==================== freq_synth
**freq_synth: met4 routing**

Supply wires on this layer in gray.
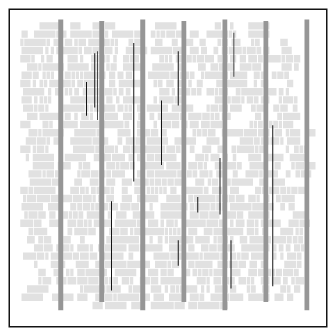

**config.mk**
```make
export PLATFORM = sky130hd
export DESIGN_NAME = freq_synth
export DESIGN_NICKNAME = d
export VERILOG_FILES = /design/src/rtl/freq_synth_pkg.sv /design/src/rtl/freq_nco.sv /design/src/rtl/freq_synth.sv
export SDC_FILE = /design/constraint.sdc
export NUM_CORES = 1
export LEC_CHECK = 0
export CAP_MARGIN = 20
export CORE_MARGIN = 3
export CORE_UTILIZATION = 60
export CTS_BUF_LIST = sky130_fd_sc_hd__clkbuf_8
export CTS_CLUSTER_SIZE = 28
export DETAILED_ROUTE_END_ITERATION = 16
export PLACE_DENSITY_LB_ADDON = 0.15
export SLEW_MARGIN = 20
export SYNTH_ARGS = -nofsm -noshare
export SYNTH_HDL_FRONTEND = slang
export SYNTH_SLANG_ARGS = --single-unit
```
**constraint.sdc**
```tcl
create_clock -name sysclk -period 4.01 [get_ports sysclk]
set_input_delay 0.6015 -clock sysclk [delete_from_list [all_inputs] [get_ports sysclk]]
set_output_delay 0.6015 -clock sysclk [all_outputs]
set_load 0.005 [all_outputs]
```
**src/rtl/freq_synth_pkg.sv**
```systemverilog
// ============================================================================
// Module   : freq_synth_pkg
// Purpose  : Shared constants, FSM encoding and x10 helper for freq_synth.
// Revision : 1.0 - initial release
// ============================================================================
`default_nettype none

package freq_synth_pkg;

    localparam int unsigned CLK_HZ_DEFAULT = 50_000_000;
    localparam int          DIGIT_W        = 4;
    localparam int          FREQ_W         = 17;
    localparam int          VAL_W          = 14;

    typedef enum logic [1:0] {
        ST_RUN   = 2'd0,
        ST_CONV  = 2'd1,
        ST_APPLY = 2'd2
    } state_t;

    // Multiply by ten using two shifts and an add; no multiplier inferred.
    function automatic logic [FREQ_W-1:0] times10(input logic [FREQ_W-1:0] x);
        return (x << 3) + (x << 1);
    endfunction

endpackage

`default_nettype wire

```
**src/rtl/freq_nco.sv**
```systemverilog
// ============================================================================
// Module   : freq_nco
// Purpose  : Modulo-HALF phase accumulator producing a square wave and rise pulse.
// Revision : 1.0 - initial release
// ============================================================================
`default_nettype none

module freq_nco
    import freq_synth_pkg::*;
#(
    parameter int unsigned CLK_HZ = CLK_HZ_DEFAULT,
    parameter int unsigned ACC_W  = 26
) (
    input  logic              clk,
    input  logic              rst,
    input  logic [FREQ_W-1:0] i_inc,
    input  logic              i_restart,
    output logic              o_sigout,
    output logic              o_rise
);

    localparam logic [ACC_W-1:0] c_HALF = ACC_W'(CLK_HZ / 2);

    logic [ACC_W-1:0] r_acc;
    logic             r_sig;
    logic             r_rise;
    logic [ACC_W-1:0] w_sum;
    logic             w_wrap;

    // acc < HALF and inc <= 99 990, so the sum never overflows ACC_W bits.
    assign w_sum  = r_acc + ACC_W'(i_inc);
    assign w_wrap = (w_sum >= c_HALF);

    always_ff @(posedge clk) begin
        if (rst) begin
            r_acc  <= '0;
            r_sig  <= 1'b0;
            r_rise <= 1'b0;
        end else if (i_restart) begin
            r_acc  <= '0;
            r_sig  <= 1'b0;
            r_rise <= 1'b0;
        end else if (i_inc != '0) begin
            r_rise <= w_wrap & ~r_sig;
            if (w_wrap) begin
                r_acc <= w_sum - c_HALF;
                r_sig <= ~r_sig;
            end else begin
                r_acc <= w_sum;
            end
        end else begin
            r_sig  <= 1'b0;
            r_rise <= 1'b0;
        end
    end

    assign o_sigout = r_sig;
    assign o_rise   = r_rise;

endmodule

`default_nettype wire

```
**src/rtl/freq_synth.sv**
```systemverilog
// ============================================================================
// Module   : freq_synth
// Purpose  : BCD-programmed square-wave synthesiser (0..99 990 Hz) driving freq_nco.
// Revision : 1.0 - initial release
// ============================================================================
`default_nettype none

module freq_synth
    import freq_synth_pkg::*;
#(
    parameter int unsigned CLK_HZ = CLK_HZ_DEFAULT,
    parameter int unsigned ACC_W  = 26
) (
    input  logic               sysclk,
    input  logic               reset,
    input  logic               load,
    input  logic [DIGIT_W-1:0] d4,
    input  logic [DIGIT_W-1:0] d3,
    input  logic [DIGIT_W-1:0] d2,
    input  logic [DIGIT_W-1:0] d1,
    input  logic               range_x10,
    output logic               busy,
    output logic               set_err,
    output logic [FREQ_W-1:0]  freq_bin,
    output logic               sigout,
    output logic               rise
);

    state_t                   r_state;
    state_t                   w_state_next;
    logic [1:0]               r_step;
    logic [4*DIGIT_W-1:0]     r_digits;
    logic                     r_x10;
    logic [VAL_W-1:0]         r_v;
    logic                     r_err;
    logic                     r_busy;
    logic                     r_set_err;
    logic [FREQ_W-1:0]        r_freq;

    logic [DIGIT_W-1:0]       w_digit;
    logic                     w_digit_bad;
    logic [VAL_W-1:0]         w_v_next;
    logic [FREQ_W-1:0]        w_scaled;
    logic                     w_restart;

    // Digits are shifted out MSB-first so the converter always sees d4 first.
    assign w_digit     = r_digits[4*DIGIT_W-1 -: DIGIT_W];
    assign w_digit_bad = (w_digit > 4'd9);
    assign w_v_next    = VAL_W'(times10(FREQ_W'(r_v)) + FREQ_W'(w_digit));
    assign w_scaled    = r_x10 ? times10(FREQ_W'(r_v)) : FREQ_W'(r_v);
    assign w_restart   = (r_state == ST_APPLY) && !r_err;

    always_comb begin
        w_state_next = r_state;
        case (r_state)
            ST_RUN:   if (load) w_state_next = ST_CONV;
            ST_CONV:  if (r_step == 2'd3) w_state_next = ST_APPLY;
            ST_APPLY: w_state_next = ST_RUN;
            default:  w_state_next = ST_RUN;
        endcase
    end

    always_ff @(posedge sysclk) begin
        if (reset) begin
            r_state   <= ST_RUN;
            r_step    <= '0;
            r_digits  <= '0;
            r_x10     <= 1'b0;
            r_v       <= '0;
            r_err     <= 1'b0;
            r_busy    <= 1'b0;
            r_set_err <= 1'b0;
            r_freq    <= '0;
        end else begin
            r_state <= w_state_next;
            r_busy  <= (w_state_next != ST_RUN);
            case (r_state)
                ST_RUN: begin
                    if (load) begin
                        r_digits  <= {d4, d3, d2, d1};
                        r_x10     <= range_x10;
                        r_v       <= '0;
                        r_err     <= 1'b0;
                        r_set_err <= 1'b0;
                        r_step    <= '0;
                    end
                end
                ST_CONV: begin
                    r_v      <= w_v_next;
                    r_err    <= r_err | w_digit_bad;
                    r_digits <= {r_digits[3*DIGIT_W-1:0], {DIGIT_W{1'b0}}};
                    r_step   <= r_step + 2'd1;
                end
                ST_APPLY: begin
                    // A bad setting leaves the running frequency and phase untouched.
                    if (r_err) begin
                        r_set_err <= 1'b1;
                    end else begin
                        r_freq <= w_scaled;
                    end
                end
                default: ;
            endcase
        end
    end

    freq_nco #(
        .CLK_HZ (CLK_HZ),
        .ACC_W  (ACC_W)
    ) u_nco (
        .clk       (sysclk),
        .rst       (reset),
        .i_inc     (r_freq),
        .i_restart (w_restart),
        .o_sigout  (sigout),
        .o_rise    (rise)
    );

    assign busy     = r_busy;
    assign set_err  = r_set_err;
    assign freq_bin = r_freq;

endmodule

`default_nettype wire

```
==================== fetch_sequencer
==> config.mk <==
export PLATFORM = sky130hd
export DESIGN_NAME = fetch_sequencer
export DESIGN_NICKNAME = d
export VERILOG_FILES = /design/src/rtl/fetch_sequencer.sv
export SDC_FILE = /design/constraint.sdc
export NUM_CORES = 1
export LEC_CHECK = 0
export ABC_AREA = 1
export CORE_AREA = 2 2 95 97
export CTS_CLUSTER_DIAMETER = 40
export DETAILED_ROUTE_END_ITERATION = 10
export DIE_AREA = 0 0 97 99
export PLACE_DENSITY = 0.87
export SLEW_MARGIN = 20
export SYNTH_ARGS = -nofsm -noshare
export SYNTH_HDL_FRONTEND = slang
export SYNTH_SLANG_ARGS = --single-unit
==> constraint.sdc <==
create_clock -name clk -period 4.8 [get_ports clk]
set_input_delay 1.44 -clock clk [delete_from_list [all_inputs] [get_ports clk]]
set_output_delay 1.44 -clock clk [all_outputs]
set_load 0.005 [all_outputs]
==> src/rtl/fetch_sequencer.sv <==
// -----------------------------------------------------------------------------
// fetch_sequencer
//
// Multi-cycle instruction-fetch controller. It requests the instruction at the
// current PC from instruction memory, holds the returned word for decode, and
// when decode accepts it pulses the program-counter load enable and picks the
// sequential (pc+4) or branch-target (pc+ImmExt) update.
//
// Ports
//   clk           rising-edge clock
//   Async_reset   asynchronous, active-low reset
//   pc            current PC from the program counter
//   imem_req      instruction memory request (high for the whole REQ phase)
//   imem_addr     request address (pc while requesting, else 0)
//   imem_ack      one-cycle pulse, imem_rdata valid
//   imem_rdata    fetched instruction
//   id_ready      decode accepts the held instruction this cycle
//   branch_taken  redirect decision, only looked at on an accept cycle
//   halt          stop issuing new fetches
//   instr_valid   held instruction valid to decode
//   instr         held instruction
//   instr_pc      address of the held instruction
//   pc_load       program counter load enable
//   pc_src        program counter source select (1 = pc+ImmExt)
//   fetch_fault   sticky timeout flag, cleared only by reset
// -----------------------------------------------------------------------------
module fetch_sequencer #(
  parameter int unsigned MAX_WAIT = 15  // legal range 1..255
) (
  input  logic        clk,
  input  logic        Async_reset,
  input  logic [31:0] pc,
  output logic        imem_req,
  output logic [31:0] imem_addr,
  input  logic        imem_ack,
  input  logic [31:0] imem_rdata,
  input  logic        id_ready,
  input  logic        branch_taken,
  input  logic        halt,
  output logic        instr_valid,
  output logic [31:0] instr,
  output logic [31:0] instr_pc,
  output logic        pc_load,
  output logic        pc_src,
  output logic        fetch_fault
);

  typedef enum logic [1:0] {
    IDLE  = 2'd0,
    REQ   = 2'd1,
    HOLD  = 2'd2,
    FAULT = 2'd3
  } state_e;

  localparam logic [7:0] MAX_WAIT_C = 8'(MAX_WAIT);

  state_e      state_q, state_d;
  logic [7:0]  wait_q, wait_d;
  logic [7:0]  wait_inc;
  logic [31:0] instr_q, instr_d;
  logic [31:0] instr_pc_q, instr_pc_d;

  // NOTE: state registers use non-blocking assignments so every flop samples
  // the pre-edge value of every other flop, independent of block ordering.
  always_ff @(posedge clk or negedge Async_reset) begin
    if (!Async_reset) begin
      state_q    <= IDLE;
      wait_q     <= '0;
      instr_q    <= '0;
      instr_pc_q <= '0;
    end else begin
      state_q    <= state_d;
      wait_q     <= wait_d;
      instr_q    <= instr_d;
      instr_pc_q <= instr_pc_d;
    end
  end

  // Counter never exceeds MAX_WAIT, so the 8-bit increment cannot wrap.
  assign wait_inc = wait_q + 8'd1;

  // NOTE: every signal driven here gets a default first, so no path through
  // the case statement leaves a value unassigned and no latch is inferred.
  always_comb begin
    state_d     = state_q;
    wait_d      = wait_q;
    instr_d     = instr_q;
    instr_pc_d  = instr_pc_q;
    imem_req    = 1'b0;
    imem_addr   = '0;
    instr_valid = 1'b0;
    pc_load     = 1'b0;
    pc_src      = 1'b0;
    fetch_fault = 1'b0;
    instr       = instr_q;
    instr_pc    = instr_pc_q;

    unique case (state_q)
      IDLE: begin
        if (!halt) state_d = REQ;
      end

      REQ: begin
        // imem_ack only steers registered state here; the request outputs
        // depend on state_q alone, so there is no ack-to-req/load path.
        imem_req  = 1'b1;
        imem_addr = pc;
        if (imem_ack) begin
          instr_d    = imem_rdata;
          instr_pc_d = pc;
          wait_d     = '0;
          state_d    = HOLD;
        end else begin
          wait_d = wait_inc;
          if (wait_inc == MAX_WAIT_C) state_d = FAULT;
        end
      end

      HOLD: begin
        instr_valid = 1'b1;
        if (id_ready) begin
          pc_load = 1'b1;
          pc_src  = branch_taken;
          // halt is honoured only here, never in the middle of a request.
          state_d = halt ? IDLE : REQ;
        end
      end

      FAULT: begin
        fetch_fault = 1'b1;
        instr       = '0;
        instr_pc    = '0;
      end

      default: state_d = IDLE;
    endcase
  end

endmodule

==================== gbuff_arbiter
`config.mk`:
```
export PLATFORM = sky130hd
export DESIGN_NAME = gbuff_arbiter
export DESIGN_NICKNAME = d
export VERILOG_FILES = /design/src/rtl/gbuff_arb_pkg.sv /design/src/rtl/rr_arbiter.sv /design/src/rtl/gbuff_arbiter.sv
export SDC_FILE = /design/constraint.sdc
export NUM_CORES = 1
export LEC_CHECK = 0
export ABC_AREA = 1
export ABC_CLOCK_PERIOD_IN_PS = 2300
export CORE_ASPECT_RATIO = 0.5
export CORE_MARGIN = 5
export CORE_UTILIZATION = 33
export CTS_CLUSTER_DIAMETER = 40
export DETAILED_ROUTE_END_ITERATION = 7
export PLACE_DENSITY = 0.87
export SKIP_CTS_REPAIR_TIMING = 1
export SLEW_MARGIN = 10
export SYNTH_ARGS = -nofsm -noshare
export SYNTH_HDL_FRONTEND = slang
export SYNTH_SLANG_ARGS = --single-unit
```
`constraint.sdc`:
```
create_clock -name clk_i -period 2.3 [get_ports clk_i]
set_clock_uncertainty 0.05 [all_clocks]
set_input_delay 0.345 -clock clk_i [delete_from_list [all_inputs] [get_ports clk_i]]
set_output_delay 0.345 -clock clk_i [all_outputs]
set_load 0.03 [all_outputs]
```
`src/rtl/gbuff_arb_pkg.sv`:
```
// Shared types and helpers for the global-buffer arbiter.
// Sweep engine is compiled in only when GBUFF_ARB_CLEAR_EN is defined.
package gbuff_arb_pkg;

   localparam int NUM_REQ_DEF   = 4;
   localparam int ADDR_BITS_DEF = 8;
   localparam int DATA_BITS_DEF = 8;

   typedef logic [0:0] state_t;

   localparam state_t SERVE = 1'b0;
   localparam state_t CLEAR = 1'b1;

   function automatic int req_id_w(input int n);
      return (n > 1) ? $clog2(n) : 1;
   endfunction

endpackage

```
`src/rtl/rr_arbiter.sv`:
```
// Rotating-priority encoder: first valid requester at or above ptr,
// wrapping modulo N. Purely combinational; pointer lives in the parent.
module rr_arbiter
   import gbuff_arb_pkg::*;
#(
   parameter int N = NUM_REQ_DEF,
   parameter int W = req_id_w(N)
) (
   input  logic [N-1:0] valid,
   input  logic [W-1:0] ptr,
   output logic [N-1:0] grant,
   output logic [W-1:0] idx,
   output logic         any
);

   localparam int W1 = W + 1;

   logic [W1-1:0] s;
   logic [W-1:0]  j;

   always_comb begin
      grant = '0;
      idx   = '0;
      any   = 1'b0;
      s     = '0;
      j     = '0;
      for (int i = 0; i < N; i++) begin
         s = {1'b0, ptr} + W1'(i);
         if (s >= W1'(N)) s = s - W1'(N);
         j = s[W-1:0];
         if (!any && valid[j]) begin
            any      = 1'b1;
            grant[j] = 1'b1;
            idx      = j;
         end
      end
   end

endmodule

```
`src/rtl/gbuff_arbiter.sv`:
```
// Round-robin access controller for one single-port global buffer.
// Define GBUFF_ARB_CLEAR_EN to build the zero-fill sweep engine.
module gbuff_arbiter
   import gbuff_arb_pkg::*;
#(
   parameter int NUM_REQ   = NUM_REQ_DEF,
   parameter int ADDR_BITS = ADDR_BITS_DEF,
   parameter int DATA_BITS = DATA_BITS_DEF
) (
   input  logic                           clk_i,
   input  logic                           rst_i,
   input  logic [NUM_REQ-1:0]             req_valid,
   input  logic [NUM_REQ-1:0]             req_we,
   input  logic [NUM_REQ*ADDR_BITS-1:0]   req_addr,
   input  logic [NUM_REQ*DATA_BITS-1:0]   req_wdata,
   output logic [NUM_REQ-1:0]             req_ready,
   output logic [NUM_REQ-1:0]             rsp_valid,
   output logic [DATA_BITS-1:0]           rsp_data,
   input  logic                           clear_i,
   output logic                           busy_o,
   output logic                           gb_wr_en,
   output logic [ADDR_BITS-1:0]           gb_index,
   output logic [DATA_BITS-1:0]           gb_data_in,
   input  logic [DATA_BITS-1:0]           gb_data_out
);

   localparam int W = req_id_w(NUM_REQ);

   logic [W-1:0]       rr_ptr;
   logic [W-1:0]       gidx;
   logic [NUM_REQ-1:0] grant;
   logic               gany;
   logic               serve;
   logic               take;

   rr_arbiter #(
      .N (NUM_REQ),
      .W (W)
   ) u_rr (
      .valid (req_valid),
      .ptr   (rr_ptr),
      .grant (grant),
      .idx   (gidx),
      .any   (gany)
   );

`ifdef GBUFF_ARB_CLEAR_EN
   state_t               state;
   logic [ADDR_BITS-1:0] cnt;

   assign serve  = (state == SERVE);
   assign busy_o = ~serve;

   // The grant in the clear_i cycle still completes; sweep starts next cycle.
   always_ff @(posedge clk_i or posedge rst_i) begin
      if (rst_i) begin
         state <= SERVE;
         cnt   <= '0;
      end else if (serve) begin
         cnt <= '0;
         if (clear_i) state <= CLEAR;
      end else begin
         cnt <= cnt + 1'b1;
         if (cnt == '1) state <= SERVE;
      end
   end
`else
   logic unused_clear;

   assign unused_clear = clear_i;
   assign serve        = 1'b1;
   assign busy_o       = 1'b0;
`endif

   assign take      = serve & gany;
   assign req_ready = serve ? grant : '0;
   assign rsp_data  = gb_data_out;

   always_comb begin
      gb_wr_en   = 1'b0;
      gb_index   = '0;
      gb_data_in = '0;
      if (take) begin
         gb_wr_en   = req_we[gidx];
         gb_index   = req_addr[gidx*ADDR_BITS +: ADDR_BITS];
         gb_data_in = req_wdata[gidx*DATA_BITS +: DATA_BITS];
      end
`ifdef GBUFF_ARB_CLEAR_EN
      if (!serve) begin
         gb_wr_en = 1'b1;
         gb_index = cnt;
      end
`endif
   end

   always_ff @(posedge clk_i or posedge rst_i) begin
      if (rst_i) begin
         rr_ptr    <= '0;
         rsp_valid <= '0;
      end else begin
         rsp_valid <= take ? (grant & ~req_we) : '0;
         if (take) begin
            if (gidx == W'(NUM_REQ - 1)) rr_ptr <= '0;
            else                         rr_ptr <= gidx + 1'b1;
         end
      end
   end

endmodule

```
==================== set_access_controller
$ cat src/rtl/set_access_controller_pkg.sv
// Shared encodings and address field layout for the cache-set access controller.
package set_access_controller_pkg;
    localparam int ADDR_W     = 32;
    localparam int TAG_W      = 24;
    localparam int INDEX_W    = 2;
    localparam int OFFSET_W   = 6;
    localparam int DATA_W     = 64;
    localparam int NUM_SETS   = 4;
    localparam int SET_DATA_W = 129;

    localparam int TAG_LSB    = 8;
    localparam int INDEX_LSB  = 6;
    localparam int OFFSET_LSB = 0;

    typedef enum logic [2:0] {OP_READ = 3'd0, OP_WRITE = 3'd1, OP_NOP = 3'd2} op_e;
    typedef enum logic [1:0] {SIZE_8 = 2'd0, SIZE_16 = 2'd1, SIZE_32 = 2'd2, SIZE_64 = 2'd3} size_e;
    typedef enum logic [1:0] {ST_IDLE, ST_ISSUE, ST_WAIT, ST_RESP} state_e;

    // Keeps only the bytes covered by the access; upper bits are zero-extended.
    function automatic logic [DATA_W-1:0] size_mask(input logic [1:0] size);
        case (size)
            SIZE_8:  return 64'h0000_0000_0000_00FF;
            SIZE_16: return 64'h0000_0000_0000_FFFF;
            SIZE_32: return 64'h0000_0000_FFFF_FFFF;
            default: return 64'hFFFF_FFFF_FFFF_FFFF;
        endcase
    endfunction
endpackage

$ cat src/rtl/set_access_controller_addr_split.sv
// Combinational tag/index/offset split with one-hot set select and natural-alignment check.
module set_access_controller_addr_split
    import set_access_controller_pkg::*;
(
    input  logic [ADDR_W-1:0]   addr,
    input  logic [1:0]          size,
    output logic [TAG_W-1:0]    tag,
    output logic [NUM_SETS-1:0] sel,
    output logic [OFFSET_W-1:0] offset,
    output logic                aligned
);
    logic [INDEX_W-1:0]  index;
    logic [OFFSET_W-1:0] amask;

    assign tag    = addr[TAG_LSB +: TAG_W];
    assign index  = addr[INDEX_LSB +: INDEX_W];
    assign offset = addr[OFFSET_LSB +: OFFSET_W];
    assign sel    = {{(NUM_SETS-1){1'b0}}, 1'b1} << index;

    always_comb begin
        amask = '0;
        case (size)
            SIZE_8:  amask = 6'b000000;
            SIZE_16: amask = 6'b000001;
            SIZE_32: amask = 6'b000011;
            default: amask = 6'b000111;
        endcase
    end

    assign aligned = ((offset & amask) == '0);
endmodule

$ cat src/rtl/set_access_controller.sv
// Initiator side of the cache-set interface: one set operation and one CPU response per request.
module set_access_controller
    import set_access_controller_pkg::*;
#(
    parameter int          TIMEOUT  = 16,
    parameter logic [31:0] OPS_INIT = 32'h0
) (
    input  logic                  clk,
    input  logic                  reset,
    input  logic                  cpu_req_valid,
    output logic                  cpu_req_ready,
    input  logic [ADDR_W-1:0]     cpu_req_addr,
    input  logic                  cpu_req_we,
    input  logic [1:0]            cpu_req_size,
    input  logic [DATA_W-1:0]     cpu_req_wdata,
    output logic                  cpu_rsp_valid,
    input  logic                  cpu_rsp_ready,
    output logic [DATA_W-1:0]     cpu_rsp_data,
    output logic                  cpu_rsp_miss,
    output logic                  cpu_rsp_err,
    output logic [NUM_SETS-1:0]   set_sel,
    output logic                  set_enable,
    output logic [2:0]            set_write_enable,
    output logic [OFFSET_W-1:0]   set_block_offset,
    output logic [1:0]            set_data_size,
    output logic [TAG_W-1:0]      set_tag,
    output logic [DATA_W-1:0]     set_write_data,
    output logic [31:0]           set_n_ops,
    input  logic [SET_DATA_W-1:0] set_out_data,
    input  logic                  set_miss,
    input  logic                  set_data_ready
);
    localparam int WCNT_W = $clog2(TIMEOUT + 1);

    state_e              state;
    logic                we_q;
    logic [1:0]          size_q;
    logic [31:0]         ops_cnt;
    logic [WCNT_W-1:0]   wait_cnt;

    logic [TAG_W-1:0]    tag;
    logic [NUM_SETS-1:0] sel;
    logic [OFFSET_W-1:0] offset;
    logic                aligned;
    logic                unused_hi;

    // Only the low DATA_W bits of the set data path can ever be returned.
    assign unused_hi = ^set_out_data[SET_DATA_W-1:DATA_W];

    set_access_controller_addr_split u_split (
        .addr    (cpu_req_addr),
        .size    (cpu_req_size),
        .tag     (tag),
        .sel     (sel),
        .offset  (offset),
        .aligned (aligned)
    );

    always_ff @(posedge clk) begin
        if (reset) begin
            state            <= ST_IDLE;
            we_q             <= 1'b0;
            size_q           <= '0;
            ops_cnt          <= OPS_INIT;
            wait_cnt         <= '0;
            cpu_req_ready    <= 1'b0;
            cpu_rsp_valid    <= 1'b0;
            cpu_rsp_data     <= '0;
            cpu_rsp_miss     <= 1'b0;
            cpu_rsp_err      <= 1'b0;
            set_sel          <= '0;
            set_enable       <= 1'b0;
            set_write_enable <= OP_NOP;
            set_block_offset <= '0;
            set_data_size    <= '0;
            set_tag          <= '0;
            set_write_data   <= '0;
            set_n_ops        <= '0;
        end else begin
            case (state)
                ST_IDLE: begin
                    cpu_req_ready <= 1'b1;
                    if (cpu_req_valid && cpu_req_ready) begin
                        cpu_req_ready    <= 1'b0;
                        we_q             <= cpu_req_we;
                        size_q           <= cpu_req_size;
                        set_tag          <= tag;
                        set_block_offset <= offset;
                        set_data_size    <= cpu_req_size;
                        set_write_data   <= cpu_req_wdata;
                        if (!aligned) begin
                            state         <= ST_RESP;
                            cpu_rsp_valid <= 1'b1;
                            cpu_rsp_err   <= 1'b1;
                        end else begin
                            state            <= ST_ISSUE;
                            set_enable       <= 1'b1;
                            set_sel          <= sel;
                            set_n_ops        <= ops_cnt;
                            set_write_enable <= cpu_req_we ? OP_WRITE : OP_READ;
                        end
                    end
                end
                ST_ISSUE: begin
                    set_enable <= 1'b0;
                    set_sel    <= '0;
                    ops_cnt    <= ops_cnt + 32'd1;
                    wait_cnt   <= '0;
                    state      <= ST_WAIT;
                end
                ST_WAIT: begin
                    wait_cnt <= wait_cnt + 1'b1;
                    // Writes finish after a single WAIT cycle; reads wait for data, miss or timeout.
                    if (we_q) begin
                        cpu_rsp_miss <= set_miss;
                        state        <= ST_RESP;
                    end else if (set_data_ready) begin
                        cpu_rsp_data <= set_out_data[DATA_W-1:0] & size_mask(size_q);
                        state        <= ST_RESP;
                    end else if (set_miss) begin
                        cpu_rsp_miss <= 1'b1;
                        state        <= ST_RESP;
                    end else if (wait_cnt == WCNT_W'(TIMEOUT - 1)) begin
                        cpu_rsp_err <= 1'b1;
                        state       <= ST_RESP;
                    end
                    if (we_q || set_data_ready || set_miss || wait_cnt == WCNT_W'(TIMEOUT - 1)) begin
                        cpu_rsp_valid    <= 1'b1;
                        set_write_enable <= OP_NOP;
                    end
                end
                ST_RESP: begin
                    if (cpu_rsp_ready) begin
                        state         <= ST_IDLE;
                        cpu_rsp_valid <= 1'b0;
                        cpu_rsp_data  <= '0;
                        cpu_rsp_miss  <= 1'b0;
                        cpu_rsp_err   <= 1'b0;
                        cpu_req_ready <= 1'b1;
                    end
                end
                default: state <= ST_IDLE;
            endcase
        end
    end
endmodule

$ cat config.mk
export PLATFORM = sky130hd
export DESIGN_NAME = set_access_controller
export DESIGN_NICKNAME = d
export VERILOG_FILES = /design/src/rtl/set_access_controller_pkg.sv /design/src/rtl/set_access_controller_addr_split.sv /design/src/rtl/set_access_controller.sv
export SDC_FILE = /design/constraint.sdc
export NUM_CORES = 1
export LEC_CHECK = 0
export CORE_AREA = 2 2 171 173
export DETAILED_ROUTE_END_ITERATION = 10
export DIE_AREA = 0 0 173 175
export PLACE_DENSITY = 0.77
export SKIP_CTS_REPAIR_TIMING = 1
export SLEW_MARGIN = 10
export SYNTH_ARGS = -nofsm -noshare
export SYNTH_HDL_FRONTEND = slang
export SYNTH_SLANG_ARGS = --single-unit
$ cat constraint.sdc
create_clock -name clk -period 2.6 [get_ports clk]
set_clock_uncertainty 0.1 [all_clocks]
set_input_delay 0.52 -clock clk [delete_from_list [all_inputs] [get_ports clk]]
set_output_delay 0.52 -clock clk [all_outputs]
set_load 0.05 [all_outputs]
**freq_synth: the metal 3 layer**

The bar under the picture is 20 um long.
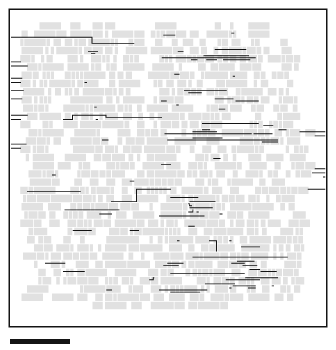
share of all routed wire: 4.6%
wire length on this layer: 686 um
nets with wire on the layer: 72
main direction: horizontal
routed vias: 5480
post-detailed-routing wire length: 15.0 mm
GR Layer Usage met3: 0.0389

Notes on 'met4 routing' of freq_synth above:
share of all routed wire: 1.9%
nets with wire on the layer: 10
wire length on this layer: 279 um

==> flow_metrics.py, freq_synth <==
# Generated from Yosys and OpenROAD reports
metrics = {
    "logic_synthesis": {
        "flop_cell": "dfxtp_1",
        "ys_sh_adder": 0.0855,
        "compound_area_frac": 0.225,
        "synth_seq_share": 0.285,
        "post_synth_num_cell_types": 76,
        "syn_area_um2": 5830,
        "netlist_instances": 730,
        "common_cells": "nor2_1, dfxtp_1, nand2_1, a21oi_1, ha_1",
        "netlist_logic_family_top": "simple AND/OR/NAND/NOR gates",
        "synth-xor-area-share": 0.0837,
    },
    "setup_path": {
        "worstPathArrival_ns": 4.19,
        "critPathMaxFanout": 5,
    },
    "final_layout": {
        "final-instance-count-excl-fill": 890,
        "post-route-util": 0.711,
        "nonClkBufAreaFrac": 0.0738,
    },
    "cts": {
        "cts_buffers": 9,
    },
    "drt": {
        "wl_per_cell_um": 16.9,
    },
    "global_routing": {
        "met2_usage": 0.482,
    },
    "status": {
        "outcome": "finished clean",
    },
    "die": {
        "tapCellCount": 129,
        "initCoreUtil": 0.625,
    },
}
**set_access_controller: the metal 3 layer**

The bar under the picture is 50 um long.
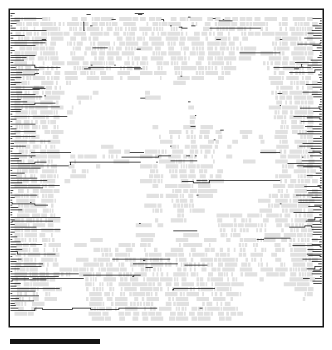
longest straight run: 39.1 um
wire length on this layer: 2450 um

==> flow_metrics.py, set_access_controller <==
# Generated from Yosys and OpenROAD reports
metrics = {
    "status": {
        "outcome": "finished clean",
    },
    "min_path": {
        "hp-start": "cpu_rsp_data[8]",
    },
    "sta": {
        "finalCritPeriodShare": 0.959,
        "grt_setup_unrepaired": "no",
    },
    "final_layout": {
        "syn_to_final_growth_pct": 54.7,
        "final_nets": 1729,
        "mostFrequentLayoutCells": "clkdlybuf4s50_1, nand2_1, dfxtp_1, a21oi_1, nand3_1",
        "nNonClkBuffers": 391,
    },
    "cts": {
        "h-tree-depth": 1,
        "clock_sinks": 243,
    },
    "logic_synthesis": {
        "netlist_logic_family_top": "simple AND/OR/NAND/NOR gates",
        "common_cells": "nand2_1, dfxtp_1, a21oi_1, nand3_1, clkbuf_1",
        "top_area_cell": "dfxtp_1",
        "synth_seq_share": 0.526,
    },
    "flow_run": {
        "drv_cap": 0,
    },
    "setup_path": {
        "ff2ff_path_depth": 7,
    },
}
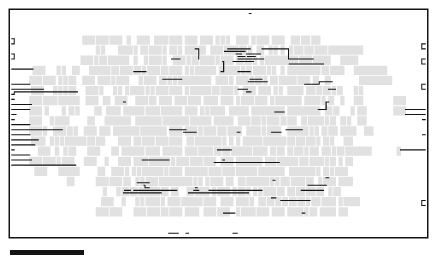
**Above:** gbuff_arbiter (the metal 3 layer).
The bar under the picture is 20 um long.
nets with wire on the layer: 69
main direction: horizontal
share of all routed wire: 4.8%
longest straight run: 17.5 um
wire length on this layer: 394 um

==> flow_metrics.py, gbuff_arbiter <==
# Generated from Yosys and OpenROAD reports
metrics = {
    "sta": {
        "setup-violations-final": 21,
        "setup_ws_ns": -0.465,
        "finalCritPeriodShare": 1.20,
        "whs_ns": 0.292,
    },
    "status": {
        "outcome": "finished, violations left",
        "violations": "setup timing",
    },
    "setup_path": {
        "cp-start-kind": "flip-flop",
        "path_common_cell": "nand2_1",
        "critPathSlowestCell": "dfrtp_2",
        "worstReg2RegStart": "rr_ptr[0]",
    },
    "drt": {
        "dr_wl_met3_um": 394,
        "drc": 0,
    },
    "final_layout": {
        "inverters": 90,
        "comb_share": 0.424,
        "clock_buffers": 3,
    },
    "global_routing": {
        "track_usage": 0.174,
        "grt_most_used_layer": "met2",
    },
    "logic_synthesis": {
        "netlist_instances": 314,
        "fp_nets": 402,
    },
    "die": {
        "rows": 18,
        "core_um2": 5000,
    },
}
**fetch_sequencer: the metal 3 layer**

The bar under the picture is 20 um long.
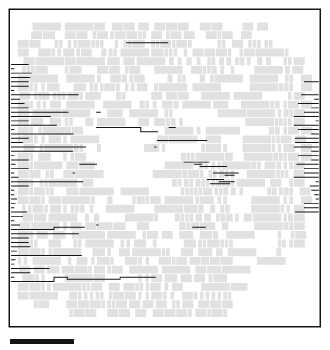
longest straight run: 23.2 um
share of all routed wire: 6.8%
post-detailed-routing wire length: 9.25 mm
routed vias: 3400
GR Layer Usage met3: 0.0546

==> flow_metrics.py, fetch_sequencer <==
# Generated from Yosys and OpenROAD reports
metrics = {
    "drt": {
        "drt_iter0_markers": 169,
        "wl_met2_mm": 4.94,
        "highest_layer": "met4",
    },
    "die": {
        "die_w_um": 97,
        "tapCellCount": 108,
        "initCoreUtil": 0.442,
    },
    "global_routing": {
        "grt_most_used_layer": "met2",
        "grt_max_degree": 97,
        "antenna_found_initial": 0,
        "grt_util_met1": 0.212,
    },
    "cts": {
        "cts_buffers": 9,
        "cts_resized": 0,
        "clock_sinks": 74,
        "clock_latency_ns": 0.34,
    },
    "setup_path": {
        "critPathSlowestCell": "clkdlybuf4s50_1",
        "startpoint": "id_ready",
        "path_buffers": 2,
        "ff2ff_path_depth": 5,
        "crit_path_end": "pc_src",
        "cp-end-kind": "primary output",
    },
    "sta": {
        "finalSetupTns_ns": 0,
        "hold_violations": 0,
        "setup_ws_ns": 0.742,
        "worst_pin_slew_ns": 1.00,
    },
    "final_layout": {
        "regArea_um2": 1850,
        "mostFrequentLayoutCells": "clkdlybuf4s50_1, inv_1, nor2_1, dfrtp_1, nand2_1",
        "clkCellAreaFrac": 0.0378,
        "nonClkBufAreaFrac": 0.298,
        "clock_buffers": 9,
    },
    "min_path": {
        "holdCritPathClass": "flip-flop to flip-flop",
    },
    "place": {
        "place_congestion": 0.866,
    },
    "logic_synthesis": {
        "netlist_logic_family_top": "simple AND/OR/NAND/NOR gates",
        "ys_cells": 471,
    },
    "status": {
        "outcome": "finished clean",
    },
}

==================== com_tx_fsm
**com_tx_fsm: signal wires on met1**

Supply wires on this layer in gray.
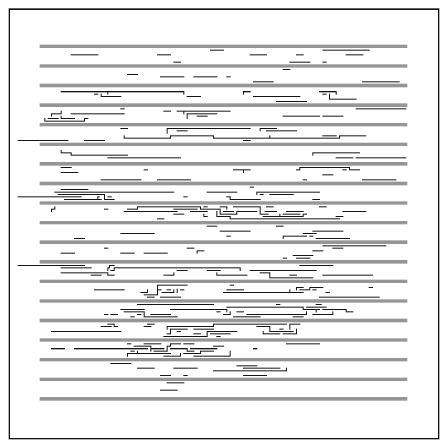

$ cat config.mk
export PLATFORM = sky130hd
export DESIGN_NAME = com_tx_fsm
export DESIGN_NICKNAME = d
export VERILOG_FILES = /design/src/rtl/com_pkg.sv /design/src/rtl/com_tx_fsm.sv
export SDC_FILE = /design/constraint.sdc
export NUM_CORES = 1
export LEC_CHECK = 0
export CORE_MARGIN = 4
export CORE_UTILIZATION = 44
export CTS_BUF_LIST = sky130_fd_sc_hd__clkbuf_16
export CTS_CLUSTER_SIZE = 30
export DETAILED_ROUTE_END_ITERATION = 16
export GPL_ROUTABILITY_DRIVEN = 1
export GPL_TIMING_DRIVEN = 0
export PLACE_DENSITY = 0.7
export SLEW_MARGIN = 20
export SYNTH_ARGS = -nofsm -noshare
export SYNTH_HDL_FRONTEND = slang
export SYNTH_SLANG_ARGS = --single-unit
$ cat constraint.sdc
create_clock -name rclk -period 3.35 [get_ports rclk]
set_clock_uncertainty 0.15 [all_clocks]
set_input_delay 0.5025 -clock rclk [delete_from_list [all_inputs] [get_ports rclk]]
set_output_delay 0.5025 -clock rclk [all_outputs]
set_load 0.05 [all_outputs]
$ cat src/rtl/com_pkg.sv
// Shared definitions for the req/grant/w_en link: FSM state encoding and default
// link data width.
package com_pkg;

    localparam int unsigned DSIZE_DEF = 8;

    // Five states need three bits.
    typedef enum logic [2:0] {
        IDLE  = 3'd0,
        ARB   = 3'd1,
        DATA  = 3'd2,
        REST1 = 3'd3,
        REST2 = 3'd4
    } state_t;

endpackage

$ cat src/rtl/com_tx_fsm.sv
// Transmit end of the req/grant/w_en link: drains a show-ahead FIFO and streams
// bursts of up to MAX_BURST words after the receiver grants the link.
module com_tx_fsm
    import com_pkg::*;
#(
    parameter int unsigned DSIZE     = DSIZE_DEF,
    parameter int unsigned MAX_BURST = 16
) (
    input  logic             rclk,
    input  logic             rrst_n,
    input  logic [DSIZE-1:0] rdata,
    input  logic             rempty,
    output logic             r_en,
    output logic             req,
    output logic [DSIZE-1:0] dout,
    input  logic             grant,
    output logic             busy,
    output logic             proto_err
);

    localparam int unsigned   CW   = $clog2(MAX_BURST + 1);
    localparam logic [CW-1:0] MAXC = CW'(MAX_BURST);

    state_t           r_state;
    state_t           w_next;
    logic             r_req;
    logic [DSIZE-1:0] r_dout;
    logic [DSIZE-1:0] r_hold;
    logic [CW-1:0]    r_cnt;
    logic             r_perr;

    logic             w_ren;
    logic             w_start;
    logic             w_load;
    logic             w_more;

    always_comb begin
        w_next  = r_state;
        w_ren   = 1'b0;
        w_start = 1'b0;
        w_load  = 1'b0;
        w_more  = !rempty && (r_cnt < MAXC);
        case (r_state)
            IDLE: begin
                if (!rempty) begin
                    w_ren   = 1'b1;
                    w_start = 1'b1;
                    w_next  = ARB;
                end
            end
            ARB: begin
                if (grant) begin
                    w_load = 1'b1;
                    w_next = DATA;
                end
            end
            DATA: begin
                if (r_req) begin
                    w_load = 1'b1;
                end else begin
                    w_next = REST1;
                end
            end
            REST1:   w_next = REST2;
            REST2:   w_next = IDLE;
            default: w_next = IDLE;
        endcase
        // Every load cycle may refill the hold register for the following cycle.
        if (w_load && w_more) begin
            w_ren = 1'b1;
        end
    end

    always_ff @(posedge rclk or negedge rrst_n) begin
        if (!rrst_n) begin
            r_state <= IDLE;
            r_req   <= 1'b0;
            r_dout  <= '0;
            r_hold  <= '0;
            r_cnt   <= '0;
            r_perr  <= 1'b0;
        end else begin
            r_state <= w_next;
            if (w_start) begin
                r_hold <= rdata;
                r_cnt  <= CW'(1);
                r_req  <= 1'b1;
            end
            if (w_load) begin
                r_dout <= r_hold;
                if (w_more) begin
                    r_hold <= rdata;
                    r_cnt  <= r_cnt + CW'(1);
                    r_req  <= 1'b1;
                end else begin
                    r_req  <= 1'b0;
                end
            end
            if (r_state == DATA && grant != r_req) begin
                r_perr <= 1'b1;
            end
        end
    end

    // The pop strobe is combinational, so it is gated by reset to stay low while held.
    assign r_en      = w_ren && rrst_n;
    assign req       = r_req;
    assign dout      = r_dout;
    assign busy      = (r_state != IDLE);
    assign proto_err = r_perr;

endmodule

==================== gty_lane_bringup_sequencer
[config.mk]
export PLATFORM = sky130hd
export DESIGN_NAME = gty_lane_bringup_sequencer
export DESIGN_NICKNAME = d
export VERILOG_FILES = /design/src/rtl/gty_lane_bringup_sequencer.sv
export SDC_FILE = /design/constraint.sdc
export NUM_CORES = 1
export LEC_CHECK = 0
export CORE_MARGIN = 2
export CORE_UTILIZATION = 54
export DETAILED_ROUTE_END_ITERATION = 7
export HOLD_SLACK_MARGIN = 0.03
export PLACE_DENSITY = 0.82
export SYNTH_ARGS = -nofsm -noshare
export SYNTH_HDL_FRONTEND = slang
export SYNTH_SLANG_ARGS = --single-unit
[constraint.sdc]
create_clock -name sysclk -period 4.65 [get_ports sysclk]
set_input_delay 0.465 -clock sysclk [delete_from_list [all_inputs] [get_ports sysclk]]
set_output_delay 0.465 -clock sysclk [all_outputs]
set_load 0.005 [all_outputs]
[src/rtl/gty_lane_bringup_sequencer.sv]
// Bring-up sequencer for one GTY lane running PRBS: PLL settle, lane reset pulse,
// reset-done and PRBS-lock waits with timeouts, run-time monitoring, retry and fault latch.
module gty_lane_bringup_sequencer #(
    parameter int PLL_SETTLE_CYCLES = 1024,
    parameter int RESET_CYCLES      = 16,
    parameter int DONE_TIMEOUT      = 65535,
    parameter int LOCK_TIMEOUT      = 65535,
    parameter int MAX_RETRIES       = 3,
    parameter int ERR_WIDTH         = 32
) (
    input  logic                 sysclk,
    input  logic                 rst_n,
    input  logic                 enable,
    input  logic                 clear_counters,
    input  logic                 qpll_lock,
    input  logic                 tx_reset_done,
    input  logic                 rx_reset_done,
    input  logic                 rxprbslocked,
    input  logic                 rxprbserr,
    output logic                 gty_tx_reset,
    output logic                 gty_rx_reset,
    output logic                 prbs_cnt_reset,
    output logic [2:0]           state,
    output logic                 link_up,
    output logic                 fault,
    output logic [3:0]           retry_count,
    output logic [ERR_WIDTH-1:0] err_count,
    output logic [15:0]          lock_loss_count
);

    typedef enum logic [2:0] {
        S_IDLE      = 3'd0,
        S_WAIT_PLL  = 3'd1,
        S_RESET     = 3'd2,
        S_WAIT_DONE = 3'd3,
        S_WAIT_PRBS = 3'd4,
        S_RUN       = 3'd5,
        S_RETRY     = 3'd6,
        S_FAULT     = 3'd7
    } state_t;

    localparam int MAX_A = (PLL_SETTLE_CYCLES > RESET_CYCLES) ? PLL_SETTLE_CYCLES : RESET_CYCLES;
    localparam int MAX_B = (DONE_TIMEOUT > LOCK_TIMEOUT) ? DONE_TIMEOUT : LOCK_TIMEOUT;
    localparam int MAX_C = (MAX_A > MAX_B) ? MAX_A : MAX_B;
    localparam int TW    = $clog2(MAX_C + 1);

    state_t        st, st_nxt;
    logic [TW-1:0] tmr, tmr_nxt;
    logic          lock_loss;

    // One shared timer: settle count in WAIT_PLL, dwell/timeout elsewhere.
    // It only advances while the state is held, so every entry starts it at zero.
    always_comb begin
        st_nxt    = st;
        tmr_nxt   = '0;
        lock_loss = 1'b0;
        case (st)
            S_IDLE: st_nxt = S_WAIT_PLL;
            S_WAIT_PLL: begin
                if (qpll_lock) begin
                    if (tmr == TW'(PLL_SETTLE_CYCLES - 1)) st_nxt = S_RESET;
                    else                                   tmr_nxt = tmr + 1'b1;
                end
            end
            S_RESET: begin
                if (!qpll_lock)                          st_nxt = S_WAIT_PLL;
                else if (tmr == TW'(RESET_CYCLES - 1))   st_nxt = S_WAIT_DONE;
                else                                     tmr_nxt = tmr + 1'b1;
            end
            S_WAIT_DONE: begin
                if (!qpll_lock)                          st_nxt = S_WAIT_PLL;
                else if (tx_reset_done && rx_reset_done) st_nxt = S_WAIT_PRBS;
                else if (tmr == TW'(DONE_TIMEOUT - 1))   st_nxt = S_RETRY;
                else                                     tmr_nxt = tmr + 1'b1;
            end
            S_WAIT_PRBS: begin
                if (!qpll_lock)                          st_nxt = S_WAIT_PLL;
                else if (rxprbslocked)                   st_nxt = S_RUN;
                else if (tmr == TW'(LOCK_TIMEOUT - 1))   st_nxt = S_RETRY;
                else                                     tmr_nxt = tmr + 1'b1;
            end
            S_RUN: begin
                // PLL loss restarts from settle without spending a retry.
                if (!qpll_lock || !rxprbslocked) begin
                    lock_loss = 1'b1;
                    st_nxt    = !qpll_lock ? S_WAIT_PLL : S_RETRY;
                end
            end
            S_RETRY: st_nxt = (retry_count + 4'd1 == 4'(MAX_RETRIES)) ? S_FAULT : S_WAIT_PLL;
            S_FAULT: st_nxt = S_FAULT;
            default: st_nxt = S_IDLE;
        endcase
        if (!enable) begin
            st_nxt    = S_IDLE;
            tmr_nxt   = '0;
            lock_loss = 1'b0;
        end
    end

    always_ff @(posedge sysclk) begin
        if (!rst_n) begin
            st              <= S_IDLE;
            tmr             <= '0;
            gty_tx_reset    <= 1'b1;
            gty_rx_reset    <= 1'b1;
            prbs_cnt_reset  <= 1'b0;
            link_up         <= 1'b0;
            fault           <= 1'b0;
            retry_count     <= '0;
            err_count       <= '0;
            lock_loss_count <= '0;
        end else begin
            st             <= st_nxt;
            tmr            <= tmr_nxt;
            // Outputs are decoded from the next state so they change with the state register.
            gty_tx_reset   <= !(st_nxt inside {S_WAIT_DONE, S_WAIT_PRBS, S_RUN});
            gty_rx_reset   <= !(st_nxt inside {S_WAIT_DONE, S_WAIT_PRBS, S_RUN});
            prbs_cnt_reset <= (st_nxt == S_RUN) && (st != S_RUN);
            link_up        <= (st_nxt == S_RUN);
            fault          <= (st_nxt == S_FAULT);

            if (st_nxt == S_IDLE)    retry_count <= '0;
            else if (st == S_RETRY)  retry_count <= retry_count + 4'd1;

            if (clear_counters)
                err_count <= '0;
            else if (st == S_RUN && rxprbserr && err_count != {ERR_WIDTH{1'b1}})
                err_count <= err_count + 1'b1;

            if (clear_counters)
                lock_loss_count <= '0;
            else if (lock_loss && lock_loss_count != 16'hFFFF)
                lock_loss_count <= lock_loss_count + 16'd1;
        end
    end

    assign state = st;

endmodule

==================== fdc_mockdrive_array_flat
===== config.mk =====
export PLATFORM = sky130hd
export DESIGN_NAME = fdc_mockdrive_array_flat
export DESIGN_NICKNAME = d
export VERILOG_FILES = /design/src/rtl/fdc_mockdrive_pkg.sv /design/src/rtl/fdc_mockdrive_if.sv /design/src/rtl/fdc_mockdrive_unit.sv /design/src/rtl/fdc_mockdrive_array.sv /design/src/flat_wrapper.sv
export SDC_FILE = /design/constraint.sdc
export NUM_CORES = 1
export LEC_CHECK = 0
export CORE_MARGIN = 4
export CORE_UTILIZATION = 65
export DETAILED_ROUTE_END_ITERATION = 10
export GPL_TIMING_DRIVEN = 0
export PLACE_DENSITY = 0.85
export SLEW_MARGIN = 20
export SYNTH_ARGS = -nofsm -noshare
export SYNTH_HDL_FRONTEND = slang
export SYNTH_SLANG_ARGS = --single-unit

===== constraint.sdc =====
create_clock -name clk -period 5.4 [get_ports clk]
set_input_delay 0.81 -clock clk [delete_from_list [all_inputs] [get_ports clk]]
set_output_delay 0.81 -clock clk [all_outputs]
set_load 0.005 [all_outputs]

===== src/rtl/fdc_mockdrive_pkg.sv =====
`default_nettype none
// ============================================================================
// Module      : fdc_mockdrive_pkg
// Description : Shared constants, image geometry type and timing helpers for
//               the mock floppy drive array.
// Revision    : 1.0 - initial release
// ============================================================================
package fdc_mockdrive_pkg;

    localparam int DIV_W = 8;   // byte-rate divider width
    localparam int POS_W = 9;   // byte position within a slot

    // clk_3mhz_en ticks minus 1 per byte
    localparam logic [DIV_W-1:0] SD_RELOAD   = 8'd186;
    localparam logic [DIV_W-1:0] DD_RELOAD   = 8'd93;

    // Byte offset of the header / index pulse inside a slot
    localparam logic [POS_W-1:0] HDR_OFS     = 9'd8;

    // Last byte index of a data sector slot and of the index-gap slot
    localparam logic [POS_W-1:0] SD_SEC_LAST = 9'd324;
    localparam logic [POS_W-1:0] DD_SEC_LAST = 9'd350;
    localparam logic [POS_W-1:0] SD_GAP_LAST = 9'd251;
    localparam logic [POS_W-1:0] DD_GAP_LAST = 9'd131;

    // Attributes of a mounted disk image
    typedef struct packed {
        logic       mounted;
        logic       ds;
        logic       dd;
        logic       wp;
        logic [4:0] sps;
    } geom_t;

    // Divider reload value for the image density
    function automatic logic [DIV_W-1:0] byte_reload(input logic dd);
        return dd ? DD_RELOAD : SD_RELOAD;
    endfunction

    // Last byte index of the current slot (gap or data) for the density
    function automatic logic [POS_W-1:0] slot_last(input logic dd, input logic gap);
        logic [POS_W-1:0] v;
        if (gap) begin
            v = dd ? DD_GAP_LAST : SD_GAP_LAST;
        end else begin
            v = dd ? DD_SEC_LAST : SD_SEC_LAST;
        end
        return v;
    endfunction

endpackage
`default_nettype wire


===== src/rtl/fdc_mockdrive_if.sv =====
`default_nettype none
// ============================================================================
// Module      : fdc_mockdrive_if
// Description : Drive-select bus between the FDC core (master) and the mock
//               drive array (slave).
// Revision    : 1.0 - initial release
// ============================================================================
interface fdc_mockdrive_if #(
    parameter int DRV_W   = 2,
    parameter int TRACK_W = 7
);
    // FDC -> drives
    logic [DRV_W-1:0]   sel;
    logic               sel_valid;
    logic               motor_on;
    logic               step;
    logic               dir;

    // Drives -> FDC (selected drive)
    logic               ready;
    logic               byte_clk;
    logic               header_clk;
    logic               ip;
    logic [TRACK_W-1:0] track;
    logic [4:0]         sector;
    logic               ds;
    logic               tr00;
    logic               wprt;

    modport master (
        output sel, sel_valid, motor_on, step, dir,
        input  ready, byte_clk, header_clk, ip, track, sector, ds, tr00, wprt
    );

    modport slave (
        input  sel, sel_valid, motor_on, step, dir,
        output ready, byte_clk, header_clk, ip, track, sector, ds, tr00, wprt
    );
endinterface
`default_nettype wire


===== src/rtl/fdc_mockdrive_unit.sv =====
`default_nettype none
// ============================================================================
// Module      : fdc_mockdrive_unit
// Description : One mock drive: head position, byte clock, sector slot
//               sequencing, index/header pulses and spin-up qualification.
// Revision    : 1.0 - initial release
// ============================================================================
module fdc_mockdrive_unit
    import fdc_mockdrive_pkg::*;
#(
    parameter int TRACK_W    = 7,
    parameter int MAX_TRACK  = 80,
    parameter int SPINUP_IDX = 2
) (
    input  wire logic               clk,
    input  wire logic               rst_n,
    input  wire logic               i_clk_3mhz_en,
    input  wire logic               i_motor_on,
    input  wire logic               i_step_pulse,
    input  wire logic               i_dir,
    input  wire logic               i_load,
    input  wire geom_t              i_load_geom,
    output logic [TRACK_W-1:0]      o_track,
    output logic [4:0]              o_sector,
    output logic                    o_byte_clk,
    output logic                    o_header_clk,
    output logic                    o_ip,
    output logic                    o_ready,
    output logic                    o_ds,
    output logic                    o_wprt
);

    localparam int                 c_SPIN_W    = (SPINUP_IDX < 1) ? 1 : $clog2(SPINUP_IDX + 1);
    localparam logic [c_SPIN_W-1:0] c_SPIN_MAX = c_SPIN_W'(SPINUP_IDX);
    localparam logic [TRACK_W-1:0]  c_TRACK_TOP = TRACK_W'(MAX_TRACK - 1);

    logic [TRACK_W-1:0]  r_track;
    geom_t               r_geom;
    logic [DIV_W-1:0]    r_div;
    logic [POS_W-1:0]    r_pos;
    logic [4:0]          r_sector;
    logic [c_SPIN_W-1:0] r_spin;
    logic                r_byte_clk;
    logic                r_header_clk;
    logic                r_ip_pre;
    logic                r_ip;

    logic                w_run;
    logic                w_byte_evt;
    logic                w_gap;
    logic                w_at_hdr;
    logic [POS_W-1:0]    w_pos_last;

    assign w_run      = r_geom.mounted & i_motor_on;
    assign w_byte_evt = w_run & i_clk_3mhz_en & (r_div == '0);
    // sps=0 makes every slot the gap
    assign w_gap      = (r_sector >= r_geom.sps);
    assign w_at_hdr   = (r_pos == HDR_OFS);
    assign w_pos_last = slot_last(r_geom.dd, w_gap);

    // Head position: one track per step pulse, clamped to the physical range
    always_ff @(posedge clk or negedge rst_n) begin
        if (!rst_n) begin
            r_track <= '0;
        end else if (i_step_pulse) begin
            if (i_dir) begin
                if (r_track != c_TRACK_TOP) begin
                    r_track <= r_track + 1'b1;
                end
            end else if (r_track != '0) begin
                r_track <= r_track - 1'b1;
            end
        end
    end

    // Image attributes latched by the mount logic
    always_ff @(posedge clk or negedge rst_n) begin
        if (!rst_n) begin
            r_geom <= '0;
        end else if (i_load) begin
            r_geom <= i_load_geom;
        end
    end

    // Byte-rate divider; a load restarts it so the first byte comes promptly
    always_ff @(posedge clk or negedge rst_n) begin
        if (!rst_n) begin
            r_div      <= '0;
            r_byte_clk <= 1'b0;
        end else if (i_load) begin
            r_div      <= '0;
            r_byte_clk <= 1'b0;
        end else begin
            r_byte_clk <= w_byte_evt;
            if (w_run && i_clk_3mhz_en) begin
                r_div <= (r_div == '0) ? byte_reload(r_geom.dd) : r_div - 1'b1;
            end
        end
    end

    // Slot sequencing: each byte strobe handles byte r_pos, then advances
    always_ff @(posedge clk or negedge rst_n) begin
        if (!rst_n) begin
            r_pos        <= '0;
            r_sector     <= '0;
            r_header_clk <= 1'b0;
            r_ip_pre     <= 1'b0;
        end else if (i_load) begin
            r_pos        <= '0;
            r_sector     <= '0;
            r_header_clk <= 1'b0;
            r_ip_pre     <= 1'b0;
        end else begin
            r_header_clk <= w_byte_evt & w_at_hdr & ~w_gap;
            r_ip_pre     <= w_byte_evt & w_at_hdr & w_gap;
            if (w_byte_evt) begin
                if (r_pos == w_pos_last) begin
                    r_pos    <= '0;
                    r_sector <= w_gap ? 5'd0 : r_sector + 5'd1;
                end else begin
                    r_pos <= r_pos + 1'b1;
                end
            end
        end
    end

    // Index pulse trails the gap's header byte by one cycle; spin-up counts them
    always_ff @(posedge clk or negedge rst_n) begin
        if (!rst_n) begin
            r_ip   <= 1'b0;
            r_spin <= '0;
        end else begin
            r_ip <= i_load ? 1'b0 : r_ip_pre;
            if (i_load || !i_motor_on || !r_geom.mounted) begin
                r_spin <= '0;
            end else if (r_ip && (r_spin != c_SPIN_MAX)) begin
                r_spin <= r_spin + 1'b1;
            end
        end
    end

    assign o_track      = r_track;
    assign o_sector     = w_gap ? 5'd0 : r_sector;
    assign o_byte_clk   = r_byte_clk;
    assign o_header_clk = r_header_clk;
    assign o_ip         = r_ip;
    assign o_ready      = r_geom.mounted & (r_spin == c_SPIN_MAX);
    assign o_ds         = r_geom.ds;
    assign o_wprt       = r_geom.wp;

endmodule
`default_nettype wire


===== src/rtl/fdc_mockdrive_array.sv =====
`default_nettype none
// ============================================================================
// Module      : fdc_mockdrive_array
// Description : NUM_DRIVES independent mock floppy drives behind one FDC
//               drive-select bus, with shared step edge detection and a
//               selected-drive output multiplexer.
// Revision    : 1.0 - initial release
// ============================================================================
module fdc_mockdrive_array
    import fdc_mockdrive_pkg::*;
#(
    parameter int NUM_DRIVES = 3,
    parameter int DRV_W      = 2,
    parameter int TRACK_W    = 7,
    parameter int MAX_TRACK  = 80,
    parameter int SPINUP_IDX = 2
) (
    input  wire logic             clk,
    input  wire logic             rst_n,
    input  wire logic             clk_3mhz_en,
    fdc_mockdrive_if.slave        bus,
    input  wire logic [DRV_W-1:0] load_drive,
    input  wire logic             load_mounted,
    input  wire logic             load_ds,
    input  wire logic             load_dd,
    input  wire logic             load_wp,
    input  wire logic [4:0]       load_sps,
    input  wire logic             load_strobe
);

    logic                  r_step_last;
    logic                  w_step_fall;
    geom_t                 w_load_geom;
    logic [NUM_DRIVES-1:0] w_sel_hit;
    logic [NUM_DRIVES-1:0] w_load_hit;

    logic [TRACK_W-1:0]    w_track_d  [NUM_DRIVES];
    logic [4:0]            w_sector_d [NUM_DRIVES];
    logic [NUM_DRIVES-1:0] w_byte_d;
    logic [NUM_DRIVES-1:0] w_hdr_d;
    logic [NUM_DRIVES-1:0] w_ip_d;
    logic [NUM_DRIVES-1:0] w_ready_d;
    logic [NUM_DRIVES-1:0] w_ds_d;
    logic [NUM_DRIVES-1:0] w_wp_d;

    logic                  w_ready;
    logic                  w_byte_clk;
    logic                  w_header_clk;
    logic                  w_ip;
    logic [TRACK_W-1:0]    w_track;
    logic [4:0]            w_sector;
    logic                  w_ds;
    logic                  w_tr00;
    logic                  w_wprt;

    assign w_load_geom.mounted = load_mounted;
    assign w_load_geom.ds      = load_ds;
    assign w_load_geom.dd      = load_dd;
    assign w_load_geom.wp      = load_wp;
    assign w_load_geom.sps     = load_sps;

    // Step edge detector shared by all drives; only the selected one moves
    always_ff @(posedge clk or negedge rst_n) begin
        if (!rst_n) begin
            r_step_last <= 1'b0;
        end else begin
            r_step_last <= bus.step;
        end
    end

    assign w_step_fall = r_step_last & ~bus.step;

    generate
        for (genvar gi = 0; gi < NUM_DRIVES; gi++) begin : g_drive
            assign w_sel_hit[gi]  = bus.sel_valid & (bus.sel == DRV_W'(gi));
            assign w_load_hit[gi] = load_strobe & (load_drive == DRV_W'(gi));

            fdc_mockdrive_unit #(
                .TRACK_W    (TRACK_W),
                .MAX_TRACK  (MAX_TRACK),
                .SPINUP_IDX (SPINUP_IDX)
            ) u_unit (
                .clk          (clk),
                .rst_n        (rst_n),
                .i_clk_3mhz_en(clk_3mhz_en),
                .i_motor_on   (bus.motor_on),
                .i_step_pulse (w_step_fall & w_sel_hit[gi]),
                .i_dir        (bus.dir),
                .i_load       (w_load_hit[gi]),
                .i_load_geom  (w_load_geom),
                .o_track      (w_track_d[gi]),
                .o_sector     (w_sector_d[gi]),
                .o_byte_clk   (w_byte_d[gi]),
                .o_header_clk (w_hdr_d[gi]),
                .o_ip         (w_ip_d[gi]),
                .o_ready      (w_ready_d[gi]),
                .o_ds         (w_ds_d[gi]),
                .o_wprt       (w_wp_d[gi])
            );
        end
    endgenerate

    // Output mux: an invalid or out-of-range selection matches no drive -> all 0
    always_comb begin
        w_ready      = 1'b0;
        w_byte_clk   = 1'b0;
        w_header_clk = 1'b0;
        w_ip         = 1'b0;
        w_track      = '0;
        w_sector     = '0;
        w_ds         = 1'b0;
        w_tr00       = 1'b0;
        w_wprt       = 1'b0;
        for (int i = 0; i < NUM_DRIVES; i++) begin
            if (w_sel_hit[i]) begin
                w_ready      = w_ready_d[i];
                w_byte_clk   = w_byte_d[i];
                w_header_clk = w_hdr_d[i];
                w_ip         = w_ip_d[i];
                w_track      = w_track_d[i];
                w_sector     = w_sector_d[i];
                w_ds         = w_ds_d[i];
                w_tr00       = (w_track_d[i] == '0);
                w_wprt       = w_wp_d[i];
            end
        end
    end

    assign bus.ready      = w_ready;
    assign bus.byte_clk   = w_byte_clk;
    assign bus.header_clk = w_header_clk;
    assign bus.ip         = w_ip;
    assign bus.track      = w_track;
    assign bus.sector     = w_sector;
    assign bus.ds         = w_ds;
    assign bus.tr00       = w_tr00;
    assign bus.wprt       = w_wprt;

endmodule
`default_nettype wire

===== src/flat_wrapper.sv =====
// flat-port wrapper written by rule: the top's interface ports become plain ports
module fdc_mockdrive_array_flat import fdc_mockdrive_pkg::*;
#(
    parameter int NUM_DRIVES = 3,
    parameter int DRV_W      = 2,
    parameter int TRACK_W    = 7,
    parameter int MAX_TRACK  = 80,
    parameter int SPINUP_IDX = 2
)
  (clk, rst_n, clk_3mhz_en, load_drive, load_mounted, load_ds, load_dd, load_wp, load_sps, load_strobe, bus_sel, bus_sel_valid, bus_motor_on, bus_step, bus_dir, bus_ready, bus_byte_clk, bus_header_clk, bus_ip, bus_track, bus_sector, bus_ds, bus_tr00, bus_wprt);
  fdc_mockdrive_if #(.DRV_W(DRV_W), .TRACK_W(TRACK_W)) bus_i ();
  input  wire logic clk;
  input  wire logic rst_n;
  input  wire logic clk_3mhz_en;
  input  wire logic [DRV_W-1:0] load_drive;
  input  wire logic load_mounted;
  input  wire logic load_ds;
  input  wire logic load_dd;
  input  wire logic load_wp;
  input  wire logic [4:0] load_sps;
  input  wire logic load_strobe;
  input wire logic [$bits(bus_i.sel)-1:0] bus_sel;
  input wire logic [$bits(bus_i.sel_valid)-1:0] bus_sel_valid;
  input wire logic [$bits(bus_i.motor_on)-1:0] bus_motor_on;
  input wire logic [$bits(bus_i.step)-1:0] bus_step;
  input wire logic [$bits(bus_i.dir)-1:0] bus_dir;
  output wire logic [$bits(bus_i.ready)-1:0] bus_ready;
  output wire logic [$bits(bus_i.byte_clk)-1:0] bus_byte_clk;
  output wire logic [$bits(bus_i.header_clk)-1:0] bus_header_clk;
  output wire logic [$bits(bus_i.ip)-1:0] bus_ip;
  output wire logic [$bits(bus_i.track)-1:0] bus_track;
  output wire logic [$bits(bus_i.sector)-1:0] bus_sector;
  output wire logic [$bits(bus_i.ds)-1:0] bus_ds;
  output wire logic [$bits(bus_i.tr00)-1:0] bus_tr00;
  output wire logic [$bits(bus_i.wprt)-1:0] bus_wprt;
  assign bus_i.sel = bus_sel;
  assign bus_i.sel_valid = bus_sel_valid;
  assign bus_i.motor_on = bus_motor_on;
  assign bus_i.step = bus_step;
  assign bus_i.dir = bus_dir;
  assign bus_ready = bus_i.ready;
  assign bus_byte_clk = bus_i.byte_clk;
  assign bus_header_clk = bus_i.header_clk;
  assign bus_ip = bus_i.ip;
  assign bus_track = bus_i.track;
  assign bus_sector = bus_i.sector;
  assign bus_ds = bus_i.ds;
  assign bus_tr00 = bus_i.tr00;
  assign bus_wprt = bus_i.wprt;
  fdc_mockdrive_array #(.NUM_DRIVES(NUM_DRIVES), .DRV_W(DRV_W), .TRACK_W(TRACK_W), .MAX_TRACK(MAX_TRACK), .SPINUP_IDX(SPINUP_IDX)) u_core (.clk(clk), .rst_n(rst_n), .clk_3mhz_en(clk_3mhz_en), .bus(bus_i), .load_drive(load_drive), .load_mounted(load_mounted), .load_ds(load_ds), .load_dd(load_dd), .load_wp(load_wp), .load_sps(load_sps), .load_strobe(load_strobe));
endmodule

==================== ahb_bus_controller
## config.mk

```make
export PLATFORM = sky130hd
export DESIGN_NAME = ahb_bus_controller
export DESIGN_NICKNAME = d
export VERILOG_FILES = /design/src/rtl/ahb_bus_controller.sv
export SDC_FILE = /design/constraint.sdc
export NUM_CORES = 1
export LEC_CHECK = 0
export CAP_MARGIN = 20
export CORE_MARGIN = 4
export CORE_UTILIZATION = 25
export DETAILED_ROUTE_END_ITERATION = 7
export PLACE_DENSITY = 0.43
export SLEW_MARGIN = 15
export SYNTH_ARGS = -nofsm -noshare
export SYNTH_HDL_FRONTEND = slang
export SYNTH_SLANG_ARGS = --single-unit
```

## constraint.sdc

```tcl
create_clock -name clk -period 2 [get_ports clk]
set_input_delay 0.4 -clock clk [delete_from_list [all_inputs] [get_ports clk]]
set_output_delay 0.4 -clock clk [all_outputs]
set_load 0.02 [all_outputs]
```

## src/rtl/ahb_bus_controller.sv

```systemverilog
`default_nettype none
// ============================================================================
// Module  : ahb_bus_controller
// Purpose : Two-master round-robin AHB bus controller (IDLE/LOAD/ADDR/DATA)
//           with registered grant/select/enable outputs and DATA-phase timeout.
// Revision: 1.0 - initial release
// ============================================================================
module ahb_bus_controller #(
  parameter int TIMEOUT = 16
) (
  input  logic       clk,
  input  logic       rst,
  input  logic       req1,
  input  logic       req2,
  input  logic       wr1,
  input  logic       wr2,
  input  logic       rdyout,
  input  logic [1:0] respout,
  output logic       gnt1,
  output logic       gnt2,
  output logic       sel1,
  output logic       sel2,
  output logic       sel3,
  output logic       sel4,
  output logic       mux1,
  output logic       mux2,
  output logic       Aout,
  output logic       Dout,
  output logic       done1,
  output logic       done2,
  output logic       err
);

  typedef enum logic [1:0] {
    IDLE = 2'd0,
    LOAD = 2'd1,
    ADDR = 2'd2,
    DATA = 2'd3
  } state_t;

  localparam logic [4:0] C_CNT_LAST = 5'(TIMEOUT - 1);

  state_t     state_q, state_d;
  logic [4:0] cnt_q, cnt_d;
  logic       owner_q, owner_d;   // 0 = master 1, 1 = master 2
  logic       last_q, last_d;     // index of the master granted most recently
  logic       wr_q, wr_d;

  logic gnt1_q, gnt1_d, gnt2_q, gnt2_d;
  logic sel1_q, sel1_d, sel2_q, sel2_d, sel3_q, sel3_d, sel4_q, sel4_d;
  logic mux1_q, mux1_d, mux2_q, mux2_d;
  logic aout_q, aout_d, dout_q, dout_d;
  logic done1_q, done1_d, done2_q, done2_d, err_q, err_d;

  logic w_pick;

  // A tie goes to whichever master was not served last.
  assign w_pick = (req1 && req2) ? ~last_q : req2;

  always_ff @(posedge clk or negedge rst) begin
    if (!rst) begin
      state_q <= IDLE;
      cnt_q   <= 5'd0;
      owner_q <= 1'b0;
      last_q  <= 1'b1;
      wr_q    <= 1'b0;
      gnt1_q  <= 1'b0;
      gnt2_q  <= 1'b0;
      sel1_q  <= 1'b0;
      sel2_q  <= 1'b0;
      sel3_q  <= 1'b0;
      sel4_q  <= 1'b0;
      mux1_q  <= 1'b0;
      mux2_q  <= 1'b0;
      aout_q  <= 1'b0;
      dout_q  <= 1'b0;
      done1_q <= 1'b0;
      done2_q <= 1'b0;
      err_q   <= 1'b0;
    end else begin
      state_q <= state_d;
      cnt_q   <= cnt_d;
      owner_q <= owner_d;
      last_q  <= last_d;
      wr_q    <= wr_d;
      gnt1_q  <= gnt1_d;
      gnt2_q  <= gnt2_d;
      sel1_q  <= sel1_d;
      sel2_q  <= sel2_d;
      sel3_q  <= sel3_d;
      sel4_q  <= sel4_d;
      mux1_q  <= mux1_d;
      mux2_q  <= mux2_d;
      aout_q  <= aout_d;
      dout_q  <= dout_d;
      done1_q <= done1_d;
      done2_q <= done2_d;
      err_q   <= err_d;
    end
  end

  // Outputs are decoded from the next state so they appear registered,
  // aligned with the state they describe.
  always_comb begin
    state_d = state_q;
    cnt_d   = cnt_q;
    owner_d = owner_q;
    last_d  = last_q;
    wr_d    = wr_q;
    gnt1_d  = 1'b0;
    gnt2_d  = 1'b0;
    sel1_d  = 1'b0;
    sel2_d  = 1'b0;
    sel3_d  = 1'b0;
    sel4_d  = 1'b0;
    mux1_d  = mux1_q;
    mux2_d  = mux2_q;
    aout_d  = 1'b0;
    dout_d  = 1'b0;
    done1_d = 1'b0;
    done2_d = 1'b0;
    err_d   = 1'b0;

    case (state_q)
      IDLE: begin
        if (req1 || req2) begin
          state_d = LOAD;
          owner_d = w_pick;
          last_d  = w_pick;
          wr_d    = w_pick ? wr2 : wr1;
          gnt1_d  = ~w_pick;
          gnt2_d  = w_pick;
          sel1_d  = ~w_pick;
          sel2_d  = w_pick;
          sel3_d  = ~w_pick & wr1;
          sel4_d  = w_pick & wr2;
          mux1_d  = w_pick;
          mux2_d  = w_pick;
        end
      end
      LOAD: begin
        state_d = ADDR;
        gnt1_d  = ~owner_q;
        gnt2_d  = owner_q;
        aout_d  = 1'b1;
      end
      ADDR: begin
        state_d = DATA;
        cnt_d   = 5'd0;
        gnt1_d  = ~owner_q;
        gnt2_d  = owner_q;
        aout_d  = 1'b1;
        dout_d  = wr_q;
      end
      DATA: begin
        if (rdyout) begin
          state_d = IDLE;
          if (respout == 2'b00) begin
            done1_d = ~owner_q;
            done2_d = owner_q;
          end else begin
            err_d = 1'b1;
          end
        end else if (cnt_q == C_CNT_LAST) begin
          state_d = IDLE;
          err_d   = 1'b1;
        end else begin
          cnt_d  = cnt_q + 5'd1;
          gnt1_d = ~owner_q;
          gnt2_d = owner_q;
          aout_d = 1'b1;
          dout_d = wr_q;
        end
      end
      default: state_d = IDLE;
    endcase
  end

  assign gnt1  = gnt1_q;
  assign gnt2  = gnt2_q;
  assign sel1  = sel1_q;
  assign sel2  = sel2_q;
  assign sel3  = sel3_q;
  assign sel4  = sel4_q;
  assign mux1  = mux1_q;
  assign mux2  = mux2_q;
  assign Aout  = aout_q;
  assign Dout  = dout_q;
  assign done1 = done1_q;
  assign done2 = done2_q;
  assign err   = err_q;

endmodule
`default_nettype wire
```

**fdc_mockdrive_array_flat: signal wires on met1**

Supply wires on this layer in gray.
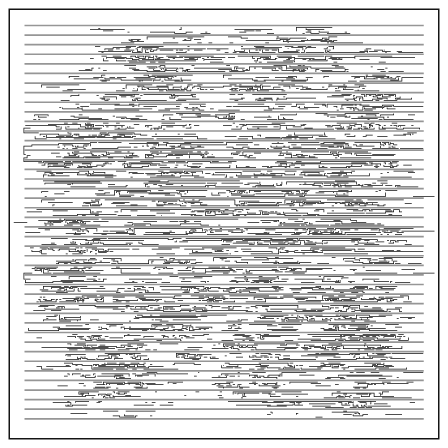
longest straight run: 38.6 um
share of all routed wire: 44%
main direction: horizontal
wire length on this layer: 8810 um
nets with wire on the layer: 993
post-detailed-routing wire length: 20.1 mm
met1 usage: 0.389

==> flow_metrics.py, fdc_mockdrive_array_flat <==
# Generated from Yosys and OpenROAD reports
metrics = {
    "status": {
        "outcome": "finished clean",
    },
    "setup_path": {
        "cp.depth": 14,
        "reg2reg_slack_ns": 1.12,
        "startpoint": "u_core.g_drive[1].u_unit.r_sector[0]",
        "r2r_end": "u_core.g_drive[1].u_unit.r_sector[2]",
        "ff2ff_path_depth": 14,
        "worstPathArrival_ns": 4.63,
        "cp-end-kind": "flip-flop",
    },
    "final_layout": {
        "reg_top3": "u_core.g_drive.u_unit.r_pos x27, u_core.g_drive.u_unit.r_div x24",
        "clkCellAreaFrac": 0.0673,
        "inverters": 53,
        "logic_gates": 732,
        "regMostFlops": "u_core.g_drive.u_unit.r_pos",
        "flops": 133,
        "syn_to_final_growth_pct": 15.1,
        "nonClkBufAreaFrac": 0.0536,
        "fillCellCount": 919,
        "seq_area_frac": 0.346,
    },
    "logic_synthesis": {
        "async_flop_share": 1.00,
        "ys_sh_adder": 0.0926,
        "postSynthAreaPerCell_um2": 8.82,
        "yosysTopAreaCellShare": 0.399,
        "ys_cells": 947,
    },
    "power": {
        "p_seq_mw": 1.46,
        "p_leak_nw": 4.13,
        "comb_power_share": 0.312,
        "powerClk_mw": 1.27,
        "comb_power_mw": 1.24,
    },
    "sta": {
        "finalSetupTns_ns": 0,
        "hold_violations": 0,
        "clock.fmax_mhz": 234,
        "setup_ws_ns": 1.12,
    },
    "cts": {
        "cts_buffers": 17,
        "post_cts_buffers": 0,
    },
    "place": {
        "hpwl_mm": 13.9,
        "place_congestion": 0.872,
    },
    "drt": {
        "wl_per_cell_um": 16.9,
    },
    "global_routing": {
        "track_usage": 0.286,
        "grt_use_met3": 0.0690,
    },
    "min_path": {
        "holdCritPathClass": "primary input to asynchronous set/reset pin",
    },
}
**gty_lane_bringup_sequencer: the metal 3 layer**

The bar under the picture is 20 um long.
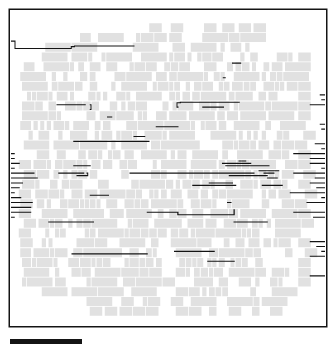
main direction: horizontal
nets with wire on the layer: 60
wire length on this layer: 445 um

==> flow_metrics.py, gty_lane_bringup_sequencer <==
# Generated from Yosys and OpenROAD reports
metrics = {
    "logic_synthesis": {
        "ys_cells": 452,
        "ys_area_um2": 3800,
        "ys_seq_elements": 75,
        "compound_area_frac": 0.143,
        "synthSimpleGateAreaFrac": 0.329,
    },
    "global_routing": {
        "met2_usage": 0.421,
        "grt_most_used_layer": "met2",
    },
    "min_path": {
        "min_path_cells": 1,
    },
    "sta": {
        "slew_violations": 0,
        "setup-violations-final": 0,
        "finalSetupTns_ns": 0,
    },
    "status": {
        "outcome": "finished clean",
    },
    "place": {
        "portBuffers": 68,
        "place_ws_ns": 1.97,
    },
    "setup_path": {
        "critPathSlowestCell": "or4_1",
        "worstPathArrival_ns": 2.78,
    },
    "final_layout": {
        "fillCellCount": 569,
        "flops": 75,
        "lay_top_count": "dfxtp_1",
        "final-instance-count-excl-fill": 618,
        "drive_gt1_frac": 0.0651,
    },
    "cts": {
        "cts_tree": "built",
    },
    "drt": {
        "wl_met2_mm": 4.45,
        "drt_wl_total_mm": 8.83,
    },
    "power": {
        "powerDensity_nw_per_um2": 259,
        "powerClk_uw": 561,
    },
    "flow_run": {
        "tool_warnings": 28,
    },
}
**ahb_bus_controller: gate families picked out**

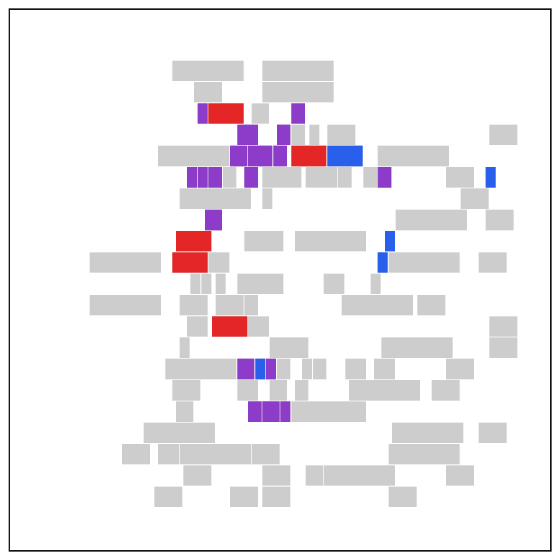
[fa/ha/maj cells] red | cells: 5 | where: center
[nand cells] purple | cells: 18
[nor cells] blue | cells: 5
Top cell excl fill/tap: clkdlybuf4s50_1
Non-Filler Instances: 153
logic share of the area: 0.286

==> flow_metrics.py, ahb_bus_controller <==
# Generated from Yosys and OpenROAD reports
metrics = {
    "setup_path": {
        "crit_path_end": "gnt1",
        "reg2reg_slack_ns": 0.14,
        "crit_chain": "ha_1 > and3_1 > ha_1 > or3b_4 > a21oi_4 > a21o_1",
    },
    "die": {
        "initCoreUtil": 0.268,
        "pin_count": 22,
        "die_h_um": 69.0,
    },
    "logic_synthesis": {
        "flop_cell": "dfrtp_1",
        "ys_seq_elements": 21,
    },
    "place": {
        "placed_area_um2": 1200,
    },
    "drt": {
        "ant_nets": 0,
    },
    "final_layout": {
        "antennaDiodeCount": 0,
        "final_area_um2": 1240,
    },
    "status": {
        "outcome": "finished clean",
    },
    "global_routing": {
        "grt_max_degree": 22,
        "track_usage": 0.0866,
    },
    "sta": {
        "worst_pin_slew_ns": 0.404,
    },
    "flow_run": {
        "drv_cap": 0,
    },
    "power": {
        "comb_power_uw": 755,
        "p_seq_uw": 658,
    },
}
**com_tx_fsm: gate families picked out**

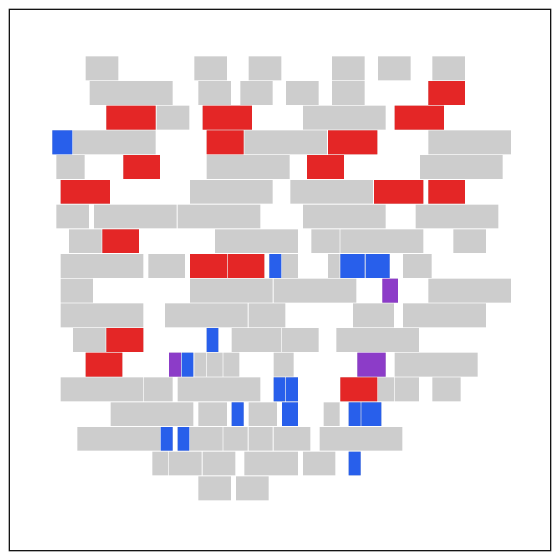
[nand cells] purple | cells: 3
[nor cells] blue | cells: 15
[mux cells] red | cells: 17
Top cell excl fill/tap: dfrtp_1
logic share of the area: 0.315
Non-Filler Instances: 142

Notes on 'signal wires on met1' of com_tx_fsm above:
main direction: horizontal
nets with wire on the layer: 111
longest straight run: 17.5 um
post-detailed-routing wire length: 1.96 mm
met1 usage: 0.156
routed vias: 756

==> flow_metrics.py, com_tx_fsm <==
# Generated from Yosys and OpenROAD reports
metrics = {
    "global_routing": {
        "first_global_vias": 739,
        "grt_overflow": 0,
    },
    "setup_path": {
        "worstReg2RegStart": "r_state[0]",
        "crit_chain": "clkdlybuf4s50_1 > nor3_1 > o21ai_4 > o21a_4 > buf_6 > nor2b_1 > dlygate4sd2_1",
        "critPathMaxFanout": 10,
        "max_stage_delay_ns": 0.53,
        "startpoint": "rempty",
    },
    "final_layout": {
        "seq_area_frac": 0.433,
        "syn_to_final_growth_pct": 28.9,
        "dominant_cells": "registers",
        "nonClkBufAreaFrac": 0.172,
    },
    "logic_synthesis": {
        "syn_area_um2": 1160,
        "postSynthAreaPerCell_um2": 13.5,
        "compound_area_frac": 0.0838,
        "fp_nets": 99,
    },
    "place": {
        "placed_cells": 139,
        "place_congestion": 0.727,
    },
    "sta": {
        "finalSetupTns_ns": 0,
    },
    "die": {
        "pin_count": 24,
        "core_um2": 2500,
    },
    "drt": {
        "drt_iter0_markers": 15,
        "ant_nets": 0,
        "wl_met2_mm": 1.04,
    },
    "status": {
        "outcome": "finished clean",
    },
    "power": {
        "powerClk_uw": 251,
        "p_int_mw": 1.02,
        "p_seq_uw": 550,
    },
    "flow_run": {
        "tool_warnings": 26,
    },
    "cts": {
        "cts_tree": "built",
    },
}

==> gallery <==
Clock nets.
shot_01.png
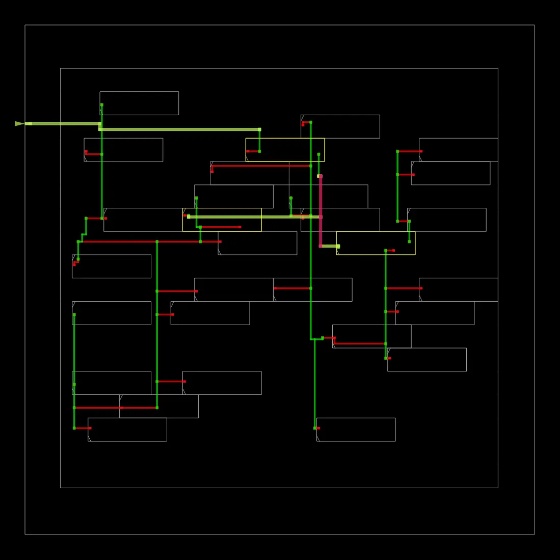
shot_02.png
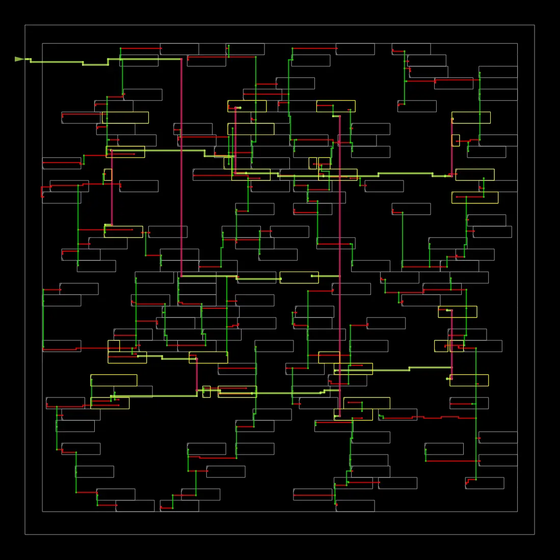
shot_03.png
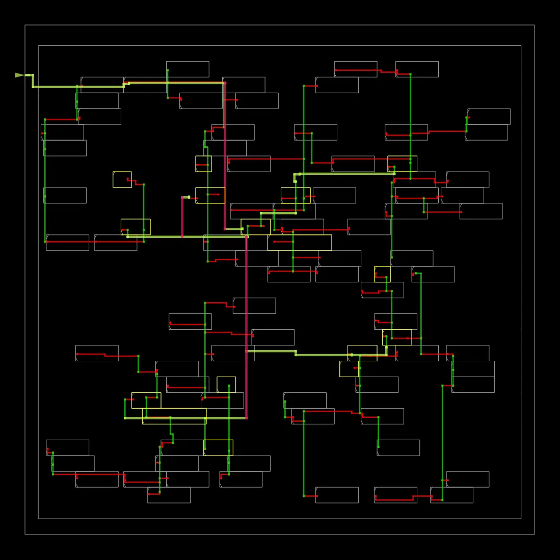
shot_03.png comes from gty_lane_bringup_sequencer.
shot_01.png comes from com_tx_fsm.
shot_02.png comes from fdc_mockdrive_array_flat.


==================== ksa_param
==> src/rtl/ksa_param.sv <==
`default_nettype none
// ============================================================================
//  Module   : ksa_param
//  Purpose  : Parametrised RC4 key-scheduling engine. Walks i = 0..N-1 and
//             swaps S[i] with S[j] in an external single-port synchronous
//             S RAM. The RAM registers its address, so read data is valid
//             one cycle after the address is presented.
//             N = 2**ADDR_W entries, each ADDR_W bits wide.
//             The key is KEY_BYTES symbols, big-endian: symbol 0 is the
//             most significant ADDR_W bits of key.
//  Options  : KSA_INIT_EN - when defined, an INIT phase writes S[n] = n
//             for every n before the swap phase. The engine then does not
//             depend on the RAM contents left by earlier activity. When it is
//             undefined, the caller must preload the identity permutation.
//  Revision : 1.0 - initial release
// ============================================================================
module ksa_param #(
    parameter int ADDR_W    = 8,
    parameter int KEY_BYTES = 3
) (
    input  logic                          clk,
    input  logic                          rst_n,
    input  logic                          en,
    output logic                          rdy,
    output logic                          done,
    input  logic [KEY_BYTES*ADDR_W-1:0]   key,
    output logic [ADDR_W-1:0]             addr,
    input  logic [ADDR_W-1:0]             rddata,
    output logic [ADDR_W-1:0]             wrdata,
    output logic                          wren
);

    // The key symbol index needs at least one bit even for a one-symbol key.
    localparam int                KIDX_W      = (KEY_BYTES > 1) ? $clog2(KEY_BYTES) : 1;
    localparam logic [ADDR_W-1:0] C_LAST      = '1;
    localparam logic [KIDX_W-1:0] C_KIDX_LAST = KIDX_W'(KEY_BYTES - 1);

    // One state per swap step, plus idle, the optional init sweep, and the
    // completion cycle.
    typedef enum logic [3:0] {
        IDLE  = 4'd0,
        INIT  = 4'd1,
        RD_I  = 4'd2,
        LAT_I = 4'd3,
        RD_J  = 4'd4,
        LAT_J = 4'd5,
        WR_I  = 4'd6,
        WR_J  = 4'd7,
        FIN   = 4'd8
    } state_t;

    state_t                        r_state;
    logic [ADDR_W-1:0]             r_i;
    logic [ADDR_W-1:0]             r_j;
    logic [ADDR_W-1:0]             r_si;
    logic [KEY_BYTES*ADDR_W-1:0]   r_key;
    // r_kidx tracks i mod KEY_BYTES incrementally, so no divider is needed.
    logic [KIDX_W-1:0]             r_kidx;

    logic [ADDR_W-1:0]             w_key_sym;
    logic [ADDR_W-1:0]             w_j_next;

    // Select the current key symbol, big-endian (symbol 0 = top bits).
    always_comb begin
        w_key_sym = '0;
        for (int b = 0; b < KEY_BYTES; b++) begin
            if (r_kidx == KIDX_W'(b)) begin
                w_key_sym = r_key[(KEY_BYTES - b)*ADDR_W-1 -: ADDR_W];
            end
        end
    end

    // The adds wrap naturally at ADDR_W bits, which gives mod N.
    // rddata is S[i] while the FSM is in LAT_I.
    assign w_j_next = r_j + rddata + w_key_sym;

    // Main FSM. All RAM-facing outputs are registered, so each state sets
    // up the outputs that the next state presents.
    always_ff @(posedge clk or negedge rst_n) begin
        if (!rst_n) begin
            r_state <= IDLE;
            rdy     <= 1'b1;
            done    <= 1'b0;
            wren    <= 1'b0;
            addr    <= '0;
            wrdata  <= '0;
            r_i     <= '0;
            r_j     <= '0;
            r_si    <= '0;
            r_key   <= '0;
            r_kidx  <= '0;
        end else begin
            case (r_state)
                IDLE: begin
                    done <= 1'b0;
                    if (en) begin
                        // The key is latched only here. en while busy
                        // never reaches this branch.
                        r_key  <= key;
                        rdy    <= 1'b0;
                        r_i    <= '0;
                        r_j    <= '0;
                        r_kidx <= '0;
                        addr   <= '0;
`ifdef KSA_INIT_EN
                        wrdata  <= '0;
                        wren    <= 1'b1;
                        r_state <= INIT;
`else
                        r_state <= RD_I;
`endif
                    end
                end

`ifdef KSA_INIT_EN
                // Write S[n] = n, one entry per cycle. r_i is the sweep counter.
                INIT: begin
                    if (r_i == C_LAST) begin
                        r_i     <= '0;
                        addr    <= '0;
                        wren    <= 1'b0;
                        r_state <= RD_I;
                    end else begin
                        r_i    <= r_i + 1'b1;
                        addr   <= r_i + 1'b1;
                        wrdata <= r_i + 1'b1;
                    end
                end
`endif

                // addr = i is on the bus. The RAM registers it on this edge.
                RD_I: begin
                    r_state <= LAT_I;
                end

                // S[i] is valid. Latch it and move to reading S[j_next].
                LAT_I: begin
                    r_si    <= rddata;
                    r_j     <= w_j_next;
                    addr    <= w_j_next;
                    r_state <= RD_J;
                end

                RD_J: begin
                    r_state <= LAT_J;
                end

                // S[j] is valid. It goes straight out as the first write's data.
                LAT_J: begin
                    addr    <= r_i;
                    wrdata  <= rddata;
                    wren    <= 1'b1;
                    r_state <= WR_I;
                end

                // Second half of the swap. When i == j, both writes store the
                // same original value, so S is unchanged.
                WR_I: begin
                    addr    <= r_j;
                    wrdata  <= r_si;
                    r_state <= WR_J;
                end

                WR_J: begin
                    wren <= 1'b0;
                    if (r_i == C_LAST) begin
                        r_i     <= '0;
                        r_j     <= '0;
                        r_kidx  <= '0;
                        done    <= 1'b1;
                        r_state <= FIN;
                    end else begin
                        r_i     <= r_i + 1'b1;
                        addr    <= r_i + 1'b1;
                        r_kidx  <= (r_kidx == C_KIDX_LAST) ? '0 : r_kidx + 1'b1;
                        r_state <= RD_I;
                    end
                end

                // done is high for exactly this cycle. rdy returns next cycle.
                FIN: begin
                    done    <= 1'b0;
                    rdy     <= 1'b1;
                    r_state <= IDLE;
                end

                default: begin
                    done    <= 1'b0;
                    wren    <= 1'b0;
                    rdy     <= 1'b1;
                    r_state <= IDLE;
                end
            endcase
        end
    end

endmodule
`default_nettype wire

==> config.mk <==
export PLATFORM = sky130hd
export DESIGN_NAME = ksa_param
export DESIGN_NICKNAME = d
export VERILOG_FILES = /design/src/rtl/ksa_param.sv
export SDC_FILE = /design/constraint.sdc
export NUM_CORES = 1
export LEC_CHECK = 0
export CAP_MARGIN = 0
export CORE_MARGIN = 2
export CORE_UTILIZATION = 45
export DETAILED_ROUTE_END_ITERATION = 7
export GPL_TIMING_DRIVEN = 0
export PLACE_DENSITY_LB_ADDON = 0.08
export SLEW_MARGIN = 15
export SYNTH_ARGS = -nofsm -noshare
export SYNTH_HDL_FRONTEND = slang
export SYNTH_SLANG_ARGS = --single-unit
==> constraint.sdc <==
create_clock -name clk -period 3.5 [get_ports clk]
set_clock_uncertainty 0.05 [all_clocks]
set_input_delay 0.7 -clock clk [delete_from_list [all_inputs] [get_ports clk]]
set_output_delay 0.7 -clock clk [all_outputs]
set_load 0.03 [all_outputs]
==================== fsm
File: config.mk
export PLATFORM = sky130hd
export DESIGN_NAME = fsm
export DESIGN_NICKNAME = d
export VERILOG_FILES = /design/src/rtl/fsm.sv
export SDC_FILE = /design/constraint.sdc
export NUM_CORES = 1
export LEC_CHECK = 0
export CAP_MARGIN = 10
export CORE_MARGIN = 4
export CORE_UTILIZATION = 40
export DETAILED_ROUTE_END_ITERATION = 10
export PLACE_DENSITY_LB_ADDON = 0.15
export SYNTH_ARGS = -nofsm -noshare
export SYNTH_HDL_FRONTEND = slang
export SYNTH_SLANG_ARGS = --single-unit
File: constraint.sdc
create_clock -name clk -period 2 [get_ports clk]
set_input_delay 0.2 -clock clk [delete_from_list [all_inputs] [get_ports clk]]
set_output_delay 0.2 -clock clk [all_outputs]
set_load 0.1 [all_outputs]
File: src/rtl/fsm.sv
// Brew sequencer: on an ok rising edge, dispense five ingredients in order.
// Each step opens one valve and pulses start_timer. The sequencer then waits
// for the external timer to report t_expired before moving to the next step.
// Outputs are registered. They are updated together with the state, so they
// always match the registered state and step and never follow an input
// combinationally.
module fsm (
    input  logic       clk,
    input  logic       reset,
    input  logic       ok,
    input  logic       t_expired,
    output logic [2:0] ing_type,
    output logic       start_timer,
    output logic [7:3] ingredientes
);

    typedef enum logic [1:0] {
        IDLE = 2'd0,
        LOAD = 2'd1,
        WAIT = 2'd2,
        DONE = 2'd3
    } state_t;

    localparam logic [2:0] LAST_STEP = 3'd5;
    localparam logic [2:0] CODE_DONE = 3'd6;

    state_t     state;
    logic [2:0] step;
    logic       ok_q;

    // State, step counter, ok edge detector and registered Moore outputs.
    // Each output register is written with the value that belongs to the
    // state being entered.
    always_ff @(posedge clk or negedge reset) begin
        if (!reset) begin
            state        <= IDLE;
            step         <= 3'd0;
            ok_q         <= 1'b0;
            ing_type     <= 3'd0;
            start_timer  <= 1'b0;
            ingredientes <= 5'b00000;
        end else begin
            // ok_q follows ok in every state, so an ok level that is held
            // through a brew cannot look like a new press back in IDLE.
            ok_q <= ok;
            case (state)
                IDLE: begin
                    if (ok && !ok_q) begin
                        state        <= LOAD;
                        step         <= 3'd1;
                        ing_type     <= 3'd1;
                        start_timer  <= 1'b1;
                        ingredientes <= 5'b00001;
                    end
                end
                LOAD: begin
                    // t_expired is ignored here. The timer was only started this cycle.
                    state       <= WAIT;
                    start_timer <= 1'b0;
                end
                WAIT: begin
                    if (t_expired) begin
                        if (step < LAST_STEP) begin
                            state        <= LOAD;
                            step         <= step + 3'd1;
                            ing_type     <= step + 3'd1;
                            start_timer  <= 1'b1;
                            ingredientes <= ingredientes << 1;
                        end else begin
                            state        <= DONE;
                            ing_type     <= CODE_DONE;
                            ingredientes <= 5'b00000;
                        end
                    end
                end
                DONE: begin
                    state    <= IDLE;
                    ing_type <= 3'd0;
                end
                default: begin
                    state        <= IDLE;
                    ing_type     <= 3'd0;
                    start_timer  <= 1'b0;
                    ingredientes <= 5'b00000;
                end
            endcase
        end
    end

endmodule


==> screenshots <==
Signal wires on met1.
Supply wires on this layer in gray.
image #1
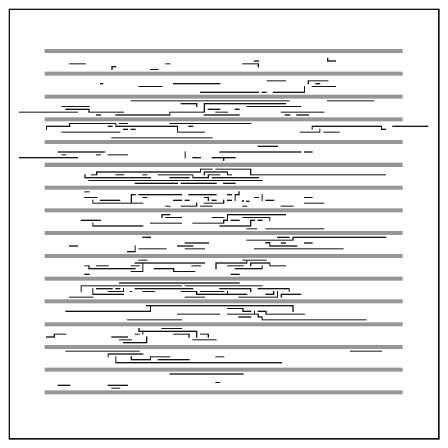
image #2
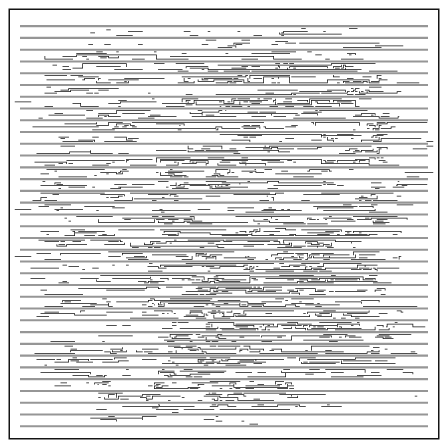
Image #2 is ksa_param.
Image #1 is fsm.

**ksa_param: met4 routing**

Supply wires on this layer in gray.
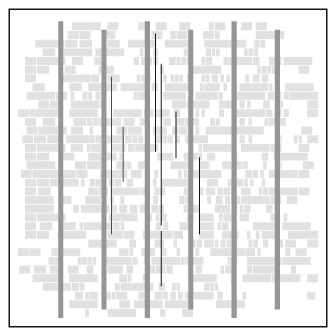
longest straight run: 50.3 um
main direction: vertical
share of all routed wire: 2.0%
nets with wire on the layer: 5
routed vias: 3458
post-detailed-routing wire length: 10.6 mm

==> flow_metrics.py, ksa_param <==
# Generated from Yosys and OpenROAD reports
metrics = {
    "place": {
        "placed_area_um2": 4740,
    },
    "logic_synthesis": {
        "fp_nets": 470,
        "flop_cell": "dfrtp_1",
        "yosysTopAreaCellShare": 0.444,
    },
    "sta": {
        "finalCritPeriodShare": 0.927,
        "finalSetupTns_ns": 0,
        "setup_ws_ns": 0.255,
    },
    "final_layout": {
        "nonClkBufAreaFrac": 0.137,
        "largest_reg_flops": 24,
        "flops": 73,
        "antennaDiodeCount": 0,
    },
    "drt": {
        "wl_per_cell_um": 17.8,
    },
    "setup_path": {
        "cp-start-kind": "flip-flop",
        "crit_path_end": "addr[5]",
        "crit_chain": "clkbuf_4 > mux2i_1 > nor2_1 > a21oi_2 > fa_1 > inv_1 > ha_1 > inv_1 > fa_1 > nor2b_1 > o21a_1 > o21ai_0 > a32oi_1 > o31ai_1",
    },
    "status": {
        "outcome": "finished clean",
    },
    "cts": {
        "path_clk_slew_ns": 0.08,
        "post_cts_buffers": 0,
    },
    "global_routing": {
        "antenna_found_initial": 0,
    },
}
**fsm: the metal 2 layer**

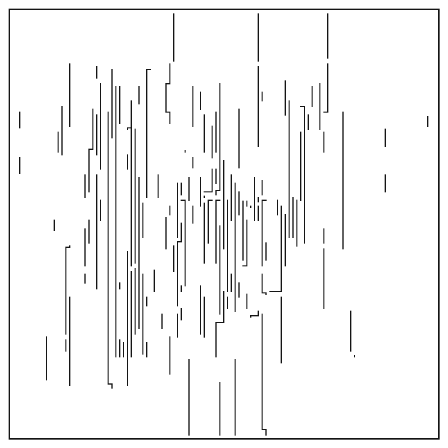
longest straight run: 32.5 um
nets with wire on the layer: 76
wire length on this layer: 767 um
share of all routed wire: 48%
main direction: vertical
post-detailed-routing wire length: 1.59 mm
GR Util met2: 0.221
routed vias: 584

**fsm: clock nets**

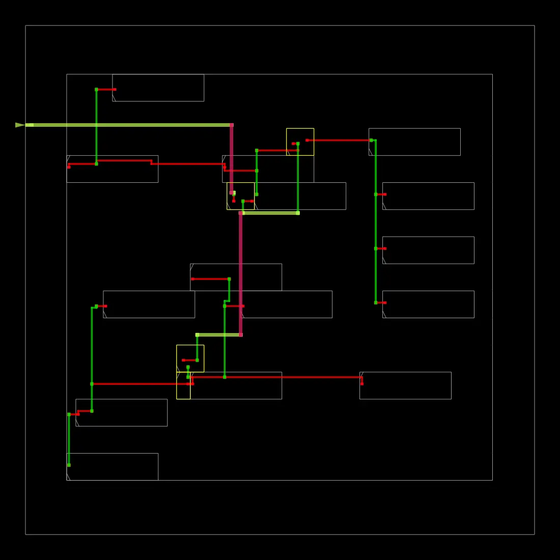
flop count: 15
TritonCTS Buffers: 3

==> flow_metrics.py, fsm <==
# Generated from Yosys and OpenROAD reports
metrics = {
    "status": {
        "outcome": "finished clean",
    },
    "global_routing": {
        "grt_use_met3": 0.0379,
        "antenna_found_initial": 0,
        "grt_most_used_layer": "met2",
        "track_usage": 0.150,
    },
    "min_path": {
        "holdCritPathClass": "primary input to asynchronous set/reset pin",
    },
    "logic_synthesis": {
        "netlist_instances": 66,
        "post_synth_num_cell_types": 31,
        "top_area_cell": "dfrtp_1",
        "yosysWarnings": 0,
    },
    "final_layout": {
        "final-instance-count-excl-fill": 107,
        "regArea_um2": 375,
        "reg_top3": "ingredientes x5, ing_type x3, step x3",
        "regMostFlops": "ingredientes",
    },
    "die": {
        "die-area_um2": 2620,
        "initCoreUtil": 0.427,
    },
    "sta": {
        "period_minus_slack_ns": 1.53,
    },
    "setup_path": {
        "crit_chain": "or4b_4 > o21a_4 > mux2_4",
        "critPathSlowestCell": "or4b_4",
    },
}

==================== uart_tx_serializer
**uart_tx_serializer: signal wires on met1**

Supply wires on this layer in gray.
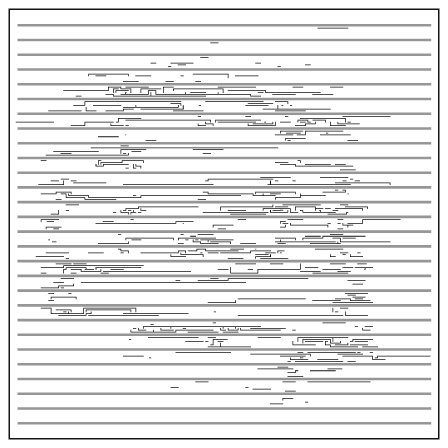

## src/rtl/uart_pkg.sv

```systemverilog
// Shared definitions for the UART transmit path: FSM states, word-length codes,
// default oversampling ratio and the parity helper.
package uart_pkg;

    typedef enum logic [2:0] {
        IDLE,
        START,
        DATA,
        PARITY,
        STOP
    } tx_state_e;

    localparam logic [1:0] WLS_5 = 2'b00;
    localparam logic [1:0] WLS_6 = 2'b01;
    localparam logic [1:0] WLS_7 = 2'b10;
    localparam logic [1:0] WLS_8 = 2'b11;

    localparam int OVERSAMPLE_DEF = 16;

    // Sticky parity sends the inverse of eps; otherwise eps picks even (XOR) or odd (XNOR).
    function automatic logic parity(input logic [7:0] data, input logic [1:0] wls,
                                    input logic eps, input logic sticky);
        logic [7:0] mask;
        logic       x;
        mask = 8'hFF >> (2'd3 - wls);
        x    = ^(data & mask);
        if (sticky)
            return ~eps;
        return eps ? x : ~x;
    endfunction

endpackage

```

## src/rtl/uart_bit_timer.sv

```systemverilog
// Counts baud_pulse ticks within one serial bit and strobes bit_done on the
// last tick of the programmed bit length.
module uart_bit_timer #(
    parameter int CNT_W = 6
) (
    input  logic             clk,
    input  logic             rst,
    input  logic             clear,
    input  logic             baud_pulse,
    input  logic [CNT_W-1:0] bit_len,
    output logic             bit_done
);

    logic [CNT_W-1:0] cnt;

    assign bit_done = baud_pulse && !clear && (cnt == bit_len - 1'b1);

    // NOTE: sequential state uses non-blocking assignments so every register
    // samples the pre-edge values regardless of statement order.
    always_ff @(posedge clk) begin
        if (rst || clear || bit_done)
            cnt <= '0;
        else if (baud_pulse)
            cnt <= cnt + 1'b1;
    end

endmodule

```

## src/rtl/uart_tx_serializer.sv

```systemverilog
// UART transmit serializer: pulls words from the TX FIFO and shifts out
// start, 5-8 data bits LSB first, optional parity and 1/1.5/2 stop bits.
module uart_tx_serializer
    import uart_pkg::*;
#(
    parameter int OVERSAMPLE = OVERSAMPLE_DEF
) (
    input  logic       clk,
    input  logic       rst,
    input  logic       baud_pulse,
    input  logic       fifo_empty,
    input  logic [7:0] fifo_dout,
    output logic       fifo_pop,
    input  logic [1:0] wls,
    input  logic       stb,
    input  logic       pen,
    input  logic       eps,
    input  logic       sticky,
    input  logic       set_break,
    output logic       tx,
    output logic       tsr_empty
);

    localparam int CNT_W = $clog2(2 * OVERSAMPLE + 1);
    localparam logic [CNT_W-1:0] LEN_1  = CNT_W'(OVERSAMPLE);
    localparam logic [CNT_W-1:0] LEN_15 = CNT_W'(OVERSAMPLE * 3 / 2);
    localparam logic [CNT_W-1:0] LEN_2  = CNT_W'(OVERSAMPLE * 2);

    tx_state_e        state, state_n;
    logic [7:0]       shreg, shreg_n;
    logic [2:0]       bit_cnt, bit_cnt_n;
    logic [1:0]       wls_q;
    logic             stb_q, pen_q, par_q;
    logic             load, tx_next, bit_done;
    logic [CNT_W-1:0] bit_len;

    // Only the stop bit length depends on configuration; every other bit is one bit time.
    always_comb begin
        bit_len = LEN_1;
        if (state == STOP && stb_q)
            bit_len = (wls_q == WLS_5) ? LEN_15 : LEN_2;
    end

    uart_bit_timer #(.CNT_W(CNT_W)) u_bit_timer (
        .clk        (clk),
        .rst        (rst),
        .clear      (state == IDLE),
        .baud_pulse (baud_pulse),
        .bit_len    (bit_len),
        .bit_done   (bit_done)
    );

    // NOTE: every signal written here gets a default first so no path can
    // leave it unassigned and infer a latch.
    always_comb begin
        state_n   = state;
        shreg_n   = shreg;
        bit_cnt_n = bit_cnt;
        load      = 1'b0;
        tx_next   = 1'b1;
        case (state)
            IDLE: if (!fifo_empty) load = 1'b1;
            START: if (bit_done) begin
                state_n   = DATA;
                bit_cnt_n = '0;
            end
            DATA: if (bit_done) begin
                if (bit_cnt == {1'b0, wls_q} + 3'd4) begin
                    state_n = pen_q ? PARITY : STOP;
                end else begin
                    bit_cnt_n = bit_cnt + 1'b1;
                    shreg_n   = shreg >> 1;
                end
            end
            PARITY: if (bit_done) state_n = STOP;
            STOP: if (bit_done) begin
                if (!fifo_empty) load = 1'b1;
                else             state_n = IDLE;
            end
            default: state_n = IDLE;
        endcase
        if (load) begin
            state_n   = START;
            shreg_n   = fifo_dout;
            bit_cnt_n = '0;
        end
        // Line level follows the state being entered so tx stays a plain register.
        case (state_n)
            START:   tx_next = 1'b0;
            DATA:    tx_next = shreg_n[0];
            PARITY:  tx_next = par_q;
            default: tx_next = 1'b1;
        endcase
    end

    always_ff @(posedge clk) begin
        if (rst) begin
            state     <= IDLE;
            shreg     <= '0;
            bit_cnt   <= '0;
            wls_q     <= WLS_5;
            stb_q     <= 1'b0;
            pen_q     <= 1'b0;
            par_q     <= 1'b0;
            tx        <= 1'b1;
            fifo_pop  <= 1'b0;
            tsr_empty <= 1'b1;
        end else begin
            state     <= state_n;
            shreg     <= shreg_n;
            bit_cnt   <= bit_cnt_n;
            tx        <= set_break ? 1'b0 : tx_next;
            fifo_pop  <= load;
            tsr_empty <= (state_n == IDLE);
            if (load) begin
                wls_q <= wls;
                stb_q <= stb;
                pen_q <= pen;
                par_q <= parity(fifo_dout, wls, eps, sticky);
            end
        end
    end

endmodule

```

## config.mk

```make
export PLATFORM = sky130hd
export DESIGN_NAME = uart_tx_serializer
export DESIGN_NICKNAME = d
export VERILOG_FILES = /design/src/rtl/uart_pkg.sv /design/src/rtl/uart_bit_timer.sv /design/src/rtl/uart_tx_serializer.sv
export SDC_FILE = /design/constraint.sdc
export NUM_CORES = 1
export LEC_CHECK = 0
export CORE_UTILIZATION = 25
export DETAILED_ROUTE_END_ITERATION = 12
export PLACE_DENSITY = 0.4
export SETUP_SLACK_MARGIN = 0.2
export SYNTH_ARGS = -nofsm -noshare
export SYNTH_HDL_FRONTEND = slang
export SYNTH_SLANG_ARGS = --single-unit
```

## constraint.sdc

```tcl
create_clock -name clk -period 2.9 [get_ports clk]
set_clock_uncertainty 0.05 [all_clocks]
set_input_delay 0.58 -clock clk [delete_from_list [all_inputs] [get_ports clk]]
set_output_delay 0.58 -clock clk [all_outputs]
set_load 0.02 [all_outputs]
```

==================== fp_mant_normalizer
### config.mk
export PLATFORM = sky130hd
export DESIGN_NAME = fp_mant_normalizer
export DESIGN_NICKNAME = d
export VERILOG_FILES = /design/src/rtl/fp_mant_normalizer.sv
export SDC_FILE = /design/constraint.sdc
export NUM_CORES = 1
export LEC_CHECK = 0
export CAP_MARGIN = 20
export CORE_ASPECT_RATIO = 0.7
export CORE_UTILIZATION = 50
export DETAILED_ROUTE_END_ITERATION = 6
export PLACE_DENSITY = 0.84
export SLEW_MARGIN = 20
export SYNTH_ARGS = -nofsm -noshare
export SYNTH_HDL_FRONTEND = slang
export SYNTH_SLANG_ARGS = --single-unit
### constraint.sdc
create_clock -name clk -period 5.4 [get_ports clk]
set_input_delay 0.81 -clock clk [delete_from_list [all_inputs] [get_ports clk]]
set_output_delay 0.81 -clock clk [all_outputs]
set_load 0.02 [all_outputs]
### src/rtl/fp_mant_normalizer.sv
// Post-add mantissa normalizer: absorbs adder carry-out or left-shifts one bit
// per cycle until the hidden bit is set, adjusting the exponent alongside.
module fp_mant_normalizer #(
  parameter int unsigned MANT_W = 24,
  parameter int unsigned EXP_W  = 8
) (
  input  logic              clk,
  input  logic              rst_n,
  input  logic              in_valid,
  output logic              in_ready,
  input  logic              in_sign,
  input  logic [EXP_W-1:0]  in_exp,
  input  logic [MANT_W-1:0] in_mant,
  input  logic              in_carry,
  output logic              out_valid,
  input  logic              out_ready,
  output logic              out_sign,
  output logic [EXP_W-1:0]  out_exp,
  output logic [MANT_W-1:0] out_mant,
  output logic              out_zero,
  output logic              out_overflow,
  output logic              busy
);

  localparam logic [EXP_W-1:0] EXP_MAX = '1;

  typedef enum logic [1:0] {IDLE, NORM, DONE} state_e;

  state_e              state_q, state_d;
  logic                sign_q, sign_d;
  logic [EXP_W-1:0]    exp_q, exp_d;
  logic [MANT_W-1:0]   mant_q, mant_d;
  logic                carry_q, carry_d;
  logic                zero_q, zero_d;
  logic                ovf_q, ovf_d;
  logic                in_ready_q, busy_q, out_valid_q;

  // Next-state and datapath step; priority inside NORM is carry, zero, normalized, floor, shift.
  always_comb begin
    state_d = state_q;
    sign_d  = sign_q;
    exp_d   = exp_q;
    mant_d  = mant_q;
    carry_d = carry_q;
    zero_d  = zero_q;
    ovf_d   = ovf_q;
    case (state_q)
      IDLE: begin
        if (in_valid && in_ready_q) begin
          sign_d  = in_sign;
          exp_d   = in_exp;
          mant_d  = in_mant;
          carry_d = in_carry;
          zero_d  = 1'b0;
          ovf_d   = 1'b0;
          state_d = NORM;
        end
      end
      NORM: begin
        if (carry_q) begin
          carry_d = 1'b0;
          state_d = DONE;
          // exp+1 reaching all-ones (or beyond) saturates to infinity
          if (exp_q >= EXP_MAX - EXP_W'(1)) begin
            mant_d = '0;
            exp_d  = EXP_MAX;
            ovf_d  = 1'b1;
          end else begin
            mant_d = {1'b1, mant_q[MANT_W-1:1]};
            exp_d  = exp_q + EXP_W'(1);
          end
        end else if (mant_q == '0) begin
          exp_d   = '0;
          zero_d  = 1'b1;
          state_d = DONE;
        end else if (mant_q[MANT_W-1]) begin
          state_d = DONE;
        end else if (exp_q <= EXP_W'(1)) begin
          exp_d   = '0;
          state_d = DONE;
        end else begin
          mant_d = {mant_q[MANT_W-2:0], 1'b0};
          exp_d  = exp_q - EXP_W'(1);
        end
      end
      DONE: begin
        if (out_ready) state_d = IDLE;
      end
      default: state_d = IDLE;
    endcase
  end

  always_ff @(posedge clk) begin
    if (!rst_n) begin
      state_q     <= IDLE;
      sign_q      <= 1'b0;
      exp_q       <= '0;
      mant_q      <= '0;
      carry_q     <= 1'b0;
      zero_q      <= 1'b0;
      ovf_q       <= 1'b0;
      in_ready_q  <= 1'b0;
      busy_q      <= 1'b0;
      out_valid_q <= 1'b0;
    end else begin
      state_q     <= state_d;
      sign_q      <= sign_d;
      exp_q       <= exp_d;
      mant_q      <= mant_d;
      carry_q     <= carry_d;
      zero_q      <= zero_d;
      ovf_q       <= ovf_d;
      in_ready_q  <= (state_d == IDLE);
      busy_q      <= (state_d != IDLE);
      out_valid_q <= (state_d == DONE);
    end
  end

  assign in_ready     = in_ready_q;
  assign busy         = busy_q;
  assign out_valid    = out_valid_q;
  assign out_sign     = sign_q;
  assign out_exp      = exp_q;
  assign out_mant     = mant_q;
  assign out_zero     = zero_q;
  assign out_overflow = ovf_q;

endmodule

==================== sha256_msg_padder_flat
===== config.mk =====
export PLATFORM = sky130hd
export DESIGN_NAME = sha256_msg_padder_flat
export DESIGN_NICKNAME = d
export VERILOG_FILES = /design/src/rtl/sha256_msg_padder_if.sv /design/src/rtl/sha256_msg_padder.sv /design/src/flat_wrapper.sv
export SDC_FILE = /design/constraint.sdc
export NUM_CORES = 1
export LEC_CHECK = 0
export CAP_MARGIN = 10
export CELL_PAD_IN_SITES_DETAIL_PLACEMENT = 0
export CELL_PAD_IN_SITES_GLOBAL_PLACEMENT = 1
export CORE_UTILIZATION = 30
export DETAILED_ROUTE_END_ITERATION = 10
export HOLD_SLACK_MARGIN = 0.05
export PLACE_DENSITY = 0.66
export SYNTH_ARGS = -nofsm -noshare
export SYNTH_HDL_FRONTEND = slang
export SYNTH_SLANG_ARGS = --single-unit

===== constraint.sdc =====
create_clock -name clk_in -period 5.4 [get_ports clk_in]
set_input_delay 0.54 -clock clk_in [delete_from_list [all_inputs] [get_ports clk_in]]
set_output_delay 0.54 -clock clk_in [all_outputs]
set_load 0.02 [all_outputs]

===== src/rtl/sha256_msg_padder_if.sv =====
// Handshake bundle between the byte-stream source, the SHA-256 padder and the
// SHA-256 core's block-load port.
// master: the padder. It consumes the byte stream and drives the core word writes.
// slave : the environment. It is the byte source plus the core.
interface sha256_msg_padder_if;
   // byte stream in
   logic [7:0]  s_data;
   logic        s_valid;
   logic        s_last;
   logic        s_ready;
   // core side
   logic        core_ready;
   logic        msg_init;
   logic        wr_en;
   logic [3:0]  wr_addr;
   logic [31:0] wr_data;
   logic        blk_start;
   logic        msg_done;
   logic        busy;

   modport master (
      input  s_data, s_valid, s_last, core_ready,
      output s_ready, msg_init, wr_en, wr_addr, wr_data, blk_start, msg_done, busy
   );

   modport slave (
      output s_data, s_valid, s_last, core_ready,
      input  s_ready, msg_init, wr_en, wr_addr, wr_data, blk_start, msg_done, busy
   );
endinterface


===== src/rtl/sha256_msg_padder.sv =====
// SHA-256 message padder.
// Bytes are packed little-endian into 32-bit words, with the first byte in [7:0].
// Each 512-bit block is written to the core as word indices 0..15, followed by blk_start.
// The padder appends PAD_BYTE and the zero fill, then the 64-bit message bit-length in words 14/15.
// A second block is added when the length does not fit.
// Optional build macro SHA_PAD_ABORT_EN adds an 'abort' input.
// That input drops the current message and returns the padder to IDLE without msg_done.
module sha256_msg_padder #(
   parameter logic [7:0]  PAD_BYTE = 8'h80,
   parameter int unsigned LEN_W    = 32
) (
   input  logic clk_in,
   input  logic rst_in,
`ifdef SHA_PAD_ABORT_EN
   input  logic abort,
`endif
   sha256_msg_padder_if.master bus
);

   typedef enum logic [3:0] {
      IDLE, INIT, FILL, PAD, ZERO, LEN_HI, LEN_LO, START, WAIT, DONE
   } state_t;

   state_t           state_q;
   logic [LEN_W-1:0] byte_cnt_q;   // accepted message bytes
   logic [3:0]       word_idx_q;   // next word index within the block
   logic [31:0]      acc_q;        // partially packed word
   logic             msg_open_q;   // block filled mid-message, more bytes follow
   logic             pad_pend_q;   // s_last closed a full block, pad word starts next block
   logic             pad2_q;       // pad landed in word 14/15, length goes in an extra block
   logic             hold_q;       // ignore core_ready while the core sees blk_start

   // registered outputs
   logic        s_ready_q;
   logic        msg_init_q;
   logic        wr_en_q;
   logic [3:0]  wr_addr_q;
   logic [31:0] wr_data_q;
   logic        blk_start_q;
   logic        msg_done_q;

   logic        abort_hit;
   logic [1:0]  lane;
   logic        accept;
   logic [31:0] acc_d;
   logic [31:0] pad_word_d;
   logic [63:0] bit_len;

`ifdef SHA_PAD_ABORT_EN
   assign abort_hit = abort;
`else
   assign abort_hit = 1'b0;
`endif

   assign lane    = byte_cnt_q[1:0];
   assign accept  = (state_q == FILL) && s_ready_q && bus.s_valid;
   assign bit_len = 64'({byte_cnt_q, 3'b000});

   // Merge the incoming byte or the pad byte into the current lane of the accumulator.
   always_comb begin
      // NOTE: every combinational output gets a full default first so no latch is inferred.
      acc_d      = acc_q;
      pad_word_d = acc_q;
      acc_d[{lane, 3'b000} +: 8]      = bus.s_data;
      pad_word_d[{lane, 3'b000} +: 8] = PAD_BYTE;
   end

   // Padding sequencer: state, counters, accumulator and all registered outputs.
   // NOTE: the reset is asynchronous and active-low, so it sits in the sensitivity list.
   always_ff @(posedge clk_in or negedge rst_in) begin
      if (!rst_in) begin
         state_q     <= IDLE;
         byte_cnt_q  <= '0;
         word_idx_q  <= '0;
         acc_q       <= '0;
         msg_open_q  <= 1'b0;
         pad_pend_q  <= 1'b0;
         pad2_q      <= 1'b0;
         hold_q      <= 1'b0;
         s_ready_q   <= 1'b0;
         msg_init_q  <= 1'b0;
         wr_en_q     <= 1'b0;
         wr_addr_q   <= '0;
         wr_data_q   <= '0;
         blk_start_q <= 1'b0;
         msg_done_q  <= 1'b0;
      end else begin
         // NOTE: sequential state uses non-blocking assignments only, so every register updates from pre-edge values.
         msg_init_q  <= 1'b0;
         wr_en_q     <= 1'b0;
         blk_start_q <= 1'b0;
         msg_done_q  <= 1'b0;

         case (state_q)
            IDLE: begin
               if (bus.s_valid && bus.core_ready) begin
                  state_q    <= INIT;
                  msg_init_q <= 1'b1;
               end
            end

            INIT: begin
               state_q   <= FILL;
               s_ready_q <= 1'b1;
            end

            FILL: begin
               if (accept) begin
                  byte_cnt_q <= byte_cnt_q + LEN_W'(1);
                  if (lane == 2'd3) begin
                     wr_en_q    <= 1'b1;
                     wr_addr_q  <= word_idx_q;
                     wr_data_q  <= acc_d;
                     acc_q      <= '0;
                     word_idx_q <= word_idx_q + 4'd1;
                  end else begin
                     acc_q <= acc_d;
                  end
                  if ((lane == 2'd3) && (word_idx_q == 4'd15)) begin
                     s_ready_q  <= 1'b0;
                     state_q    <= START;
                     msg_open_q <= !bus.s_last;
                     pad_pend_q <= bus.s_last;
                  end else if (bus.s_last) begin
                     s_ready_q <= 1'b0;
                     state_q   <= PAD;
                  end
               end
            end

            PAD: begin
               wr_en_q    <= 1'b1;
               wr_addr_q  <= word_idx_q;
               wr_data_q  <= pad_word_d;
               acc_q      <= '0;
               word_idx_q <= word_idx_q + 4'd1;
               if (word_idx_q == 4'd15) begin
                  state_q <= START;
                  pad2_q  <= 1'b1;
               end else if (word_idx_q == 4'd13) begin
                  state_q <= LEN_HI;
               end else begin
                  state_q <= ZERO;
                  pad2_q  <= (word_idx_q == 4'd14);
               end
            end

            ZERO: begin
               wr_en_q    <= 1'b1;
               wr_addr_q  <= word_idx_q;
               wr_data_q  <= '0;
               word_idx_q <= word_idx_q + 4'd1;
               if (pad2_q && (word_idx_q == 4'd15)) begin
                  state_q <= START;
               end else if (!pad2_q && (word_idx_q == 4'd13)) begin
                  state_q <= LEN_HI;
               end
            end

            LEN_HI: begin
               wr_en_q    <= 1'b1;
               wr_addr_q  <= word_idx_q;
               wr_data_q  <= bit_len[63:32];
               word_idx_q <= word_idx_q + 4'd1;
               state_q    <= LEN_LO;
            end

            LEN_LO: begin
               wr_en_q    <= 1'b1;
               wr_addr_q  <= word_idx_q;
               wr_data_q  <= bit_len[31:0];
               word_idx_q <= word_idx_q + 4'd1;
               state_q    <= START;
            end

            START: begin
               blk_start_q <= 1'b1;
               hold_q      <= 1'b1;
               state_q     <= WAIT;
            end

            WAIT: begin
               if (hold_q) begin
                  hold_q <= 1'b0;
               end else if (bus.core_ready) begin
                  if (msg_open_q) begin
                     msg_open_q <= 1'b0;
                     s_ready_q  <= 1'b1;
                     state_q    <= FILL;
                  end else if (pad_pend_q) begin
                     pad_pend_q <= 1'b0;
                     state_q    <= PAD;
                  end else if (pad2_q) begin
                     pad2_q  <= 1'b0;
                     state_q <= ZERO;
                  end else begin
                     msg_done_q <= 1'b1;
                     state_q    <= DONE;
                  end
               end
            end

            DONE: begin
               byte_cnt_q <= '0;
               word_idx_q <= '0;
               acc_q      <= '0;
               state_q    <= IDLE;
            end

            default: state_q <= IDLE;
         endcase

         // Abort overrides whatever the case above scheduled.
         if (abort_hit) begin
            state_q     <= IDLE;
            byte_cnt_q  <= '0;
            word_idx_q  <= '0;
            acc_q       <= '0;
            msg_open_q  <= 1'b0;
            pad_pend_q  <= 1'b0;
            pad2_q      <= 1'b0;
            hold_q      <= 1'b0;
            s_ready_q   <= 1'b0;
            msg_init_q  <= 1'b0;
            wr_en_q     <= 1'b0;
            blk_start_q <= 1'b0;
            msg_done_q  <= 1'b0;
         end
      end
   end

   assign bus.s_ready   = s_ready_q;
   assign bus.msg_init  = msg_init_q;
   assign bus.wr_en     = wr_en_q;
   assign bus.wr_addr   = wr_addr_q;
   assign bus.wr_data   = wr_data_q;
   assign bus.blk_start = blk_start_q;
   assign bus.msg_done  = msg_done_q;
   assign bus.busy      = (state_q != IDLE);

endmodule


===== src/flat_wrapper.sv =====
// flat-port wrapper written by rule: the top's interface ports become plain ports
module sha256_msg_padder_flat 
#(
   parameter logic [7:0]  PAD_BYTE = 8'h80,
   parameter int unsigned LEN_W    = 32
)
  (clk_in, rst_in, bus_s_data, bus_s_valid, bus_s_last, bus_core_ready, bus_s_ready, bus_msg_init, bus_wr_en, bus_wr_addr, bus_wr_data, bus_blk_start, bus_msg_done, bus_busy);
  sha256_msg_padder_if bus_i ();
  input  logic clk_in;
  input  logic rst_in;
  input wire logic [$bits(bus_i.s_data)-1:0] bus_s_data;
  input wire logic [$bits(bus_i.s_valid)-1:0] bus_s_valid;
  input wire logic [$bits(bus_i.s_last)-1:0] bus_s_last;
  input wire logic [$bits(bus_i.core_ready)-1:0] bus_core_ready;
  output wire logic [$bits(bus_i.s_ready)-1:0] bus_s_ready;
  output wire logic [$bits(bus_i.msg_init)-1:0] bus_msg_init;
  output wire logic [$bits(bus_i.wr_en)-1:0] bus_wr_en;
  output wire logic [$bits(bus_i.wr_addr)-1:0] bus_wr_addr;
  output wire logic [$bits(bus_i.wr_data)-1:0] bus_wr_data;
  output wire logic [$bits(bus_i.blk_start)-1:0] bus_blk_start;
  output wire logic [$bits(bus_i.msg_done)-1:0] bus_msg_done;
  output wire logic [$bits(bus_i.busy)-1:0] bus_busy;
  assign bus_i.s_data = bus_s_data;
  assign bus_i.s_valid = bus_s_valid;
  assign bus_i.s_last = bus_s_last;
  assign bus_i.core_ready = bus_core_ready;
  assign bus_s_ready = bus_i.s_ready;
  assign bus_msg_init = bus_i.msg_init;
  assign bus_wr_en = bus_i.wr_en;
  assign bus_wr_addr = bus_i.wr_addr;
  assign bus_wr_data = bus_i.wr_data;
  assign bus_blk_start = bus_i.blk_start;
  assign bus_msg_done = bus_i.msg_done;
  assign bus_busy = bus_i.busy;
  sha256_msg_padder #(.PAD_BYTE(PAD_BYTE), .LEN_W(LEN_W)) u_core (.clk_in(clk_in), .rst_in(rst_in), .bus(bus_i));
endmodule

**sha256_msg_padder_flat: the metal 3 layer**

The bar under the picture is 50 um long.
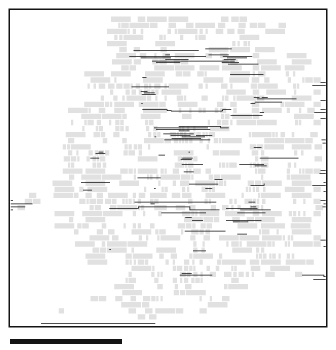
wire length on this layer: 966 um
nets with wire on the layer: 81
main direction: horizontal
post-detailed-routing wire length: 17.0 mm
routed vias: 4958

==> flow_metrics.py, sha256_msg_padder_flat <==
# Generated from Yosys and OpenROAD reports
metrics = {
    "setup_path": {
        "cp.required_ns": 5.69,
        "crit_path_end": "u_core.word_idx_q[3]",
        "crit_chain": "or4b_1 > nor3_4 > nor2_2 > inv_2 > nand4_1 > mux2i_1",
        "r2r_end": "u_core.word_idx_q[3]",
        "ff2ff_path_depth": 6,
        "cp-start-kind": "flip-flop",
        "critPathSlowestCell": "inv_2",
        "max_stage_delay_ns": 0.75,
    },
    "power": {
        "p_total_mw": 3.89,
        "clockPowerShare": 0.281,
    },
    "logic_synthesis": {
        "ys_cells": 600,
        "common_cells": "dfrtp_1, nor2_1, nand2_1, a21oi_1, a22o_1",
        "syn_area_um2": 5840,
        "flop_cell": "dfrtp_1",
    },
    "final_layout": {
        "drive_gt1_frac": 0.0683,
        "clock_buffers": 22,
        "antennaDiodeCount": 0,
        "seq_area_frac": 0.407,
        "logic_gates": 434,
        "comb_share": 0.379,
    },
    "die": {
        "rows": 50,
        "die_w_um": 142,
    },
    "drt": {
        "highest_layer": "met4",
        "routedLengthMet1_mm": 8.13,
        "vias_per_cell": 5.39,
    },
    "global_routing": {
        "grt_most_used_layer": "met2",
        "grt_overflow": 0,
    },
    "cts": {
        "holdBufCountCts": 0,
    },
    "status": {
        "outcome": "finished clean",
    },
    "sta": {
        "setup-violations-final": 0,
    },
}
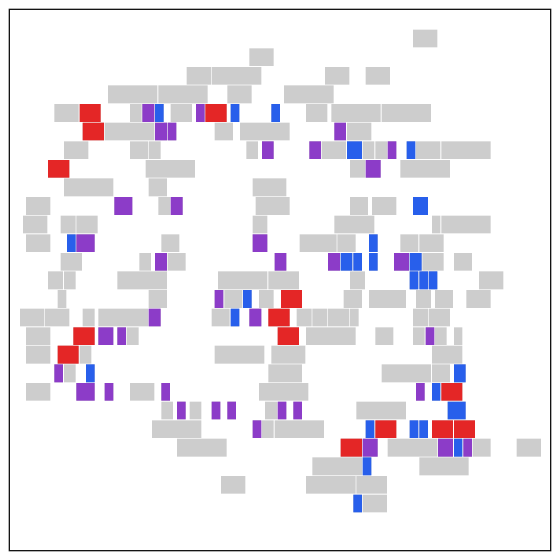
**Above:** uart_tx_serializer (gate families picked out).
[xor and xnor cells] red | cells: 14
[nand cells] purple | cells: 37
[nor cells] blue | cells: 27
Non-Filler Instances: 271
Top cell excl fill/tap: dfxtp_1
logic share of the area: 0.467

## Picture notes: 'signal wires on met1' of uart_tx_serializer
wire length on this layer: 1720 um
share of all routed wire: 52%

==> flow_metrics.py, uart_tx_serializer <==
# Generated from Yosys and OpenROAD reports
metrics = {
    "final_layout": {
        "clock_buffers": 4,
        "seq_area_frac": 0.306,
        "regArea_um2": 561,
        "final_nets": 221,
    },
    "logic_synthesis": {
        "post_synth_num_cell_types": 45,
        "synthSimpleGateAreaFrac": 0.241,
        "netlist_logic_family_top": "simple AND/OR/NAND/NOR gates",
        "postSynthAreaPerCell_um2": 8.47,
        "common_cells": "dfxtp_1, nor2_1, nand2_1, a21oi_1, nand3_1",
    },
    "drt": {
        "drt_iter0_markers": 32,
        "drc": 0,
    },
    "die": {
        "die-area_um2": 6240,
        "rows": 27,
        "die_w_um": 79.0,
    },
    "global_routing": {
        "grt_use_met3": 0.0241,
        "grt_most_used_layer": "met2",
        "grt_util_met1": 0.160,
    },
    "setup_path": {
        "max_stage_delay_ns": 0.57,
        "worstPathArrival_ns": 2.58,
        "cp.depth": 7,
    },
    "power": {
        "power_leader": "sequential cells",
        "p_switching_uw": 194,
        "p_leak_nw": 0.648,
    },
    "status": {
        "outcome": "finished clean",
    },
    "sta": {
        "hold_violations": 0,
    },
}
**fp_mant_normalizer: signal wires on met1**

Supply wires on this layer in gray.
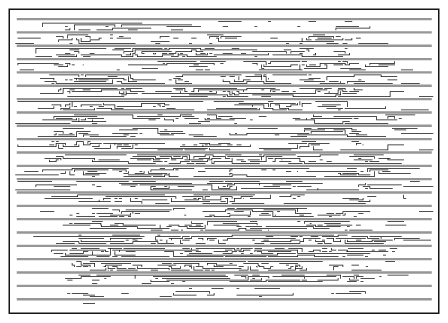
longest straight run: 37.7 um
main direction: horizontal
nets with wire on the layer: 369
wire length on this layer: 3630 um
met1 usage: 0.431
routed vias: 2786
post-detailed-routing wire length: 7.69 mm

==> flow_metrics.py, fp_mant_normalizer <==
# Generated from Yosys and OpenROAD reports
metrics = {
    "global_routing": {
        "grt_use_met3": 0.0581,
        "antenna_found_initial": 0,
        "track_usage": 0.284,
    },
    "power": {
        "clockPowerShare": 0.210,
        "p_switching_uw": 516,
        "powerClk_uw": 261,
        "p_leak_nw": 1.24,
    },
    "cts": {
        "holdBufCountCts": 0,
        "cts_tree": "built",
    },
    "setup_path": {
        "worstReg2RegStart": "out_exp[0]",
        "startpoint": "rst_n",
        "crit_path_end": "out_mant[20]",
    },
    "drt": {
        "drt_iter0_markers": 350,
        "wl_per_cell_um": 17.4,
        "drc": 0,
    },
    "final_layout": {
        "post-route-util": 0.698,
        "seq_area_frac": 0.243,
        "comb_share": 0.457,
        "regArea_um2": 821,
        "mi_logic_area_um2": 1540,
        "final-instance-count-excl-fill": 443,
    },
    "logic_synthesis": {
        "synthSimpleGateAreaFrac": 0.226,
        "netlist_top_cells_area": "dfxtp_1, nor2_1, a221oi_1",
        "synth_seq_share": 0.323,
    },
    "die": {
        "core_um2": 4830,
        "tapCellCount": 69,
    },
    "status": {
        "outcome": "finished clean",
    },
    "min_path": {
        "min_path_cells": 2,
    },
}

==> screenshots <==
Clock nets.
(a)
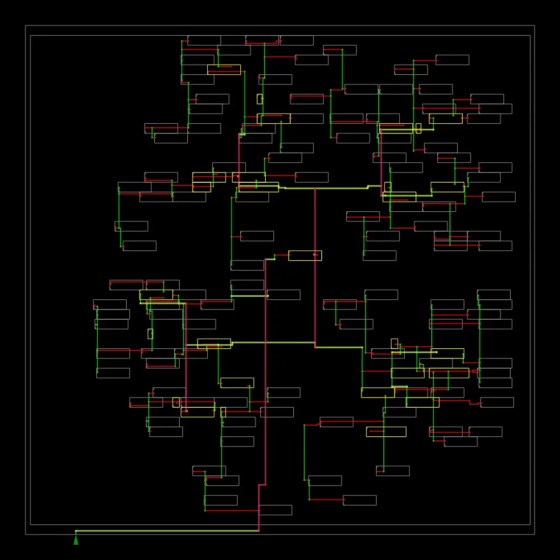
(b)
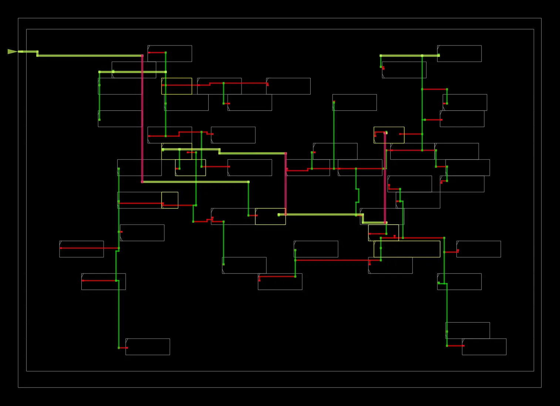
(c)
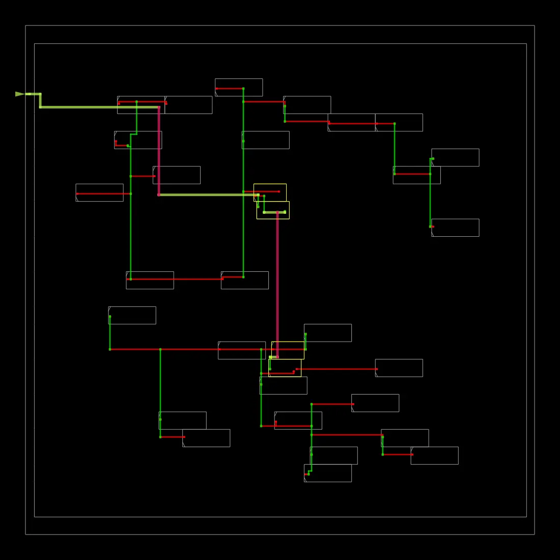
(a) is sha256_msg_padder_flat.
(c) is uart_tx_serializer.
(b) is fp_mant_normalizer.
Of these, most sequential cells: (a)


==================== dfr_readout_mac
**dfr_readout_mac: the metal 2 layer**

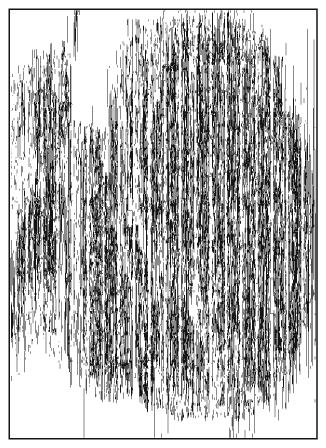

`config.mk`:
```
export PLATFORM = sky130hd
export DESIGN_NAME = dfr_readout_mac
export DESIGN_NICKNAME = d
export VERILOG_FILES = /design/src/rtl/dfr_pkg.sv /design/src/rtl/dfr_mac_unit.sv /design/src/rtl/dfr_readout_mac.sv
export SDC_FILE = /design/constraint.sdc
export NUM_CORES = 2
export LEC_CHECK = 0
export CAP_MARGIN = 20
export CORE_ASPECT_RATIO = 1.4
export CORE_UTILIZATION = 40
export DETAILED_ROUTE_END_ITERATION = 10
export GPL_ROUTABILITY_DRIVEN = 0
export GPL_TIMING_DRIVEN = 0
export PLACE_DENSITY = 0.56
export SETUP_SLACK_MARGIN = 0.15
export SKIP_LAST_GASP = 1
export SYNTH_ARGS = -nofsm -noshare
export SYNTH_HDL_FRONTEND = slang
export SYNTH_HIERARCHICAL = 1
export SYNTH_SLANG_ARGS = --single-unit
```
`constraint.sdc`:
```
create_clock -name S_AXI_ACLK -period 8.3 [get_ports S_AXI_ACLK]
set_input_delay 1.245 -clock S_AXI_ACLK [delete_from_list [all_inputs] [get_ports S_AXI_ACLK]]
set_output_delay 1.245 -clock S_AXI_ACLK [all_outputs]
set_load 0.01 [all_outputs]
```
`src/rtl/dfr_pkg.sv`:
```
// Shared types and helpers for the DFR readout layer.
// Holds the readout FSM state encoding, the accumulator width function and the
// saturation helpers used when DFR_READOUT_SATURATE_EN is defined.
package dfr_pkg;

  typedef enum logic [2:0] {
    IDLE  = 3'd0,
    RUN   = 3'd1,
    DRAIN = 3'd2,
    WRITE = 3'd3,
    DONE  = 3'd4
  } readout_state_t;

  // Working width of the saturation helpers; the shifted accumulator must fit.
  localparam int SAT_W = 160;

  // Full-precision accumulator: DW x DW product plus headroom for VN additions.
  function automatic int ACC_WIDTH(input int dw, input int vn);
    return 2 * dw + $clog2(vn);
  endfunction

  // Largest positive value representable in dw signed bits.
  function automatic logic signed [SAT_W-1:0] sat_max(input int dw);
    logic signed [SAT_W-1:0] one;
    one = {{(SAT_W-1){1'b0}}, 1'b1};
    return (one <<< (dw - 1)) - one;
  endfunction

  // True when v does not fit in dw signed bits.
  function automatic logic sat_hit(input logic signed [SAT_W-1:0] v, input int dw);
    return (v > sat_max(dw)) || (v < ~sat_max(dw));
  endfunction

  // Clamp v to the signed range of dw bits.
  function automatic logic signed [SAT_W-1:0] sat_clamp(input logic signed [SAT_W-1:0] v,
                                                        input int dw);
    logic signed [SAT_W-1:0] res;
    if (v > sat_max(dw)) begin
      res = sat_max(dw);
    end else if (v < ~sat_max(dw)) begin
      res = ~sat_max(dw);
    end else begin
      res = v;
    end
    return res;
  endfunction

endpackage

```
`src/rtl/dfr_mac_unit.sv`:
```
// Registered signed multiply-accumulate with clear and enable.
// With clr_i and en_i together the accumulator restarts from the current product.
// acc_next_o exposes the value the accumulator takes at the next edge so a
// consumer can register a result in the same cycle the last product lands.
module dfr_mac_unit #(
  parameter int DW    = 32,
  parameter int ACC_W = 68
) (
  input  logic                    clk_i,
  input  logic                    rst_ni,
  input  logic                    clr_i,
  input  logic                    en_i,
  input  logic signed [DW-1:0]    a_i,
  input  logic signed [DW-1:0]    b_i,
  output logic signed [ACC_W-1:0] acc_next_o
);

  logic signed [2*DW-1:0]  prod;
  logic signed [ACC_W-1:0] prod_ext;
  logic signed [ACC_W-1:0] acc_q;
  logic signed [ACC_W-1:0] acc_d;

  assign prod     = a_i * b_i;
  assign prod_ext = ACC_W'(prod);

  // Next accumulator value: load, accumulate, clear or hold.
  always_comb begin
    acc_d = acc_q;
    if (en_i) begin
      if (clr_i) begin
        acc_d = prod_ext;
      end else begin
        acc_d = acc_q + prod_ext;
      end
    end else if (clr_i) begin
      acc_d = '0;
    end else begin
      acc_d = acc_q;
    end
  end

  // Accumulator register.
  always_ff @(posedge clk_i or negedge rst_ni) begin
    if (!rst_ni) begin
      acc_q <= '0;
    end else begin
      acc_q <= acc_d;
    end
  end

  assign acc_next_o = acc_d;

endmodule

```
`src/rtl/dfr_readout_mac.sv`:
```
// DFR readout layer: per sample, dot product of VIRTUAL_NODES reservoir states
// with the trained weights, scaled back to the Q format and written out.
// Optional build macro: DFR_READOUT_SATURATE_EN (clamp instead of wrap, adds sat_flag).
// One sample takes VIRTUAL_NODES+2 cycles: VN read cycles, one drain, one write.
module dfr_readout_mac
  import dfr_pkg::*;
#(
  parameter int VIRTUAL_NODES                = 10,
  parameter int RESERVOIR_DATA_WIDTH         = 32,
  parameter int RESERVOIR_HISTORY_ADDR_WIDTH = 20,
  parameter int OUTPUT_ADDR_WIDTH            = 16,
  parameter int FRAC_BITS                    = 16,
  localparam int DW    = RESERVOIR_DATA_WIDTH,
  localparam int RHAW  = RESERVOIR_HISTORY_ADDR_WIDTH,
  localparam int OAW   = OUTPUT_ADDR_WIDTH,
  localparam int VN_AW = (VIRTUAL_NODES > 1) ? $clog2(VIRTUAL_NODES) : 1
) (
  input  logic             S_AXI_ACLK,
  input  logic             S_AXI_ARESETN,
  input  logic             start,
  input  logic [OAW-1:0]   num_samples,
  output logic             busy,
  output logic             done,
  output logic             res_rd_en,
  output logic [RHAW-1:0]  res_rd_addr,
  input  logic [DW-1:0]    res_rd_data,
  output logic             w_rd_en,
  output logic [VN_AW-1:0] w_rd_addr,
  input  logic [DW-1:0]    w_rd_data,
  output logic             out_wr_en,
  output logic [OAW-1:0]   out_wr_addr,
`ifdef DFR_READOUT_SATURATE_EN
  output logic [DW-1:0]    out_wr_data,
  output logic             sat_flag
`else
  output logic [DW-1:0]    out_wr_data
`endif
);

  localparam int ACC_W = ACC_WIDTH(DW, VIRTUAL_NODES);

  readout_state_t   state_q, state_d;
  logic [VN_AW-1:0] node_q, node_d;
  logic [OAW-1:0]   sample_q, sample_d;
  logic [OAW-1:0]   nsamp_q, nsamp_d;
  logic [RHAW-1:0]  base_q, base_d;
  logic             vld_q, first_q;

  logic             busy_q, done_q, rd_en_q, wr_en_q;
  logic [RHAW-1:0]  res_rd_addr_q;
  logic [VN_AW-1:0] w_rd_addr_q;
  logic [OAW-1:0]   wr_addr_q;
  logic [DW-1:0]    wr_data_q;

  logic signed [ACC_W-1:0] acc_next;
  logic signed [ACC_W-1:0] acc_shift;
  logic [DW-1:0]           result;
  logic                    start_ok;

  // Operands arrive one cycle after the read; the first node of a sample restarts the sum.
  dfr_mac_unit #(
    .DW    (DW),
    .ACC_W (ACC_W)
  ) u_mac (
    .clk_i      (S_AXI_ACLK),
    .rst_ni     (S_AXI_ARESETN),
    .clr_i      (first_q),
    .en_i       (vld_q),
    .a_i        (res_rd_data),
    .b_i        (w_rd_data),
    .acc_next_o (acc_next)
  );

  assign acc_shift = acc_next >>> FRAC_BITS;
  assign start_ok  = (state_q == IDLE) && start;

`ifdef DFR_READOUT_SATURATE_EN
  logic signed [SAT_W-1:0] acc_wide;
  logic                    sat_q;
  assign acc_wide = SAT_W'(acc_shift);
  assign result   = DW'(sat_clamp(acc_wide, DW));
  assign sat_flag = sat_q;

  // Sticky saturation flag, cleared by an accepted start.
  always_ff @(posedge S_AXI_ACLK or negedge S_AXI_ARESETN) begin
    if (!S_AXI_ARESETN) begin
      sat_q <= 1'b0;
    end else if (start_ok) begin
      sat_q <= 1'b0;
    end else if ((state_q == DRAIN) && sat_hit(acc_wide, DW)) begin
      sat_q <= 1'b1;
    end else begin
      sat_q <= sat_q;
    end
  end
`else
  assign result = DW'(acc_shift);
`endif

  // Readout sequencing: next state and counters.
  always_comb begin
    state_d  = state_q;
    node_d   = node_q;
    sample_d = sample_q;
    nsamp_d  = nsamp_q;
    base_d   = base_q;
    case (state_q)
      IDLE: begin
        if (start) begin
          nsamp_d  = num_samples;
          sample_d = '0;
          base_d   = '0;
          node_d   = '0;
          state_d  = (num_samples == '0) ? DONE : RUN;
        end else begin
          state_d = IDLE;
        end
      end
      RUN: begin
        if (node_q == VN_AW'(VIRTUAL_NODES - 1)) begin
          state_d = DRAIN;
        end else begin
          node_d = node_q + VN_AW'(1);
        end
      end
      DRAIN: begin
        state_d = WRITE;
      end
      WRITE: begin
        if (sample_q == nsamp_q - OAW'(1)) begin
          state_d = DONE;
        end else begin
          sample_d = sample_q + OAW'(1);
          base_d   = base_q + RHAW'(VIRTUAL_NODES);
          node_d   = '0;
          state_d  = RUN;
        end
      end
      DONE: begin
        state_d = IDLE;
      end
      default: begin
        state_d = IDLE;
      end
    endcase
  end

  // State, counters and registered outputs derived from the next state.
  always_ff @(posedge S_AXI_ACLK or negedge S_AXI_ARESETN) begin
    if (!S_AXI_ARESETN) begin
      state_q       <= IDLE;
      node_q        <= '0;
      sample_q      <= '0;
      nsamp_q       <= '0;
      base_q        <= '0;
      vld_q         <= 1'b0;
      first_q       <= 1'b0;
      busy_q        <= 1'b0;
      done_q        <= 1'b0;
      rd_en_q       <= 1'b0;
      res_rd_addr_q <= '0;
      w_rd_addr_q   <= '0;
      wr_en_q       <= 1'b0;
      wr_addr_q     <= '0;
      wr_data_q     <= '0;
    end else begin
      state_q       <= state_d;
      node_q        <= node_d;
      sample_q      <= sample_d;
      nsamp_q       <= nsamp_d;
      base_q        <= base_d;
      vld_q         <= rd_en_q;
      first_q       <= rd_en_q && (w_rd_addr_q == '0);
      busy_q        <= (state_d == RUN) || (state_d == DRAIN) || (state_d == WRITE);
      done_q        <= (state_d == DONE);
      rd_en_q       <= (state_d == RUN);
      res_rd_addr_q <= (state_d == RUN) ? (base_d + RHAW'(node_d)) : '0;
      w_rd_addr_q   <= (state_d == RUN) ? node_d : '0;
      wr_en_q       <= (state_d == WRITE);
      wr_addr_q     <= (state_d == WRITE) ? sample_d : '0;
      wr_data_q     <= (state_d == WRITE) ? result : '0;
    end
  end

  assign busy        = busy_q;
  assign done        = done_q;
  assign res_rd_en   = rd_en_q;
  assign res_rd_addr = res_rd_addr_q;
  assign w_rd_en     = rd_en_q;
  assign w_rd_addr   = w_rd_addr_q;
  assign out_wr_en   = wr_en_q;
  assign out_wr_addr = wr_addr_q;
  assign out_wr_data = wr_data_q;

endmodule
```
==================== uart_tx_fifo_sequencer
$ cat config.mk
export PLATFORM = sky130hd
export DESIGN_NAME = uart_tx_fifo_sequencer
export DESIGN_NICKNAME = d
export VERILOG_FILES = /design/src/rtl/uart_fifo_pkg.sv /design/src/rtl/uart_tx_fifo_sequencer_rr_arbiter2.sv /design/src/rtl/uart_tx_fifo_sequencer.sv
export SDC_FILE = /design/constraint.sdc
export NUM_CORES = 1
export LEC_CHECK = 0
export CORE_MARGIN = 10
export CORE_UTILIZATION = 33
export DETAILED_ROUTE_END_ITERATION = 6
export PLACE_DENSITY = 0.67
export RECOVER_POWER = 50
export SYNTH_ARGS = -nofsm -noshare
export SYNTH_HDL_FRONTEND = slang
export SYNTH_SLANG_ARGS = --single-unit
$ cat constraint.sdc
create_clock -name Clk -period 3 [get_ports Clk]
set_clock_uncertainty 0.15 [all_clocks]
set_input_delay 0.3 -clock Clk [delete_from_list [all_inputs] [get_ports Clk]]
set_output_delay 0.3 -clock Clk [all_outputs]
set_load 0.01 [all_outputs]
$ cat src/rtl/uart_fifo_pkg.sv
// -----------------------------------------------------------------------------
// uart_fifo_pkg
// Shared definitions for the UART transmit FIFO slice:
//   - status bit positions reported by the attached FIFO
//   - drain FSM state encoding used by uart_tx_fifo_sequencer
//   - default FIFO address width
// -----------------------------------------------------------------------------
package uart_fifo_pkg;

    // Default FIFO address width; usable depth is (1 << width) - 1.
    localparam int UART_FIFO_ADDR_WIDTH = 4;

    // Bit positions inside the FIFO status word.
    localparam int FIFO_STAT_EMPTY  = 0;
    localparam int FIFO_STAT_FULL   = 1;
    localparam int FIFO_STAT_AFULL  = 2;
    localparam int FIFO_STAT_AEMPTY = 3;
    localparam int FIFO_STAT_WIDTH  = 4;

    // Drain FSM states.
    //   S_IDLE  : waiting for data, enable and an idle transmitter
    //   S_READ  : FIFO read strobe is high for this single cycle
    //   S_LOAD  : Tx_Start pulse, Tx_Data carries the fetched byte
    //   S_HOLD  : gives the transmitter one cycle to raise Tx_Busy
    //   S_DRAIN : waits for the transmitter to finish the frame
    typedef enum logic [2:0] {
        S_IDLE  = 3'd0,
        S_READ  = 3'd1,
        S_LOAD  = 3'd2,
        S_HOLD  = 3'd3,
        S_DRAIN = 3'd4
    } drain_state_e;

endpackage : uart_fifo_pkg

$ cat src/rtl/uart_tx_fifo_sequencer_rr_arbiter2.sv
// -----------------------------------------------------------------------------
// rr_arbiter2
// Two-requester round-robin grant logic, purely combinational.
// The last-grant history register lives in the parent.
//
// Ports:
//   valid0, valid1 : request lines from source 0 / source 1
//   last_grant     : index of the source granted most recently (0 or 1)
//   block          : when high no grant is issued (destination full)
//   grant0, grant1 : one-hot (or zero) grant outputs
// -----------------------------------------------------------------------------
module rr_arbiter2
    import uart_fifo_pkg::*;
(
    input  logic valid0,
    input  logic valid1,
    input  logic last_grant,
    input  logic block,
    output logic grant0,
    output logic grant1
);

    // Grant selection: single requester wins outright, contention goes to
    // the source that was not served last.
    always_comb begin
        grant0 = 1'b0;
        grant1 = 1'b0;
        if (block) begin
            grant0 = 1'b0;
            grant1 = 1'b0;
        end else if (valid0 && valid1) begin
            grant0 = last_grant;
            grant1 = ~last_grant;
        end else begin
            grant0 = valid0;
            grant1 = valid1;
        end
    end

endmodule : rr_arbiter2

$ cat src/rtl/uart_tx_fifo_sequencer.sv
// -----------------------------------------------------------------------------
// uart_tx_fifo_sequencer
// Controller around the 8-bit UART transmit FIFO. Two byte producers are
// merged into the FIFO write port by round-robin arbitration, and the FIFO is
// drained into the UART shifter through a start/busy handshake. An internal
// occupancy count (Level) drives all accept/read decisions so the FIFO's own
// registered status flags are never relied upon.
//
// Ports:
//   Clk                     clock, all state updates on the rising edge
//   Reset                   synchronous, active-low
//   Req0_Valid/Data/Ready   byte source 0 (Ready is combinational)
//   Req1_Valid/Data/Ready   byte source 1 (Ready is combinational)
//   Fifo_Write, Fifo_Wdata  registered FIFO write strobe and data
//   Fifo_Read               registered FIFO read strobe
//   Fifo_Rdata              FIFO read data, valid after the read negedge
//   Tx_Enable               0 pauses draining (sampled only in IDLE)
//   Tx_Start                one-cycle start pulse to the transmitter
//   Tx_Data                 byte for the transmitter, held until next load
//   Tx_Busy                 transmitter is shifting a frame
//   Level                   internal occupancy count, 0..DEPTH
// -----------------------------------------------------------------------------
module uart_tx_fifo_sequencer
    import uart_fifo_pkg::*;
#(
    parameter int ADDR_WIDTH = UART_FIFO_ADDR_WIDTH,
    parameter int DEPTH      = (1 << ADDR_WIDTH) - 1
)
(
    input  logic                  Clk,
    input  logic                  Reset,
    input  logic                  Req0_Valid,
    input  logic [7:0]            Req0_Data,
    output logic                  Req0_Ready,
    input  logic                  Req1_Valid,
    input  logic [7:0]            Req1_Data,
    output logic                  Req1_Ready,
    output logic                  Fifo_Write,
    output logic [7:0]            Fifo_Wdata,
    output logic                  Fifo_Read,
    input  logic [7:0]            Fifo_Rdata,
    input  logic                  Tx_Enable,
    output logic                  Tx_Start,
    output logic [7:0]            Tx_Data,
    input  logic                  Tx_Busy,
    output logic [ADDR_WIDTH-1:0] Level
);

    localparam logic [ADDR_WIDTH-1:0] LEVEL_FULL = ADDR_WIDTH'(DEPTH);
    localparam logic [ADDR_WIDTH-1:0] LEVEL_ONE  = ADDR_WIDTH'(1);
    localparam logic [ADDR_WIDTH-1:0] LEVEL_ZERO = ADDR_WIDTH'(0);

    // ------------------------------------------------------------------
    // State
    // ------------------------------------------------------------------
    drain_state_e          state_q, state_d;
    logic [ADDR_WIDTH-1:0] level_q, level_d;
    logic                  last_grant_q, last_grant_d;
    logic                  fifo_write_q, fifo_write_d;
    logic [7:0]            fifo_wdata_q, fifo_wdata_d;
    logic                  fifo_read_q, fifo_read_d;
    logic                  tx_start_q, tx_start_d;
    logic [7:0]            tx_data_q, tx_data_d;

    // Combinational decisions
    logic full;
    logic grant0;
    logic grant1;
    logic accept0;
    logic accept1;
    logic accept;
    logic rd_go;

    // Acceptance is blocked purely on the internal count; a read decided in
    // the same cycle does not free a slot until the next cycle.
    assign full = (level_q == LEVEL_FULL);

    rr_arbiter2 u_arb (
        .valid0     (Req0_Valid),
        .valid1     (Req1_Valid),
        .last_grant (last_grant_q),
        .block      (full),
        .grant0     (grant0),
        .grant1     (grant1)
    );

    assign accept0 = Req0_Valid & grant0;
    assign accept1 = Req1_Valid & grant1;
    assign accept  = accept0 | accept1;

    // Read decision only from IDLE. Level counts a byte from the edge it is
    // accepted, so the earliest read follows the FIFO write by one cycle.
    assign rd_go = (state_q == S_IDLE) & Tx_Enable & (level_q != LEVEL_ZERO) & ~Tx_Busy;

    // ------------------------------------------------------------------
    // Write side
    // ------------------------------------------------------------------

    // Write strobe/data, arbitration history and occupancy next values.
    always_comb begin
        last_grant_d = last_grant_q;
        fifo_write_d = 1'b0;
        fifo_wdata_d = fifo_wdata_q;
        level_d      = level_q;

        if (accept1) begin
            last_grant_d = 1'b1;
            fifo_write_d = 1'b1;
            fifo_wdata_d = Req1_Data;
        end else if (accept0) begin
            last_grant_d = 1'b0;
            fifo_write_d = 1'b1;
            fifo_wdata_d = Req0_Data;
        end else begin
            last_grant_d = last_grant_q;
            fifo_write_d = 1'b0;
            fifo_wdata_d = fifo_wdata_q;
        end

        // Accept and read in the same cycle cancel out.
        if (accept && !rd_go) begin
            level_d = level_q + LEVEL_ONE;
        end else if (!accept && rd_go) begin
            level_d = level_q - LEVEL_ONE;
        end else begin
            level_d = level_q;
        end
    end

    // ------------------------------------------------------------------
    // Drain FSM
    // ------------------------------------------------------------------

    // Drain FSM state register.
    always_ff @(posedge Clk) begin
        if (!Reset) begin
            state_q <= S_IDLE;
        end else begin
            state_q <= state_d;
        end
    end

    // Drain FSM next-state logic.
    always_comb begin
        state_d = state_q;
        case (state_q)
            S_IDLE: begin
                if (rd_go) begin
                    state_d = S_READ;
                end else begin
                    state_d = S_IDLE;
                end
            end
            S_READ:  state_d = S_LOAD;
            S_LOAD:  state_d = S_HOLD;
            // HOLD gives the transmitter a cycle to assert Tx_Busy before
            // DRAIN starts looking at it.
            S_HOLD:  state_d = S_DRAIN;
            S_DRAIN: begin
                if (!Tx_Busy) begin
                    state_d = S_IDLE;
                end else begin
                    state_d = S_DRAIN;
                end
            end
            default: state_d = S_IDLE;
        endcase
    end

    // Drain FSM output logic: next values of the registered read/start/data.
    // Fifo_Read is registered from the IDLE decision so it is high during
    // READ; Fifo_Rdata is valid by the end of READ and captured so that
    // Tx_Data and Tx_Start appear together during LOAD.
    always_comb begin
        fifo_read_d = 1'b0;
        tx_start_d  = 1'b0;
        tx_data_d   = tx_data_q;
        case (state_q)
            S_IDLE: begin
                fifo_read_d = rd_go;
                tx_start_d  = 1'b0;
                tx_data_d   = tx_data_q;
            end
            S_READ: begin
                fifo_read_d = 1'b0;
                tx_start_d  = 1'b1;
                tx_data_d   = Fifo_Rdata;
            end
            default: begin
                fifo_read_d = 1'b0;
                tx_start_d  = 1'b0;
                tx_data_d   = tx_data_q;
            end
        endcase
    end

    // ------------------------------------------------------------------
    // Datapath registers
    // ------------------------------------------------------------------

    // Registered outputs, occupancy count and last-grant history.
    always_ff @(posedge Clk) begin
        if (!Reset) begin
            level_q      <= LEVEL_ZERO;
            last_grant_q <= 1'b1;
            fifo_write_q <= 1'b0;
            fifo_wdata_q <= 8'h00;
            fifo_read_q  <= 1'b0;
            tx_start_q   <= 1'b0;
            tx_data_q    <= 8'h00;
        end else begin
            level_q      <= level_d;
            last_grant_q <= last_grant_d;
            fifo_write_q <= fifo_write_d;
            fifo_wdata_q <= fifo_wdata_d;
            fifo_read_q  <= fifo_read_d;
            tx_start_q   <= tx_start_d;
            tx_data_q    <= tx_data_d;
        end
    end

    assign Req0_Ready = grant0;
    assign Req1_Ready = grant1;
    assign Fifo_Write = fifo_write_q;
    assign Fifo_Wdata = fifo_wdata_q;
    assign Fifo_Read  = fifo_read_q;
    assign Tx_Start   = tx_start_q;
    assign Tx_Data    = tx_data_q;
    assign Level      = level_q;

endmodule : uart_tx_fifo_sequencer

==================== pipe_hazard_ctrl
[config.mk]
export PLATFORM = sky130hd
export DESIGN_NAME = pipe_hazard_ctrl
export DESIGN_NICKNAME = d
export VERILOG_FILES = /design/src/rtl/pipe_hazard_ctrl_pkg.sv /design/src/rtl/pipe_hazard_ctrl_mdu_timer.sv /design/src/rtl/pipe_hazard_ctrl.sv
export SDC_FILE = /design/constraint.sdc
export NUM_CORES = 1
export LEC_CHECK = 0
export ABC_AREA = 1
export CORE_MARGIN = 4
export CORE_UTILIZATION = 38
export CTS_CLUSTER_DIAMETER = 100
export DETAILED_ROUTE_END_ITERATION = 16
export PLACE_DENSITY = 0.77
export SLEW_MARGIN = 20
export SYNTH_ARGS = -nofsm -noshare
export SYNTH_HDL_FRONTEND = slang
export SYNTH_SLANG_ARGS = --single-unit
[constraint.sdc]
create_clock -name clk -period 1.57 [get_ports clk]
set_input_delay 0.157 -clock clk [delete_from_list [all_inputs] [get_ports clk]]
set_output_delay 0.157 -clock clk [all_outputs]
set_load 0.01 [all_outputs]
[src/rtl/pipe_hazard_ctrl_pkg.sv]
// Shared types and constants for the pipeline hazard controller and its MDU timer.
package pipe_hazard_ctrl_pkg;
  localparam int RAW = 5;
  localparam logic [RAW-1:0] REG_ZERO = '0;

  typedef enum logic [0:0] {
    RUN      = 1'b0,
    MDU_WAIT = 1'b1
  } haz_state_e;
endpackage

[src/rtl/pipe_hazard_ctrl_mdu_timer.sv]
// Tracks the multiply/divide busy window: loads MDU_LAT-1 on start, counts down to 0.
module haz_mdu_timer
  import pipe_hazard_ctrl_pkg::*;
#(
  parameter int MDU_LAT = 32,
  parameter int CNT_W   = 6
) (
  input  logic       clk,
  input  logic       rst,
  input  logic       start_i,
  output haz_state_e state_o,
  output logic       busy_o
);
  haz_state_e       state_q, state_d;
  logic [CNT_W-1:0] cnt_q, cnt_d;

  always_comb begin
    state_d = state_q;
    cnt_d   = cnt_q;
    case (state_q)
      RUN: begin
        if (start_i) begin
          state_d = MDU_WAIT;
          cnt_d   = CNT_W'(MDU_LAT - 1);
        end
      end
      MDU_WAIT: begin
        if (cnt_q == '0) state_d = RUN;
        else             cnt_d   = cnt_q - CNT_W'(1);
      end
      default: state_d = RUN;
    endcase
  end

  always_ff @(posedge clk or negedge rst) begin
    if (!rst) begin
      state_q <= RUN;
      cnt_q   <= '0;
    end else begin
      state_q <= state_d;
      cnt_q   <= cnt_d;
    end
  end

  assign state_o = state_q;
  assign busy_o  = rst & (state_q == MDU_WAIT);
endmodule

[src/rtl/pipe_hazard_ctrl.sv]
// 5-stage pipeline sequencing: branch flush, load-use / MDU stalls, imem wait.
// Optional perf counters under HAZ_PERF_CNT_EN.
module pipe_hazard_ctrl
  import pipe_hazard_ctrl_pkg::*;
#(
  parameter int MDU_LAT = 32,
  parameter int CNT_W   = 6,
  parameter int RAW     = pipe_hazard_ctrl_pkg::RAW
) (
  input  logic           clk,
  input  logic           rst,
  input  logic [RAW-1:0] id_rs,
  input  logic [RAW-1:0] id_rt,
  input  logic           id_uses_rt,
  input  logic           ex_mem_read,
  input  logic [RAW-1:0] ex_rt,
  input  logic           ex_branch_taken,
  input  logic           id_mdu_start,
  input  logic           id_mdu_read,
  input  logic           imem_ready,
  output logic           pc_wr,
  output logic           if_id_wr,
  output logic           if_id_flush,
  output logic           id_ex_flush,
  output logic           mdu_busy
`ifdef HAZ_PERF_CNT_EN
  ,
  output logic [31:0]    perf_stall_cyc,
  output logic [31:0]    perf_flush_cnt,
  output logic [31:0]    perf_mdu_hold
`endif
);
  haz_state_e state;
  logic       load_use, mdu_hold, mdu_start;

  assign load_use = ex_mem_read && (ex_rt != RAW'(REG_ZERO)) &&
                    ((ex_rt == id_rs) || (id_uses_rt && (ex_rt == id_rt)));
  assign mdu_hold = (state == MDU_WAIT) && (id_mdu_start || id_mdu_read);
  // In MDU_WAIT a new start is itself a hold, so only RUN can launch.
  assign mdu_start = id_mdu_start && !ex_branch_taken && !load_use && !mdu_hold;

  haz_mdu_timer #(.MDU_LAT(MDU_LAT), .CNT_W(CNT_W)) u_timer (
    .clk     (clk),
    .rst     (rst),
    .start_i (mdu_start),
    .state_o (state),
    .busy_o  (mdu_busy)
  );

  always_comb begin
    pc_wr       = 1'b1;
    if_id_wr    = 1'b1;
    if_id_flush = 1'b0;
    id_ex_flush = 1'b0;
    if (!rst) begin
      pc_wr       = 1'b0;
      if_id_wr    = 1'b0;
      if_id_flush = 1'b1;
      id_ex_flush = 1'b1;
    end else if (ex_branch_taken) begin
      if_id_flush = 1'b1;
      id_ex_flush = 1'b1;
    end else if (load_use || mdu_hold) begin
      pc_wr       = 1'b0;
      if_id_wr    = 1'b0;
      id_ex_flush = 1'b1;
    end else if (!imem_ready) begin
      pc_wr       = 1'b0;
      if_id_flush = 1'b1;
    end
  end

`ifdef HAZ_PERF_CNT_EN
  logic [31:0] stall_q, flush_q, hold_q;

  always_ff @(posedge clk or negedge rst) begin
    if (!rst) begin
      stall_q <= '0;
      flush_q <= '0;
      hold_q  <= '0;
    end else begin
      if (!pc_wr)          stall_q <= stall_q + 32'd1;
      if (ex_branch_taken) flush_q <= flush_q + 32'd1;
      if (mdu_hold)        hold_q  <= hold_q + 32'd1;
    end
  end

  assign perf_stall_cyc = stall_q;
  assign perf_flush_cnt = flush_q;
  assign perf_mdu_hold  = hold_q;
`endif
endmodule

==================== vga_console_writer
### src/rtl/vga_console_writer.sv
// Write side of the VGA text buffer: turns a byte stream into cell writes,
// tracking cursor, attribute nibble and a circular top-row pointer for scrolling.
module vga_console_writer #(
  parameter int COLS = 40,
  parameter int ROWS = 15,
  parameter int AW   = $clog2(COLS*ROWS)
) (
  input  logic                    clk,
  input  logic                    rst,
  input  logic [7:0]              in_data,
  input  logic                    in_valid,
  output logic                    in_ready,
  output logic                    wr_en,
  output logic [AW-1:0]           wr_addr,
  output logic [11:0]             wr_data,
  output logic [$clog2(ROWS)-1:0] top_row,
  output logic [$clog2(COLS)-1:0] cursor_col,
  output logic [$clog2(ROWS)-1:0] cursor_row
);

  localparam int CW    = $clog2(COLS);
  localparam int RW    = $clog2(ROWS);
  localparam int CELLS = COLS * ROWS;

  typedef enum logic [1:0] {CLEAR_ALL, IDLE, ESC, CLEAR_ROW} state_t;

  state_t          r_state;
  logic [CW-1:0]   r_col;
  logic [RW-1:0]   r_row;
  logic [RW-1:0]   r_top;
  logic [3:0]      r_attr;
  logic [AW-1:0]   r_clrAddr;
  logic [CW-1:0]   r_clrCnt;
  logic            r_wrEn;
  logic [AW-1:0]   r_wrAddr;
  logic [11:0]     r_wrData;

  logic [RW:0]     w_sum;
  logic [RW-1:0]   w_physRow;
  logic [AW-1:0]   w_cellAddr;
  logic [AW-1:0]   w_topBase;
  logic [RW-1:0]   w_nextTop;
  logic            w_accept;
  logic            w_printable;
  logic            w_lastCol;
  logic            w_advRow;

  // Logical-to-physical row mapping wraps with a single compare-subtract.
  assign w_sum       = {1'b0, r_top} + {1'b0, r_row};
  assign w_physRow   = (w_sum >= (RW+1)'(ROWS)) ? RW'(w_sum - (RW+1)'(ROWS)) : RW'(w_sum);
  assign w_cellAddr  = AW'(w_physRow) * AW'(COLS) + AW'(r_col);
  assign w_topBase   = AW'(r_top) * AW'(COLS);
  assign w_nextTop   = (r_top == RW'(ROWS-1)) ? '0 : r_top + RW'(1);

  assign in_ready    = (r_state == IDLE) || (r_state == ESC);
  assign w_accept    = in_valid && in_ready;
  assign w_printable = (in_data >= 8'h20) && (in_data != 8'h7F);
  assign w_lastCol   = (r_col == CW'(COLS-1));
  assign w_advRow    = w_accept && (r_state == IDLE) &&
                       ((in_data == 8'h0A) || (w_printable && w_lastCol));

  always_ff @(posedge clk or posedge rst) begin
    if (rst) begin
      r_state   <= CLEAR_ALL;
      r_col     <= '0;
      r_row     <= '0;
      r_top     <= '0;
      r_attr    <= '0;
      r_clrAddr <= '0;
      r_clrCnt  <= '0;
      r_wrEn    <= 1'b0;
      r_wrAddr  <= '0;
      r_wrData  <= '0;
    end else begin
      r_wrEn <= 1'b0;
      case (r_state)
        CLEAR_ALL: begin
          r_wrEn    <= 1'b1;
          r_wrAddr  <= r_clrAddr;
          r_wrData  <= 12'h020;
          r_clrAddr <= r_clrAddr + AW'(1);
          if (r_clrAddr == AW'(CELLS-1)) r_state <= IDLE;
        end
        CLEAR_ROW: begin
          r_wrEn    <= 1'b1;
          r_wrAddr  <= r_clrAddr;
          r_wrData  <= 12'h020;
          r_clrAddr <= r_clrAddr + AW'(1);
          r_clrCnt  <= r_clrCnt + CW'(1);
          if (r_clrCnt == CW'(COLS-1)) r_state <= IDLE;
        end
        ESC: begin
          if (w_accept) begin
            r_attr  <= in_data[3:0];
            r_state <= IDLE;
          end
        end
        default: begin
          if (w_accept) begin
            case (in_data)
              8'h0D, 8'h0A: r_col <= '0;
              8'h08: if (r_col != '0) r_col <= r_col - CW'(1);
              8'h0C: begin
                r_col     <= '0;
                r_row     <= '0;
                r_top     <= '0;
                r_clrAddr <= '0;
                r_state   <= CLEAR_ALL;
              end
              8'h1B: r_state <= ESC;
              default: begin
                if (w_printable) begin
                  r_wrEn   <= 1'b1;
                  r_wrAddr <= w_cellAddr;
                  r_wrData <= {r_attr, in_data};
                  r_col    <= w_lastCol ? '0 : r_col + CW'(1);
                end
              end
            endcase
          end
        end
      endcase
      // Scrolling recycles the old top row as the new bottom row and blanks it.
      if (w_advRow) begin
        if (r_row != RW'(ROWS-1)) begin
          r_row <= r_row + RW'(1);
        end else begin
          r_top     <= w_nextTop;
          r_clrAddr <= w_topBase;
          r_clrCnt  <= '0;
          r_state   <= CLEAR_ROW;
        end
      end
    end
  end

  assign wr_en      = r_wrEn;
  assign wr_addr    = r_wrAddr;
  assign wr_data    = r_wrData;
  assign top_row    = r_top;
  assign cursor_col = r_col;
  assign cursor_row = r_row;

endmodule

### config.mk
export PLATFORM = sky130hd
export DESIGN_NAME = vga_console_writer
export DESIGN_NICKNAME = d
export VERILOG_FILES = /design/src/rtl/vga_console_writer.sv
export SDC_FILE = /design/constraint.sdc
export NUM_CORES = 1
export LEC_CHECK = 0
export CORE_MARGIN = 2
export CORE_UTILIZATION = 57
export DETAILED_ROUTE_END_ITERATION = 8
export PLACE_DENSITY = 0.92
export SLEW_MARGIN = 20
export SYNTH_ARGS = -nofsm -noshare
export SYNTH_HDL_FRONTEND = slang
export SYNTH_SLANG_ARGS = --single-unit
### constraint.sdc
create_clock -name clk -period 4.7 [get_ports clk]
set_clock_uncertainty 0.05 [all_clocks]
set_input_delay 0.47 -clock clk [delete_from_list [all_inputs] [get_ports clk]]
set_output_delay 0.47 -clock clk [all_outputs]
set_load 0.05 [all_outputs]
**pipe_hazard_ctrl: clock nets**

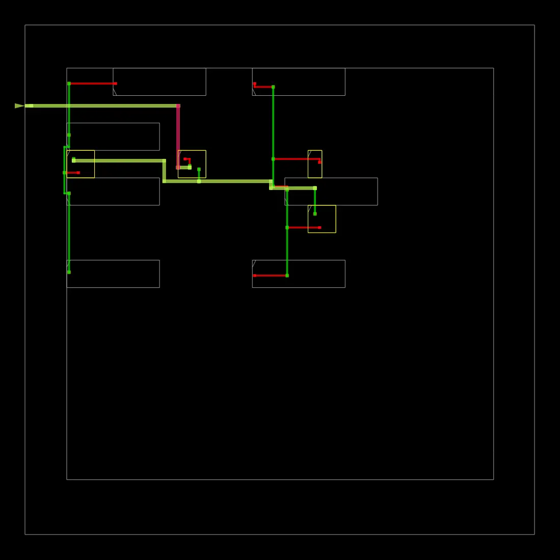
clock buffers: 4
Clock Latency Late Sink: 0.26 ns
clk sinks: 7
flop count: 7

==> flow_metrics.py, pipe_hazard_ctrl <==
# Generated from Yosys and OpenROAD reports
metrics = {
    "sta": {
        "setup-violations-final": 6,
        "finalSetupTns_ns": -0.148,
        "worst_pin_slew_ns": 0.346,
        "hold_violations": 0,
        "setup_ws_ns": -0.0725,
    },
    "global_routing": {
        "grt_max_degree": 10,
        "grt_use_met3": 0.0623,
    },
    "status": {
        "violations": "setup timing",
        "outcome": "finished, violations left",
    },
    "logic_synthesis": {
        "synth-xor-area-share": 0.0128,
        "ys_cells": 120,
        "netlist_top_cells_area": "nand2_1, dfrtp_1, inv_1",
        "common_cells": "nand2_1, inv_1, nand3_1, nor2_1, dfrtp_1",
    },
    "setup_path": {
        "worstPathArrival_ns": 1.83,
        "cp.required_ns": 1.75,
        "crit_chain": "inv_1 > ha_4 > inv_2 > or2_4 > nor2_4 > nand2_2 > o21ai_4 > buf_12 > nand3_1 > nand2_2",
    },
    "final_layout": {
        "mostFrequentLayoutCells": "nand2_1, inv_1, nand3_1, nand2_2, dlymetal6s2s_1",
        "antennaDiodeCount": 0,
    },
    "die": {
        "die-area_um2": 2550,
        "core_um2": 1730,
    },
    "drt": {
        "first_pass_iters": 4,
    },
    "cts": {
        "h-tree-depth": 1,
    },
}
**dfr_readout_mac: met4 routing**

Supply wires on this layer in gray.
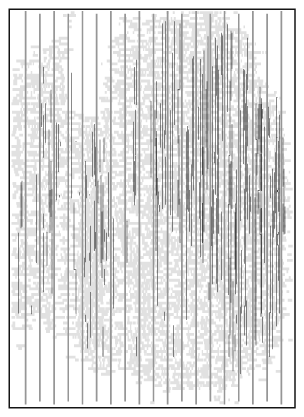
share of all routed wire: 7.6%
longest straight run: 208 um
nets with wire on the layer: 141

**dfr_readout_mac: signal wires on met1**

Supply wires on this layer in gray.
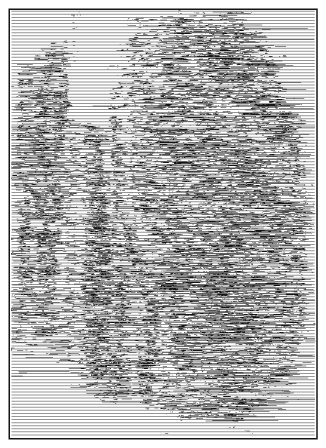
main direction: horizontal
share of all routed wire: 36%
longest straight run: 104 um
nets with wire on the layer: 5530
routed vias: 32800
post-detailed-routing wire length: 148 mm

About 'the metal 2 layer' of dfr_readout_mac:
longest straight run: 196 um
main direction: vertical
share of all routed wire: 51%
wire length on this layer: 75.9 mm
nets with wire on the layer: 5229

==> flow_metrics.py, dfr_readout_mac <==
# Generated from Yosys and OpenROAD reports
metrics = {
    "sta": {
        "slew_violations": 0,
        "finalSetupTns_ns": -55.18,
        "setup_ws_ns": -1.48,
        "maxSlewHeadroom": 0.418,
        "setup-violations-final": 62,
    },
    "setup_path": {
        "crit_path_end": "out_wr_data[30]",
        "cp-end-kind": "flip-flop",
        "path_common_cell": "fa_1",
        "critPathMaxFanout": 7,
        "ff2ff_path_depth": 24,
    },
    "die": {
        "initCoreUtil": 0.403,
        "die_w_um": 271,
        "die-area_um2": 103000,
        "die_h_um": 379,
    },
    "drt": {
        "vias_per_cell": 5.30,
        "drc": 0,
        "ant_nets": 0,
    },
    "final_layout": {
        "lay_top_count": "fa_1",
        "regMostFlops": "u_mac/acc_q",
        "antennaDiodeCount": 3,
        "inverters": 786,
        "fillCellCount": 9430,
        "mostFrequentLayoutCells": "fa_1, inv_1, nand2_1, and2_1, buf_4",
        "comb_share": 0.671,
        "final-instance-count-excl-fill": 6188,
    },
    "place": {
        "placed_cells": 5923,
        "place_ws_ns": -3.75,
    },
    "status": {
        "outcome": "finished, violations left",
        "violations": "setup timing",
    },
    "min_path": {
        "holdCritPathClass": "flip-flop to flip-flop",
        "hp-start": "base_q[0]",
        "min_to": "base_q[0]",
    },
    "cts": {
        "h-tree-depth": 4,
        "path_clk_slew_ns": 0.07,
        "cts_buffers": 17,
    },
    "global_routing": {
        "antenna_found_initial": 6,
        "grt_use_met3": 0.0361,
    },
}
**uart_tx_fifo_sequencer: signal wires on met1**

Supply wires on this layer in gray.
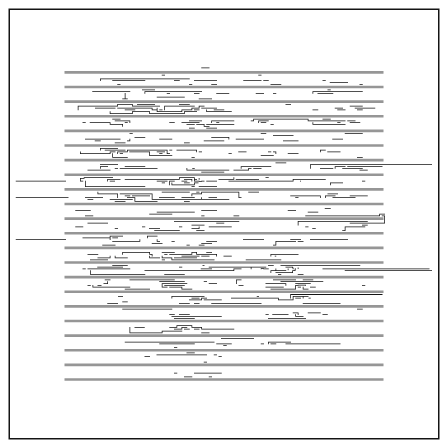
share of all routed wire: 38%
main direction: horizontal
wire length on this layer: 1270 um

==> flow_metrics.py, uart_tx_fifo_sequencer <==
# Generated from Yosys and OpenROAD reports
metrics = {
    "status": {
        "outcome": "finished clean",
    },
    "final_layout": {
        "nNonClkBuffers": 55,
        "final_nets": 212,
        "inverters": 2,
        "seq_area_frac": 0.304,
        "antennaDiodeCount": 0,
    },
    "setup_path": {
        "critPathSlowestCell": "or4_1",
        "startpoint": "Level[0]",
        "reg2reg_slack_ns": 0.41,
        "crit_family": "simple AND/OR/NAND/NOR gates",
        "cp.depth": 9,
        "worstReg2RegStart": "Level[0]",
    },
    "sta": {
        "worst_pin_slew_ns": 0.762,
        "period_minus_slack_ns": 2.59,
        "setup-violations-final": 0,
    },
    "place": {
        "placed_cells": 219,
        "portBuffers": 54,
    },
    "global_routing": {
        "grt_most_used_layer": "met2",
        "antenna_found_initial": 0,
    },
    "die": {
        "tapCellCount": 46,
        "core_um2": 3390,
        "die_w_um": 79.6,
        "die-area_um2": 6340,
        "initCoreUtil": 0.346,
    },
    "drt": {
        "routedLengthMet1_mm": 1.27,
        "vias_per_cell": 4.79,
        "drt_wl_total_mm": 3.32,
    },
    "cts": {
        "post_cts_buffers": 0,
        "clock_sinks": 27,
        "clockRootBuffer": "clkbuf_4",
    },
    "logic_synthesis": {
        "common_cells": "dfxtp_1, a21oi_1, mux2i_1, nor2b_1, o21ai_0",
        "post_synth_num_cell_types": 30,
        "fp_nets": 156,
        "top_area_cell": "dfxtp_1",
    },
    "min_path": {
        "hp-start": "Tx_Data[6]",
    },
}
**vga_console_writer: clock nets**

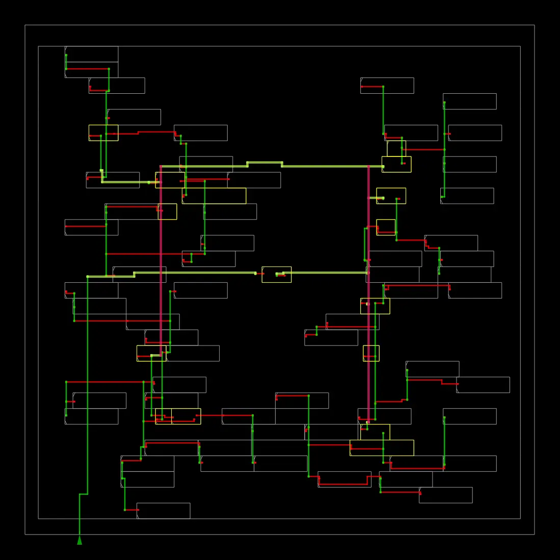
Clock Latency Late Sink: 0.35 ns
flop count: 59
TritonCTS Buffers: 9

==> flow_metrics.py, vga_console_writer <==
# Generated from Yosys and OpenROAD reports
metrics = {
    "sta": {
        "worst_pin_slew_ns": 0.868,
        "grt_setup_unrepaired": "no",
    },
    "die": {
        "pin_count": 49,
        "die_h_um": 88.0,
    },
    "setup_path": {
        "worstSetupPathType": "flip-flop to flip-flop",
        "max_stage_delay_ns": 0.53,
        "r2r_end": "wr_addr[8]",
    },
    "final_layout": {
        "post-route-util": 0.706,
        "fillCellCount": 505,
    },
    "cts": {
        "path_clk_slew_ns": 0.07,
    },
    "status": {
        "outcome": "finished clean",
    },
    "logic_synthesis": {
        "netlist_instances": 468,
    },
    "drt": {
        "drc": 0,
    },
}

==> notes/layouts.md <==
Pictures saved along the way, in no particular order.

The metal 3 layer.
panel A
The bar under the picture is 20 um long.
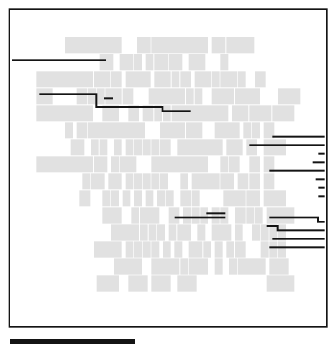
panel B
The bar under the picture is 20 um long.
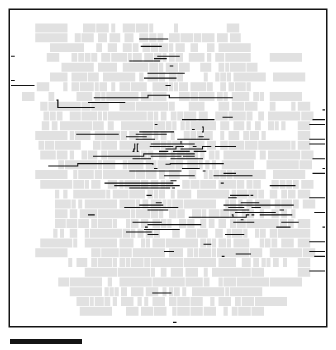
panel C
The bar under the picture is 20 um long.
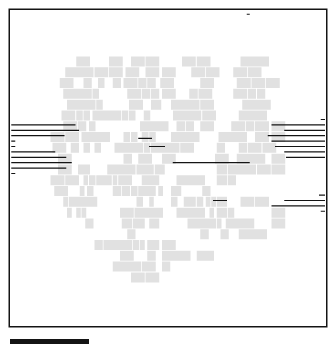
panel D
The bar under the picture is 100 um long.
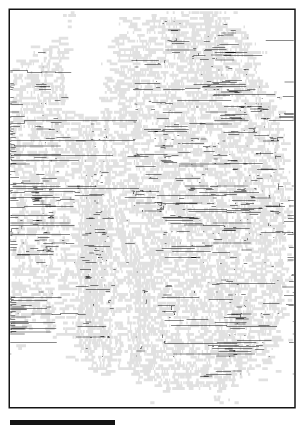
uart_tx_fifo_sequencer is panel C.
vga_console_writer is panel B.
pipe_hazard_ctrl is panel A.
dfr_readout_mac is panel D.
- smallest die: panel A
- largest die: panel D

Key to panel C:
longest straight run: 19.1 um
wire length on this layer: 238 um
nets with wire on the layer: 26
share of all routed wire: 7.2%


==================== spi_master_ctrl_flat
**spi_master_ctrl_flat: signal wires on met1**

Supply wires on this layer in gray.
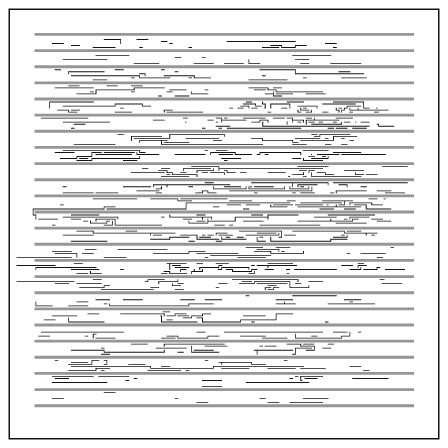

File: src/rtl/spi_master_ctrl_if.sv
// TX/RX word handshake bundle between a host and the SPI master controller.
// The controller takes the slave modport; the word source/sink takes master.
interface spi_master_ctrl_if #(
  parameter int unsigned DATA_W = 8
);
  logic              tx_valid;
  logic              tx_ready;
  logic [DATA_W-1:0] tx_data;
  logic              tx_last;
  logic              rx_valid;
  logic [DATA_W-1:0] rx_data;

  modport master (
    output tx_valid, tx_data, tx_last,
    input  tx_ready, rx_valid, rx_data
  );

  modport slave (
    input  tx_valid, tx_data, tx_last,
    output tx_ready, rx_valid, rx_data
  );
endinterface

File: src/rtl/spi_master_ctrl.sv
// SPI master transaction controller: CS setup/hold sequencing, any CPOL/CPHA,
// MSB-first words, multi-word bursts under one CS assertion.
module spi_master_ctrl #(
  parameter int unsigned CLK_DIV  = 4,
  parameter int unsigned DATA_W   = 8,
  parameter int unsigned CS_SETUP = 2,
  parameter int unsigned CS_HOLD  = 2
) (
  input  logic                 clk,
  input  logic                 rst_n,
  input  logic                 cpol,
  input  logic                 cpha,
  output logic                 busy,
  output logic                 spi_sclk,
  output logic                 spi_mosi,
  input  logic                 spi_miso,
  output logic                 spi_cs_n,
  spi_master_ctrl_if.slave     bus
);

  localparam int unsigned MAX_AB  = (CLK_DIV > CS_SETUP) ? CLK_DIV : CS_SETUP;
  localparam int unsigned MAX_CNT = (MAX_AB > CS_HOLD) ? MAX_AB : CS_HOLD;
  localparam int unsigned CNT_W   = $clog2(MAX_CNT + 1);
  localparam int unsigned EDGES   = 2 * DATA_W;
  localparam int unsigned EC_W    = $clog2(EDGES + 1);

  typedef enum logic [2:0] {
    IDLE,
    SETUP,
    XFER,
    NEXT,
    HOLD
  } state_t;

  state_t            state;
  logic [CNT_W-1:0]  cnt;
  logic [EC_W-1:0]   edge_cnt;
  logic [DATA_W-1:0] tx_sh;
  logic [DATA_W-1:0] rx_sh;
  logic              last_q;
  logic              cpol_q;
  logic              cpha_q;

  // edge_cnt holds k-1 for the edge about to be generated; odd k is leading
  logic lead_c;
  logic final_trail_c;
  logic half_done_c;
  logic accept_c;

  assign lead_c        = ~edge_cnt[0];
  assign final_trail_c = (edge_cnt == EC_W'(EDGES - 1));
  assign half_done_c   = (cnt == CNT_W'(CLK_DIV - 1));
  assign accept_c      = bus.tx_valid && bus.tx_ready;

  always_ff @(posedge clk or negedge rst_n) begin
    if (!rst_n) begin
      state        <= IDLE;
      cnt          <= '0;
      edge_cnt     <= '0;
      tx_sh        <= '0;
      rx_sh        <= '0;
      last_q       <= 1'b0;
      cpol_q       <= 1'b0;
      cpha_q       <= 1'b0;
      spi_cs_n     <= 1'b1;
      spi_sclk     <= 1'b0;
      spi_mosi     <= 1'b0;
      busy         <= 1'b0;
      bus.tx_ready <= 1'b0;
      bus.rx_valid <= 1'b0;
      bus.rx_data  <= '0;
    end else begin
      bus.rx_valid <= 1'b0;
      unique case (state)
        IDLE: begin
          spi_cs_n     <= 1'b1;
          spi_sclk     <= cpol;
          busy         <= 1'b0;
          bus.tx_ready <= 1'b1;
          if (accept_c) begin
            tx_sh        <= bus.tx_data;
            last_q       <= bus.tx_last;
            cpol_q       <= cpol;
            cpha_q       <= cpha;
            if (!cpha) spi_mosi <= bus.tx_data[DATA_W-1];
            spi_cs_n     <= 1'b0;
            busy         <= 1'b1;
            bus.tx_ready <= 1'b0;
            cnt          <= '0;
            state        <= SETUP;
          end
        end

        SETUP: begin
          if (cnt == CNT_W'(CS_SETUP - 1)) begin
            cnt      <= '0;
            edge_cnt <= '0;
            state    <= XFER;
          end else begin
            cnt <= cnt + CNT_W'(1);
          end
        end

        XFER: begin
          if (!half_done_c) begin
            cnt <= cnt + CNT_W'(1);
          end else begin
            cnt <= '0;
            if (edge_cnt == EC_W'(EDGES)) begin
              // extra idle half-period elapsed: word complete
              bus.rx_valid <= 1'b1;
              bus.rx_data  <= rx_sh;
              bus.tx_ready <= !last_q;
              state        <= last_q ? HOLD : NEXT;
            end else begin
              spi_sclk <= ~spi_sclk;
              edge_cnt <= edge_cnt + EC_W'(1);
              if (lead_c ^ cpha_q) rx_sh <= {rx_sh[DATA_W-2:0], spi_miso};
              if (cpha_q && lead_c) begin
                spi_mosi <= tx_sh[DATA_W-1];
                tx_sh    <= {tx_sh[DATA_W-2:0], 1'b0};
              end
              if (!cpha_q && !lead_c && !final_trail_c) begin
                spi_mosi <= tx_sh[DATA_W-2];
                tx_sh    <= {tx_sh[DATA_W-2:0], 1'b0};
              end
            end
          end
        end

        NEXT: begin
          // CS stays low; next word starts straight into XFER with the burst mode
          if (accept_c) begin
            tx_sh        <= bus.tx_data;
            last_q       <= bus.tx_last;
            if (!cpha_q) spi_mosi <= bus.tx_data[DATA_W-1];
            bus.tx_ready <= 1'b0;
            cnt          <= '0;
            edge_cnt     <= '0;
            state        <= XFER;
          end
        end

        HOLD: begin
          if (cnt == CNT_W'(CS_HOLD - 1)) begin
            cnt          <= '0;
            spi_cs_n     <= 1'b1;
            busy         <= 1'b0;
            bus.tx_ready <= 1'b1;
            state        <= IDLE;
          end else begin
            cnt <= cnt + CNT_W'(1);
          end
        end

        default: state <= IDLE;
      endcase
    end
  end

endmodule

File: src/flat_wrapper.sv
// flat-port wrapper written by rule: the top's interface ports become plain ports
module spi_master_ctrl_flat 
#(
  parameter int unsigned CLK_DIV  = 4,
  parameter int unsigned DATA_W   = 8,
  parameter int unsigned CS_SETUP = 2,
  parameter int unsigned CS_HOLD  = 2
)
  (clk, rst_n, cpol, cpha, busy, spi_sclk, spi_mosi, spi_miso, spi_cs_n, bus_tx_valid, bus_tx_data, bus_tx_last, bus_tx_ready, bus_rx_valid, bus_rx_data);
  spi_master_ctrl_if #(.DATA_W(DATA_W)) bus_i ();
  input  logic clk;
  input  logic rst_n;
  input  logic cpol;
  input  logic cpha;
  output logic busy;
  output logic spi_sclk;
  output logic spi_mosi;
  input  logic spi_miso;
  output logic spi_cs_n;
  input wire logic [$bits(bus_i.tx_valid)-1:0] bus_tx_valid;
  input wire logic [$bits(bus_i.tx_data)-1:0] bus_tx_data;
  input wire logic [$bits(bus_i.tx_last)-1:0] bus_tx_last;
  output wire logic [$bits(bus_i.tx_ready)-1:0] bus_tx_ready;
  output wire logic [$bits(bus_i.rx_valid)-1:0] bus_rx_valid;
  output wire logic [$bits(bus_i.rx_data)-1:0] bus_rx_data;
  assign bus_i.tx_valid = bus_tx_valid;
  assign bus_i.tx_data = bus_tx_data;
  assign bus_i.tx_last = bus_tx_last;
  assign bus_tx_ready = bus_i.tx_ready;
  assign bus_rx_valid = bus_i.rx_valid;
  assign bus_rx_data = bus_i.rx_data;
  spi_master_ctrl #(.CLK_DIV(CLK_DIV), .DATA_W(DATA_W), .CS_SETUP(CS_SETUP), .CS_HOLD(CS_HOLD)) u_core (.clk(clk), .rst_n(rst_n), .cpol(cpol), .cpha(cpha), .busy(busy), .spi_sclk(spi_sclk), .spi_mosi(spi_mosi), .spi_miso(spi_miso), .spi_cs_n(spi_cs_n), .bus(bus_i));
endmodule
File: config.mk
export PLATFORM = sky130hd
export DESIGN_NAME = spi_master_ctrl_flat
export DESIGN_NICKNAME = d
export VERILOG_FILES = /design/src/rtl/spi_master_ctrl_if.sv /design/src/rtl/spi_master_ctrl.sv /design/src/flat_wrapper.sv
export SDC_FILE = /design/constraint.sdc
export NUM_CORES = 1
export LEC_CHECK = 0
export CORE_MARGIN = 4
export CORE_UTILIZATION = 55
export CTS_CLUSTER_DIAMETER = 120
export CTS_CLUSTER_SIZE = 40
export DETAILED_ROUTE_END_ITERATION = 10
export PLACE_DENSITY_LB_ADDON = 0.1
export SYNTH_ARGS = -nofsm -noshare
export SYNTH_HDL_FRONTEND = slang
export SYNTH_SLANG_ARGS = --single-unit
File: constraint.sdc
create_clock -name clk -period 3.4 [get_ports clk]
set_input_delay 0.68 -clock clk [delete_from_list [all_inputs] [get_ports clk]]
set_output_delay 0.68 -clock clk [all_outputs]
set_load 0.02 [all_outputs]
==================== weighted_adder_tree
===== src/rtl/weighted_adder_tree.sv =====
// Weighted adder tree: per-channel power-of-two weighting, registered pairwise reduction,
// and an output stage that either passes each sum through or accumulates a window of sums.
module weighted_adder_tree #(
   parameter int unsigned NUM_CH = 4,
   parameter int unsigned IN_W   = 4,
   parameter int unsigned SH_W   = 2,
   parameter int unsigned ACC_W  = 8,
   parameter int unsigned OUT_W  = 16
) (
   input  logic                     clk,
   input  logic                     clr_n,
   input  logic                     i_valid,
   input  logic [NUM_CH*IN_W-1:0]   i_data,
   input  logic                     cfg_load,
   input  logic [NUM_CH*SH_W-1:0]   cfg_shift,
   input  logic                     cfg_mode,
   input  logic [ACC_W-1:0]         cfg_acc_len,
   output logic                     o_valid,
   output logic [OUT_W-1:0]         o_result,
   output logic                     o_sat
);

   localparam int unsigned MAX_SH = (1 << SH_W) - 1;
   localparam int unsigned LOG_CH = $clog2(NUM_CH);
   localparam int unsigned SUM_W  = IN_W + MAX_SH + LOG_CH;

   // ------------------------------------------------------------------
   // Configuration
   // ------------------------------------------------------------------
   logic [NUM_CH*SH_W-1:0] shift_q;
   logic                   mode_q;
   logic [ACC_W-1:0]       acc_len_q;

   always_ff @(posedge clk or negedge clr_n) begin
      if (!clr_n) begin
         shift_q   <= '0;
         mode_q    <= 1'b0;
         acc_len_q <= ACC_W'(1);
      end else if (cfg_load) begin
         shift_q   <= cfg_shift;
         mode_q    <= cfg_mode;
         acc_len_q <= cfg_acc_len;
      end
   end

   // ------------------------------------------------------------------
   // Input stage: weight each channel with the shift held before this edge
   // ------------------------------------------------------------------
   logic [NUM_CH*SUM_W-1:0] in_d;
   logic [NUM_CH*SUM_W-1:0] in_q;
   logic                    in_vld_q;

   for (genvar k = 0; k < NUM_CH; k++) begin : g_weight
      assign in_d[k*SUM_W +: SUM_W] =
         SUM_W'(i_data[k*IN_W +: IN_W]) << shift_q[k*SH_W +: SH_W];
   end

   always_ff @(posedge clk or negedge clr_n) begin
      if (!clr_n) begin
         in_q     <= '0;
         in_vld_q <= 1'b0;
      end else begin
         in_vld_q <= i_valid;
         if (i_valid) begin
            in_q <= in_d;
         end
      end
   end

   // ------------------------------------------------------------------
   // Registered pairwise reduction; level s holds NUM_CH >> (s+1) partial sums
   // ------------------------------------------------------------------
   for (genvar s = 0; s < LOG_CH; s++) begin : g_lvl
      localparam int unsigned CNT = NUM_CH >> (s + 1);

      logic [2*CNT*SUM_W-1:0] src;
      logic                   src_vld;
      logic [CNT*SUM_W-1:0]   sum_d;
      logic [CNT*SUM_W-1:0]   sum_q;
      logic                   vld_q;

      if (s == 0) begin : g_first
         assign src     = in_q;
         assign src_vld = in_vld_q;
      end else begin : g_next
         assign src     = g_lvl[s-1].sum_q;
         assign src_vld = g_lvl[s-1].vld_q;
      end

      for (genvar j = 0; j < CNT; j++) begin : g_add
         assign sum_d[j*SUM_W +: SUM_W] =
            src[2*j*SUM_W +: SUM_W] + src[(2*j+1)*SUM_W +: SUM_W];
      end

      always_ff @(posedge clk or negedge clr_n) begin
         if (!clr_n) begin
            sum_q <= '0;
            vld_q <= 1'b0;
         end else begin
            vld_q <= src_vld;
            if (src_vld) begin
               sum_q <= sum_d;
            end
         end
      end
   end

   logic [SUM_W-1:0] tree_sum;
   logic             tree_vld;

   assign tree_sum = g_lvl[LOG_CH-1].sum_q;
   assign tree_vld = g_lvl[LOG_CH-1].vld_q;

   // ------------------------------------------------------------------
   // Output stage: pass-through or windowed accumulation with saturation
   // ------------------------------------------------------------------
   logic [OUT_W:0]     acc_q;
   logic [OUT_W:0]     acc_d;
   logic [ACC_W-1:0]   cnt_q;
   logic [ACC_W-1:0]   cnt_d;
   logic [OUT_W:0]     total;
   logic [OUT_W-1:0]   clamped;
   logic               over;
   logic               last;
   logic               o_valid_d;
   logic [OUT_W-1:0]   o_result_d;
   logic               o_sat_d;

   always_comb begin
      // acc_q never exceeds 2^OUT_W-1, so the extra bit cannot wrap
      total      = acc_q + (OUT_W+1)'(tree_sum);
      over       = total[OUT_W];
      clamped    = over ? '1 : total[OUT_W-1:0];
      // acc_len 0 wraps to all ones, giving a 2^ACC_W window
      last       = (cnt_q == acc_len_q - ACC_W'(1));

      acc_d      = acc_q;
      cnt_d      = cnt_q;
      o_valid_d  = 1'b0;
      o_result_d = o_result;
      o_sat_d    = o_sat;

      if (cfg_load) begin
         acc_d = '0;
         cnt_d = '0;
      end else if (tree_vld) begin
         if (!mode_q) begin
            o_valid_d  = 1'b1;
            o_result_d = OUT_W'(tree_sum);
            o_sat_d    = 1'b0;
         end else if (last) begin
            o_valid_d  = 1'b1;
            o_result_d = clamped;
            o_sat_d    = over;
            acc_d      = '0;
            cnt_d      = '0;
         end else begin
            acc_d = {1'b0, clamped};
            cnt_d = cnt_q + ACC_W'(1);
         end
      end
   end

   always_ff @(posedge clk or negedge clr_n) begin
      if (!clr_n) begin
         acc_q    <= '0;
         cnt_q    <= '0;
         o_valid  <= 1'b0;
         o_result <= '0;
         o_sat    <= 1'b0;
      end else begin
         acc_q    <= acc_d;
         cnt_q    <= cnt_d;
         o_valid  <= o_valid_d;
         o_result <= o_result_d;
         o_sat    <= o_sat_d;
      end
   end

endmodule


===== config.mk =====
export PLATFORM = sky130hd
export DESIGN_NAME = weighted_adder_tree
export DESIGN_NICKNAME = d
export VERILOG_FILES = /design/src/rtl/weighted_adder_tree.sv
export SDC_FILE = /design/constraint.sdc
export NUM_CORES = 1
export LEC_CHECK = 0
export CORE_ASPECT_RATIO = 1.4
export CORE_MARGIN = 5
export CORE_UTILIZATION = 53
export DETAILED_ROUTE_END_ITERATION = 8
export PLACE_DENSITY = 0.77
export SETUP_SLACK_MARGIN = 0.5
export SLEW_MARGIN = 20
export SYNTH_ARGS = -nofsm -noshare
export SYNTH_HDL_FRONTEND = slang
export SYNTH_SLANG_ARGS = --single-unit

===== constraint.sdc =====
create_clock -name clk -period 2.6 [get_ports clk]
set_clock_uncertainty 0.05 [all_clocks]
set_input_delay 0.26 -clock clk [delete_from_list [all_inputs] [get_ports clk]]
set_output_delay 0.26 -clock clk [all_outputs]
set_load 0.01 [all_outputs]

==================== int_to_fp32_conv
$ cat config.mk
export PLATFORM = sky130hd
export DESIGN_NAME = int_to_fp32_conv
export DESIGN_NICKNAME = d
export VERILOG_FILES = /design/src/rtl/int_to_fp32_conv.sv
export SDC_FILE = /design/constraint.sdc
export NUM_CORES = 1
export LEC_CHECK = 0
export ABC_AREA = 1
export CAP_MARGIN = 10
export CORE_MARGIN = 2
export CORE_UTILIZATION = 30
export DETAILED_ROUTE_END_ITERATION = 10
export GPL_ROUTABILITY_DRIVEN = 0
export PLACE_DENSITY_LB_ADDON = 0.08
export SLEW_MARGIN = 20
export SYNTH_ARGS = -nofsm -noshare
export SYNTH_HDL_FRONTEND = slang
export SYNTH_SLANG_ARGS = --single-unit
$ cat constraint.sdc
create_clock -name clk -period 2.2 [get_ports clk]
set_input_delay 0.66 -clock clk [delete_from_list [all_inputs] [get_ports clk]]
set_output_delay 0.66 -clock clk [all_outputs]
set_load 0.01 [all_outputs]
$ cat src/rtl/int_to_fp32_conv.sv
// Iterative 32-bit integer (signed/unsigned) to IEEE-754 binary32 converter with valid/ready on both sides.
// Build option: define I2F_ROUND_NEAREST_EN for round-to-nearest-even, otherwise results truncate toward zero.
//
// state | meaning
// IDLE  | waiting for an operand, in_ready high
// NORM  | shifting the magnitude left until bit 31 is set
// ROUND | forming fraction, rounding and packing the result word
// DONE  | result presented, waiting for out_ready
module int_to_fp32_conv #(
    parameter int unsigned SHIFT_STEP = 1
) (
    input  logic        clk,
    input  logic        rst_n,
    input  logic        in_valid,
    output logic        in_ready,
    input  logic [31:0] in_data,
    input  logic        in_signed,
    output logic        out_valid,
    input  logic        out_ready,
    output logic [31:0] out_data,
    output logic        out_inexact,
    output logic        busy
);

    localparam logic [1:0] S_IDLE  = 2'd0;
    localparam logic [1:0] S_NORM  = 2'd1;
    localparam logic [1:0] S_ROUND = 2'd2;
    localparam logic [1:0] S_DONE  = 2'd3;
    localparam logic [7:0] STEP_E  = 8'(SHIFT_STEP);

    logic [1:0]  r_state;
    logic        r_sign;
    logic [31:0] r_mag;
    logic [7:0]  r_exp;
    logic [31:0] r_out_data;
    logic        r_out_inexact;

    logic        w_in_sign;
    logic [31:0] w_in_mag;
    logic        w_norm_big;
    logic [31:0] w_norm_mag;
    logic [7:0]  w_norm_exp;
    logic [22:0] w_frac;
    logic        w_guard;
    logic        w_sticky;
    logic        w_round_inc;
    logic [23:0] w_frac_sum;
    logic [7:0]  w_exp_rnd;

    assign w_in_sign = in_signed & in_data[31];
    assign w_in_mag  = w_in_sign ? (~in_data + 32'd1) : in_data;

    // Wide step only when the whole step window is zero, so the leading one never overshoots bit 31.
    assign w_norm_big = (r_mag[31 -: SHIFT_STEP] == '0);
    assign w_norm_mag = w_norm_big ? (r_mag << SHIFT_STEP) : (r_mag << 1);
    assign w_norm_exp = w_norm_big ? (r_exp - STEP_E) : (r_exp - 8'd1);

    assign w_frac   = r_mag[30:8];
    assign w_guard  = r_mag[7];
    assign w_sticky = |r_mag[6:0];

`ifdef I2F_ROUND_NEAREST_EN
    assign w_round_inc = w_guard & (w_sticky | w_frac[0]);
`else
    assign w_round_inc = 1'b0;
`endif

    // Carry out of the fraction leaves the low 23 bits zero and bumps the exponent.
    assign w_frac_sum = {1'b0, w_frac} + {23'd0, w_round_inc};
    assign w_exp_rnd  = r_exp + {7'd0, w_frac_sum[23]};

    always_ff @(posedge clk or negedge rst_n) begin
        if (!rst_n) begin
            r_state       <= S_IDLE;
            r_sign        <= 1'b0;
            r_mag         <= 32'd0;
            r_exp         <= 8'd0;
            r_out_data    <= 32'd0;
            r_out_inexact <= 1'b0;
        end else begin
            case (r_state)
                S_IDLE: begin
                    if (in_valid) begin
                        r_sign <= w_in_sign;
                        r_mag  <= w_in_mag;
                        r_exp  <= 8'd158;
                        if (w_in_mag == 32'd0) begin
                            r_out_data    <= 32'd0;
                            r_out_inexact <= 1'b0;
                            r_state       <= S_DONE;
                        end else if (w_in_mag[31]) begin
                            r_state <= S_ROUND;
                        end else begin
                            r_state <= S_NORM;
                        end
                    end
                end
                S_NORM: begin
                    r_mag <= w_norm_mag;
                    r_exp <= w_norm_exp;
                    if (w_norm_mag[31]) begin
                        r_state <= S_ROUND;
                    end
                end
                S_ROUND: begin
                    r_out_data    <= {r_sign, w_exp_rnd, w_frac_sum[22:0]};
                    r_out_inexact <= w_guard | w_sticky;
                    r_state       <= S_DONE;
                end
                default: begin
                    if (out_ready) begin
                        r_state <= S_IDLE;
                    end
                end
            endcase
        end
    end

    assign in_ready    = (r_state == S_IDLE);
    assign out_valid   = (r_state == S_DONE);
    assign busy        = (r_state != S_IDLE);
    assign out_data    = r_out_data;
    assign out_inexact = r_out_inexact;

endmodule

==================== stopwatch_timer_core_flat
===== src/rtl/stopwatch_timer_core_if.sv =====
// Control/display bundle between the input conditioning stage and stopwatch_timer_core.
// master: drives the request/level inputs; slave: the timer core that produces the BCD display.
interface stopwatch_timer_core_if;
  logic        pause_pulse;
  logic        lap_pulse;
  logic        adj;
  logic        sel;
  logic        dir;
  logic [15:0] digits;
  logic        running;
  logic        expired;
  logic        blink;
  logic        adj_field;

  modport master (
    output pause_pulse, lap_pulse, adj, sel, dir,
    input  digits, running, expired, blink, adj_field
  );

  modport slave (
    input  pause_pulse, lap_pulse, adj, sel, dir,
    output digits, running, expired, blink, adj_field
  );
endinterface


===== src/rtl/stopwatch_timer_core.sv =====
// Single-clock stopwatch/countdown engine with clock-enable prescalers, BCD MM:SS output.
// Optional lap hold is built when STOPWATCH_LAP_EN is defined.
module stopwatch_timer_core #(
  parameter int CLK_HZ   = 100000000,
  parameter int TICK_HZ  = 1,
  parameter int ADJ_HZ   = 2,
  parameter int BLINK_HZ = 2,
  parameter int MAX_MIN  = 59
) (
  input  logic                   clk,
  input  logic                   reset,
  stopwatch_timer_core_if.slave  bus
);

  localparam int TICK_DIV  = CLK_HZ / TICK_HZ;
  localparam int ADJ_DIV   = CLK_HZ / ADJ_HZ;
  localparam int BLINK_DIV = CLK_HZ / (2 * BLINK_HZ);
  localparam int TICK_W    = (TICK_DIV  > 1) ? $clog2(TICK_DIV)  : 1;
  localparam int ADJ_W     = (ADJ_DIV   > 1) ? $clog2(ADJ_DIV)   : 1;
  localparam int BLINK_W   = (BLINK_DIV > 1) ? $clog2(BLINK_DIV) : 1;

  localparam logic [TICK_W-1:0]  TICK_TERM  = TICK_W'(TICK_DIV - 1);
  localparam logic [ADJ_W-1:0]   ADJ_TERM   = ADJ_W'(ADJ_DIV - 1);
  localparam logic [BLINK_W-1:0] BLINK_TERM = BLINK_W'(BLINK_DIV - 1);

  localparam logic [7:0]  SEC_MAX = 8'h59;
  localparam logic [7:0]  MIN_MAX = {4'(MAX_MIN / 10), 4'(MAX_MIN % 10)};
  localparam logic [15:0] ONE_SEC = 16'h0001;

  typedef enum logic [2:0] {
    S_IDLE,
    S_RUN,
    S_PAUSED,
    S_ADJUST,
    S_EXPIRED
  } state_t;

  state_t               state_q, state_d;
  logic [15:0]          value_q, value_d;
  logic                 dir_q, dir_d;
  logic [TICK_W-1:0]    tick_cnt_q;
  logic [ADJ_W-1:0]     adj_cnt_q;
  logic [BLINK_W-1:0]   blink_cnt_q;
  logic                 blink_q, running_q, expired_q, adj_field_q;
  logic                 tick, adj_tick;
  logic                 stay_run, stay_adjust;

  // Two-digit BCD step with wrap at max_v; digits stay 0..9 by construction.
  function automatic logic [7:0] bcd_inc(input logic [7:0] v, input logic [7:0] max_v);
    if (v == max_v)       return 8'h00;
    if (v[3:0] == 4'd9)   return {v[7:4] + 4'd1, 4'd0};
    return {v[7:4], v[3:0] + 4'd1};
  endfunction

  function automatic logic [7:0] bcd_dec(input logic [7:0] v, input logic [7:0] max_v);
    if (v == 8'h00)       return max_v;
    if (v[3:0] == 4'd0)   return {v[7:4] - 4'd1, 4'd9};
    return {v[7:4], v[3:0] - 4'd1};
  endfunction

  function automatic logic [15:0] count_up(input logic [15:0] v);
    return {(v[7:0] == SEC_MAX) ? bcd_inc(v[15:8], MIN_MAX) : v[15:8], bcd_inc(v[7:0], SEC_MAX)};
  endfunction

  function automatic logic [15:0] count_down(input logic [15:0] v);
    return {(v[7:0] == 8'h00) ? bcd_dec(v[15:8], MIN_MAX) : v[15:8], bcd_dec(v[7:0], SEC_MAX)};
  endfunction

  assign tick        = (state_q == S_RUN)    && (tick_cnt_q == TICK_TERM);
  assign adj_tick    = (state_q == S_ADJUST) && (adj_cnt_q == ADJ_TERM);
  assign stay_run    = (state_q == S_RUN)    && (state_d == S_RUN);
  assign stay_adjust = (state_q == S_ADJUST) && (state_d == S_ADJUST);

  // NOTE: every signal gets a default before the case so no path leaves it unassigned (no latches).
  always_comb begin
    state_d = state_q;
    value_d = value_q;
    dir_d   = dir_q;
    unique case (state_q)
      S_IDLE, S_PAUSED: begin
        if (bus.adj) begin
          state_d = S_ADJUST;
        end else if (bus.pause_pulse && !(bus.dir && value_q == 16'h0000)) begin
          state_d = S_RUN;
          dir_d   = bus.dir;
        end
      end
      S_RUN: begin
        // Leaving RUN discards a coincident tick.
        if (bus.adj) begin
          state_d = S_ADJUST;
        end else if (bus.pause_pulse) begin
          state_d = S_PAUSED;
        end else if (tick) begin
          if (!dir_q) begin
            value_d = count_up(value_q);
          end else if (value_q == ONE_SEC) begin
            value_d = 16'h0000;
            state_d = S_EXPIRED;
          end else begin
            value_d = count_down(value_q);
          end
        end
      end
      S_ADJUST: begin
        if (adj_tick) begin
          if (bus.sel) value_d = {value_q[15:8], bcd_inc(value_q[7:0], SEC_MAX)};
          else         value_d = {bcd_inc(value_q[15:8], MIN_MAX), value_q[7:0]};
        end
        if (!bus.adj) state_d = S_PAUSED;
      end
      S_EXPIRED: begin
        value_d = 16'h0000;
        if (bus.adj)              state_d = S_ADJUST;
        else if (bus.pause_pulse) state_d = S_IDLE;
      end
      default: begin
        state_d = S_IDLE;
        value_d = 16'h0000;
      end
    endcase
  end

  // NOTE: sequential state uses non-blocking assignments so every flop samples pre-edge values.
  always_ff @(posedge clk) begin
    if (reset) begin
      state_q     <= S_IDLE;
      value_q     <= '0;
      dir_q       <= 1'b0;
      tick_cnt_q  <= '0;
      adj_cnt_q   <= '0;
      blink_cnt_q <= '0;
      blink_q     <= 1'b0;
      running_q   <= 1'b0;
      expired_q   <= 1'b0;
      adj_field_q <= 1'b0;
    end else begin
      state_q     <= state_d;
      value_q     <= value_d;
      dir_q       <= dir_d;
      // Prescalers restart from zero whenever their state is (re)entered.
      tick_cnt_q  <= (stay_run && !tick)        ? tick_cnt_q + 1'b1  : '0;
      adj_cnt_q   <= (stay_adjust && !adj_tick) ? adj_cnt_q + 1'b1   : '0;
      blink_cnt_q <= (stay_adjust && blink_cnt_q != BLINK_TERM) ? blink_cnt_q + 1'b1 : '0;
      blink_q     <= stay_adjust ? (blink_q ^ (blink_cnt_q == BLINK_TERM)) : 1'b0;
      running_q   <= (state_d == S_RUN);
      expired_q   <= (state_d == S_EXPIRED);
      adj_field_q <= (state_d == S_ADJUST) && bus.sel;
    end
  end

  assign bus.running   = running_q;
  assign bus.expired   = expired_q;
  assign bus.blink     = blink_q;
  assign bus.adj_field = adj_field_q;

`ifdef STOPWATCH_LAP_EN
  logic [15:0] lap_q, lap_d, digits_q;
  logic        hold_q, hold_d;

  always_comb begin
    hold_d = hold_q;
    lap_d  = lap_q;
    if (state_d != S_RUN) begin
      hold_d = 1'b0;
    end else if (stay_run && bus.lap_pulse) begin
      hold_d = !hold_q;
      if (!hold_q) lap_d = value_q;
    end
  end

  always_ff @(posedge clk) begin
    if (reset) begin
      lap_q    <= '0;
      hold_q   <= 1'b0;
      digits_q <= '0;
    end else begin
      lap_q    <= lap_d;
      hold_q   <= hold_d;
      digits_q <= hold_d ? lap_d : value_d;
    end
  end

  assign bus.digits = digits_q;
`else
  assign bus.digits = value_q;
`endif

endmodule


===== src/flat_wrapper.sv =====
// flat-port wrapper written by rule: the top's interface ports become plain ports
module stopwatch_timer_core_flat 
#(
  parameter int CLK_HZ   = 100000000,
  parameter int TICK_HZ  = 1,
  parameter int ADJ_HZ   = 2,
  parameter int BLINK_HZ = 2,
  parameter int MAX_MIN  = 59
)
  (clk, reset, bus_pause_pulse, bus_lap_pulse, bus_adj, bus_sel, bus_dir, bus_digits, bus_running, bus_expired, bus_blink, bus_adj_field);
  stopwatch_timer_core_if bus_i ();
  input  logic clk;
  input  logic reset;
  input wire logic [$bits(bus_i.pause_pulse)-1:0] bus_pause_pulse;
  input wire logic [$bits(bus_i.lap_pulse)-1:0] bus_lap_pulse;
  input wire logic [$bits(bus_i.adj)-1:0] bus_adj;
  input wire logic [$bits(bus_i.sel)-1:0] bus_sel;
  input wire logic [$bits(bus_i.dir)-1:0] bus_dir;
  output wire logic [$bits(bus_i.digits)-1:0] bus_digits;
  output wire logic [$bits(bus_i.running)-1:0] bus_running;
  output wire logic [$bits(bus_i.expired)-1:0] bus_expired;
  output wire logic [$bits(bus_i.blink)-1:0] bus_blink;
  output wire logic [$bits(bus_i.adj_field)-1:0] bus_adj_field;
  assign bus_i.pause_pulse = bus_pause_pulse;
  assign bus_i.lap_pulse = bus_lap_pulse;
  assign bus_i.adj = bus_adj;
  assign bus_i.sel = bus_sel;
  assign bus_i.dir = bus_dir;
  assign bus_digits = bus_i.digits;
  assign bus_running = bus_i.running;
  assign bus_expired = bus_i.expired;
  assign bus_blink = bus_i.blink;
  assign bus_adj_field = bus_i.adj_field;
  stopwatch_timer_core #(.CLK_HZ(CLK_HZ), .TICK_HZ(TICK_HZ), .ADJ_HZ(ADJ_HZ), .BLINK_HZ(BLINK_HZ), .MAX_MIN(MAX_MIN)) u_core (.clk(clk), .reset(reset), .bus(bus_i));
endmodule

===== config.mk =====
export PLATFORM = sky130hd
export DESIGN_NAME = stopwatch_timer_core_flat
export DESIGN_NICKNAME = d
export VERILOG_FILES = /design/src/rtl/stopwatch_timer_core_if.sv /design/src/rtl/stopwatch_timer_core.sv /design/src/flat_wrapper.sv
export SDC_FILE = /design/constraint.sdc
export NUM_CORES = 1
export LEC_CHECK = 0
export CORE_MARGIN = 4
export CORE_UTILIZATION = 60
export CTS_CLUSTER_DIAMETER = 200
export DETAILED_ROUTE_END_ITERATION = 12
export GPL_ROUTABILITY_DRIVEN = 0
export HOLD_SLACK_MARGIN = 0.12
export PLACE_DENSITY_LB_ADDON = 0.25
export SLEW_MARGIN = 15
export SYNTH_ARGS = -nofsm -noshare
export SYNTH_HDL_FRONTEND = slang
export SYNTH_SLANG_ARGS = --single-unit

===== constraint.sdc =====
create_clock -name clk -period 2.97 [get_ports clk]
set_clock_uncertainty 0.15 [all_clocks]
set_input_delay 0.297 -clock clk [delete_from_list [all_inputs] [get_ports clk]]
set_output_delay 0.297 -clock clk [all_outputs]
set_load 0.01 [all_outputs]

**spi_master_ctrl_flat: the metal 3 layer**

The bar under the picture is 20 um long.
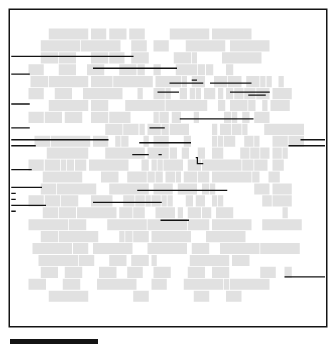
main direction: horizontal
share of all routed wire: 5.5%
longest straight run: 27.6 um

About 'signal wires on met1' of spi_master_ctrl_flat:
longest straight run: 17.9 um
main direction: horizontal
nets with wire on the layer: 228
wire length on this layer: 1940 um
share of all routed wire: 44%

==> flow_metrics.py, spi_master_ctrl_flat <==
# Generated from Yosys and OpenROAD reports
metrics = {
    "final_layout": {
        "seq_area_frac": 0.406,
        "mostFrequentLayoutCells": "dfrtp_1, mux2_2, clkdlybuf4s50_1, inv_1, o21ai_0",
        "lay_top_count": "dfrtp_1",
        "nonClkBufAreaFrac": 0.104,
        "mi_logic_area_um2": 1080,
        "flops": 43,
        "logic_gates": 134,
        "nNonClkBuffers": 28,
        "post-route-util": 0.664,
        "fillCellCount": 307,
        "final_nets": 254,
    },
    "drt": {
        "num_vias": 1620,
        "vias_per_cell": 5.79,
        "wl_met2_mm": 2.17,
        "highest_layer": "met4",
        "dr_wl_met3_um": 242,
        "drc": 0,
        "drt_iter0_markers": 142,
    },
    "place": {
        "placed_cells": 273,
        "place_congestion": 0.931,
        "place_ws_ns": 0.978,
    },
    "setup_path": {
        "crit_family": "AND-OR/OR-AND gates",
        "ff2ff_path_depth": 8,
        "cp.depth": 8,
    },
    "global_routing": {
        "grt_use_met3": 0.0485,
        "grt_overflow": 0,
    },
    "power": {
        "p_switching_uw": 803,
        "clockPowerShare": 0.150,
        "powerDensity_nw_per_um2": 814,
        "p_seq_uw": 852,
    },
    "logic_synthesis": {
        "ys_sh_adder": 0.0498,
        "synth_seq_share": 0.476,
        "ys_area_um2": 2260,
        "most_common_cell": "dfrtp_1",
        "top_area_cell": "dfrtp_1",
    },
    "die": {
        "die_h_um": 72.1,
        "rows": 23,
    },
    "sta": {
        "grt_setup_unrepaired": "no",
        "whs_ns": 0.511,
        "period_minus_slack_ns": 2.44,
        "finalSetupTns_ns": 0,
    },
    "status": {
        "outcome": "finished clean",
    },
    "cts": {
        "cts_buffer_depth": 2,
        "path_clk_slew_ns": 0.07,
    },
}
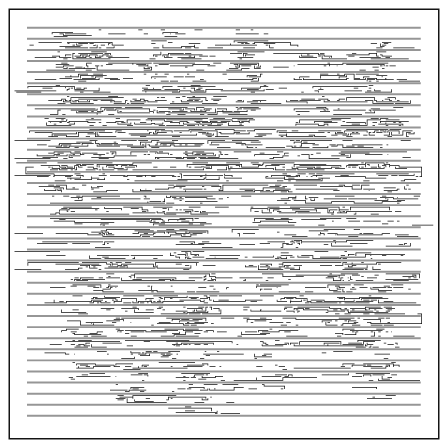
**Above:** stopwatch_timer_core_flat (signal wires on met1).
Supply wires on this layer in gray.
wire length on this layer: 5560 um
main direction: horizontal
nets with wire on the layer: 673
longest straight run: 29.9 um
share of all routed wire: 46%
met1 usage: 0.282
routed vias: 4874

==> flow_metrics.py, stopwatch_timer_core_flat <==
# Generated from Yosys and OpenROAD reports
metrics = {
    "die": {
        "die_w_um": 105,
        "tapCellCount": 111,
    },
    "setup_path": {
        "reg2reg_slack_ns": 0.19,
        "crit_family": "simple AND/OR/NAND/NOR gates",
        "cp-end-kind": "flip-flop",
        "worstReg2RegStart": "u_core.bus.digits[13]",
        "startpoint": "u_core.bus.digits[13]",
    },
    "cts": {
        "post_cts_buffers": 0,
        "cts_buffer_depth": 2,
        "clock_latency_ns": 0.38,
        "cts_resized": 0,
    },
    "logic_synthesis": {
        "flop_cell": "dfxtp_1",
        "ys_seq_elements": 102,
        "post_synth_num_cell_types": 63,
        "top_area_cell": "dfxtp_1",
        "synthSimpleGateAreaFrac": 0.327,
        "fp_nets": 692,
    },
    "drt": {
        "routedLengthMet1_mm": 5.56,
        "dr_wl_met3_um": 488,
        "wl_per_cell_um": 14.8,
    },
    "sta": {
        "slew_violations": 0,
        "setup_ws_ns": 0.192,
        "setup-violations-final": 0,
    },
    "final_layout": {
        "reg_top3": "u_core.tick_cnt_q x27, u_core.adj_cnt_q x26, u_core.blink_cnt_q x25",
        "antennaDiodeCount": 0,
        "comb_share": 0.536,
        "logic_gates": 513,
    },
    "power": {
        "p_leak_nw": 2.10,
        "p_total_mw": 2.32,
    },
    "min_path": {
        "hp-start": "u_core.blink_cnt_q[0]",
        "min_path_cells": 1,
    },
    "status": {
        "outcome": "finished clean",
    },
    "global_routing": {
        "antenna_found_initial": 0,
    },
}
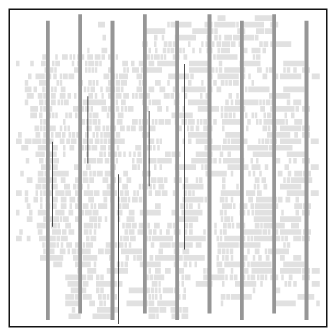
**Above:** int_to_fp32_conv (met4 routing).
Supply wires on this layer in gray.
nets with wire on the layer: 5
main direction: vertical

**int_to_fp32_conv: the metal 3 layer**

The bar under the picture is 50 um long.
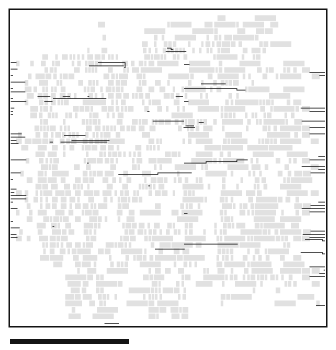
longest straight run: 22.3 um
wire length on this layer: 520 um
nets with wire on the layer: 75
main direction: horizontal
share of all routed wire: 3.3%
routed vias: 5370
GR Layer Usage met3: 0.0291
post-detailed-routing wire length: 15.6 mm

==> flow_metrics.py, int_to_fp32_conv <==
# Generated from Yosys and OpenROAD reports
metrics = {
    "status": {
        "outcome": "finished, violations left",
        "violations": "setup timing",
    },
    "place": {
        "hpwl_mm": 11.3,
        "placed_cells": 1144,
        "place_ws_ns": -1.08,
    },
    "flow_run": {
        "drv_cap": 0,
    },
    "final_layout": {
        "nNonClkBuffers": 223,
        "clkCellAreaFrac": 0.0385,
        "regArea_um2": 1880,
        "comb_share": 0.391,
        "mi_logic_area_um2": 3070,
        "drive_gt1_frac": 0.358,
        "nonClkBufAreaFrac": 0.251,
    },
    "power": {
        "p_total_mw": 7.78,
        "seqPwrFrac": 0.304,
        "clockPowerShare": 0.194,
        "power_leader": "combinational cells",
    },
    "sta": {
        "setup_ws_ns": -0.196,
        "grt_setup_unrepaired": "yes",
        "setup-violations-final": 33,
        "finalCritPeriodShare": 1.09,
        "hold_violations": 0,
    },
    "global_routing": {
        "grt_pass1_wl_mm": 26.2,
        "grt_max_degree": 76,
        "antenna_found_initial": 0,
    },
    "min_path": {
        "holdCritPathClass": "primary input to asynchronous set/reset pin",
    },
    "die": {
        "pin_count": 73,
        "tapCellCount": 220,
    },
    "logic_synthesis": {
        "top_area_cell": "dfrtp_1",
        "ys_sh_adder": 0.0151,
        "netlist_logic_family_top": "simple AND/OR/NAND/NOR gates",
        "synth-xor-area-share": 0.0106,
    },
    "cts": {
        "cts_tree": "built",
        "clock_latency_ns": 0.34,
        "cts_resized": 200,
    },
    "setup_path": {
        "worstPathArrival_ns": 2.67,
        "worstReg2RegStart": "r_state[0]",
        "crit_family": "simple AND/OR/NAND/NOR gates",
        "r2r_end": "r_state[0]",
    },
    "drt": {
        "wl_per_cell_um": 13.1,
        "ant_nets": 0,
        "drt_iter0_markers": 258,
        "vias_per_cell": 4.50,
    },
}
**weighted_adder_tree: signal wires on met1**

Supply wires on this layer in gray.
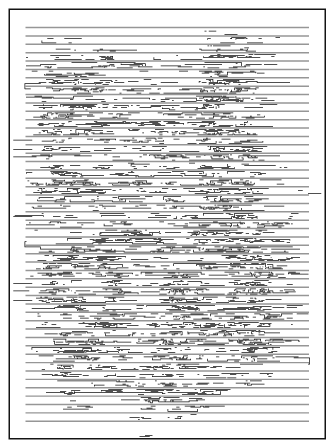
wire length on this layer: 5870 um
share of all routed wire: 37%
routed vias: 5262
met1 usage: 0.239

==> flow_metrics.py, weighted_adder_tree <==
# Generated from Yosys and OpenROAD reports
metrics = {
    "logic_synthesis": {
        "netlist_logic_family_top": "AND-OR/OR-AND gates",
        "async_flop_share": 1.00,
        "enable_flop_cells": 0,
        "top_area_cell": "dfrtp_1",
        "syn_area_um2": 6300,
        "fp_nets": 704,
        "post_synth_num_cell_types": 52,
        "synth-xor-area-share": 0.0445,
    },
    "power": {
        "power_leader": "combinational cells",
        "powerDensity_nw_per_um2": 851,
        "irDropWorstVdd_mv": 0.453,
        "clockPowerShare": 0.315,
    },
    "final_layout": {
        "nonClkBufAreaFrac": 0.123,
        "clkCellAreaFrac": 0.0673,
        "post-route-util": 0.713,
        "inverters": 51,
        "mi_logic_area_um2": 3530,
        "largest_reg_flops": 28,
        "regArea_um2": 2880,
        "final-instance-count-excl-fill": 894,
    },
    "status": {
        "outcome": "finished clean",
    },
    "min_path": {
        "holdCritPathClass": "primary input to asynchronous set/reset pin",
    },
    "die": {
        "tapCellCount": 147,
        "die_w_um": 102,
    },
    "setup_path": {
        "path_buffers": 5,
        "critPathSlowestCell": "dfrtp_1",
        "worstPathArrival_ns": 2.84,
        "ff2ff_path_depth": 12,
        "path_common_cell": "buf_4",
        "crit_path_end": "o_result[8]",
        "startpoint": "acc_len_q[2]",
    },
    "sta": {
        "whs_ns": 0.359,
        "hold_violations": 0,
        "finalSetupTns_ns": 0,
    },
    "drt": {
        "ant_nets": 0,
        "wl_per_cell_um": 17.7,
        "wl_met2_mm": 8.58,
    },
    "cts": {
        "clock_latency_ns": 0.41,
        "cts_buffers": 17,
        "cts_tree": "built",
    },
    "place": {
        "portBuffers": 54,
    },
    "global_routing": {
        "grt_pass1_wl_mm": 24.7,
        "grt_most_used_layer": "met2",
        "grt_max_degree": 48,
    },
}

==================== gerador_paridade_serial
**gerador_paridade_serial: the metal 3 layer**

The bar under the picture is 10 um long.
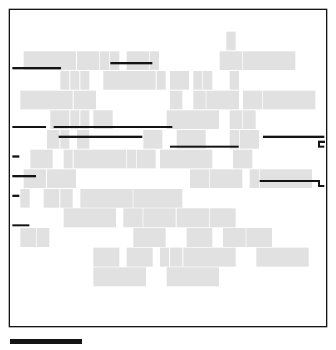

`src/rtl/pacote_paridade.sv`:
```
// pacote_paridade: shared FSM state type and default word width for the serial even-parity transmitter
package pacote_paridade;
    typedef enum logic [1:0] {IDLE, DADOS, PARIDADE} estado_t;
    localparam int WIDTH_PADRAO = 8;
endpackage

```
`src/rtl/registrador_deslocamento.sv`:
```
// registrador_deslocamento: WIDTH-bit right shift register with load/shift enables, exposing its LSB
module registrador_deslocamento #(
    parameter int WIDTH = 8
) (
    input  logic             clk,
    input  logic             reset,
    input  logic             load,
    input  logic             shift,
    input  logic [WIDTH-1:0] data_in,
    output logic             lsb
);
    logic [WIDTH-1:0] q;
    // load has priority over shift; zeros fill from the top
    always_ff @(posedge clk) begin
        if (reset) q <= '0;
        else if (load) q <= data_in;
        else if (shift) q <= q >> 1;
    end
    assign lsb = q[0];
endmodule

```
`src/rtl/gerador_paridade_serial.sv`:
```
// gerador_paridade_serial: serial even-parity transmitter, LSB first; PARIDADE_ERRO_EN adds force_err to invert a frame's parity
module gerador_paridade_serial
    import pacote_paridade::*;
#(
    parameter int WIDTH = WIDTH_PADRAO
) (
    input  logic             clk,
    input  logic             reset,
    input  logic             start,
    input  logic [WIDTH-1:0] data_in,
`ifdef PARIDADE_ERRO_EN
    input  logic             force_err,
`endif
    output logic             ready,
    output logic             out_bit,
    output logic             bit_valid,
    output logic             last
);
    localparam int CW = WIDTH > 1 ? $clog2(WIDTH) : 1;
    estado_t       state;
    logic [CW-1:0] cnt;
    logic          acc;
    logic          aceita;
    logic          inv;
    logic          prox;
`ifdef PARIDADE_ERRO_EN
    assign inv = force_err;
`else
    assign inv = 1'b0;
`endif
    assign ready  = (state == IDLE) || (state == PARIDADE);
    assign aceita = start && ready;
    // bit 0 goes straight to the line on accept, so the register holds the remaining bits already aligned
    registrador_deslocamento #(.WIDTH(WIDTH)) u_reg (
        .clk    (clk),
        .reset  (reset),
        .load   (aceita),
        .shift  (state == DADOS),
        .data_in(data_in >> 1),
        .lsb    (prox)
    );
    // frame sequencer: data bits, then the accumulated parity for one cycle; force_err is folded into acc at accept
    always_ff @(posedge clk) begin
        if (reset) begin
            state     <= IDLE;
            out_bit   <= 1'b0;
            bit_valid <= 1'b0;
            last      <= 1'b0;
            acc       <= 1'b0;
            cnt       <= '0;
        end else if (aceita) begin
            state     <= DADOS;
            out_bit   <= data_in[0];
            bit_valid <= 1'b1;
            last      <= 1'b0;
            acc       <= data_in[0] ^ inv;
            cnt       <= '0;
        end else if (state == DADOS) begin
            if (cnt == CW'(WIDTH - 1)) begin
                state   <= PARIDADE;
                out_bit <= acc;
                last    <= 1'b1;
            end else begin
                out_bit <= prox;
                acc     <= acc ^ prox;
                cnt     <= cnt + 1'b1;
            end
        end else begin
            state     <= IDLE;
            out_bit   <= 1'b0;
            bit_valid <= 1'b0;
            last      <= 1'b0;
        end
    end
endmodule

```
`config.mk`:
```
export PLATFORM = sky130hd
export DESIGN_NAME = gerador_paridade_serial
export DESIGN_NICKNAME = d
export VERILOG_FILES = /design/src/rtl/pacote_paridade.sv /design/src/rtl/registrador_deslocamento.sv /design/src/rtl/gerador_paridade_serial.sv
export SDC_FILE = /design/constraint.sdc
export NUM_CORES = 1
export LEC_CHECK = 0
export ABC_AREA = 0
export CORE_UTILIZATION = 40
export DETAILED_ROUTE_END_ITERATION = 6
export DONT_BUFFER_PORTS = 1
export GPL_TIMING_DRIVEN = 0
export HOLD_SLACK_MARGIN = 0.08
export PLACE_DENSITY = 0.59
export SLEW_MARGIN = 25
export SYNTH_ARGS = -nofsm -noshare
export SYNTH_HDL_FRONTEND = slang
export SYNTH_SLANG_ARGS = --single-unit
```
`constraint.sdc`:
```
create_clock -name clk -period 1.8 [get_ports clk]
set_input_delay 0.45 -clock clk [delete_from_list [all_inputs] [get_ports clk]]
set_output_delay 0.45 -clock clk [all_outputs]
set_load 0.02 [all_outputs]
```
==================== prog_loader_flat
### config.mk
export PLATFORM = sky130hd
export DESIGN_NAME = prog_loader_flat
export DESIGN_NICKNAME = d
export VERILOG_FILES = /design/src/rtl/prog_loader_if.sv /design/src/rtl/prog_loader.sv /design/src/flat_wrapper.sv
export SDC_FILE = /design/constraint.sdc
export NUM_CORES = 1
export LEC_CHECK = 0
export CORE_MARGIN = 4
export CORE_UTILIZATION = 40
export DETAILED_ROUTE_END_ITERATION = 7
export PLACE_DENSITY = 0.58
export SETUP_SLACK_MARGIN = 0.02
export SLEW_MARGIN = 10
export SYNTH_ARGS = -nofsm -noshare
export SYNTH_HDL_FRONTEND = slang
export SYNTH_SLANG_ARGS = --single-unit
### constraint.sdc
create_clock -name clk -period 5.31 [get_ports clk]
set_input_delay 1.062 -clock clk [delete_from_list [all_inputs] [get_ports clk]]
set_output_delay 1.062 -clock clk [all_outputs]
set_load 0.01 [all_outputs]
### src/rtl/prog_loader_if.sv
// prog_loader_if: UART byte stream and control pulses in, imem write port and CPU gating out.
// The master side drives rx_data/rx_valid/load_req/run_req; the loader is the slave.
interface prog_loader_if;
  localparam int unsigned BYTE_W = 8;
  localparam int unsigned ADDR_W = 32;
  localparam int unsigned CNT_W  = 15;

  logic [BYTE_W-1:0] rx_data;
  logic              rx_valid;
  logic              load_req;
  logic              run_req;
  logic              imem_we;
  logic [ADDR_W-1:0] imem_addr;
  logic [ADDR_W-1:0] imem_wdata;
  logic              cpu_en;
  logic              loading;
  logic              err;
  logic [CNT_W-1:0]  words_loaded;

  modport master (
    output rx_data, rx_valid, load_req, run_req,
    input  imem_we, imem_addr, imem_wdata, cpu_en, loading, err, words_loaded
  );

  modport slave (
    input  rx_data, rx_valid, load_req, run_req,
    output imem_we, imem_addr, imem_wdata, cpu_en, loading, err, words_loaded
  );
endinterface

### src/rtl/prog_loader.sv
// prog_loader: assembles a UART length-prefixed frame into imem words and gates cpu_en.
// Define LOADER_CSUM_EN to require and check a trailing XOR checksum byte.
module prog_loader #(
  parameter logic [31:0] TEXT_BASE_ADDR = 32'h0040_0000,
  parameter int unsigned MAX_WORDS      = 16384,
  parameter logic [23:0] TIMEOUT_CYCLES = 24'd5_000_000
) (
  input logic          clk,
  input logic          rst_n,
  prog_loader_if.slave bus
);
  localparam int unsigned BYTE_W = 8;
  localparam int unsigned ADDR_W = 32;
  localparam int unsigned CNT_W  = 15;
  localparam int unsigned TMO_W  = 24;
  localparam int unsigned SH_W   = 24;

`ifdef LOADER_CSUM_EN
  typedef enum logic [2:0] {S_IDLE, S_LEN, S_DATA, S_CSUM, S_RUN, S_ERROR} state_t;
  localparam state_t S_DONE = S_CSUM;
`else
  typedef enum logic [2:0] {S_IDLE, S_LEN, S_DATA, S_RUN, S_ERROR} state_t;
  localparam state_t S_DONE = S_RUN;
`endif

  state_t            state, state_nx;
  logic [1:0]        byte_cnt;
  logic [SH_W-1:0]   len_sh, word_sh;
  logic [CNT_W-1:0]  n_words, words_loaded;
  logic [TMO_W-1:0]  tmo_cnt;
  logic              imem_we, cpu_en, loading, err;
  logic [ADDR_W-1:0] imem_addr, imem_wdata;
  logic [ADDR_W-1:0] len_nx, word_nx;
  logic              busy, busy_nx, tmo_hit, byte_take, last_word;
`ifdef LOADER_CSUM_EN
  logic [BYTE_W-1:0] csum;
`endif

  // Little-endian assembly: the incoming byte lands on top of the three already held.
  assign len_nx    = {bus.rx_data, len_sh};
  assign word_nx   = {bus.rx_data, word_sh};
  assign tmo_hit   = (tmo_cnt == TIMEOUT_CYCLES - 24'd1);
  assign last_word = ((words_loaded + CNT_W'(1)) == n_words);
  assign byte_take = busy && bus.rx_valid && !bus.load_req;

`ifdef LOADER_CSUM_EN
  assign busy    = (state == S_LEN) || (state == S_DATA) || (state == S_CSUM);
  assign busy_nx = (state_nx == S_LEN) || (state_nx == S_DATA) || (state_nx == S_CSUM);
`else
  assign busy    = (state == S_LEN) || (state == S_DATA);
  assign busy_nx = (state_nx == S_LEN) || (state_nx == S_DATA);
`endif

  always_ff @(posedge clk or negedge rst_n) begin
    if (!rst_n) state <= S_IDLE;
    else        state <= state_nx;
  end

  // Next state; load_req overrides everything.
  always_comb begin
    state_nx = state;
    if (bus.load_req) begin
      state_nx = S_LEN;
    end else begin
      case (state)
        S_IDLE: if (bus.run_req) state_nx = S_RUN;
        S_LEN: begin
          if (bus.rx_valid) begin
            if (byte_cnt == 2'd3) begin
              if (len_nx > 32'(MAX_WORDS)) state_nx = S_ERROR;
              else if (len_nx == '0)       state_nx = S_DONE;
              else                         state_nx = S_DATA;
            end
          end else if (tmo_hit) begin
            state_nx = S_ERROR;
          end
        end
        S_DATA: begin
          if (bus.rx_valid) begin
            if (byte_cnt == 2'd3 && last_word) state_nx = S_DONE;
          end else if (tmo_hit) begin
            state_nx = S_ERROR;
          end
        end
`ifdef LOADER_CSUM_EN
        S_CSUM: begin
          if (bus.rx_valid)  state_nx = (bus.rx_data == csum) ? S_RUN : S_ERROR;
          else if (tmo_hit)  state_nx = S_ERROR;
        end
`endif
        default: state_nx = state;
      endcase
    end
  end

  // Datapath and registered outputs.
  always_ff @(posedge clk or negedge rst_n) begin
    if (!rst_n) begin
      byte_cnt     <= '0;
      len_sh       <= '0;
      word_sh      <= '0;
      n_words      <= '0;
      words_loaded <= '0;
      tmo_cnt      <= '0;
      imem_we      <= 1'b0;
      imem_addr    <= '0;
      imem_wdata   <= '0;
      cpu_en       <= 1'b0;
      loading      <= 1'b0;
      err          <= 1'b0;
`ifdef LOADER_CSUM_EN
      csum         <= '0;
`endif
    end else begin
      imem_we <= 1'b0;
      cpu_en  <= (state_nx == S_RUN);
      loading <= busy_nx;
      err     <= (state_nx == S_ERROR);
      if (bus.load_req) begin
        byte_cnt     <= '0;
        n_words      <= '0;
        words_loaded <= '0;
        tmo_cnt      <= '0;
`ifdef LOADER_CSUM_EN
        csum         <= '0;
`endif
      end else begin
        tmo_cnt <= (busy && !bus.rx_valid) ? tmo_cnt + TMO_W'(1) : '0;
        if (byte_take) begin
          byte_cnt <= byte_cnt + 2'd1;
          if (state == S_LEN) begin
            len_sh <= len_nx[ADDR_W-1:BYTE_W];
            if (byte_cnt == 2'd3) n_words <= CNT_W'(len_nx);
          end
          if (state == S_DATA) begin
            word_sh <= word_nx[ADDR_W-1:BYTE_W];
`ifdef LOADER_CSUM_EN
            csum    <= csum ^ bus.rx_data;
`endif
            // Depth guard keeps writes inside the text window even if n_words were corrupted.
            if (byte_cnt == 2'd3 && 32'(words_loaded) < 32'(MAX_WORDS)) begin
              imem_we      <= 1'b1;
              imem_addr    <= TEXT_BASE_ADDR + ADDR_W'({words_loaded, 2'b00});
              imem_wdata   <= word_nx;
              words_loaded <= words_loaded + CNT_W'(1);
            end
          end
        end
      end
    end
  end

  assign bus.imem_we      = imem_we;
  assign bus.imem_addr    = imem_addr;
  assign bus.imem_wdata   = imem_wdata;
  assign bus.cpu_en       = cpu_en;
  assign bus.loading      = loading;
  assign bus.err          = err;
  assign bus.words_loaded = words_loaded;
endmodule
### src/flat_wrapper.sv
// flat-port wrapper written by rule: the top's interface ports become plain ports
module prog_loader_flat 
#(
  parameter logic [31:0] TEXT_BASE_ADDR = 32'h0040_0000,
  parameter int unsigned MAX_WORDS      = 16384,
  parameter logic [23:0] TIMEOUT_CYCLES = 24'd5_000_000
)
  (clk, rst_n, bus_rx_data, bus_rx_valid, bus_load_req, bus_run_req, bus_imem_we, bus_imem_addr, bus_imem_wdata, bus_cpu_en, bus_loading, bus_err, bus_words_loaded);
  prog_loader_if bus_i ();
  input logic clk;
  input logic rst_n;
  input wire logic [$bits(bus_i.rx_data)-1:0] bus_rx_data;
  input wire logic [$bits(bus_i.rx_valid)-1:0] bus_rx_valid;
  input wire logic [$bits(bus_i.load_req)-1:0] bus_load_req;
  input wire logic [$bits(bus_i.run_req)-1:0] bus_run_req;
  output wire logic [$bits(bus_i.imem_we)-1:0] bus_imem_we;
  output wire logic [$bits(bus_i.imem_addr)-1:0] bus_imem_addr;
  output wire logic [$bits(bus_i.imem_wdata)-1:0] bus_imem_wdata;
  output wire logic [$bits(bus_i.cpu_en)-1:0] bus_cpu_en;
  output wire logic [$bits(bus_i.loading)-1:0] bus_loading;
  output wire logic [$bits(bus_i.err)-1:0] bus_err;
  output wire logic [$bits(bus_i.words_loaded)-1:0] bus_words_loaded;
  assign bus_i.rx_data = bus_rx_data;
  assign bus_i.rx_valid = bus_rx_valid;
  assign bus_i.load_req = bus_load_req;
  assign bus_i.run_req = bus_run_req;
  assign bus_imem_we = bus_i.imem_we;
  assign bus_imem_addr = bus_i.imem_addr;
  assign bus_imem_wdata = bus_i.imem_wdata;
  assign bus_cpu_en = bus_i.cpu_en;
  assign bus_loading = bus_i.loading;
  assign bus_err = bus_i.err;
  assign bus_words_loaded = bus_i.words_loaded;
  prog_loader #(.TEXT_BASE_ADDR(TEXT_BASE_ADDR), .MAX_WORDS(MAX_WORDS), .TIMEOUT_CYCLES(TIMEOUT_CYCLES)) u_core (.clk(clk), .rst_n(rst_n), .bus(bus_i));
endmodule
==================== gpio_in_conditioner
[config.mk]
export PLATFORM = sky130hd
export DESIGN_NAME = gpio_in_conditioner
export DESIGN_NICKNAME = d
export VERILOG_FILES = /design/src/rtl/gpio_in_conditioner.sv
export SDC_FILE = /design/constraint.sdc
export NUM_CORES = 1
export LEC_CHECK = 0
export CELL_PAD_IN_SITES_DETAIL_PLACEMENT = 1
export CELL_PAD_IN_SITES_GLOBAL_PLACEMENT = 2
export CORE_MARGIN = 4
export CORE_UTILIZATION = 35
export CTS_CLUSTER_DIAMETER = 120
export CTS_CLUSTER_SIZE = 40
export DETAILED_ROUTE_END_ITERATION = 8
export PLACE_DENSITY = 0.75
export SKIP_LAST_GASP = 1
export SLEW_MARGIN = 20
export SYNTH_ARGS = -nofsm -noshare
export SYNTH_HDL_FRONTEND = slang
export SYNTH_SLANG_ARGS = --single-unit
[constraint.sdc]
create_clock -name clk_i -period 2.3 [get_ports clk_i]
set_clock_uncertainty 0.1 [all_clocks]
set_input_delay 0.69 -clock clk_i [delete_from_list [all_inputs] [get_ports clk_i]]
set_output_delay 0.69 -clock clk_i [all_outputs]
set_load 0.02 [all_outputs]
[src/rtl/gpio_in_conditioner.sv]
// gpio_in_conditioner
// Synchronizes, debounces and edge-detects a bank of raw board inputs
// (switches on bits [7:0], buttons on bits [11:8]) and presents the
// debounced levels plus sticky rise-event flags as a 32-bit CPU word.
// Every bit has its own synchronizer, counter and two-state debounce FSM.

module gpio_in_conditioner #(
    parameter int WIDTH           = 12,
    parameter int SYNC_STAGES     = 2,
    parameter int DEBOUNCE_CYCLES = 250000
) (
    input  logic             clk_i,
    input  logic             srst_n_i,
    input  logic [WIDTH-1:0] raw_i,
    input  logic [WIDTH-1:0] clr_i,
    output logic [WIDTH-1:0] stable_o,
    output logic [WIDTH-1:0] rise_o,
    output logic [WIDTH-1:0] fall_o,
    output logic [WIDTH-1:0] evt_o,
    output logic [31:0]      gpio_o
);

    // Counter only has to reach DEBOUNCE_CYCLES-1, so clog2 bits are enough
    localparam int CNT_W = (DEBOUNCE_CYCLES > 1) ? $clog2(DEBOUNCE_CYCLES) : 1;
    localparam logic [CNT_W-1:0] CNT_LAST = CNT_W'(DEBOUNCE_CYCLES - 1);

    typedef enum logic {
        IDLE  = 1'b0,
        COUNT = 1'b1
    } db_state_e;

    logic [WIDTH-1:0] sync_q [SYNC_STAGES];
    logic [WIDTH-1:0] sample;
    logic [CNT_W-1:0] cnt_q [WIDTH];
    db_state_e        state_q [WIDTH];
    logic [WIDTH-1:0] load_hit;

    assign sample = sync_q[SYNC_STAGES-1];

    // Metastability chain: raw inputs shift through SYNC_STAGES flops per bit
    always_ff @(posedge clk_i) begin
        if (!srst_n_i) begin
            for (int i = 0; i < SYNC_STAGES; i++) begin
                sync_q[i] <= '0;
            end
        end else begin
            sync_q[0] <= raw_i;
            for (int i = 1; i < SYNC_STAGES; i++) begin
                sync_q[i] <= sync_q[i-1];
            end
        end
    end

    // Flags the bits whose sample has disagreed long enough to be accepted this edge
    always_comb begin
        load_hit = '0;
        for (int b = 0; b < WIDTH; b++) begin
            load_hit[b] = (state_q[b] == COUNT) && (sample[b] != stable_o[b]) &&
                          (cnt_q[b] == CNT_LAST);
        end
    end

    // Per-bit debounce FSM: count disagreeing edges, accept the level on the last one
    always_ff @(posedge clk_i) begin
        if (!srst_n_i) begin
            for (int b = 0; b < WIDTH; b++) begin
                state_q[b] <= IDLE;
                cnt_q[b]   <= '0;
            end
            stable_o <= '0;
            rise_o   <= '0;
            fall_o   <= '0;
        end else begin
            rise_o <= '0;
            fall_o <= '0;
            for (int b = 0; b < WIDTH; b++) begin
                case (state_q[b])
                    IDLE: begin
                        if (sample[b] != stable_o[b]) begin
                            cnt_q[b]   <= CNT_W'(1);
                            state_q[b] <= COUNT;
                        end else begin
                            cnt_q[b] <= '0;
                        end
                    end
                    COUNT: begin
                        if (sample[b] == stable_o[b]) begin
                            cnt_q[b]   <= '0;
                            state_q[b] <= IDLE;
                        end else if (load_hit[b]) begin
                            stable_o[b] <= sample[b];
                            rise_o[b]   <= sample[b];
                            fall_o[b]   <= ~sample[b];
                            cnt_q[b]    <= '0;
                            state_q[b]  <= IDLE;
                        end else begin
                            cnt_q[b] <= cnt_q[b] + CNT_W'(1);
                        end
                    end
                    default: begin
                        cnt_q[b]   <= '0;
                        state_q[b] <= IDLE;
                    end
                endcase
            end
        end
    end

    // Sticky rise flags: set alongside the rise pulse, cleared by mask, set wins
    always_ff @(posedge clk_i) begin
        if (!srst_n_i) begin
            evt_o <= '0;
        end else begin
            evt_o <= (evt_o & ~clr_i) | (load_hit & sample);
        end
    end

    // CPU view: events in the upper half, levels in the lower half, unused bits zero
    always_comb begin
        gpio_o = '0;
        gpio_o[WIDTH-1:0]  = stable_o;
        gpio_o[16 +: WIDTH] = evt_o;
    end

endmodule

==================== memaccess_stage_flat
<file path="src/rtl/memaccess_stage_if.sv">
// memaccess_stage_if
//   Bundles the three channels of the memory access stage:
//     request  : req_valid/req_ready handshake carrying mode, address and store data
//     memory   : req/ack data-memory port with address, write enable and data
//     response : rsp_valid/rsp_ready handshake carrying load data, error flag and
//                the completion pulse back to the pipeline
//   Modports:
//     master : the stage itself (accepts requests, drives memory, returns responses)
//     slave  : the surroundings (execute stage, data memory, response consumer)
interface memaccess_stage_if #(
  parameter int ADDR_W = 16,
  parameter int DATA_W = 16
);
  // request channel
  logic              req_valid;
  logic              req_ready;
  logic [1:0]        req_mode;
  logic [ADDR_W-1:0] req_addr;
  logic [DATA_W-1:0] req_wdata;

  // data-memory port
  logic              mem_req;
  logic              mem_we;
  logic [ADDR_W-1:0] mem_addr;
  logic [DATA_W-1:0] mem_wdata;
  logic [DATA_W-1:0] mem_rdata;
  logic              mem_ack;

  // response channel
  logic              rsp_valid;
  logic              rsp_ready;
  logic [DATA_W-1:0] rsp_data;
  logic              rsp_err;
  logic              completedata;

  modport master (
    input  req_valid, req_mode, req_addr, req_wdata,
    output req_ready,
    output mem_req, mem_we, mem_addr, mem_wdata,
    input  mem_rdata, mem_ack,
    output rsp_valid, rsp_data, rsp_err, completedata,
    input  rsp_ready
  );

  modport slave (
    output req_valid, req_mode, req_addr, req_wdata,
    input  req_ready,
    input  mem_req, mem_we, mem_addr, mem_wdata,
    output mem_rdata, mem_ack,
    input  rsp_valid, rsp_data, rsp_err, completedata,
    output rsp_ready
  );
endinterface

</file>
<file path="src/rtl/memaccess_stage.sv">
// memaccess_stage
//   Memory access stage: takes one load/store request at a time from the
//   execute stage, performs it on a variable-latency req/ack data memory
//   (optionally fetching a pointer first for indirect modes), and returns a
//   registered response. Accesses that see no ack within TIMEOUT_CYC cycles
//   complete with rsp_err=1 (TIMEOUT_CYC=0 waits forever).
//   Ports:
//     clock : rising-edge clock
//     reset : asynchronous, active-high reset
//     bus   : memaccess_stage_if.master (request, memory and response channels)
//   Mode encoding: 00 direct read, 01 direct write, 10 indirect read,
//   11 indirect write. ADDR_W must not exceed DATA_W, since a pointer is
//   taken from the low ADDR_W bits of the read data.
module memaccess_stage #(
  parameter int ADDR_W      = 16,
  parameter int DATA_W      = 16,
  parameter int TIMEOUT_CYC = 64
) (
  input  logic              clock,
  input  logic              reset,
  memaccess_stage_if.master bus
);

  // Wide enough to hold TIMEOUT_CYC itself.
  localparam int CNT_W = (TIMEOUT_CYC > 1) ? $clog2(TIMEOUT_CYC + 1) : 1;

  typedef enum logic [1:0] {
    IDLE = 2'd0,
    PTR  = 2'd1,
    ACC  = 2'd2,
    RESP = 2'd3
  } state_t;

  state_t            state_q, state_d;
  logic              we_q, we_d;        // mode[0] of the accepted request
  logic [ADDR_W-1:0] addr_q, addr_d;    // pointer location, then effective address
  logic [DATA_W-1:0] wdata_q, wdata_d;
  logic [DATA_W-1:0] data_q, data_d;    // response data
  logic              err_q, err_d;
  logic [CNT_W-1:0]  cnt_q, cnt_d;      // cycles of the current mem_req without ack
  logic [CNT_W-1:0]  cnt_inc;
  logic              timed_out;

  assign cnt_inc   = cnt_q + CNT_W'(1);
  // The cycle that would bring the counter to TIMEOUT_CYC ends the access.
  assign timed_out = (TIMEOUT_CYC != 0) && (cnt_inc == CNT_W'(TIMEOUT_CYC));

  // NOTE: every signal written here gets a default before the case statement,
  // so no path leaves a value unassigned and no latch is inferred.
  always_comb begin
    state_d = state_q;
    we_d    = we_q;
    addr_d  = addr_q;
    wdata_d = wdata_q;
    data_d  = data_q;
    err_d   = err_q;
    cnt_d   = cnt_q;

    unique case (state_q)
      IDLE: begin
        // req_ready is 1 throughout IDLE, so req_valid alone is the handshake.
        if (bus.req_valid) begin
          we_d    = bus.req_mode[0];
          addr_d  = bus.req_addr;
          wdata_d = bus.req_wdata;
          cnt_d   = '0;
          state_d = bus.req_mode[1] ? PTR : ACC;
        end
      end

      PTR: begin
        if (bus.mem_ack) begin
          // Pointer becomes the access address; mem_req stays high into ACC
          // and the timeout window restarts.
          addr_d  = bus.mem_rdata[ADDR_W-1:0];
          cnt_d   = '0;
          state_d = ACC;
        end else if (timed_out) begin
          data_d  = '0;
          err_d   = 1'b1;
          state_d = RESP;
        end else begin
          cnt_d = cnt_inc;
        end
      end

      ACC: begin
        // The ack is checked first so it wins over a same-cycle timeout.
        if (bus.mem_ack) begin
          data_d  = we_q ? '0 : bus.mem_rdata;
          err_d   = 1'b0;
          state_d = RESP;
        end else if (timed_out) begin
          data_d  = '0;
          err_d   = 1'b1;
          state_d = RESP;
        end else begin
          cnt_d = cnt_inc;
        end
      end

      RESP: begin
        if (bus.rsp_ready) begin
          state_d = IDLE;
        end
      end
    endcase
  end

  // NOTE: state registers use non-blocking assignments so every register
  // samples the values from before this clock edge, independent of order.
  always_ff @(posedge clock or posedge reset) begin
    if (reset) begin
      state_q <= IDLE;
      we_q    <= 1'b0;
      addr_q  <= '0;
      wdata_q <= '0;
      data_q  <= '0;
      err_q   <= 1'b0;
      cnt_q   <= '0;
    end else begin
      state_q <= state_d;
      we_q    <= we_d;
      addr_q  <= addr_d;
      wdata_q <= wdata_d;
      data_q  <= data_d;
      err_q   <= err_d;
      cnt_q   <= cnt_d;
    end
  end

  // Outputs decode straight from registers, so mem_req follows acceptance by
  // one cycle, and a reset drops everything at once, which also makes any
  // late ack irrelevant.
  logic in_mem;
  logic writing;
  logic in_resp;

  assign in_mem  = (state_q == PTR) || (state_q == ACC);
  assign writing = (state_q == ACC) && we_q;
  assign in_resp = (state_q == RESP);

  assign bus.req_ready    = (state_q == IDLE);
  assign bus.mem_req      = in_mem;
  assign bus.mem_we       = writing;
  assign bus.mem_addr     = in_mem  ? addr_q  : '0;
  assign bus.mem_wdata    = writing ? wdata_q : '0;
  assign bus.rsp_valid    = in_resp;
  assign bus.rsp_data     = in_resp ? data_q  : '0;
  assign bus.rsp_err      = in_resp && err_q;
  assign bus.completedata = in_resp && bus.rsp_ready && !err_q;

endmodule
</file>
<file path="src/flat_wrapper.sv">
// flat-port wrapper written by rule: the top's interface ports become plain ports
module memaccess_stage_flat 
#(
  parameter int ADDR_W      = 16,
  parameter int DATA_W      = 16,
  parameter int TIMEOUT_CYC = 64
)
  (clock, reset, bus_req_valid, bus_req_mode, bus_req_addr, bus_req_wdata, bus_req_ready, bus_mem_req, bus_mem_we, bus_mem_addr, bus_mem_wdata, bus_mem_rdata, bus_mem_ack, bus_rsp_valid, bus_rsp_data, bus_rsp_err, bus_completedata, bus_rsp_ready);
  memaccess_stage_if #(.ADDR_W(ADDR_W), .DATA_W(DATA_W)) bus_i ();
  input  logic clock;
  input  logic reset;
  input wire logic [$bits(bus_i.req_valid)-1:0] bus_req_valid;
  input wire logic [$bits(bus_i.req_mode)-1:0] bus_req_mode;
  input wire logic [$bits(bus_i.req_addr)-1:0] bus_req_addr;
  input wire logic [$bits(bus_i.req_wdata)-1:0] bus_req_wdata;
  output wire logic [$bits(bus_i.req_ready)-1:0] bus_req_ready;
  output wire logic [$bits(bus_i.mem_req)-1:0] bus_mem_req;
  output wire logic [$bits(bus_i.mem_we)-1:0] bus_mem_we;
  output wire logic [$bits(bus_i.mem_addr)-1:0] bus_mem_addr;
  output wire logic [$bits(bus_i.mem_wdata)-1:0] bus_mem_wdata;
  input wire logic [$bits(bus_i.mem_rdata)-1:0] bus_mem_rdata;
  input wire logic [$bits(bus_i.mem_ack)-1:0] bus_mem_ack;
  output wire logic [$bits(bus_i.rsp_valid)-1:0] bus_rsp_valid;
  output wire logic [$bits(bus_i.rsp_data)-1:0] bus_rsp_data;
  output wire logic [$bits(bus_i.rsp_err)-1:0] bus_rsp_err;
  output wire logic [$bits(bus_i.completedata)-1:0] bus_completedata;
  input wire logic [$bits(bus_i.rsp_ready)-1:0] bus_rsp_ready;
  assign bus_i.req_valid = bus_req_valid;
  assign bus_i.req_mode = bus_req_mode;
  assign bus_i.req_addr = bus_req_addr;
  assign bus_i.req_wdata = bus_req_wdata;
  assign bus_req_ready = bus_i.req_ready;
  assign bus_mem_req = bus_i.mem_req;
  assign bus_mem_we = bus_i.mem_we;
  assign bus_mem_addr = bus_i.mem_addr;
  assign bus_mem_wdata = bus_i.mem_wdata;
  assign bus_i.mem_rdata = bus_mem_rdata;
  assign bus_i.mem_ack = bus_mem_ack;
  assign bus_rsp_valid = bus_i.rsp_valid;
  assign bus_rsp_data = bus_i.rsp_data;
  assign bus_rsp_err = bus_i.rsp_err;
  assign bus_completedata = bus_i.completedata;
  assign bus_i.rsp_ready = bus_rsp_ready;
  memaccess_stage #(.ADDR_W(ADDR_W), .DATA_W(DATA_W), .TIMEOUT_CYC(TIMEOUT_CYC)) u_core (.clock(clock), .reset(reset), .bus(bus_i));
endmodule
</file>
<file path="config.mk">
export PLATFORM = sky130hd
export DESIGN_NAME = memaccess_stage_flat
export DESIGN_NICKNAME = d
export VERILOG_FILES = /design/src/rtl/memaccess_stage_if.sv /design/src/rtl/memaccess_stage.sv /design/src/flat_wrapper.sv
export SDC_FILE = /design/constraint.sdc
export NUM_CORES = 1
export LEC_CHECK = 0
export ABC_AREA = 1
export CORE_MARGIN = 10
export CORE_UTILIZATION = 40
export CTS_CLUSTER_DIAMETER = 40
export CTS_CLUSTER_SIZE = 28
export DETAILED_ROUTE_END_ITERATION = 6
export PLACE_DENSITY = 0.81
export SLEW_MARGIN = 25
export SYNTH_ARGS = -nofsm -noshare
export SYNTH_HDL_FRONTEND = slang
export SYNTH_SLANG_ARGS = --single-unit
export TNS_END_PERCENT = 10
</file>
<file path="constraint.sdc">
create_clock -name clock -period 6.1 [get_ports clock]
set_input_delay 1.525 -clock clock [delete_from_list [all_inputs] [get_ports clock]]
set_output_delay 1.525 -clock clock [all_outputs]
set_load 0.03 [all_outputs]
</file>
**memaccess_stage_flat: gate families picked out**

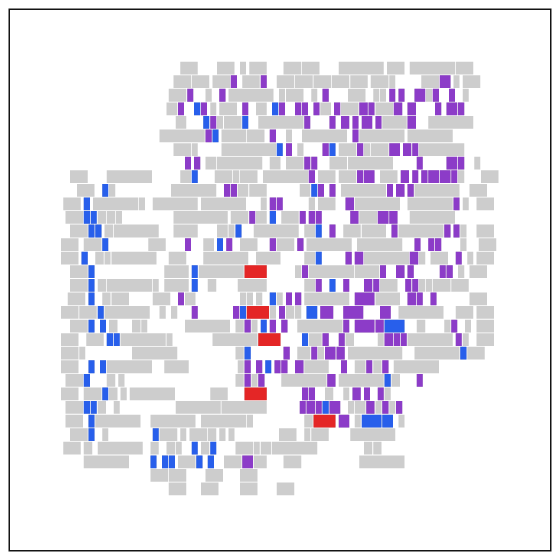
[nand cells] purple | cells: 160
[fa/ha/maj cells] red | cells: 5 | where: center
[nor cells] blue | cells: 62

==> flow_metrics.py, memaccess_stage_flat <==
# Generated from Yosys and OpenROAD reports
metrics = {
    "setup_path": {
        "critPathMaxFanout": 2,
        "max_stage_delay_ns": 0.68,
        "path_common_cell": "clkdlybuf4s50_1",
        "cp-start-kind": "primary input",
    },
    "sta": {
        "hold_violations": 0,
    },
    "cts": {
        "clock_latency_ns": 0.34,
    },
    "die": {
        "rows": 32,
        "die_w_um": 108,
    },
    "final_layout": {
        "nonClkBufAreaFrac": 0.241,
        "final-instance-count-excl-fill": 635,
        "lay_top_count": "nand2_1",
        "flops": 59,
        "logic_gates": 277,
        "clkCellAreaFrac": 0.0552,
    },
    "global_routing": {
        "grt_most_used_layer": "met2",
        "grt_pass1_wl_mm": 14.7,
    },
    "power": {
        "power_leader": "combinational cells",
        "comb_power_mw": 1.46,
        "clockPowerShare": 0.175,
    },
    "drt": {
        "first_pass_iters": 4,
        "num_vias": 2964,
        "wl_per_cell_um": 14.3,
    },
    "place": {
        "place_ws_ns": 1.67,
    },
    "status": {
        "outcome": "finished clean",
    },
    "logic_synthesis": {
        "syn_area_um2": 3110,
    },
}
**gpio_in_conditioner: clock nets**

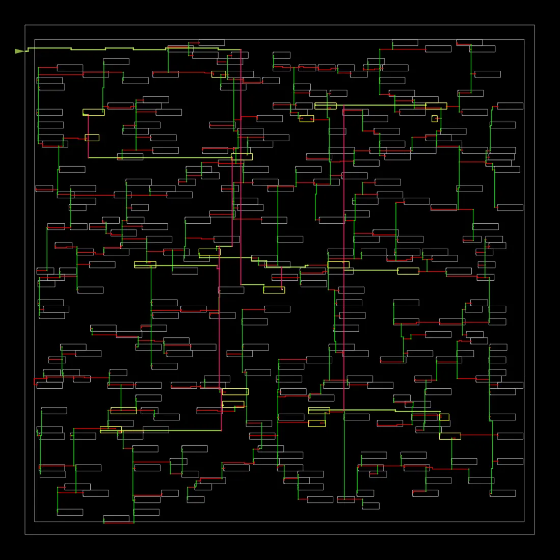
clk pwr: 3.20 mW
TritonCTS Buffers: 13
Clock Latency Late Sink: 0.52 ns

==> flow_metrics.py, gpio_in_conditioner <==
# Generated from Yosys and OpenROAD reports
metrics = {
    "status": {
        "outcome": "finished clean",
    },
    "flow_run": {
        "tool_warnings": 26,
    },
    "setup_path": {
        "worstPathArrival_ns": 1.45,
        "worstReg2RegStart": "cnt_q[0][36]",
        "crit_family": "buffers and inverters",
        "r2r_end": "evt_o[2]",
    },
    "power": {
        "p_int_mw": 7.50,
        "comb_power_uw": 532,
        "clockPowerShare": 0.322,
        "swShare": 0.246,
        "powerDensity_nw_per_um2": 531,
    },
    "global_routing": {
        "grt_use_met3": 0.0172,
        "track_usage": 0.142,
    },
    "logic_synthesis": {
        "enable_flop_cells": 227,
        "netlist_logic_family_top": "simple AND/OR/NAND/NOR gates",
        "async_flop_share": 0,
        "compound_area_frac": 0.0682,
        "ys_seq_elements": 300,
    },
    "die": {
        "rows": 76,
    },
    "final_layout": {
        "reg_top3": "cnt_q x216, sync_q x24",
        "regMostFlops": "cnt_q",
        "antennaDiodeCount": 0,
        "inverters": 38,
        "drive_gt1_frac": 0.0783,
        "largest_reg_flops": 216,
        "flops": 300,
        "clock_buffers": 13,
        "mostFrequentLayoutCells": "edfxtp_1, conb_1, nor2_1, nand2_1, nand3_1",
    },
    "min_path": {
        "min_to": "sync_q[0][17]",
    },
    "cts": {
        "cts_buffer_depth": 3,
        "cts_resized": 53,
    },
    "sta": {
        "maxSlewHeadroom": 0.661,
        "whs_ns": 0.352,
    },
    "place": {
        "hpwl_mm": 25.8,
    },
    "drt": {
        "first_pass_iters": 4,
    },
}
**prog_loader_flat: clock nets**

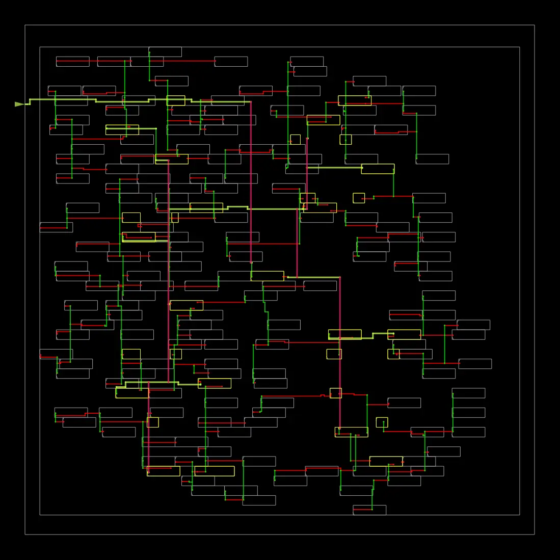
clk sinks: 159
flop count: 159

==> flow_metrics.py, prog_loader_flat <==
# Generated from Yosys and OpenROAD reports
metrics = {
    "sta": {
        "finalSetupTns_ns": 0,
        "maxSlewHeadroom": 0.325,
        "hold_violations": 0,
    },
    "global_routing": {
        "grt_pass1_wl_mm": 24.9,
        "antenna_found_initial": 0,
    },
    "place": {
        "hpwl_mm": 10.4,
        "placed_cells": 871,
    },
    "status": {
        "outcome": "finished clean",
    },
    "final_layout": {
        "mi_logic_area_um2": 2940,
        "mostFrequentLayoutCells": "dfrtp_1, mux2_2, clkdlybuf4s50_1, nor2_1, xnor2_1",
        "logic_gates": 394,
        "final-instance-count-excl-fill": 903,
    },
    "logic_synthesis": {
        "enable_flop_cells": 0,
        "ys_area_um2": 7200,
        "async_flop_share": 1.00,
    },
    "cts": {
        "cts_tree": "built",
    },
    "power": {
        "p_switching_uw": 721,
        "powerClk_mw": 1.21,
    },
    "setup_path": {
        "ff2ff_path_depth": 8,
    },
}
**gerador_paridade_serial: clock nets**

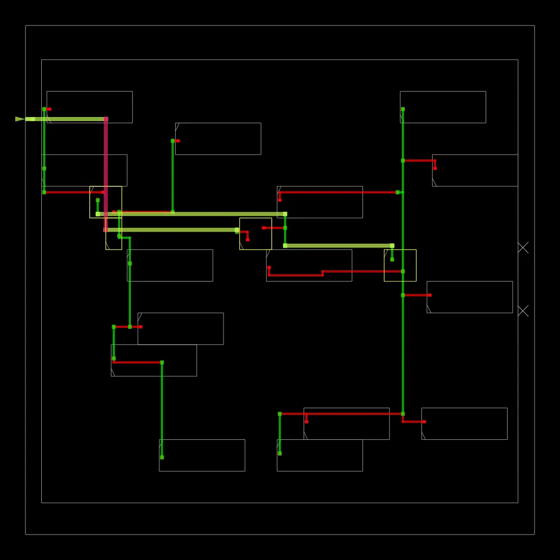
clock buffers: 4
Clock Latency Late Sink: 0.29 ns
flop count: 15

About 'the metal 3 layer' of gerador_paridade_serial:
share of all routed wire: 6.1%
wire length on this layer: 78.7 um
main direction: horizontal

==> flow_metrics.py, gerador_paridade_serial <==
# Generated from Yosys and OpenROAD reports
metrics = {
    "status": {
        "outcome": "finished, violations left",
        "violations": "DRC",
    },
    "final_layout": {
        "mostFrequentLayoutCells": "dfxtp_1, nand2_1, nor2_1, a21oi_1, a311oi_1",
        "drive_gt1_frac": 0.224,
    },
    "setup_path": {
        "worstPathArrival_ns": 1.75,
        "cp.required_ns": 2.00,
        "reg2reg_slack_ns": 0.25,
        "startpoint": "cnt[0]",
        "r2r_end": "acc",
    },
    "drt": {
        "highest_layer": "met4",
        "first_pass_iters": 6,
        "drc": 2,
    },
    "logic_synthesis": {
        "async_flop_share": 0,
        "common_cells": "dfxtp_1, nand2_1, nor2_1, a21oi_1, a311oi_1",
        "synth-xor-area-share": 0.0126,
        "most_common_cell": "dfxtp_1",
        "post_synth_num_cell_types": 27,
    },
    "global_routing": {
        "antenna_found_initial": 0,
        "first_global_vias": 485,
    },
    "sta": {
        "hold_violations": 0,
        "maxSlewHeadroom": 0.652,
    },
}


==> screenshots <==
Gate families picked out.
picture 1
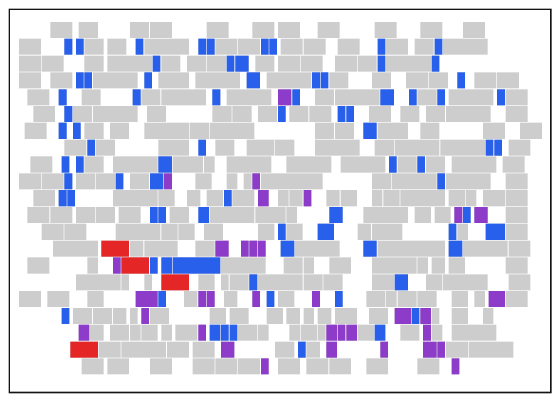
picture 2
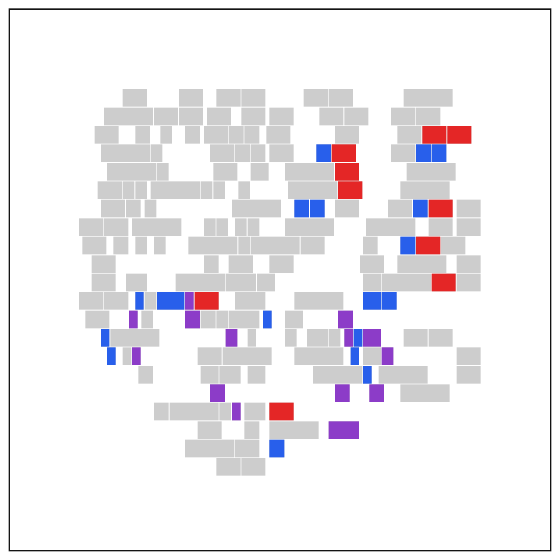
picture 3
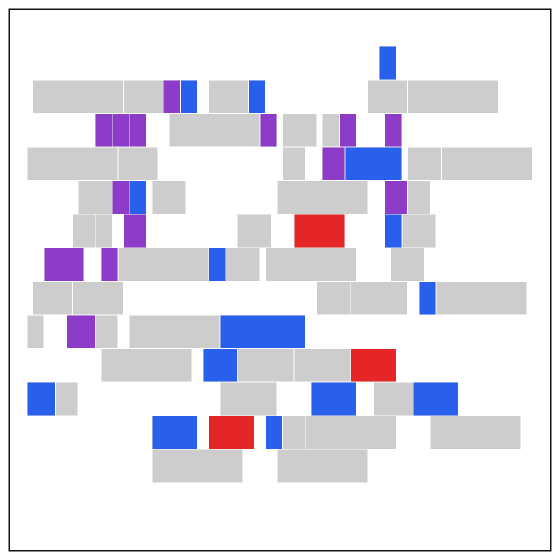
picture 4
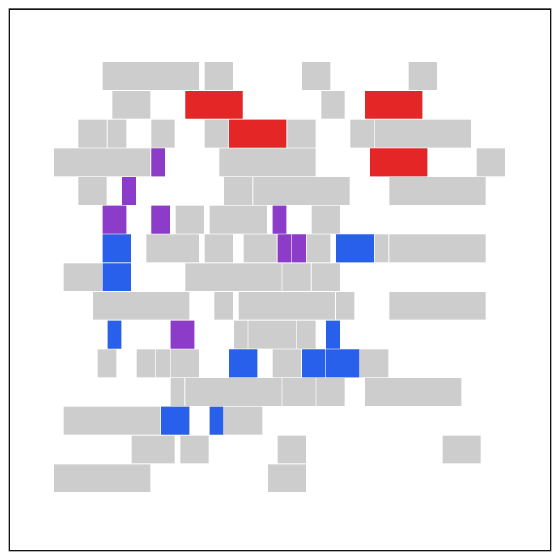
picture 5
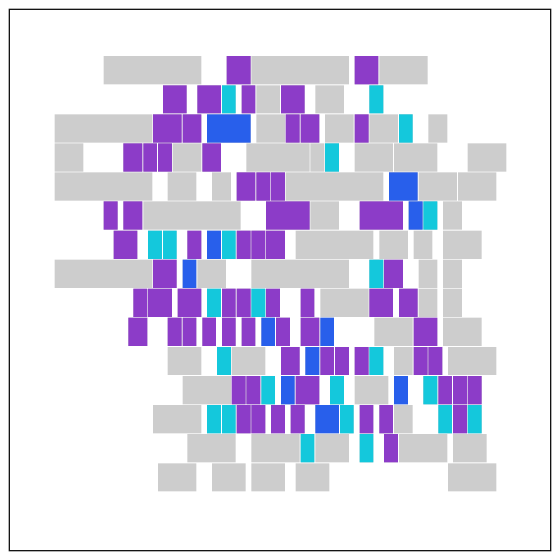
picture 6
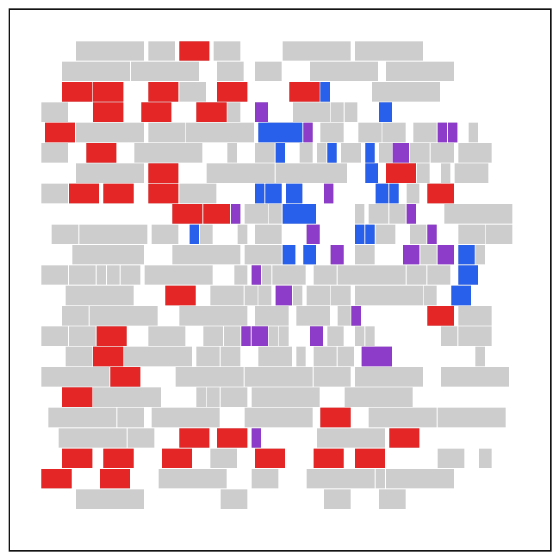
- most cells: picture 1
- fewest cells: picture 3
spi_master_ctrl_flat is picture 6.
gerador_paridade_serial is picture 3.
pipe_hazard_ctrl is picture 5.
fsm is picture 4.
fp_mant_normalizer is picture 1.
uart_tx_fifo_sequencer is picture 2.


## Gallery

The metal 2 layer.
Plate I
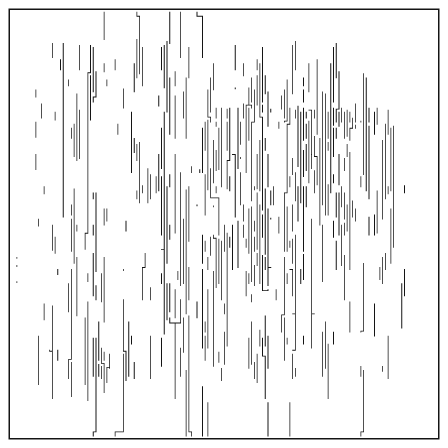
Plate II
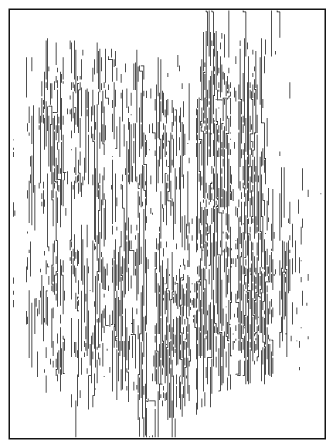
Plate III
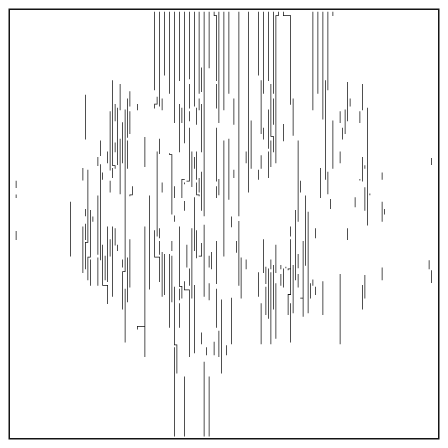
Plate IV
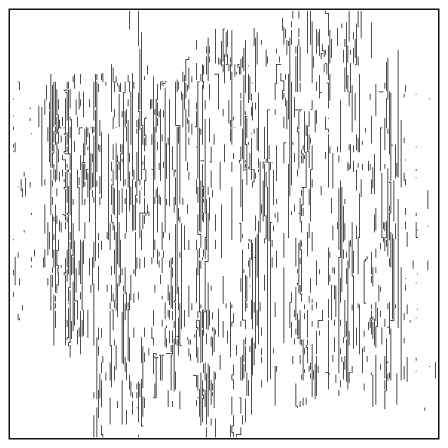
Plate V
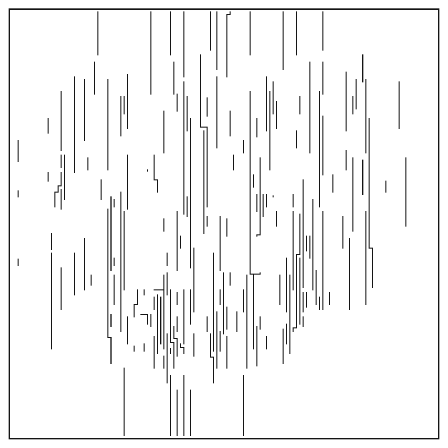
Plate VI
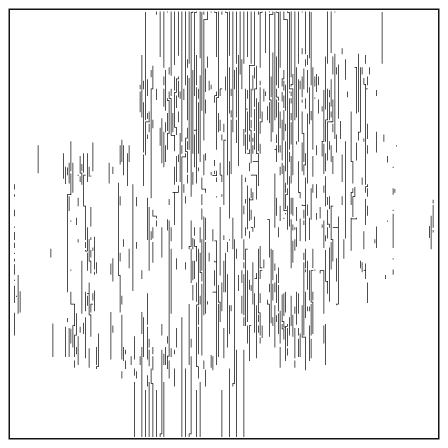
For com_tx_fsm, see Plate V.
For weighted_adder_tree, see Plate II.
For memaccess_stage_flat, see Plate VI.
For int_to_fp32_conv, see Plate IV.
For uart_tx_fifo_sequencer, see Plate III.
For spi_master_ctrl_flat, see Plate I.

Key to Plate V:
longest straight run: 25.3 um
wire length on this layer: 1040 um
share of all routed wire: 53%
nets with wire on the layer: 116
main direction: vertical

Power figures rest on the tool's default switching activity, not on a simulated workload.
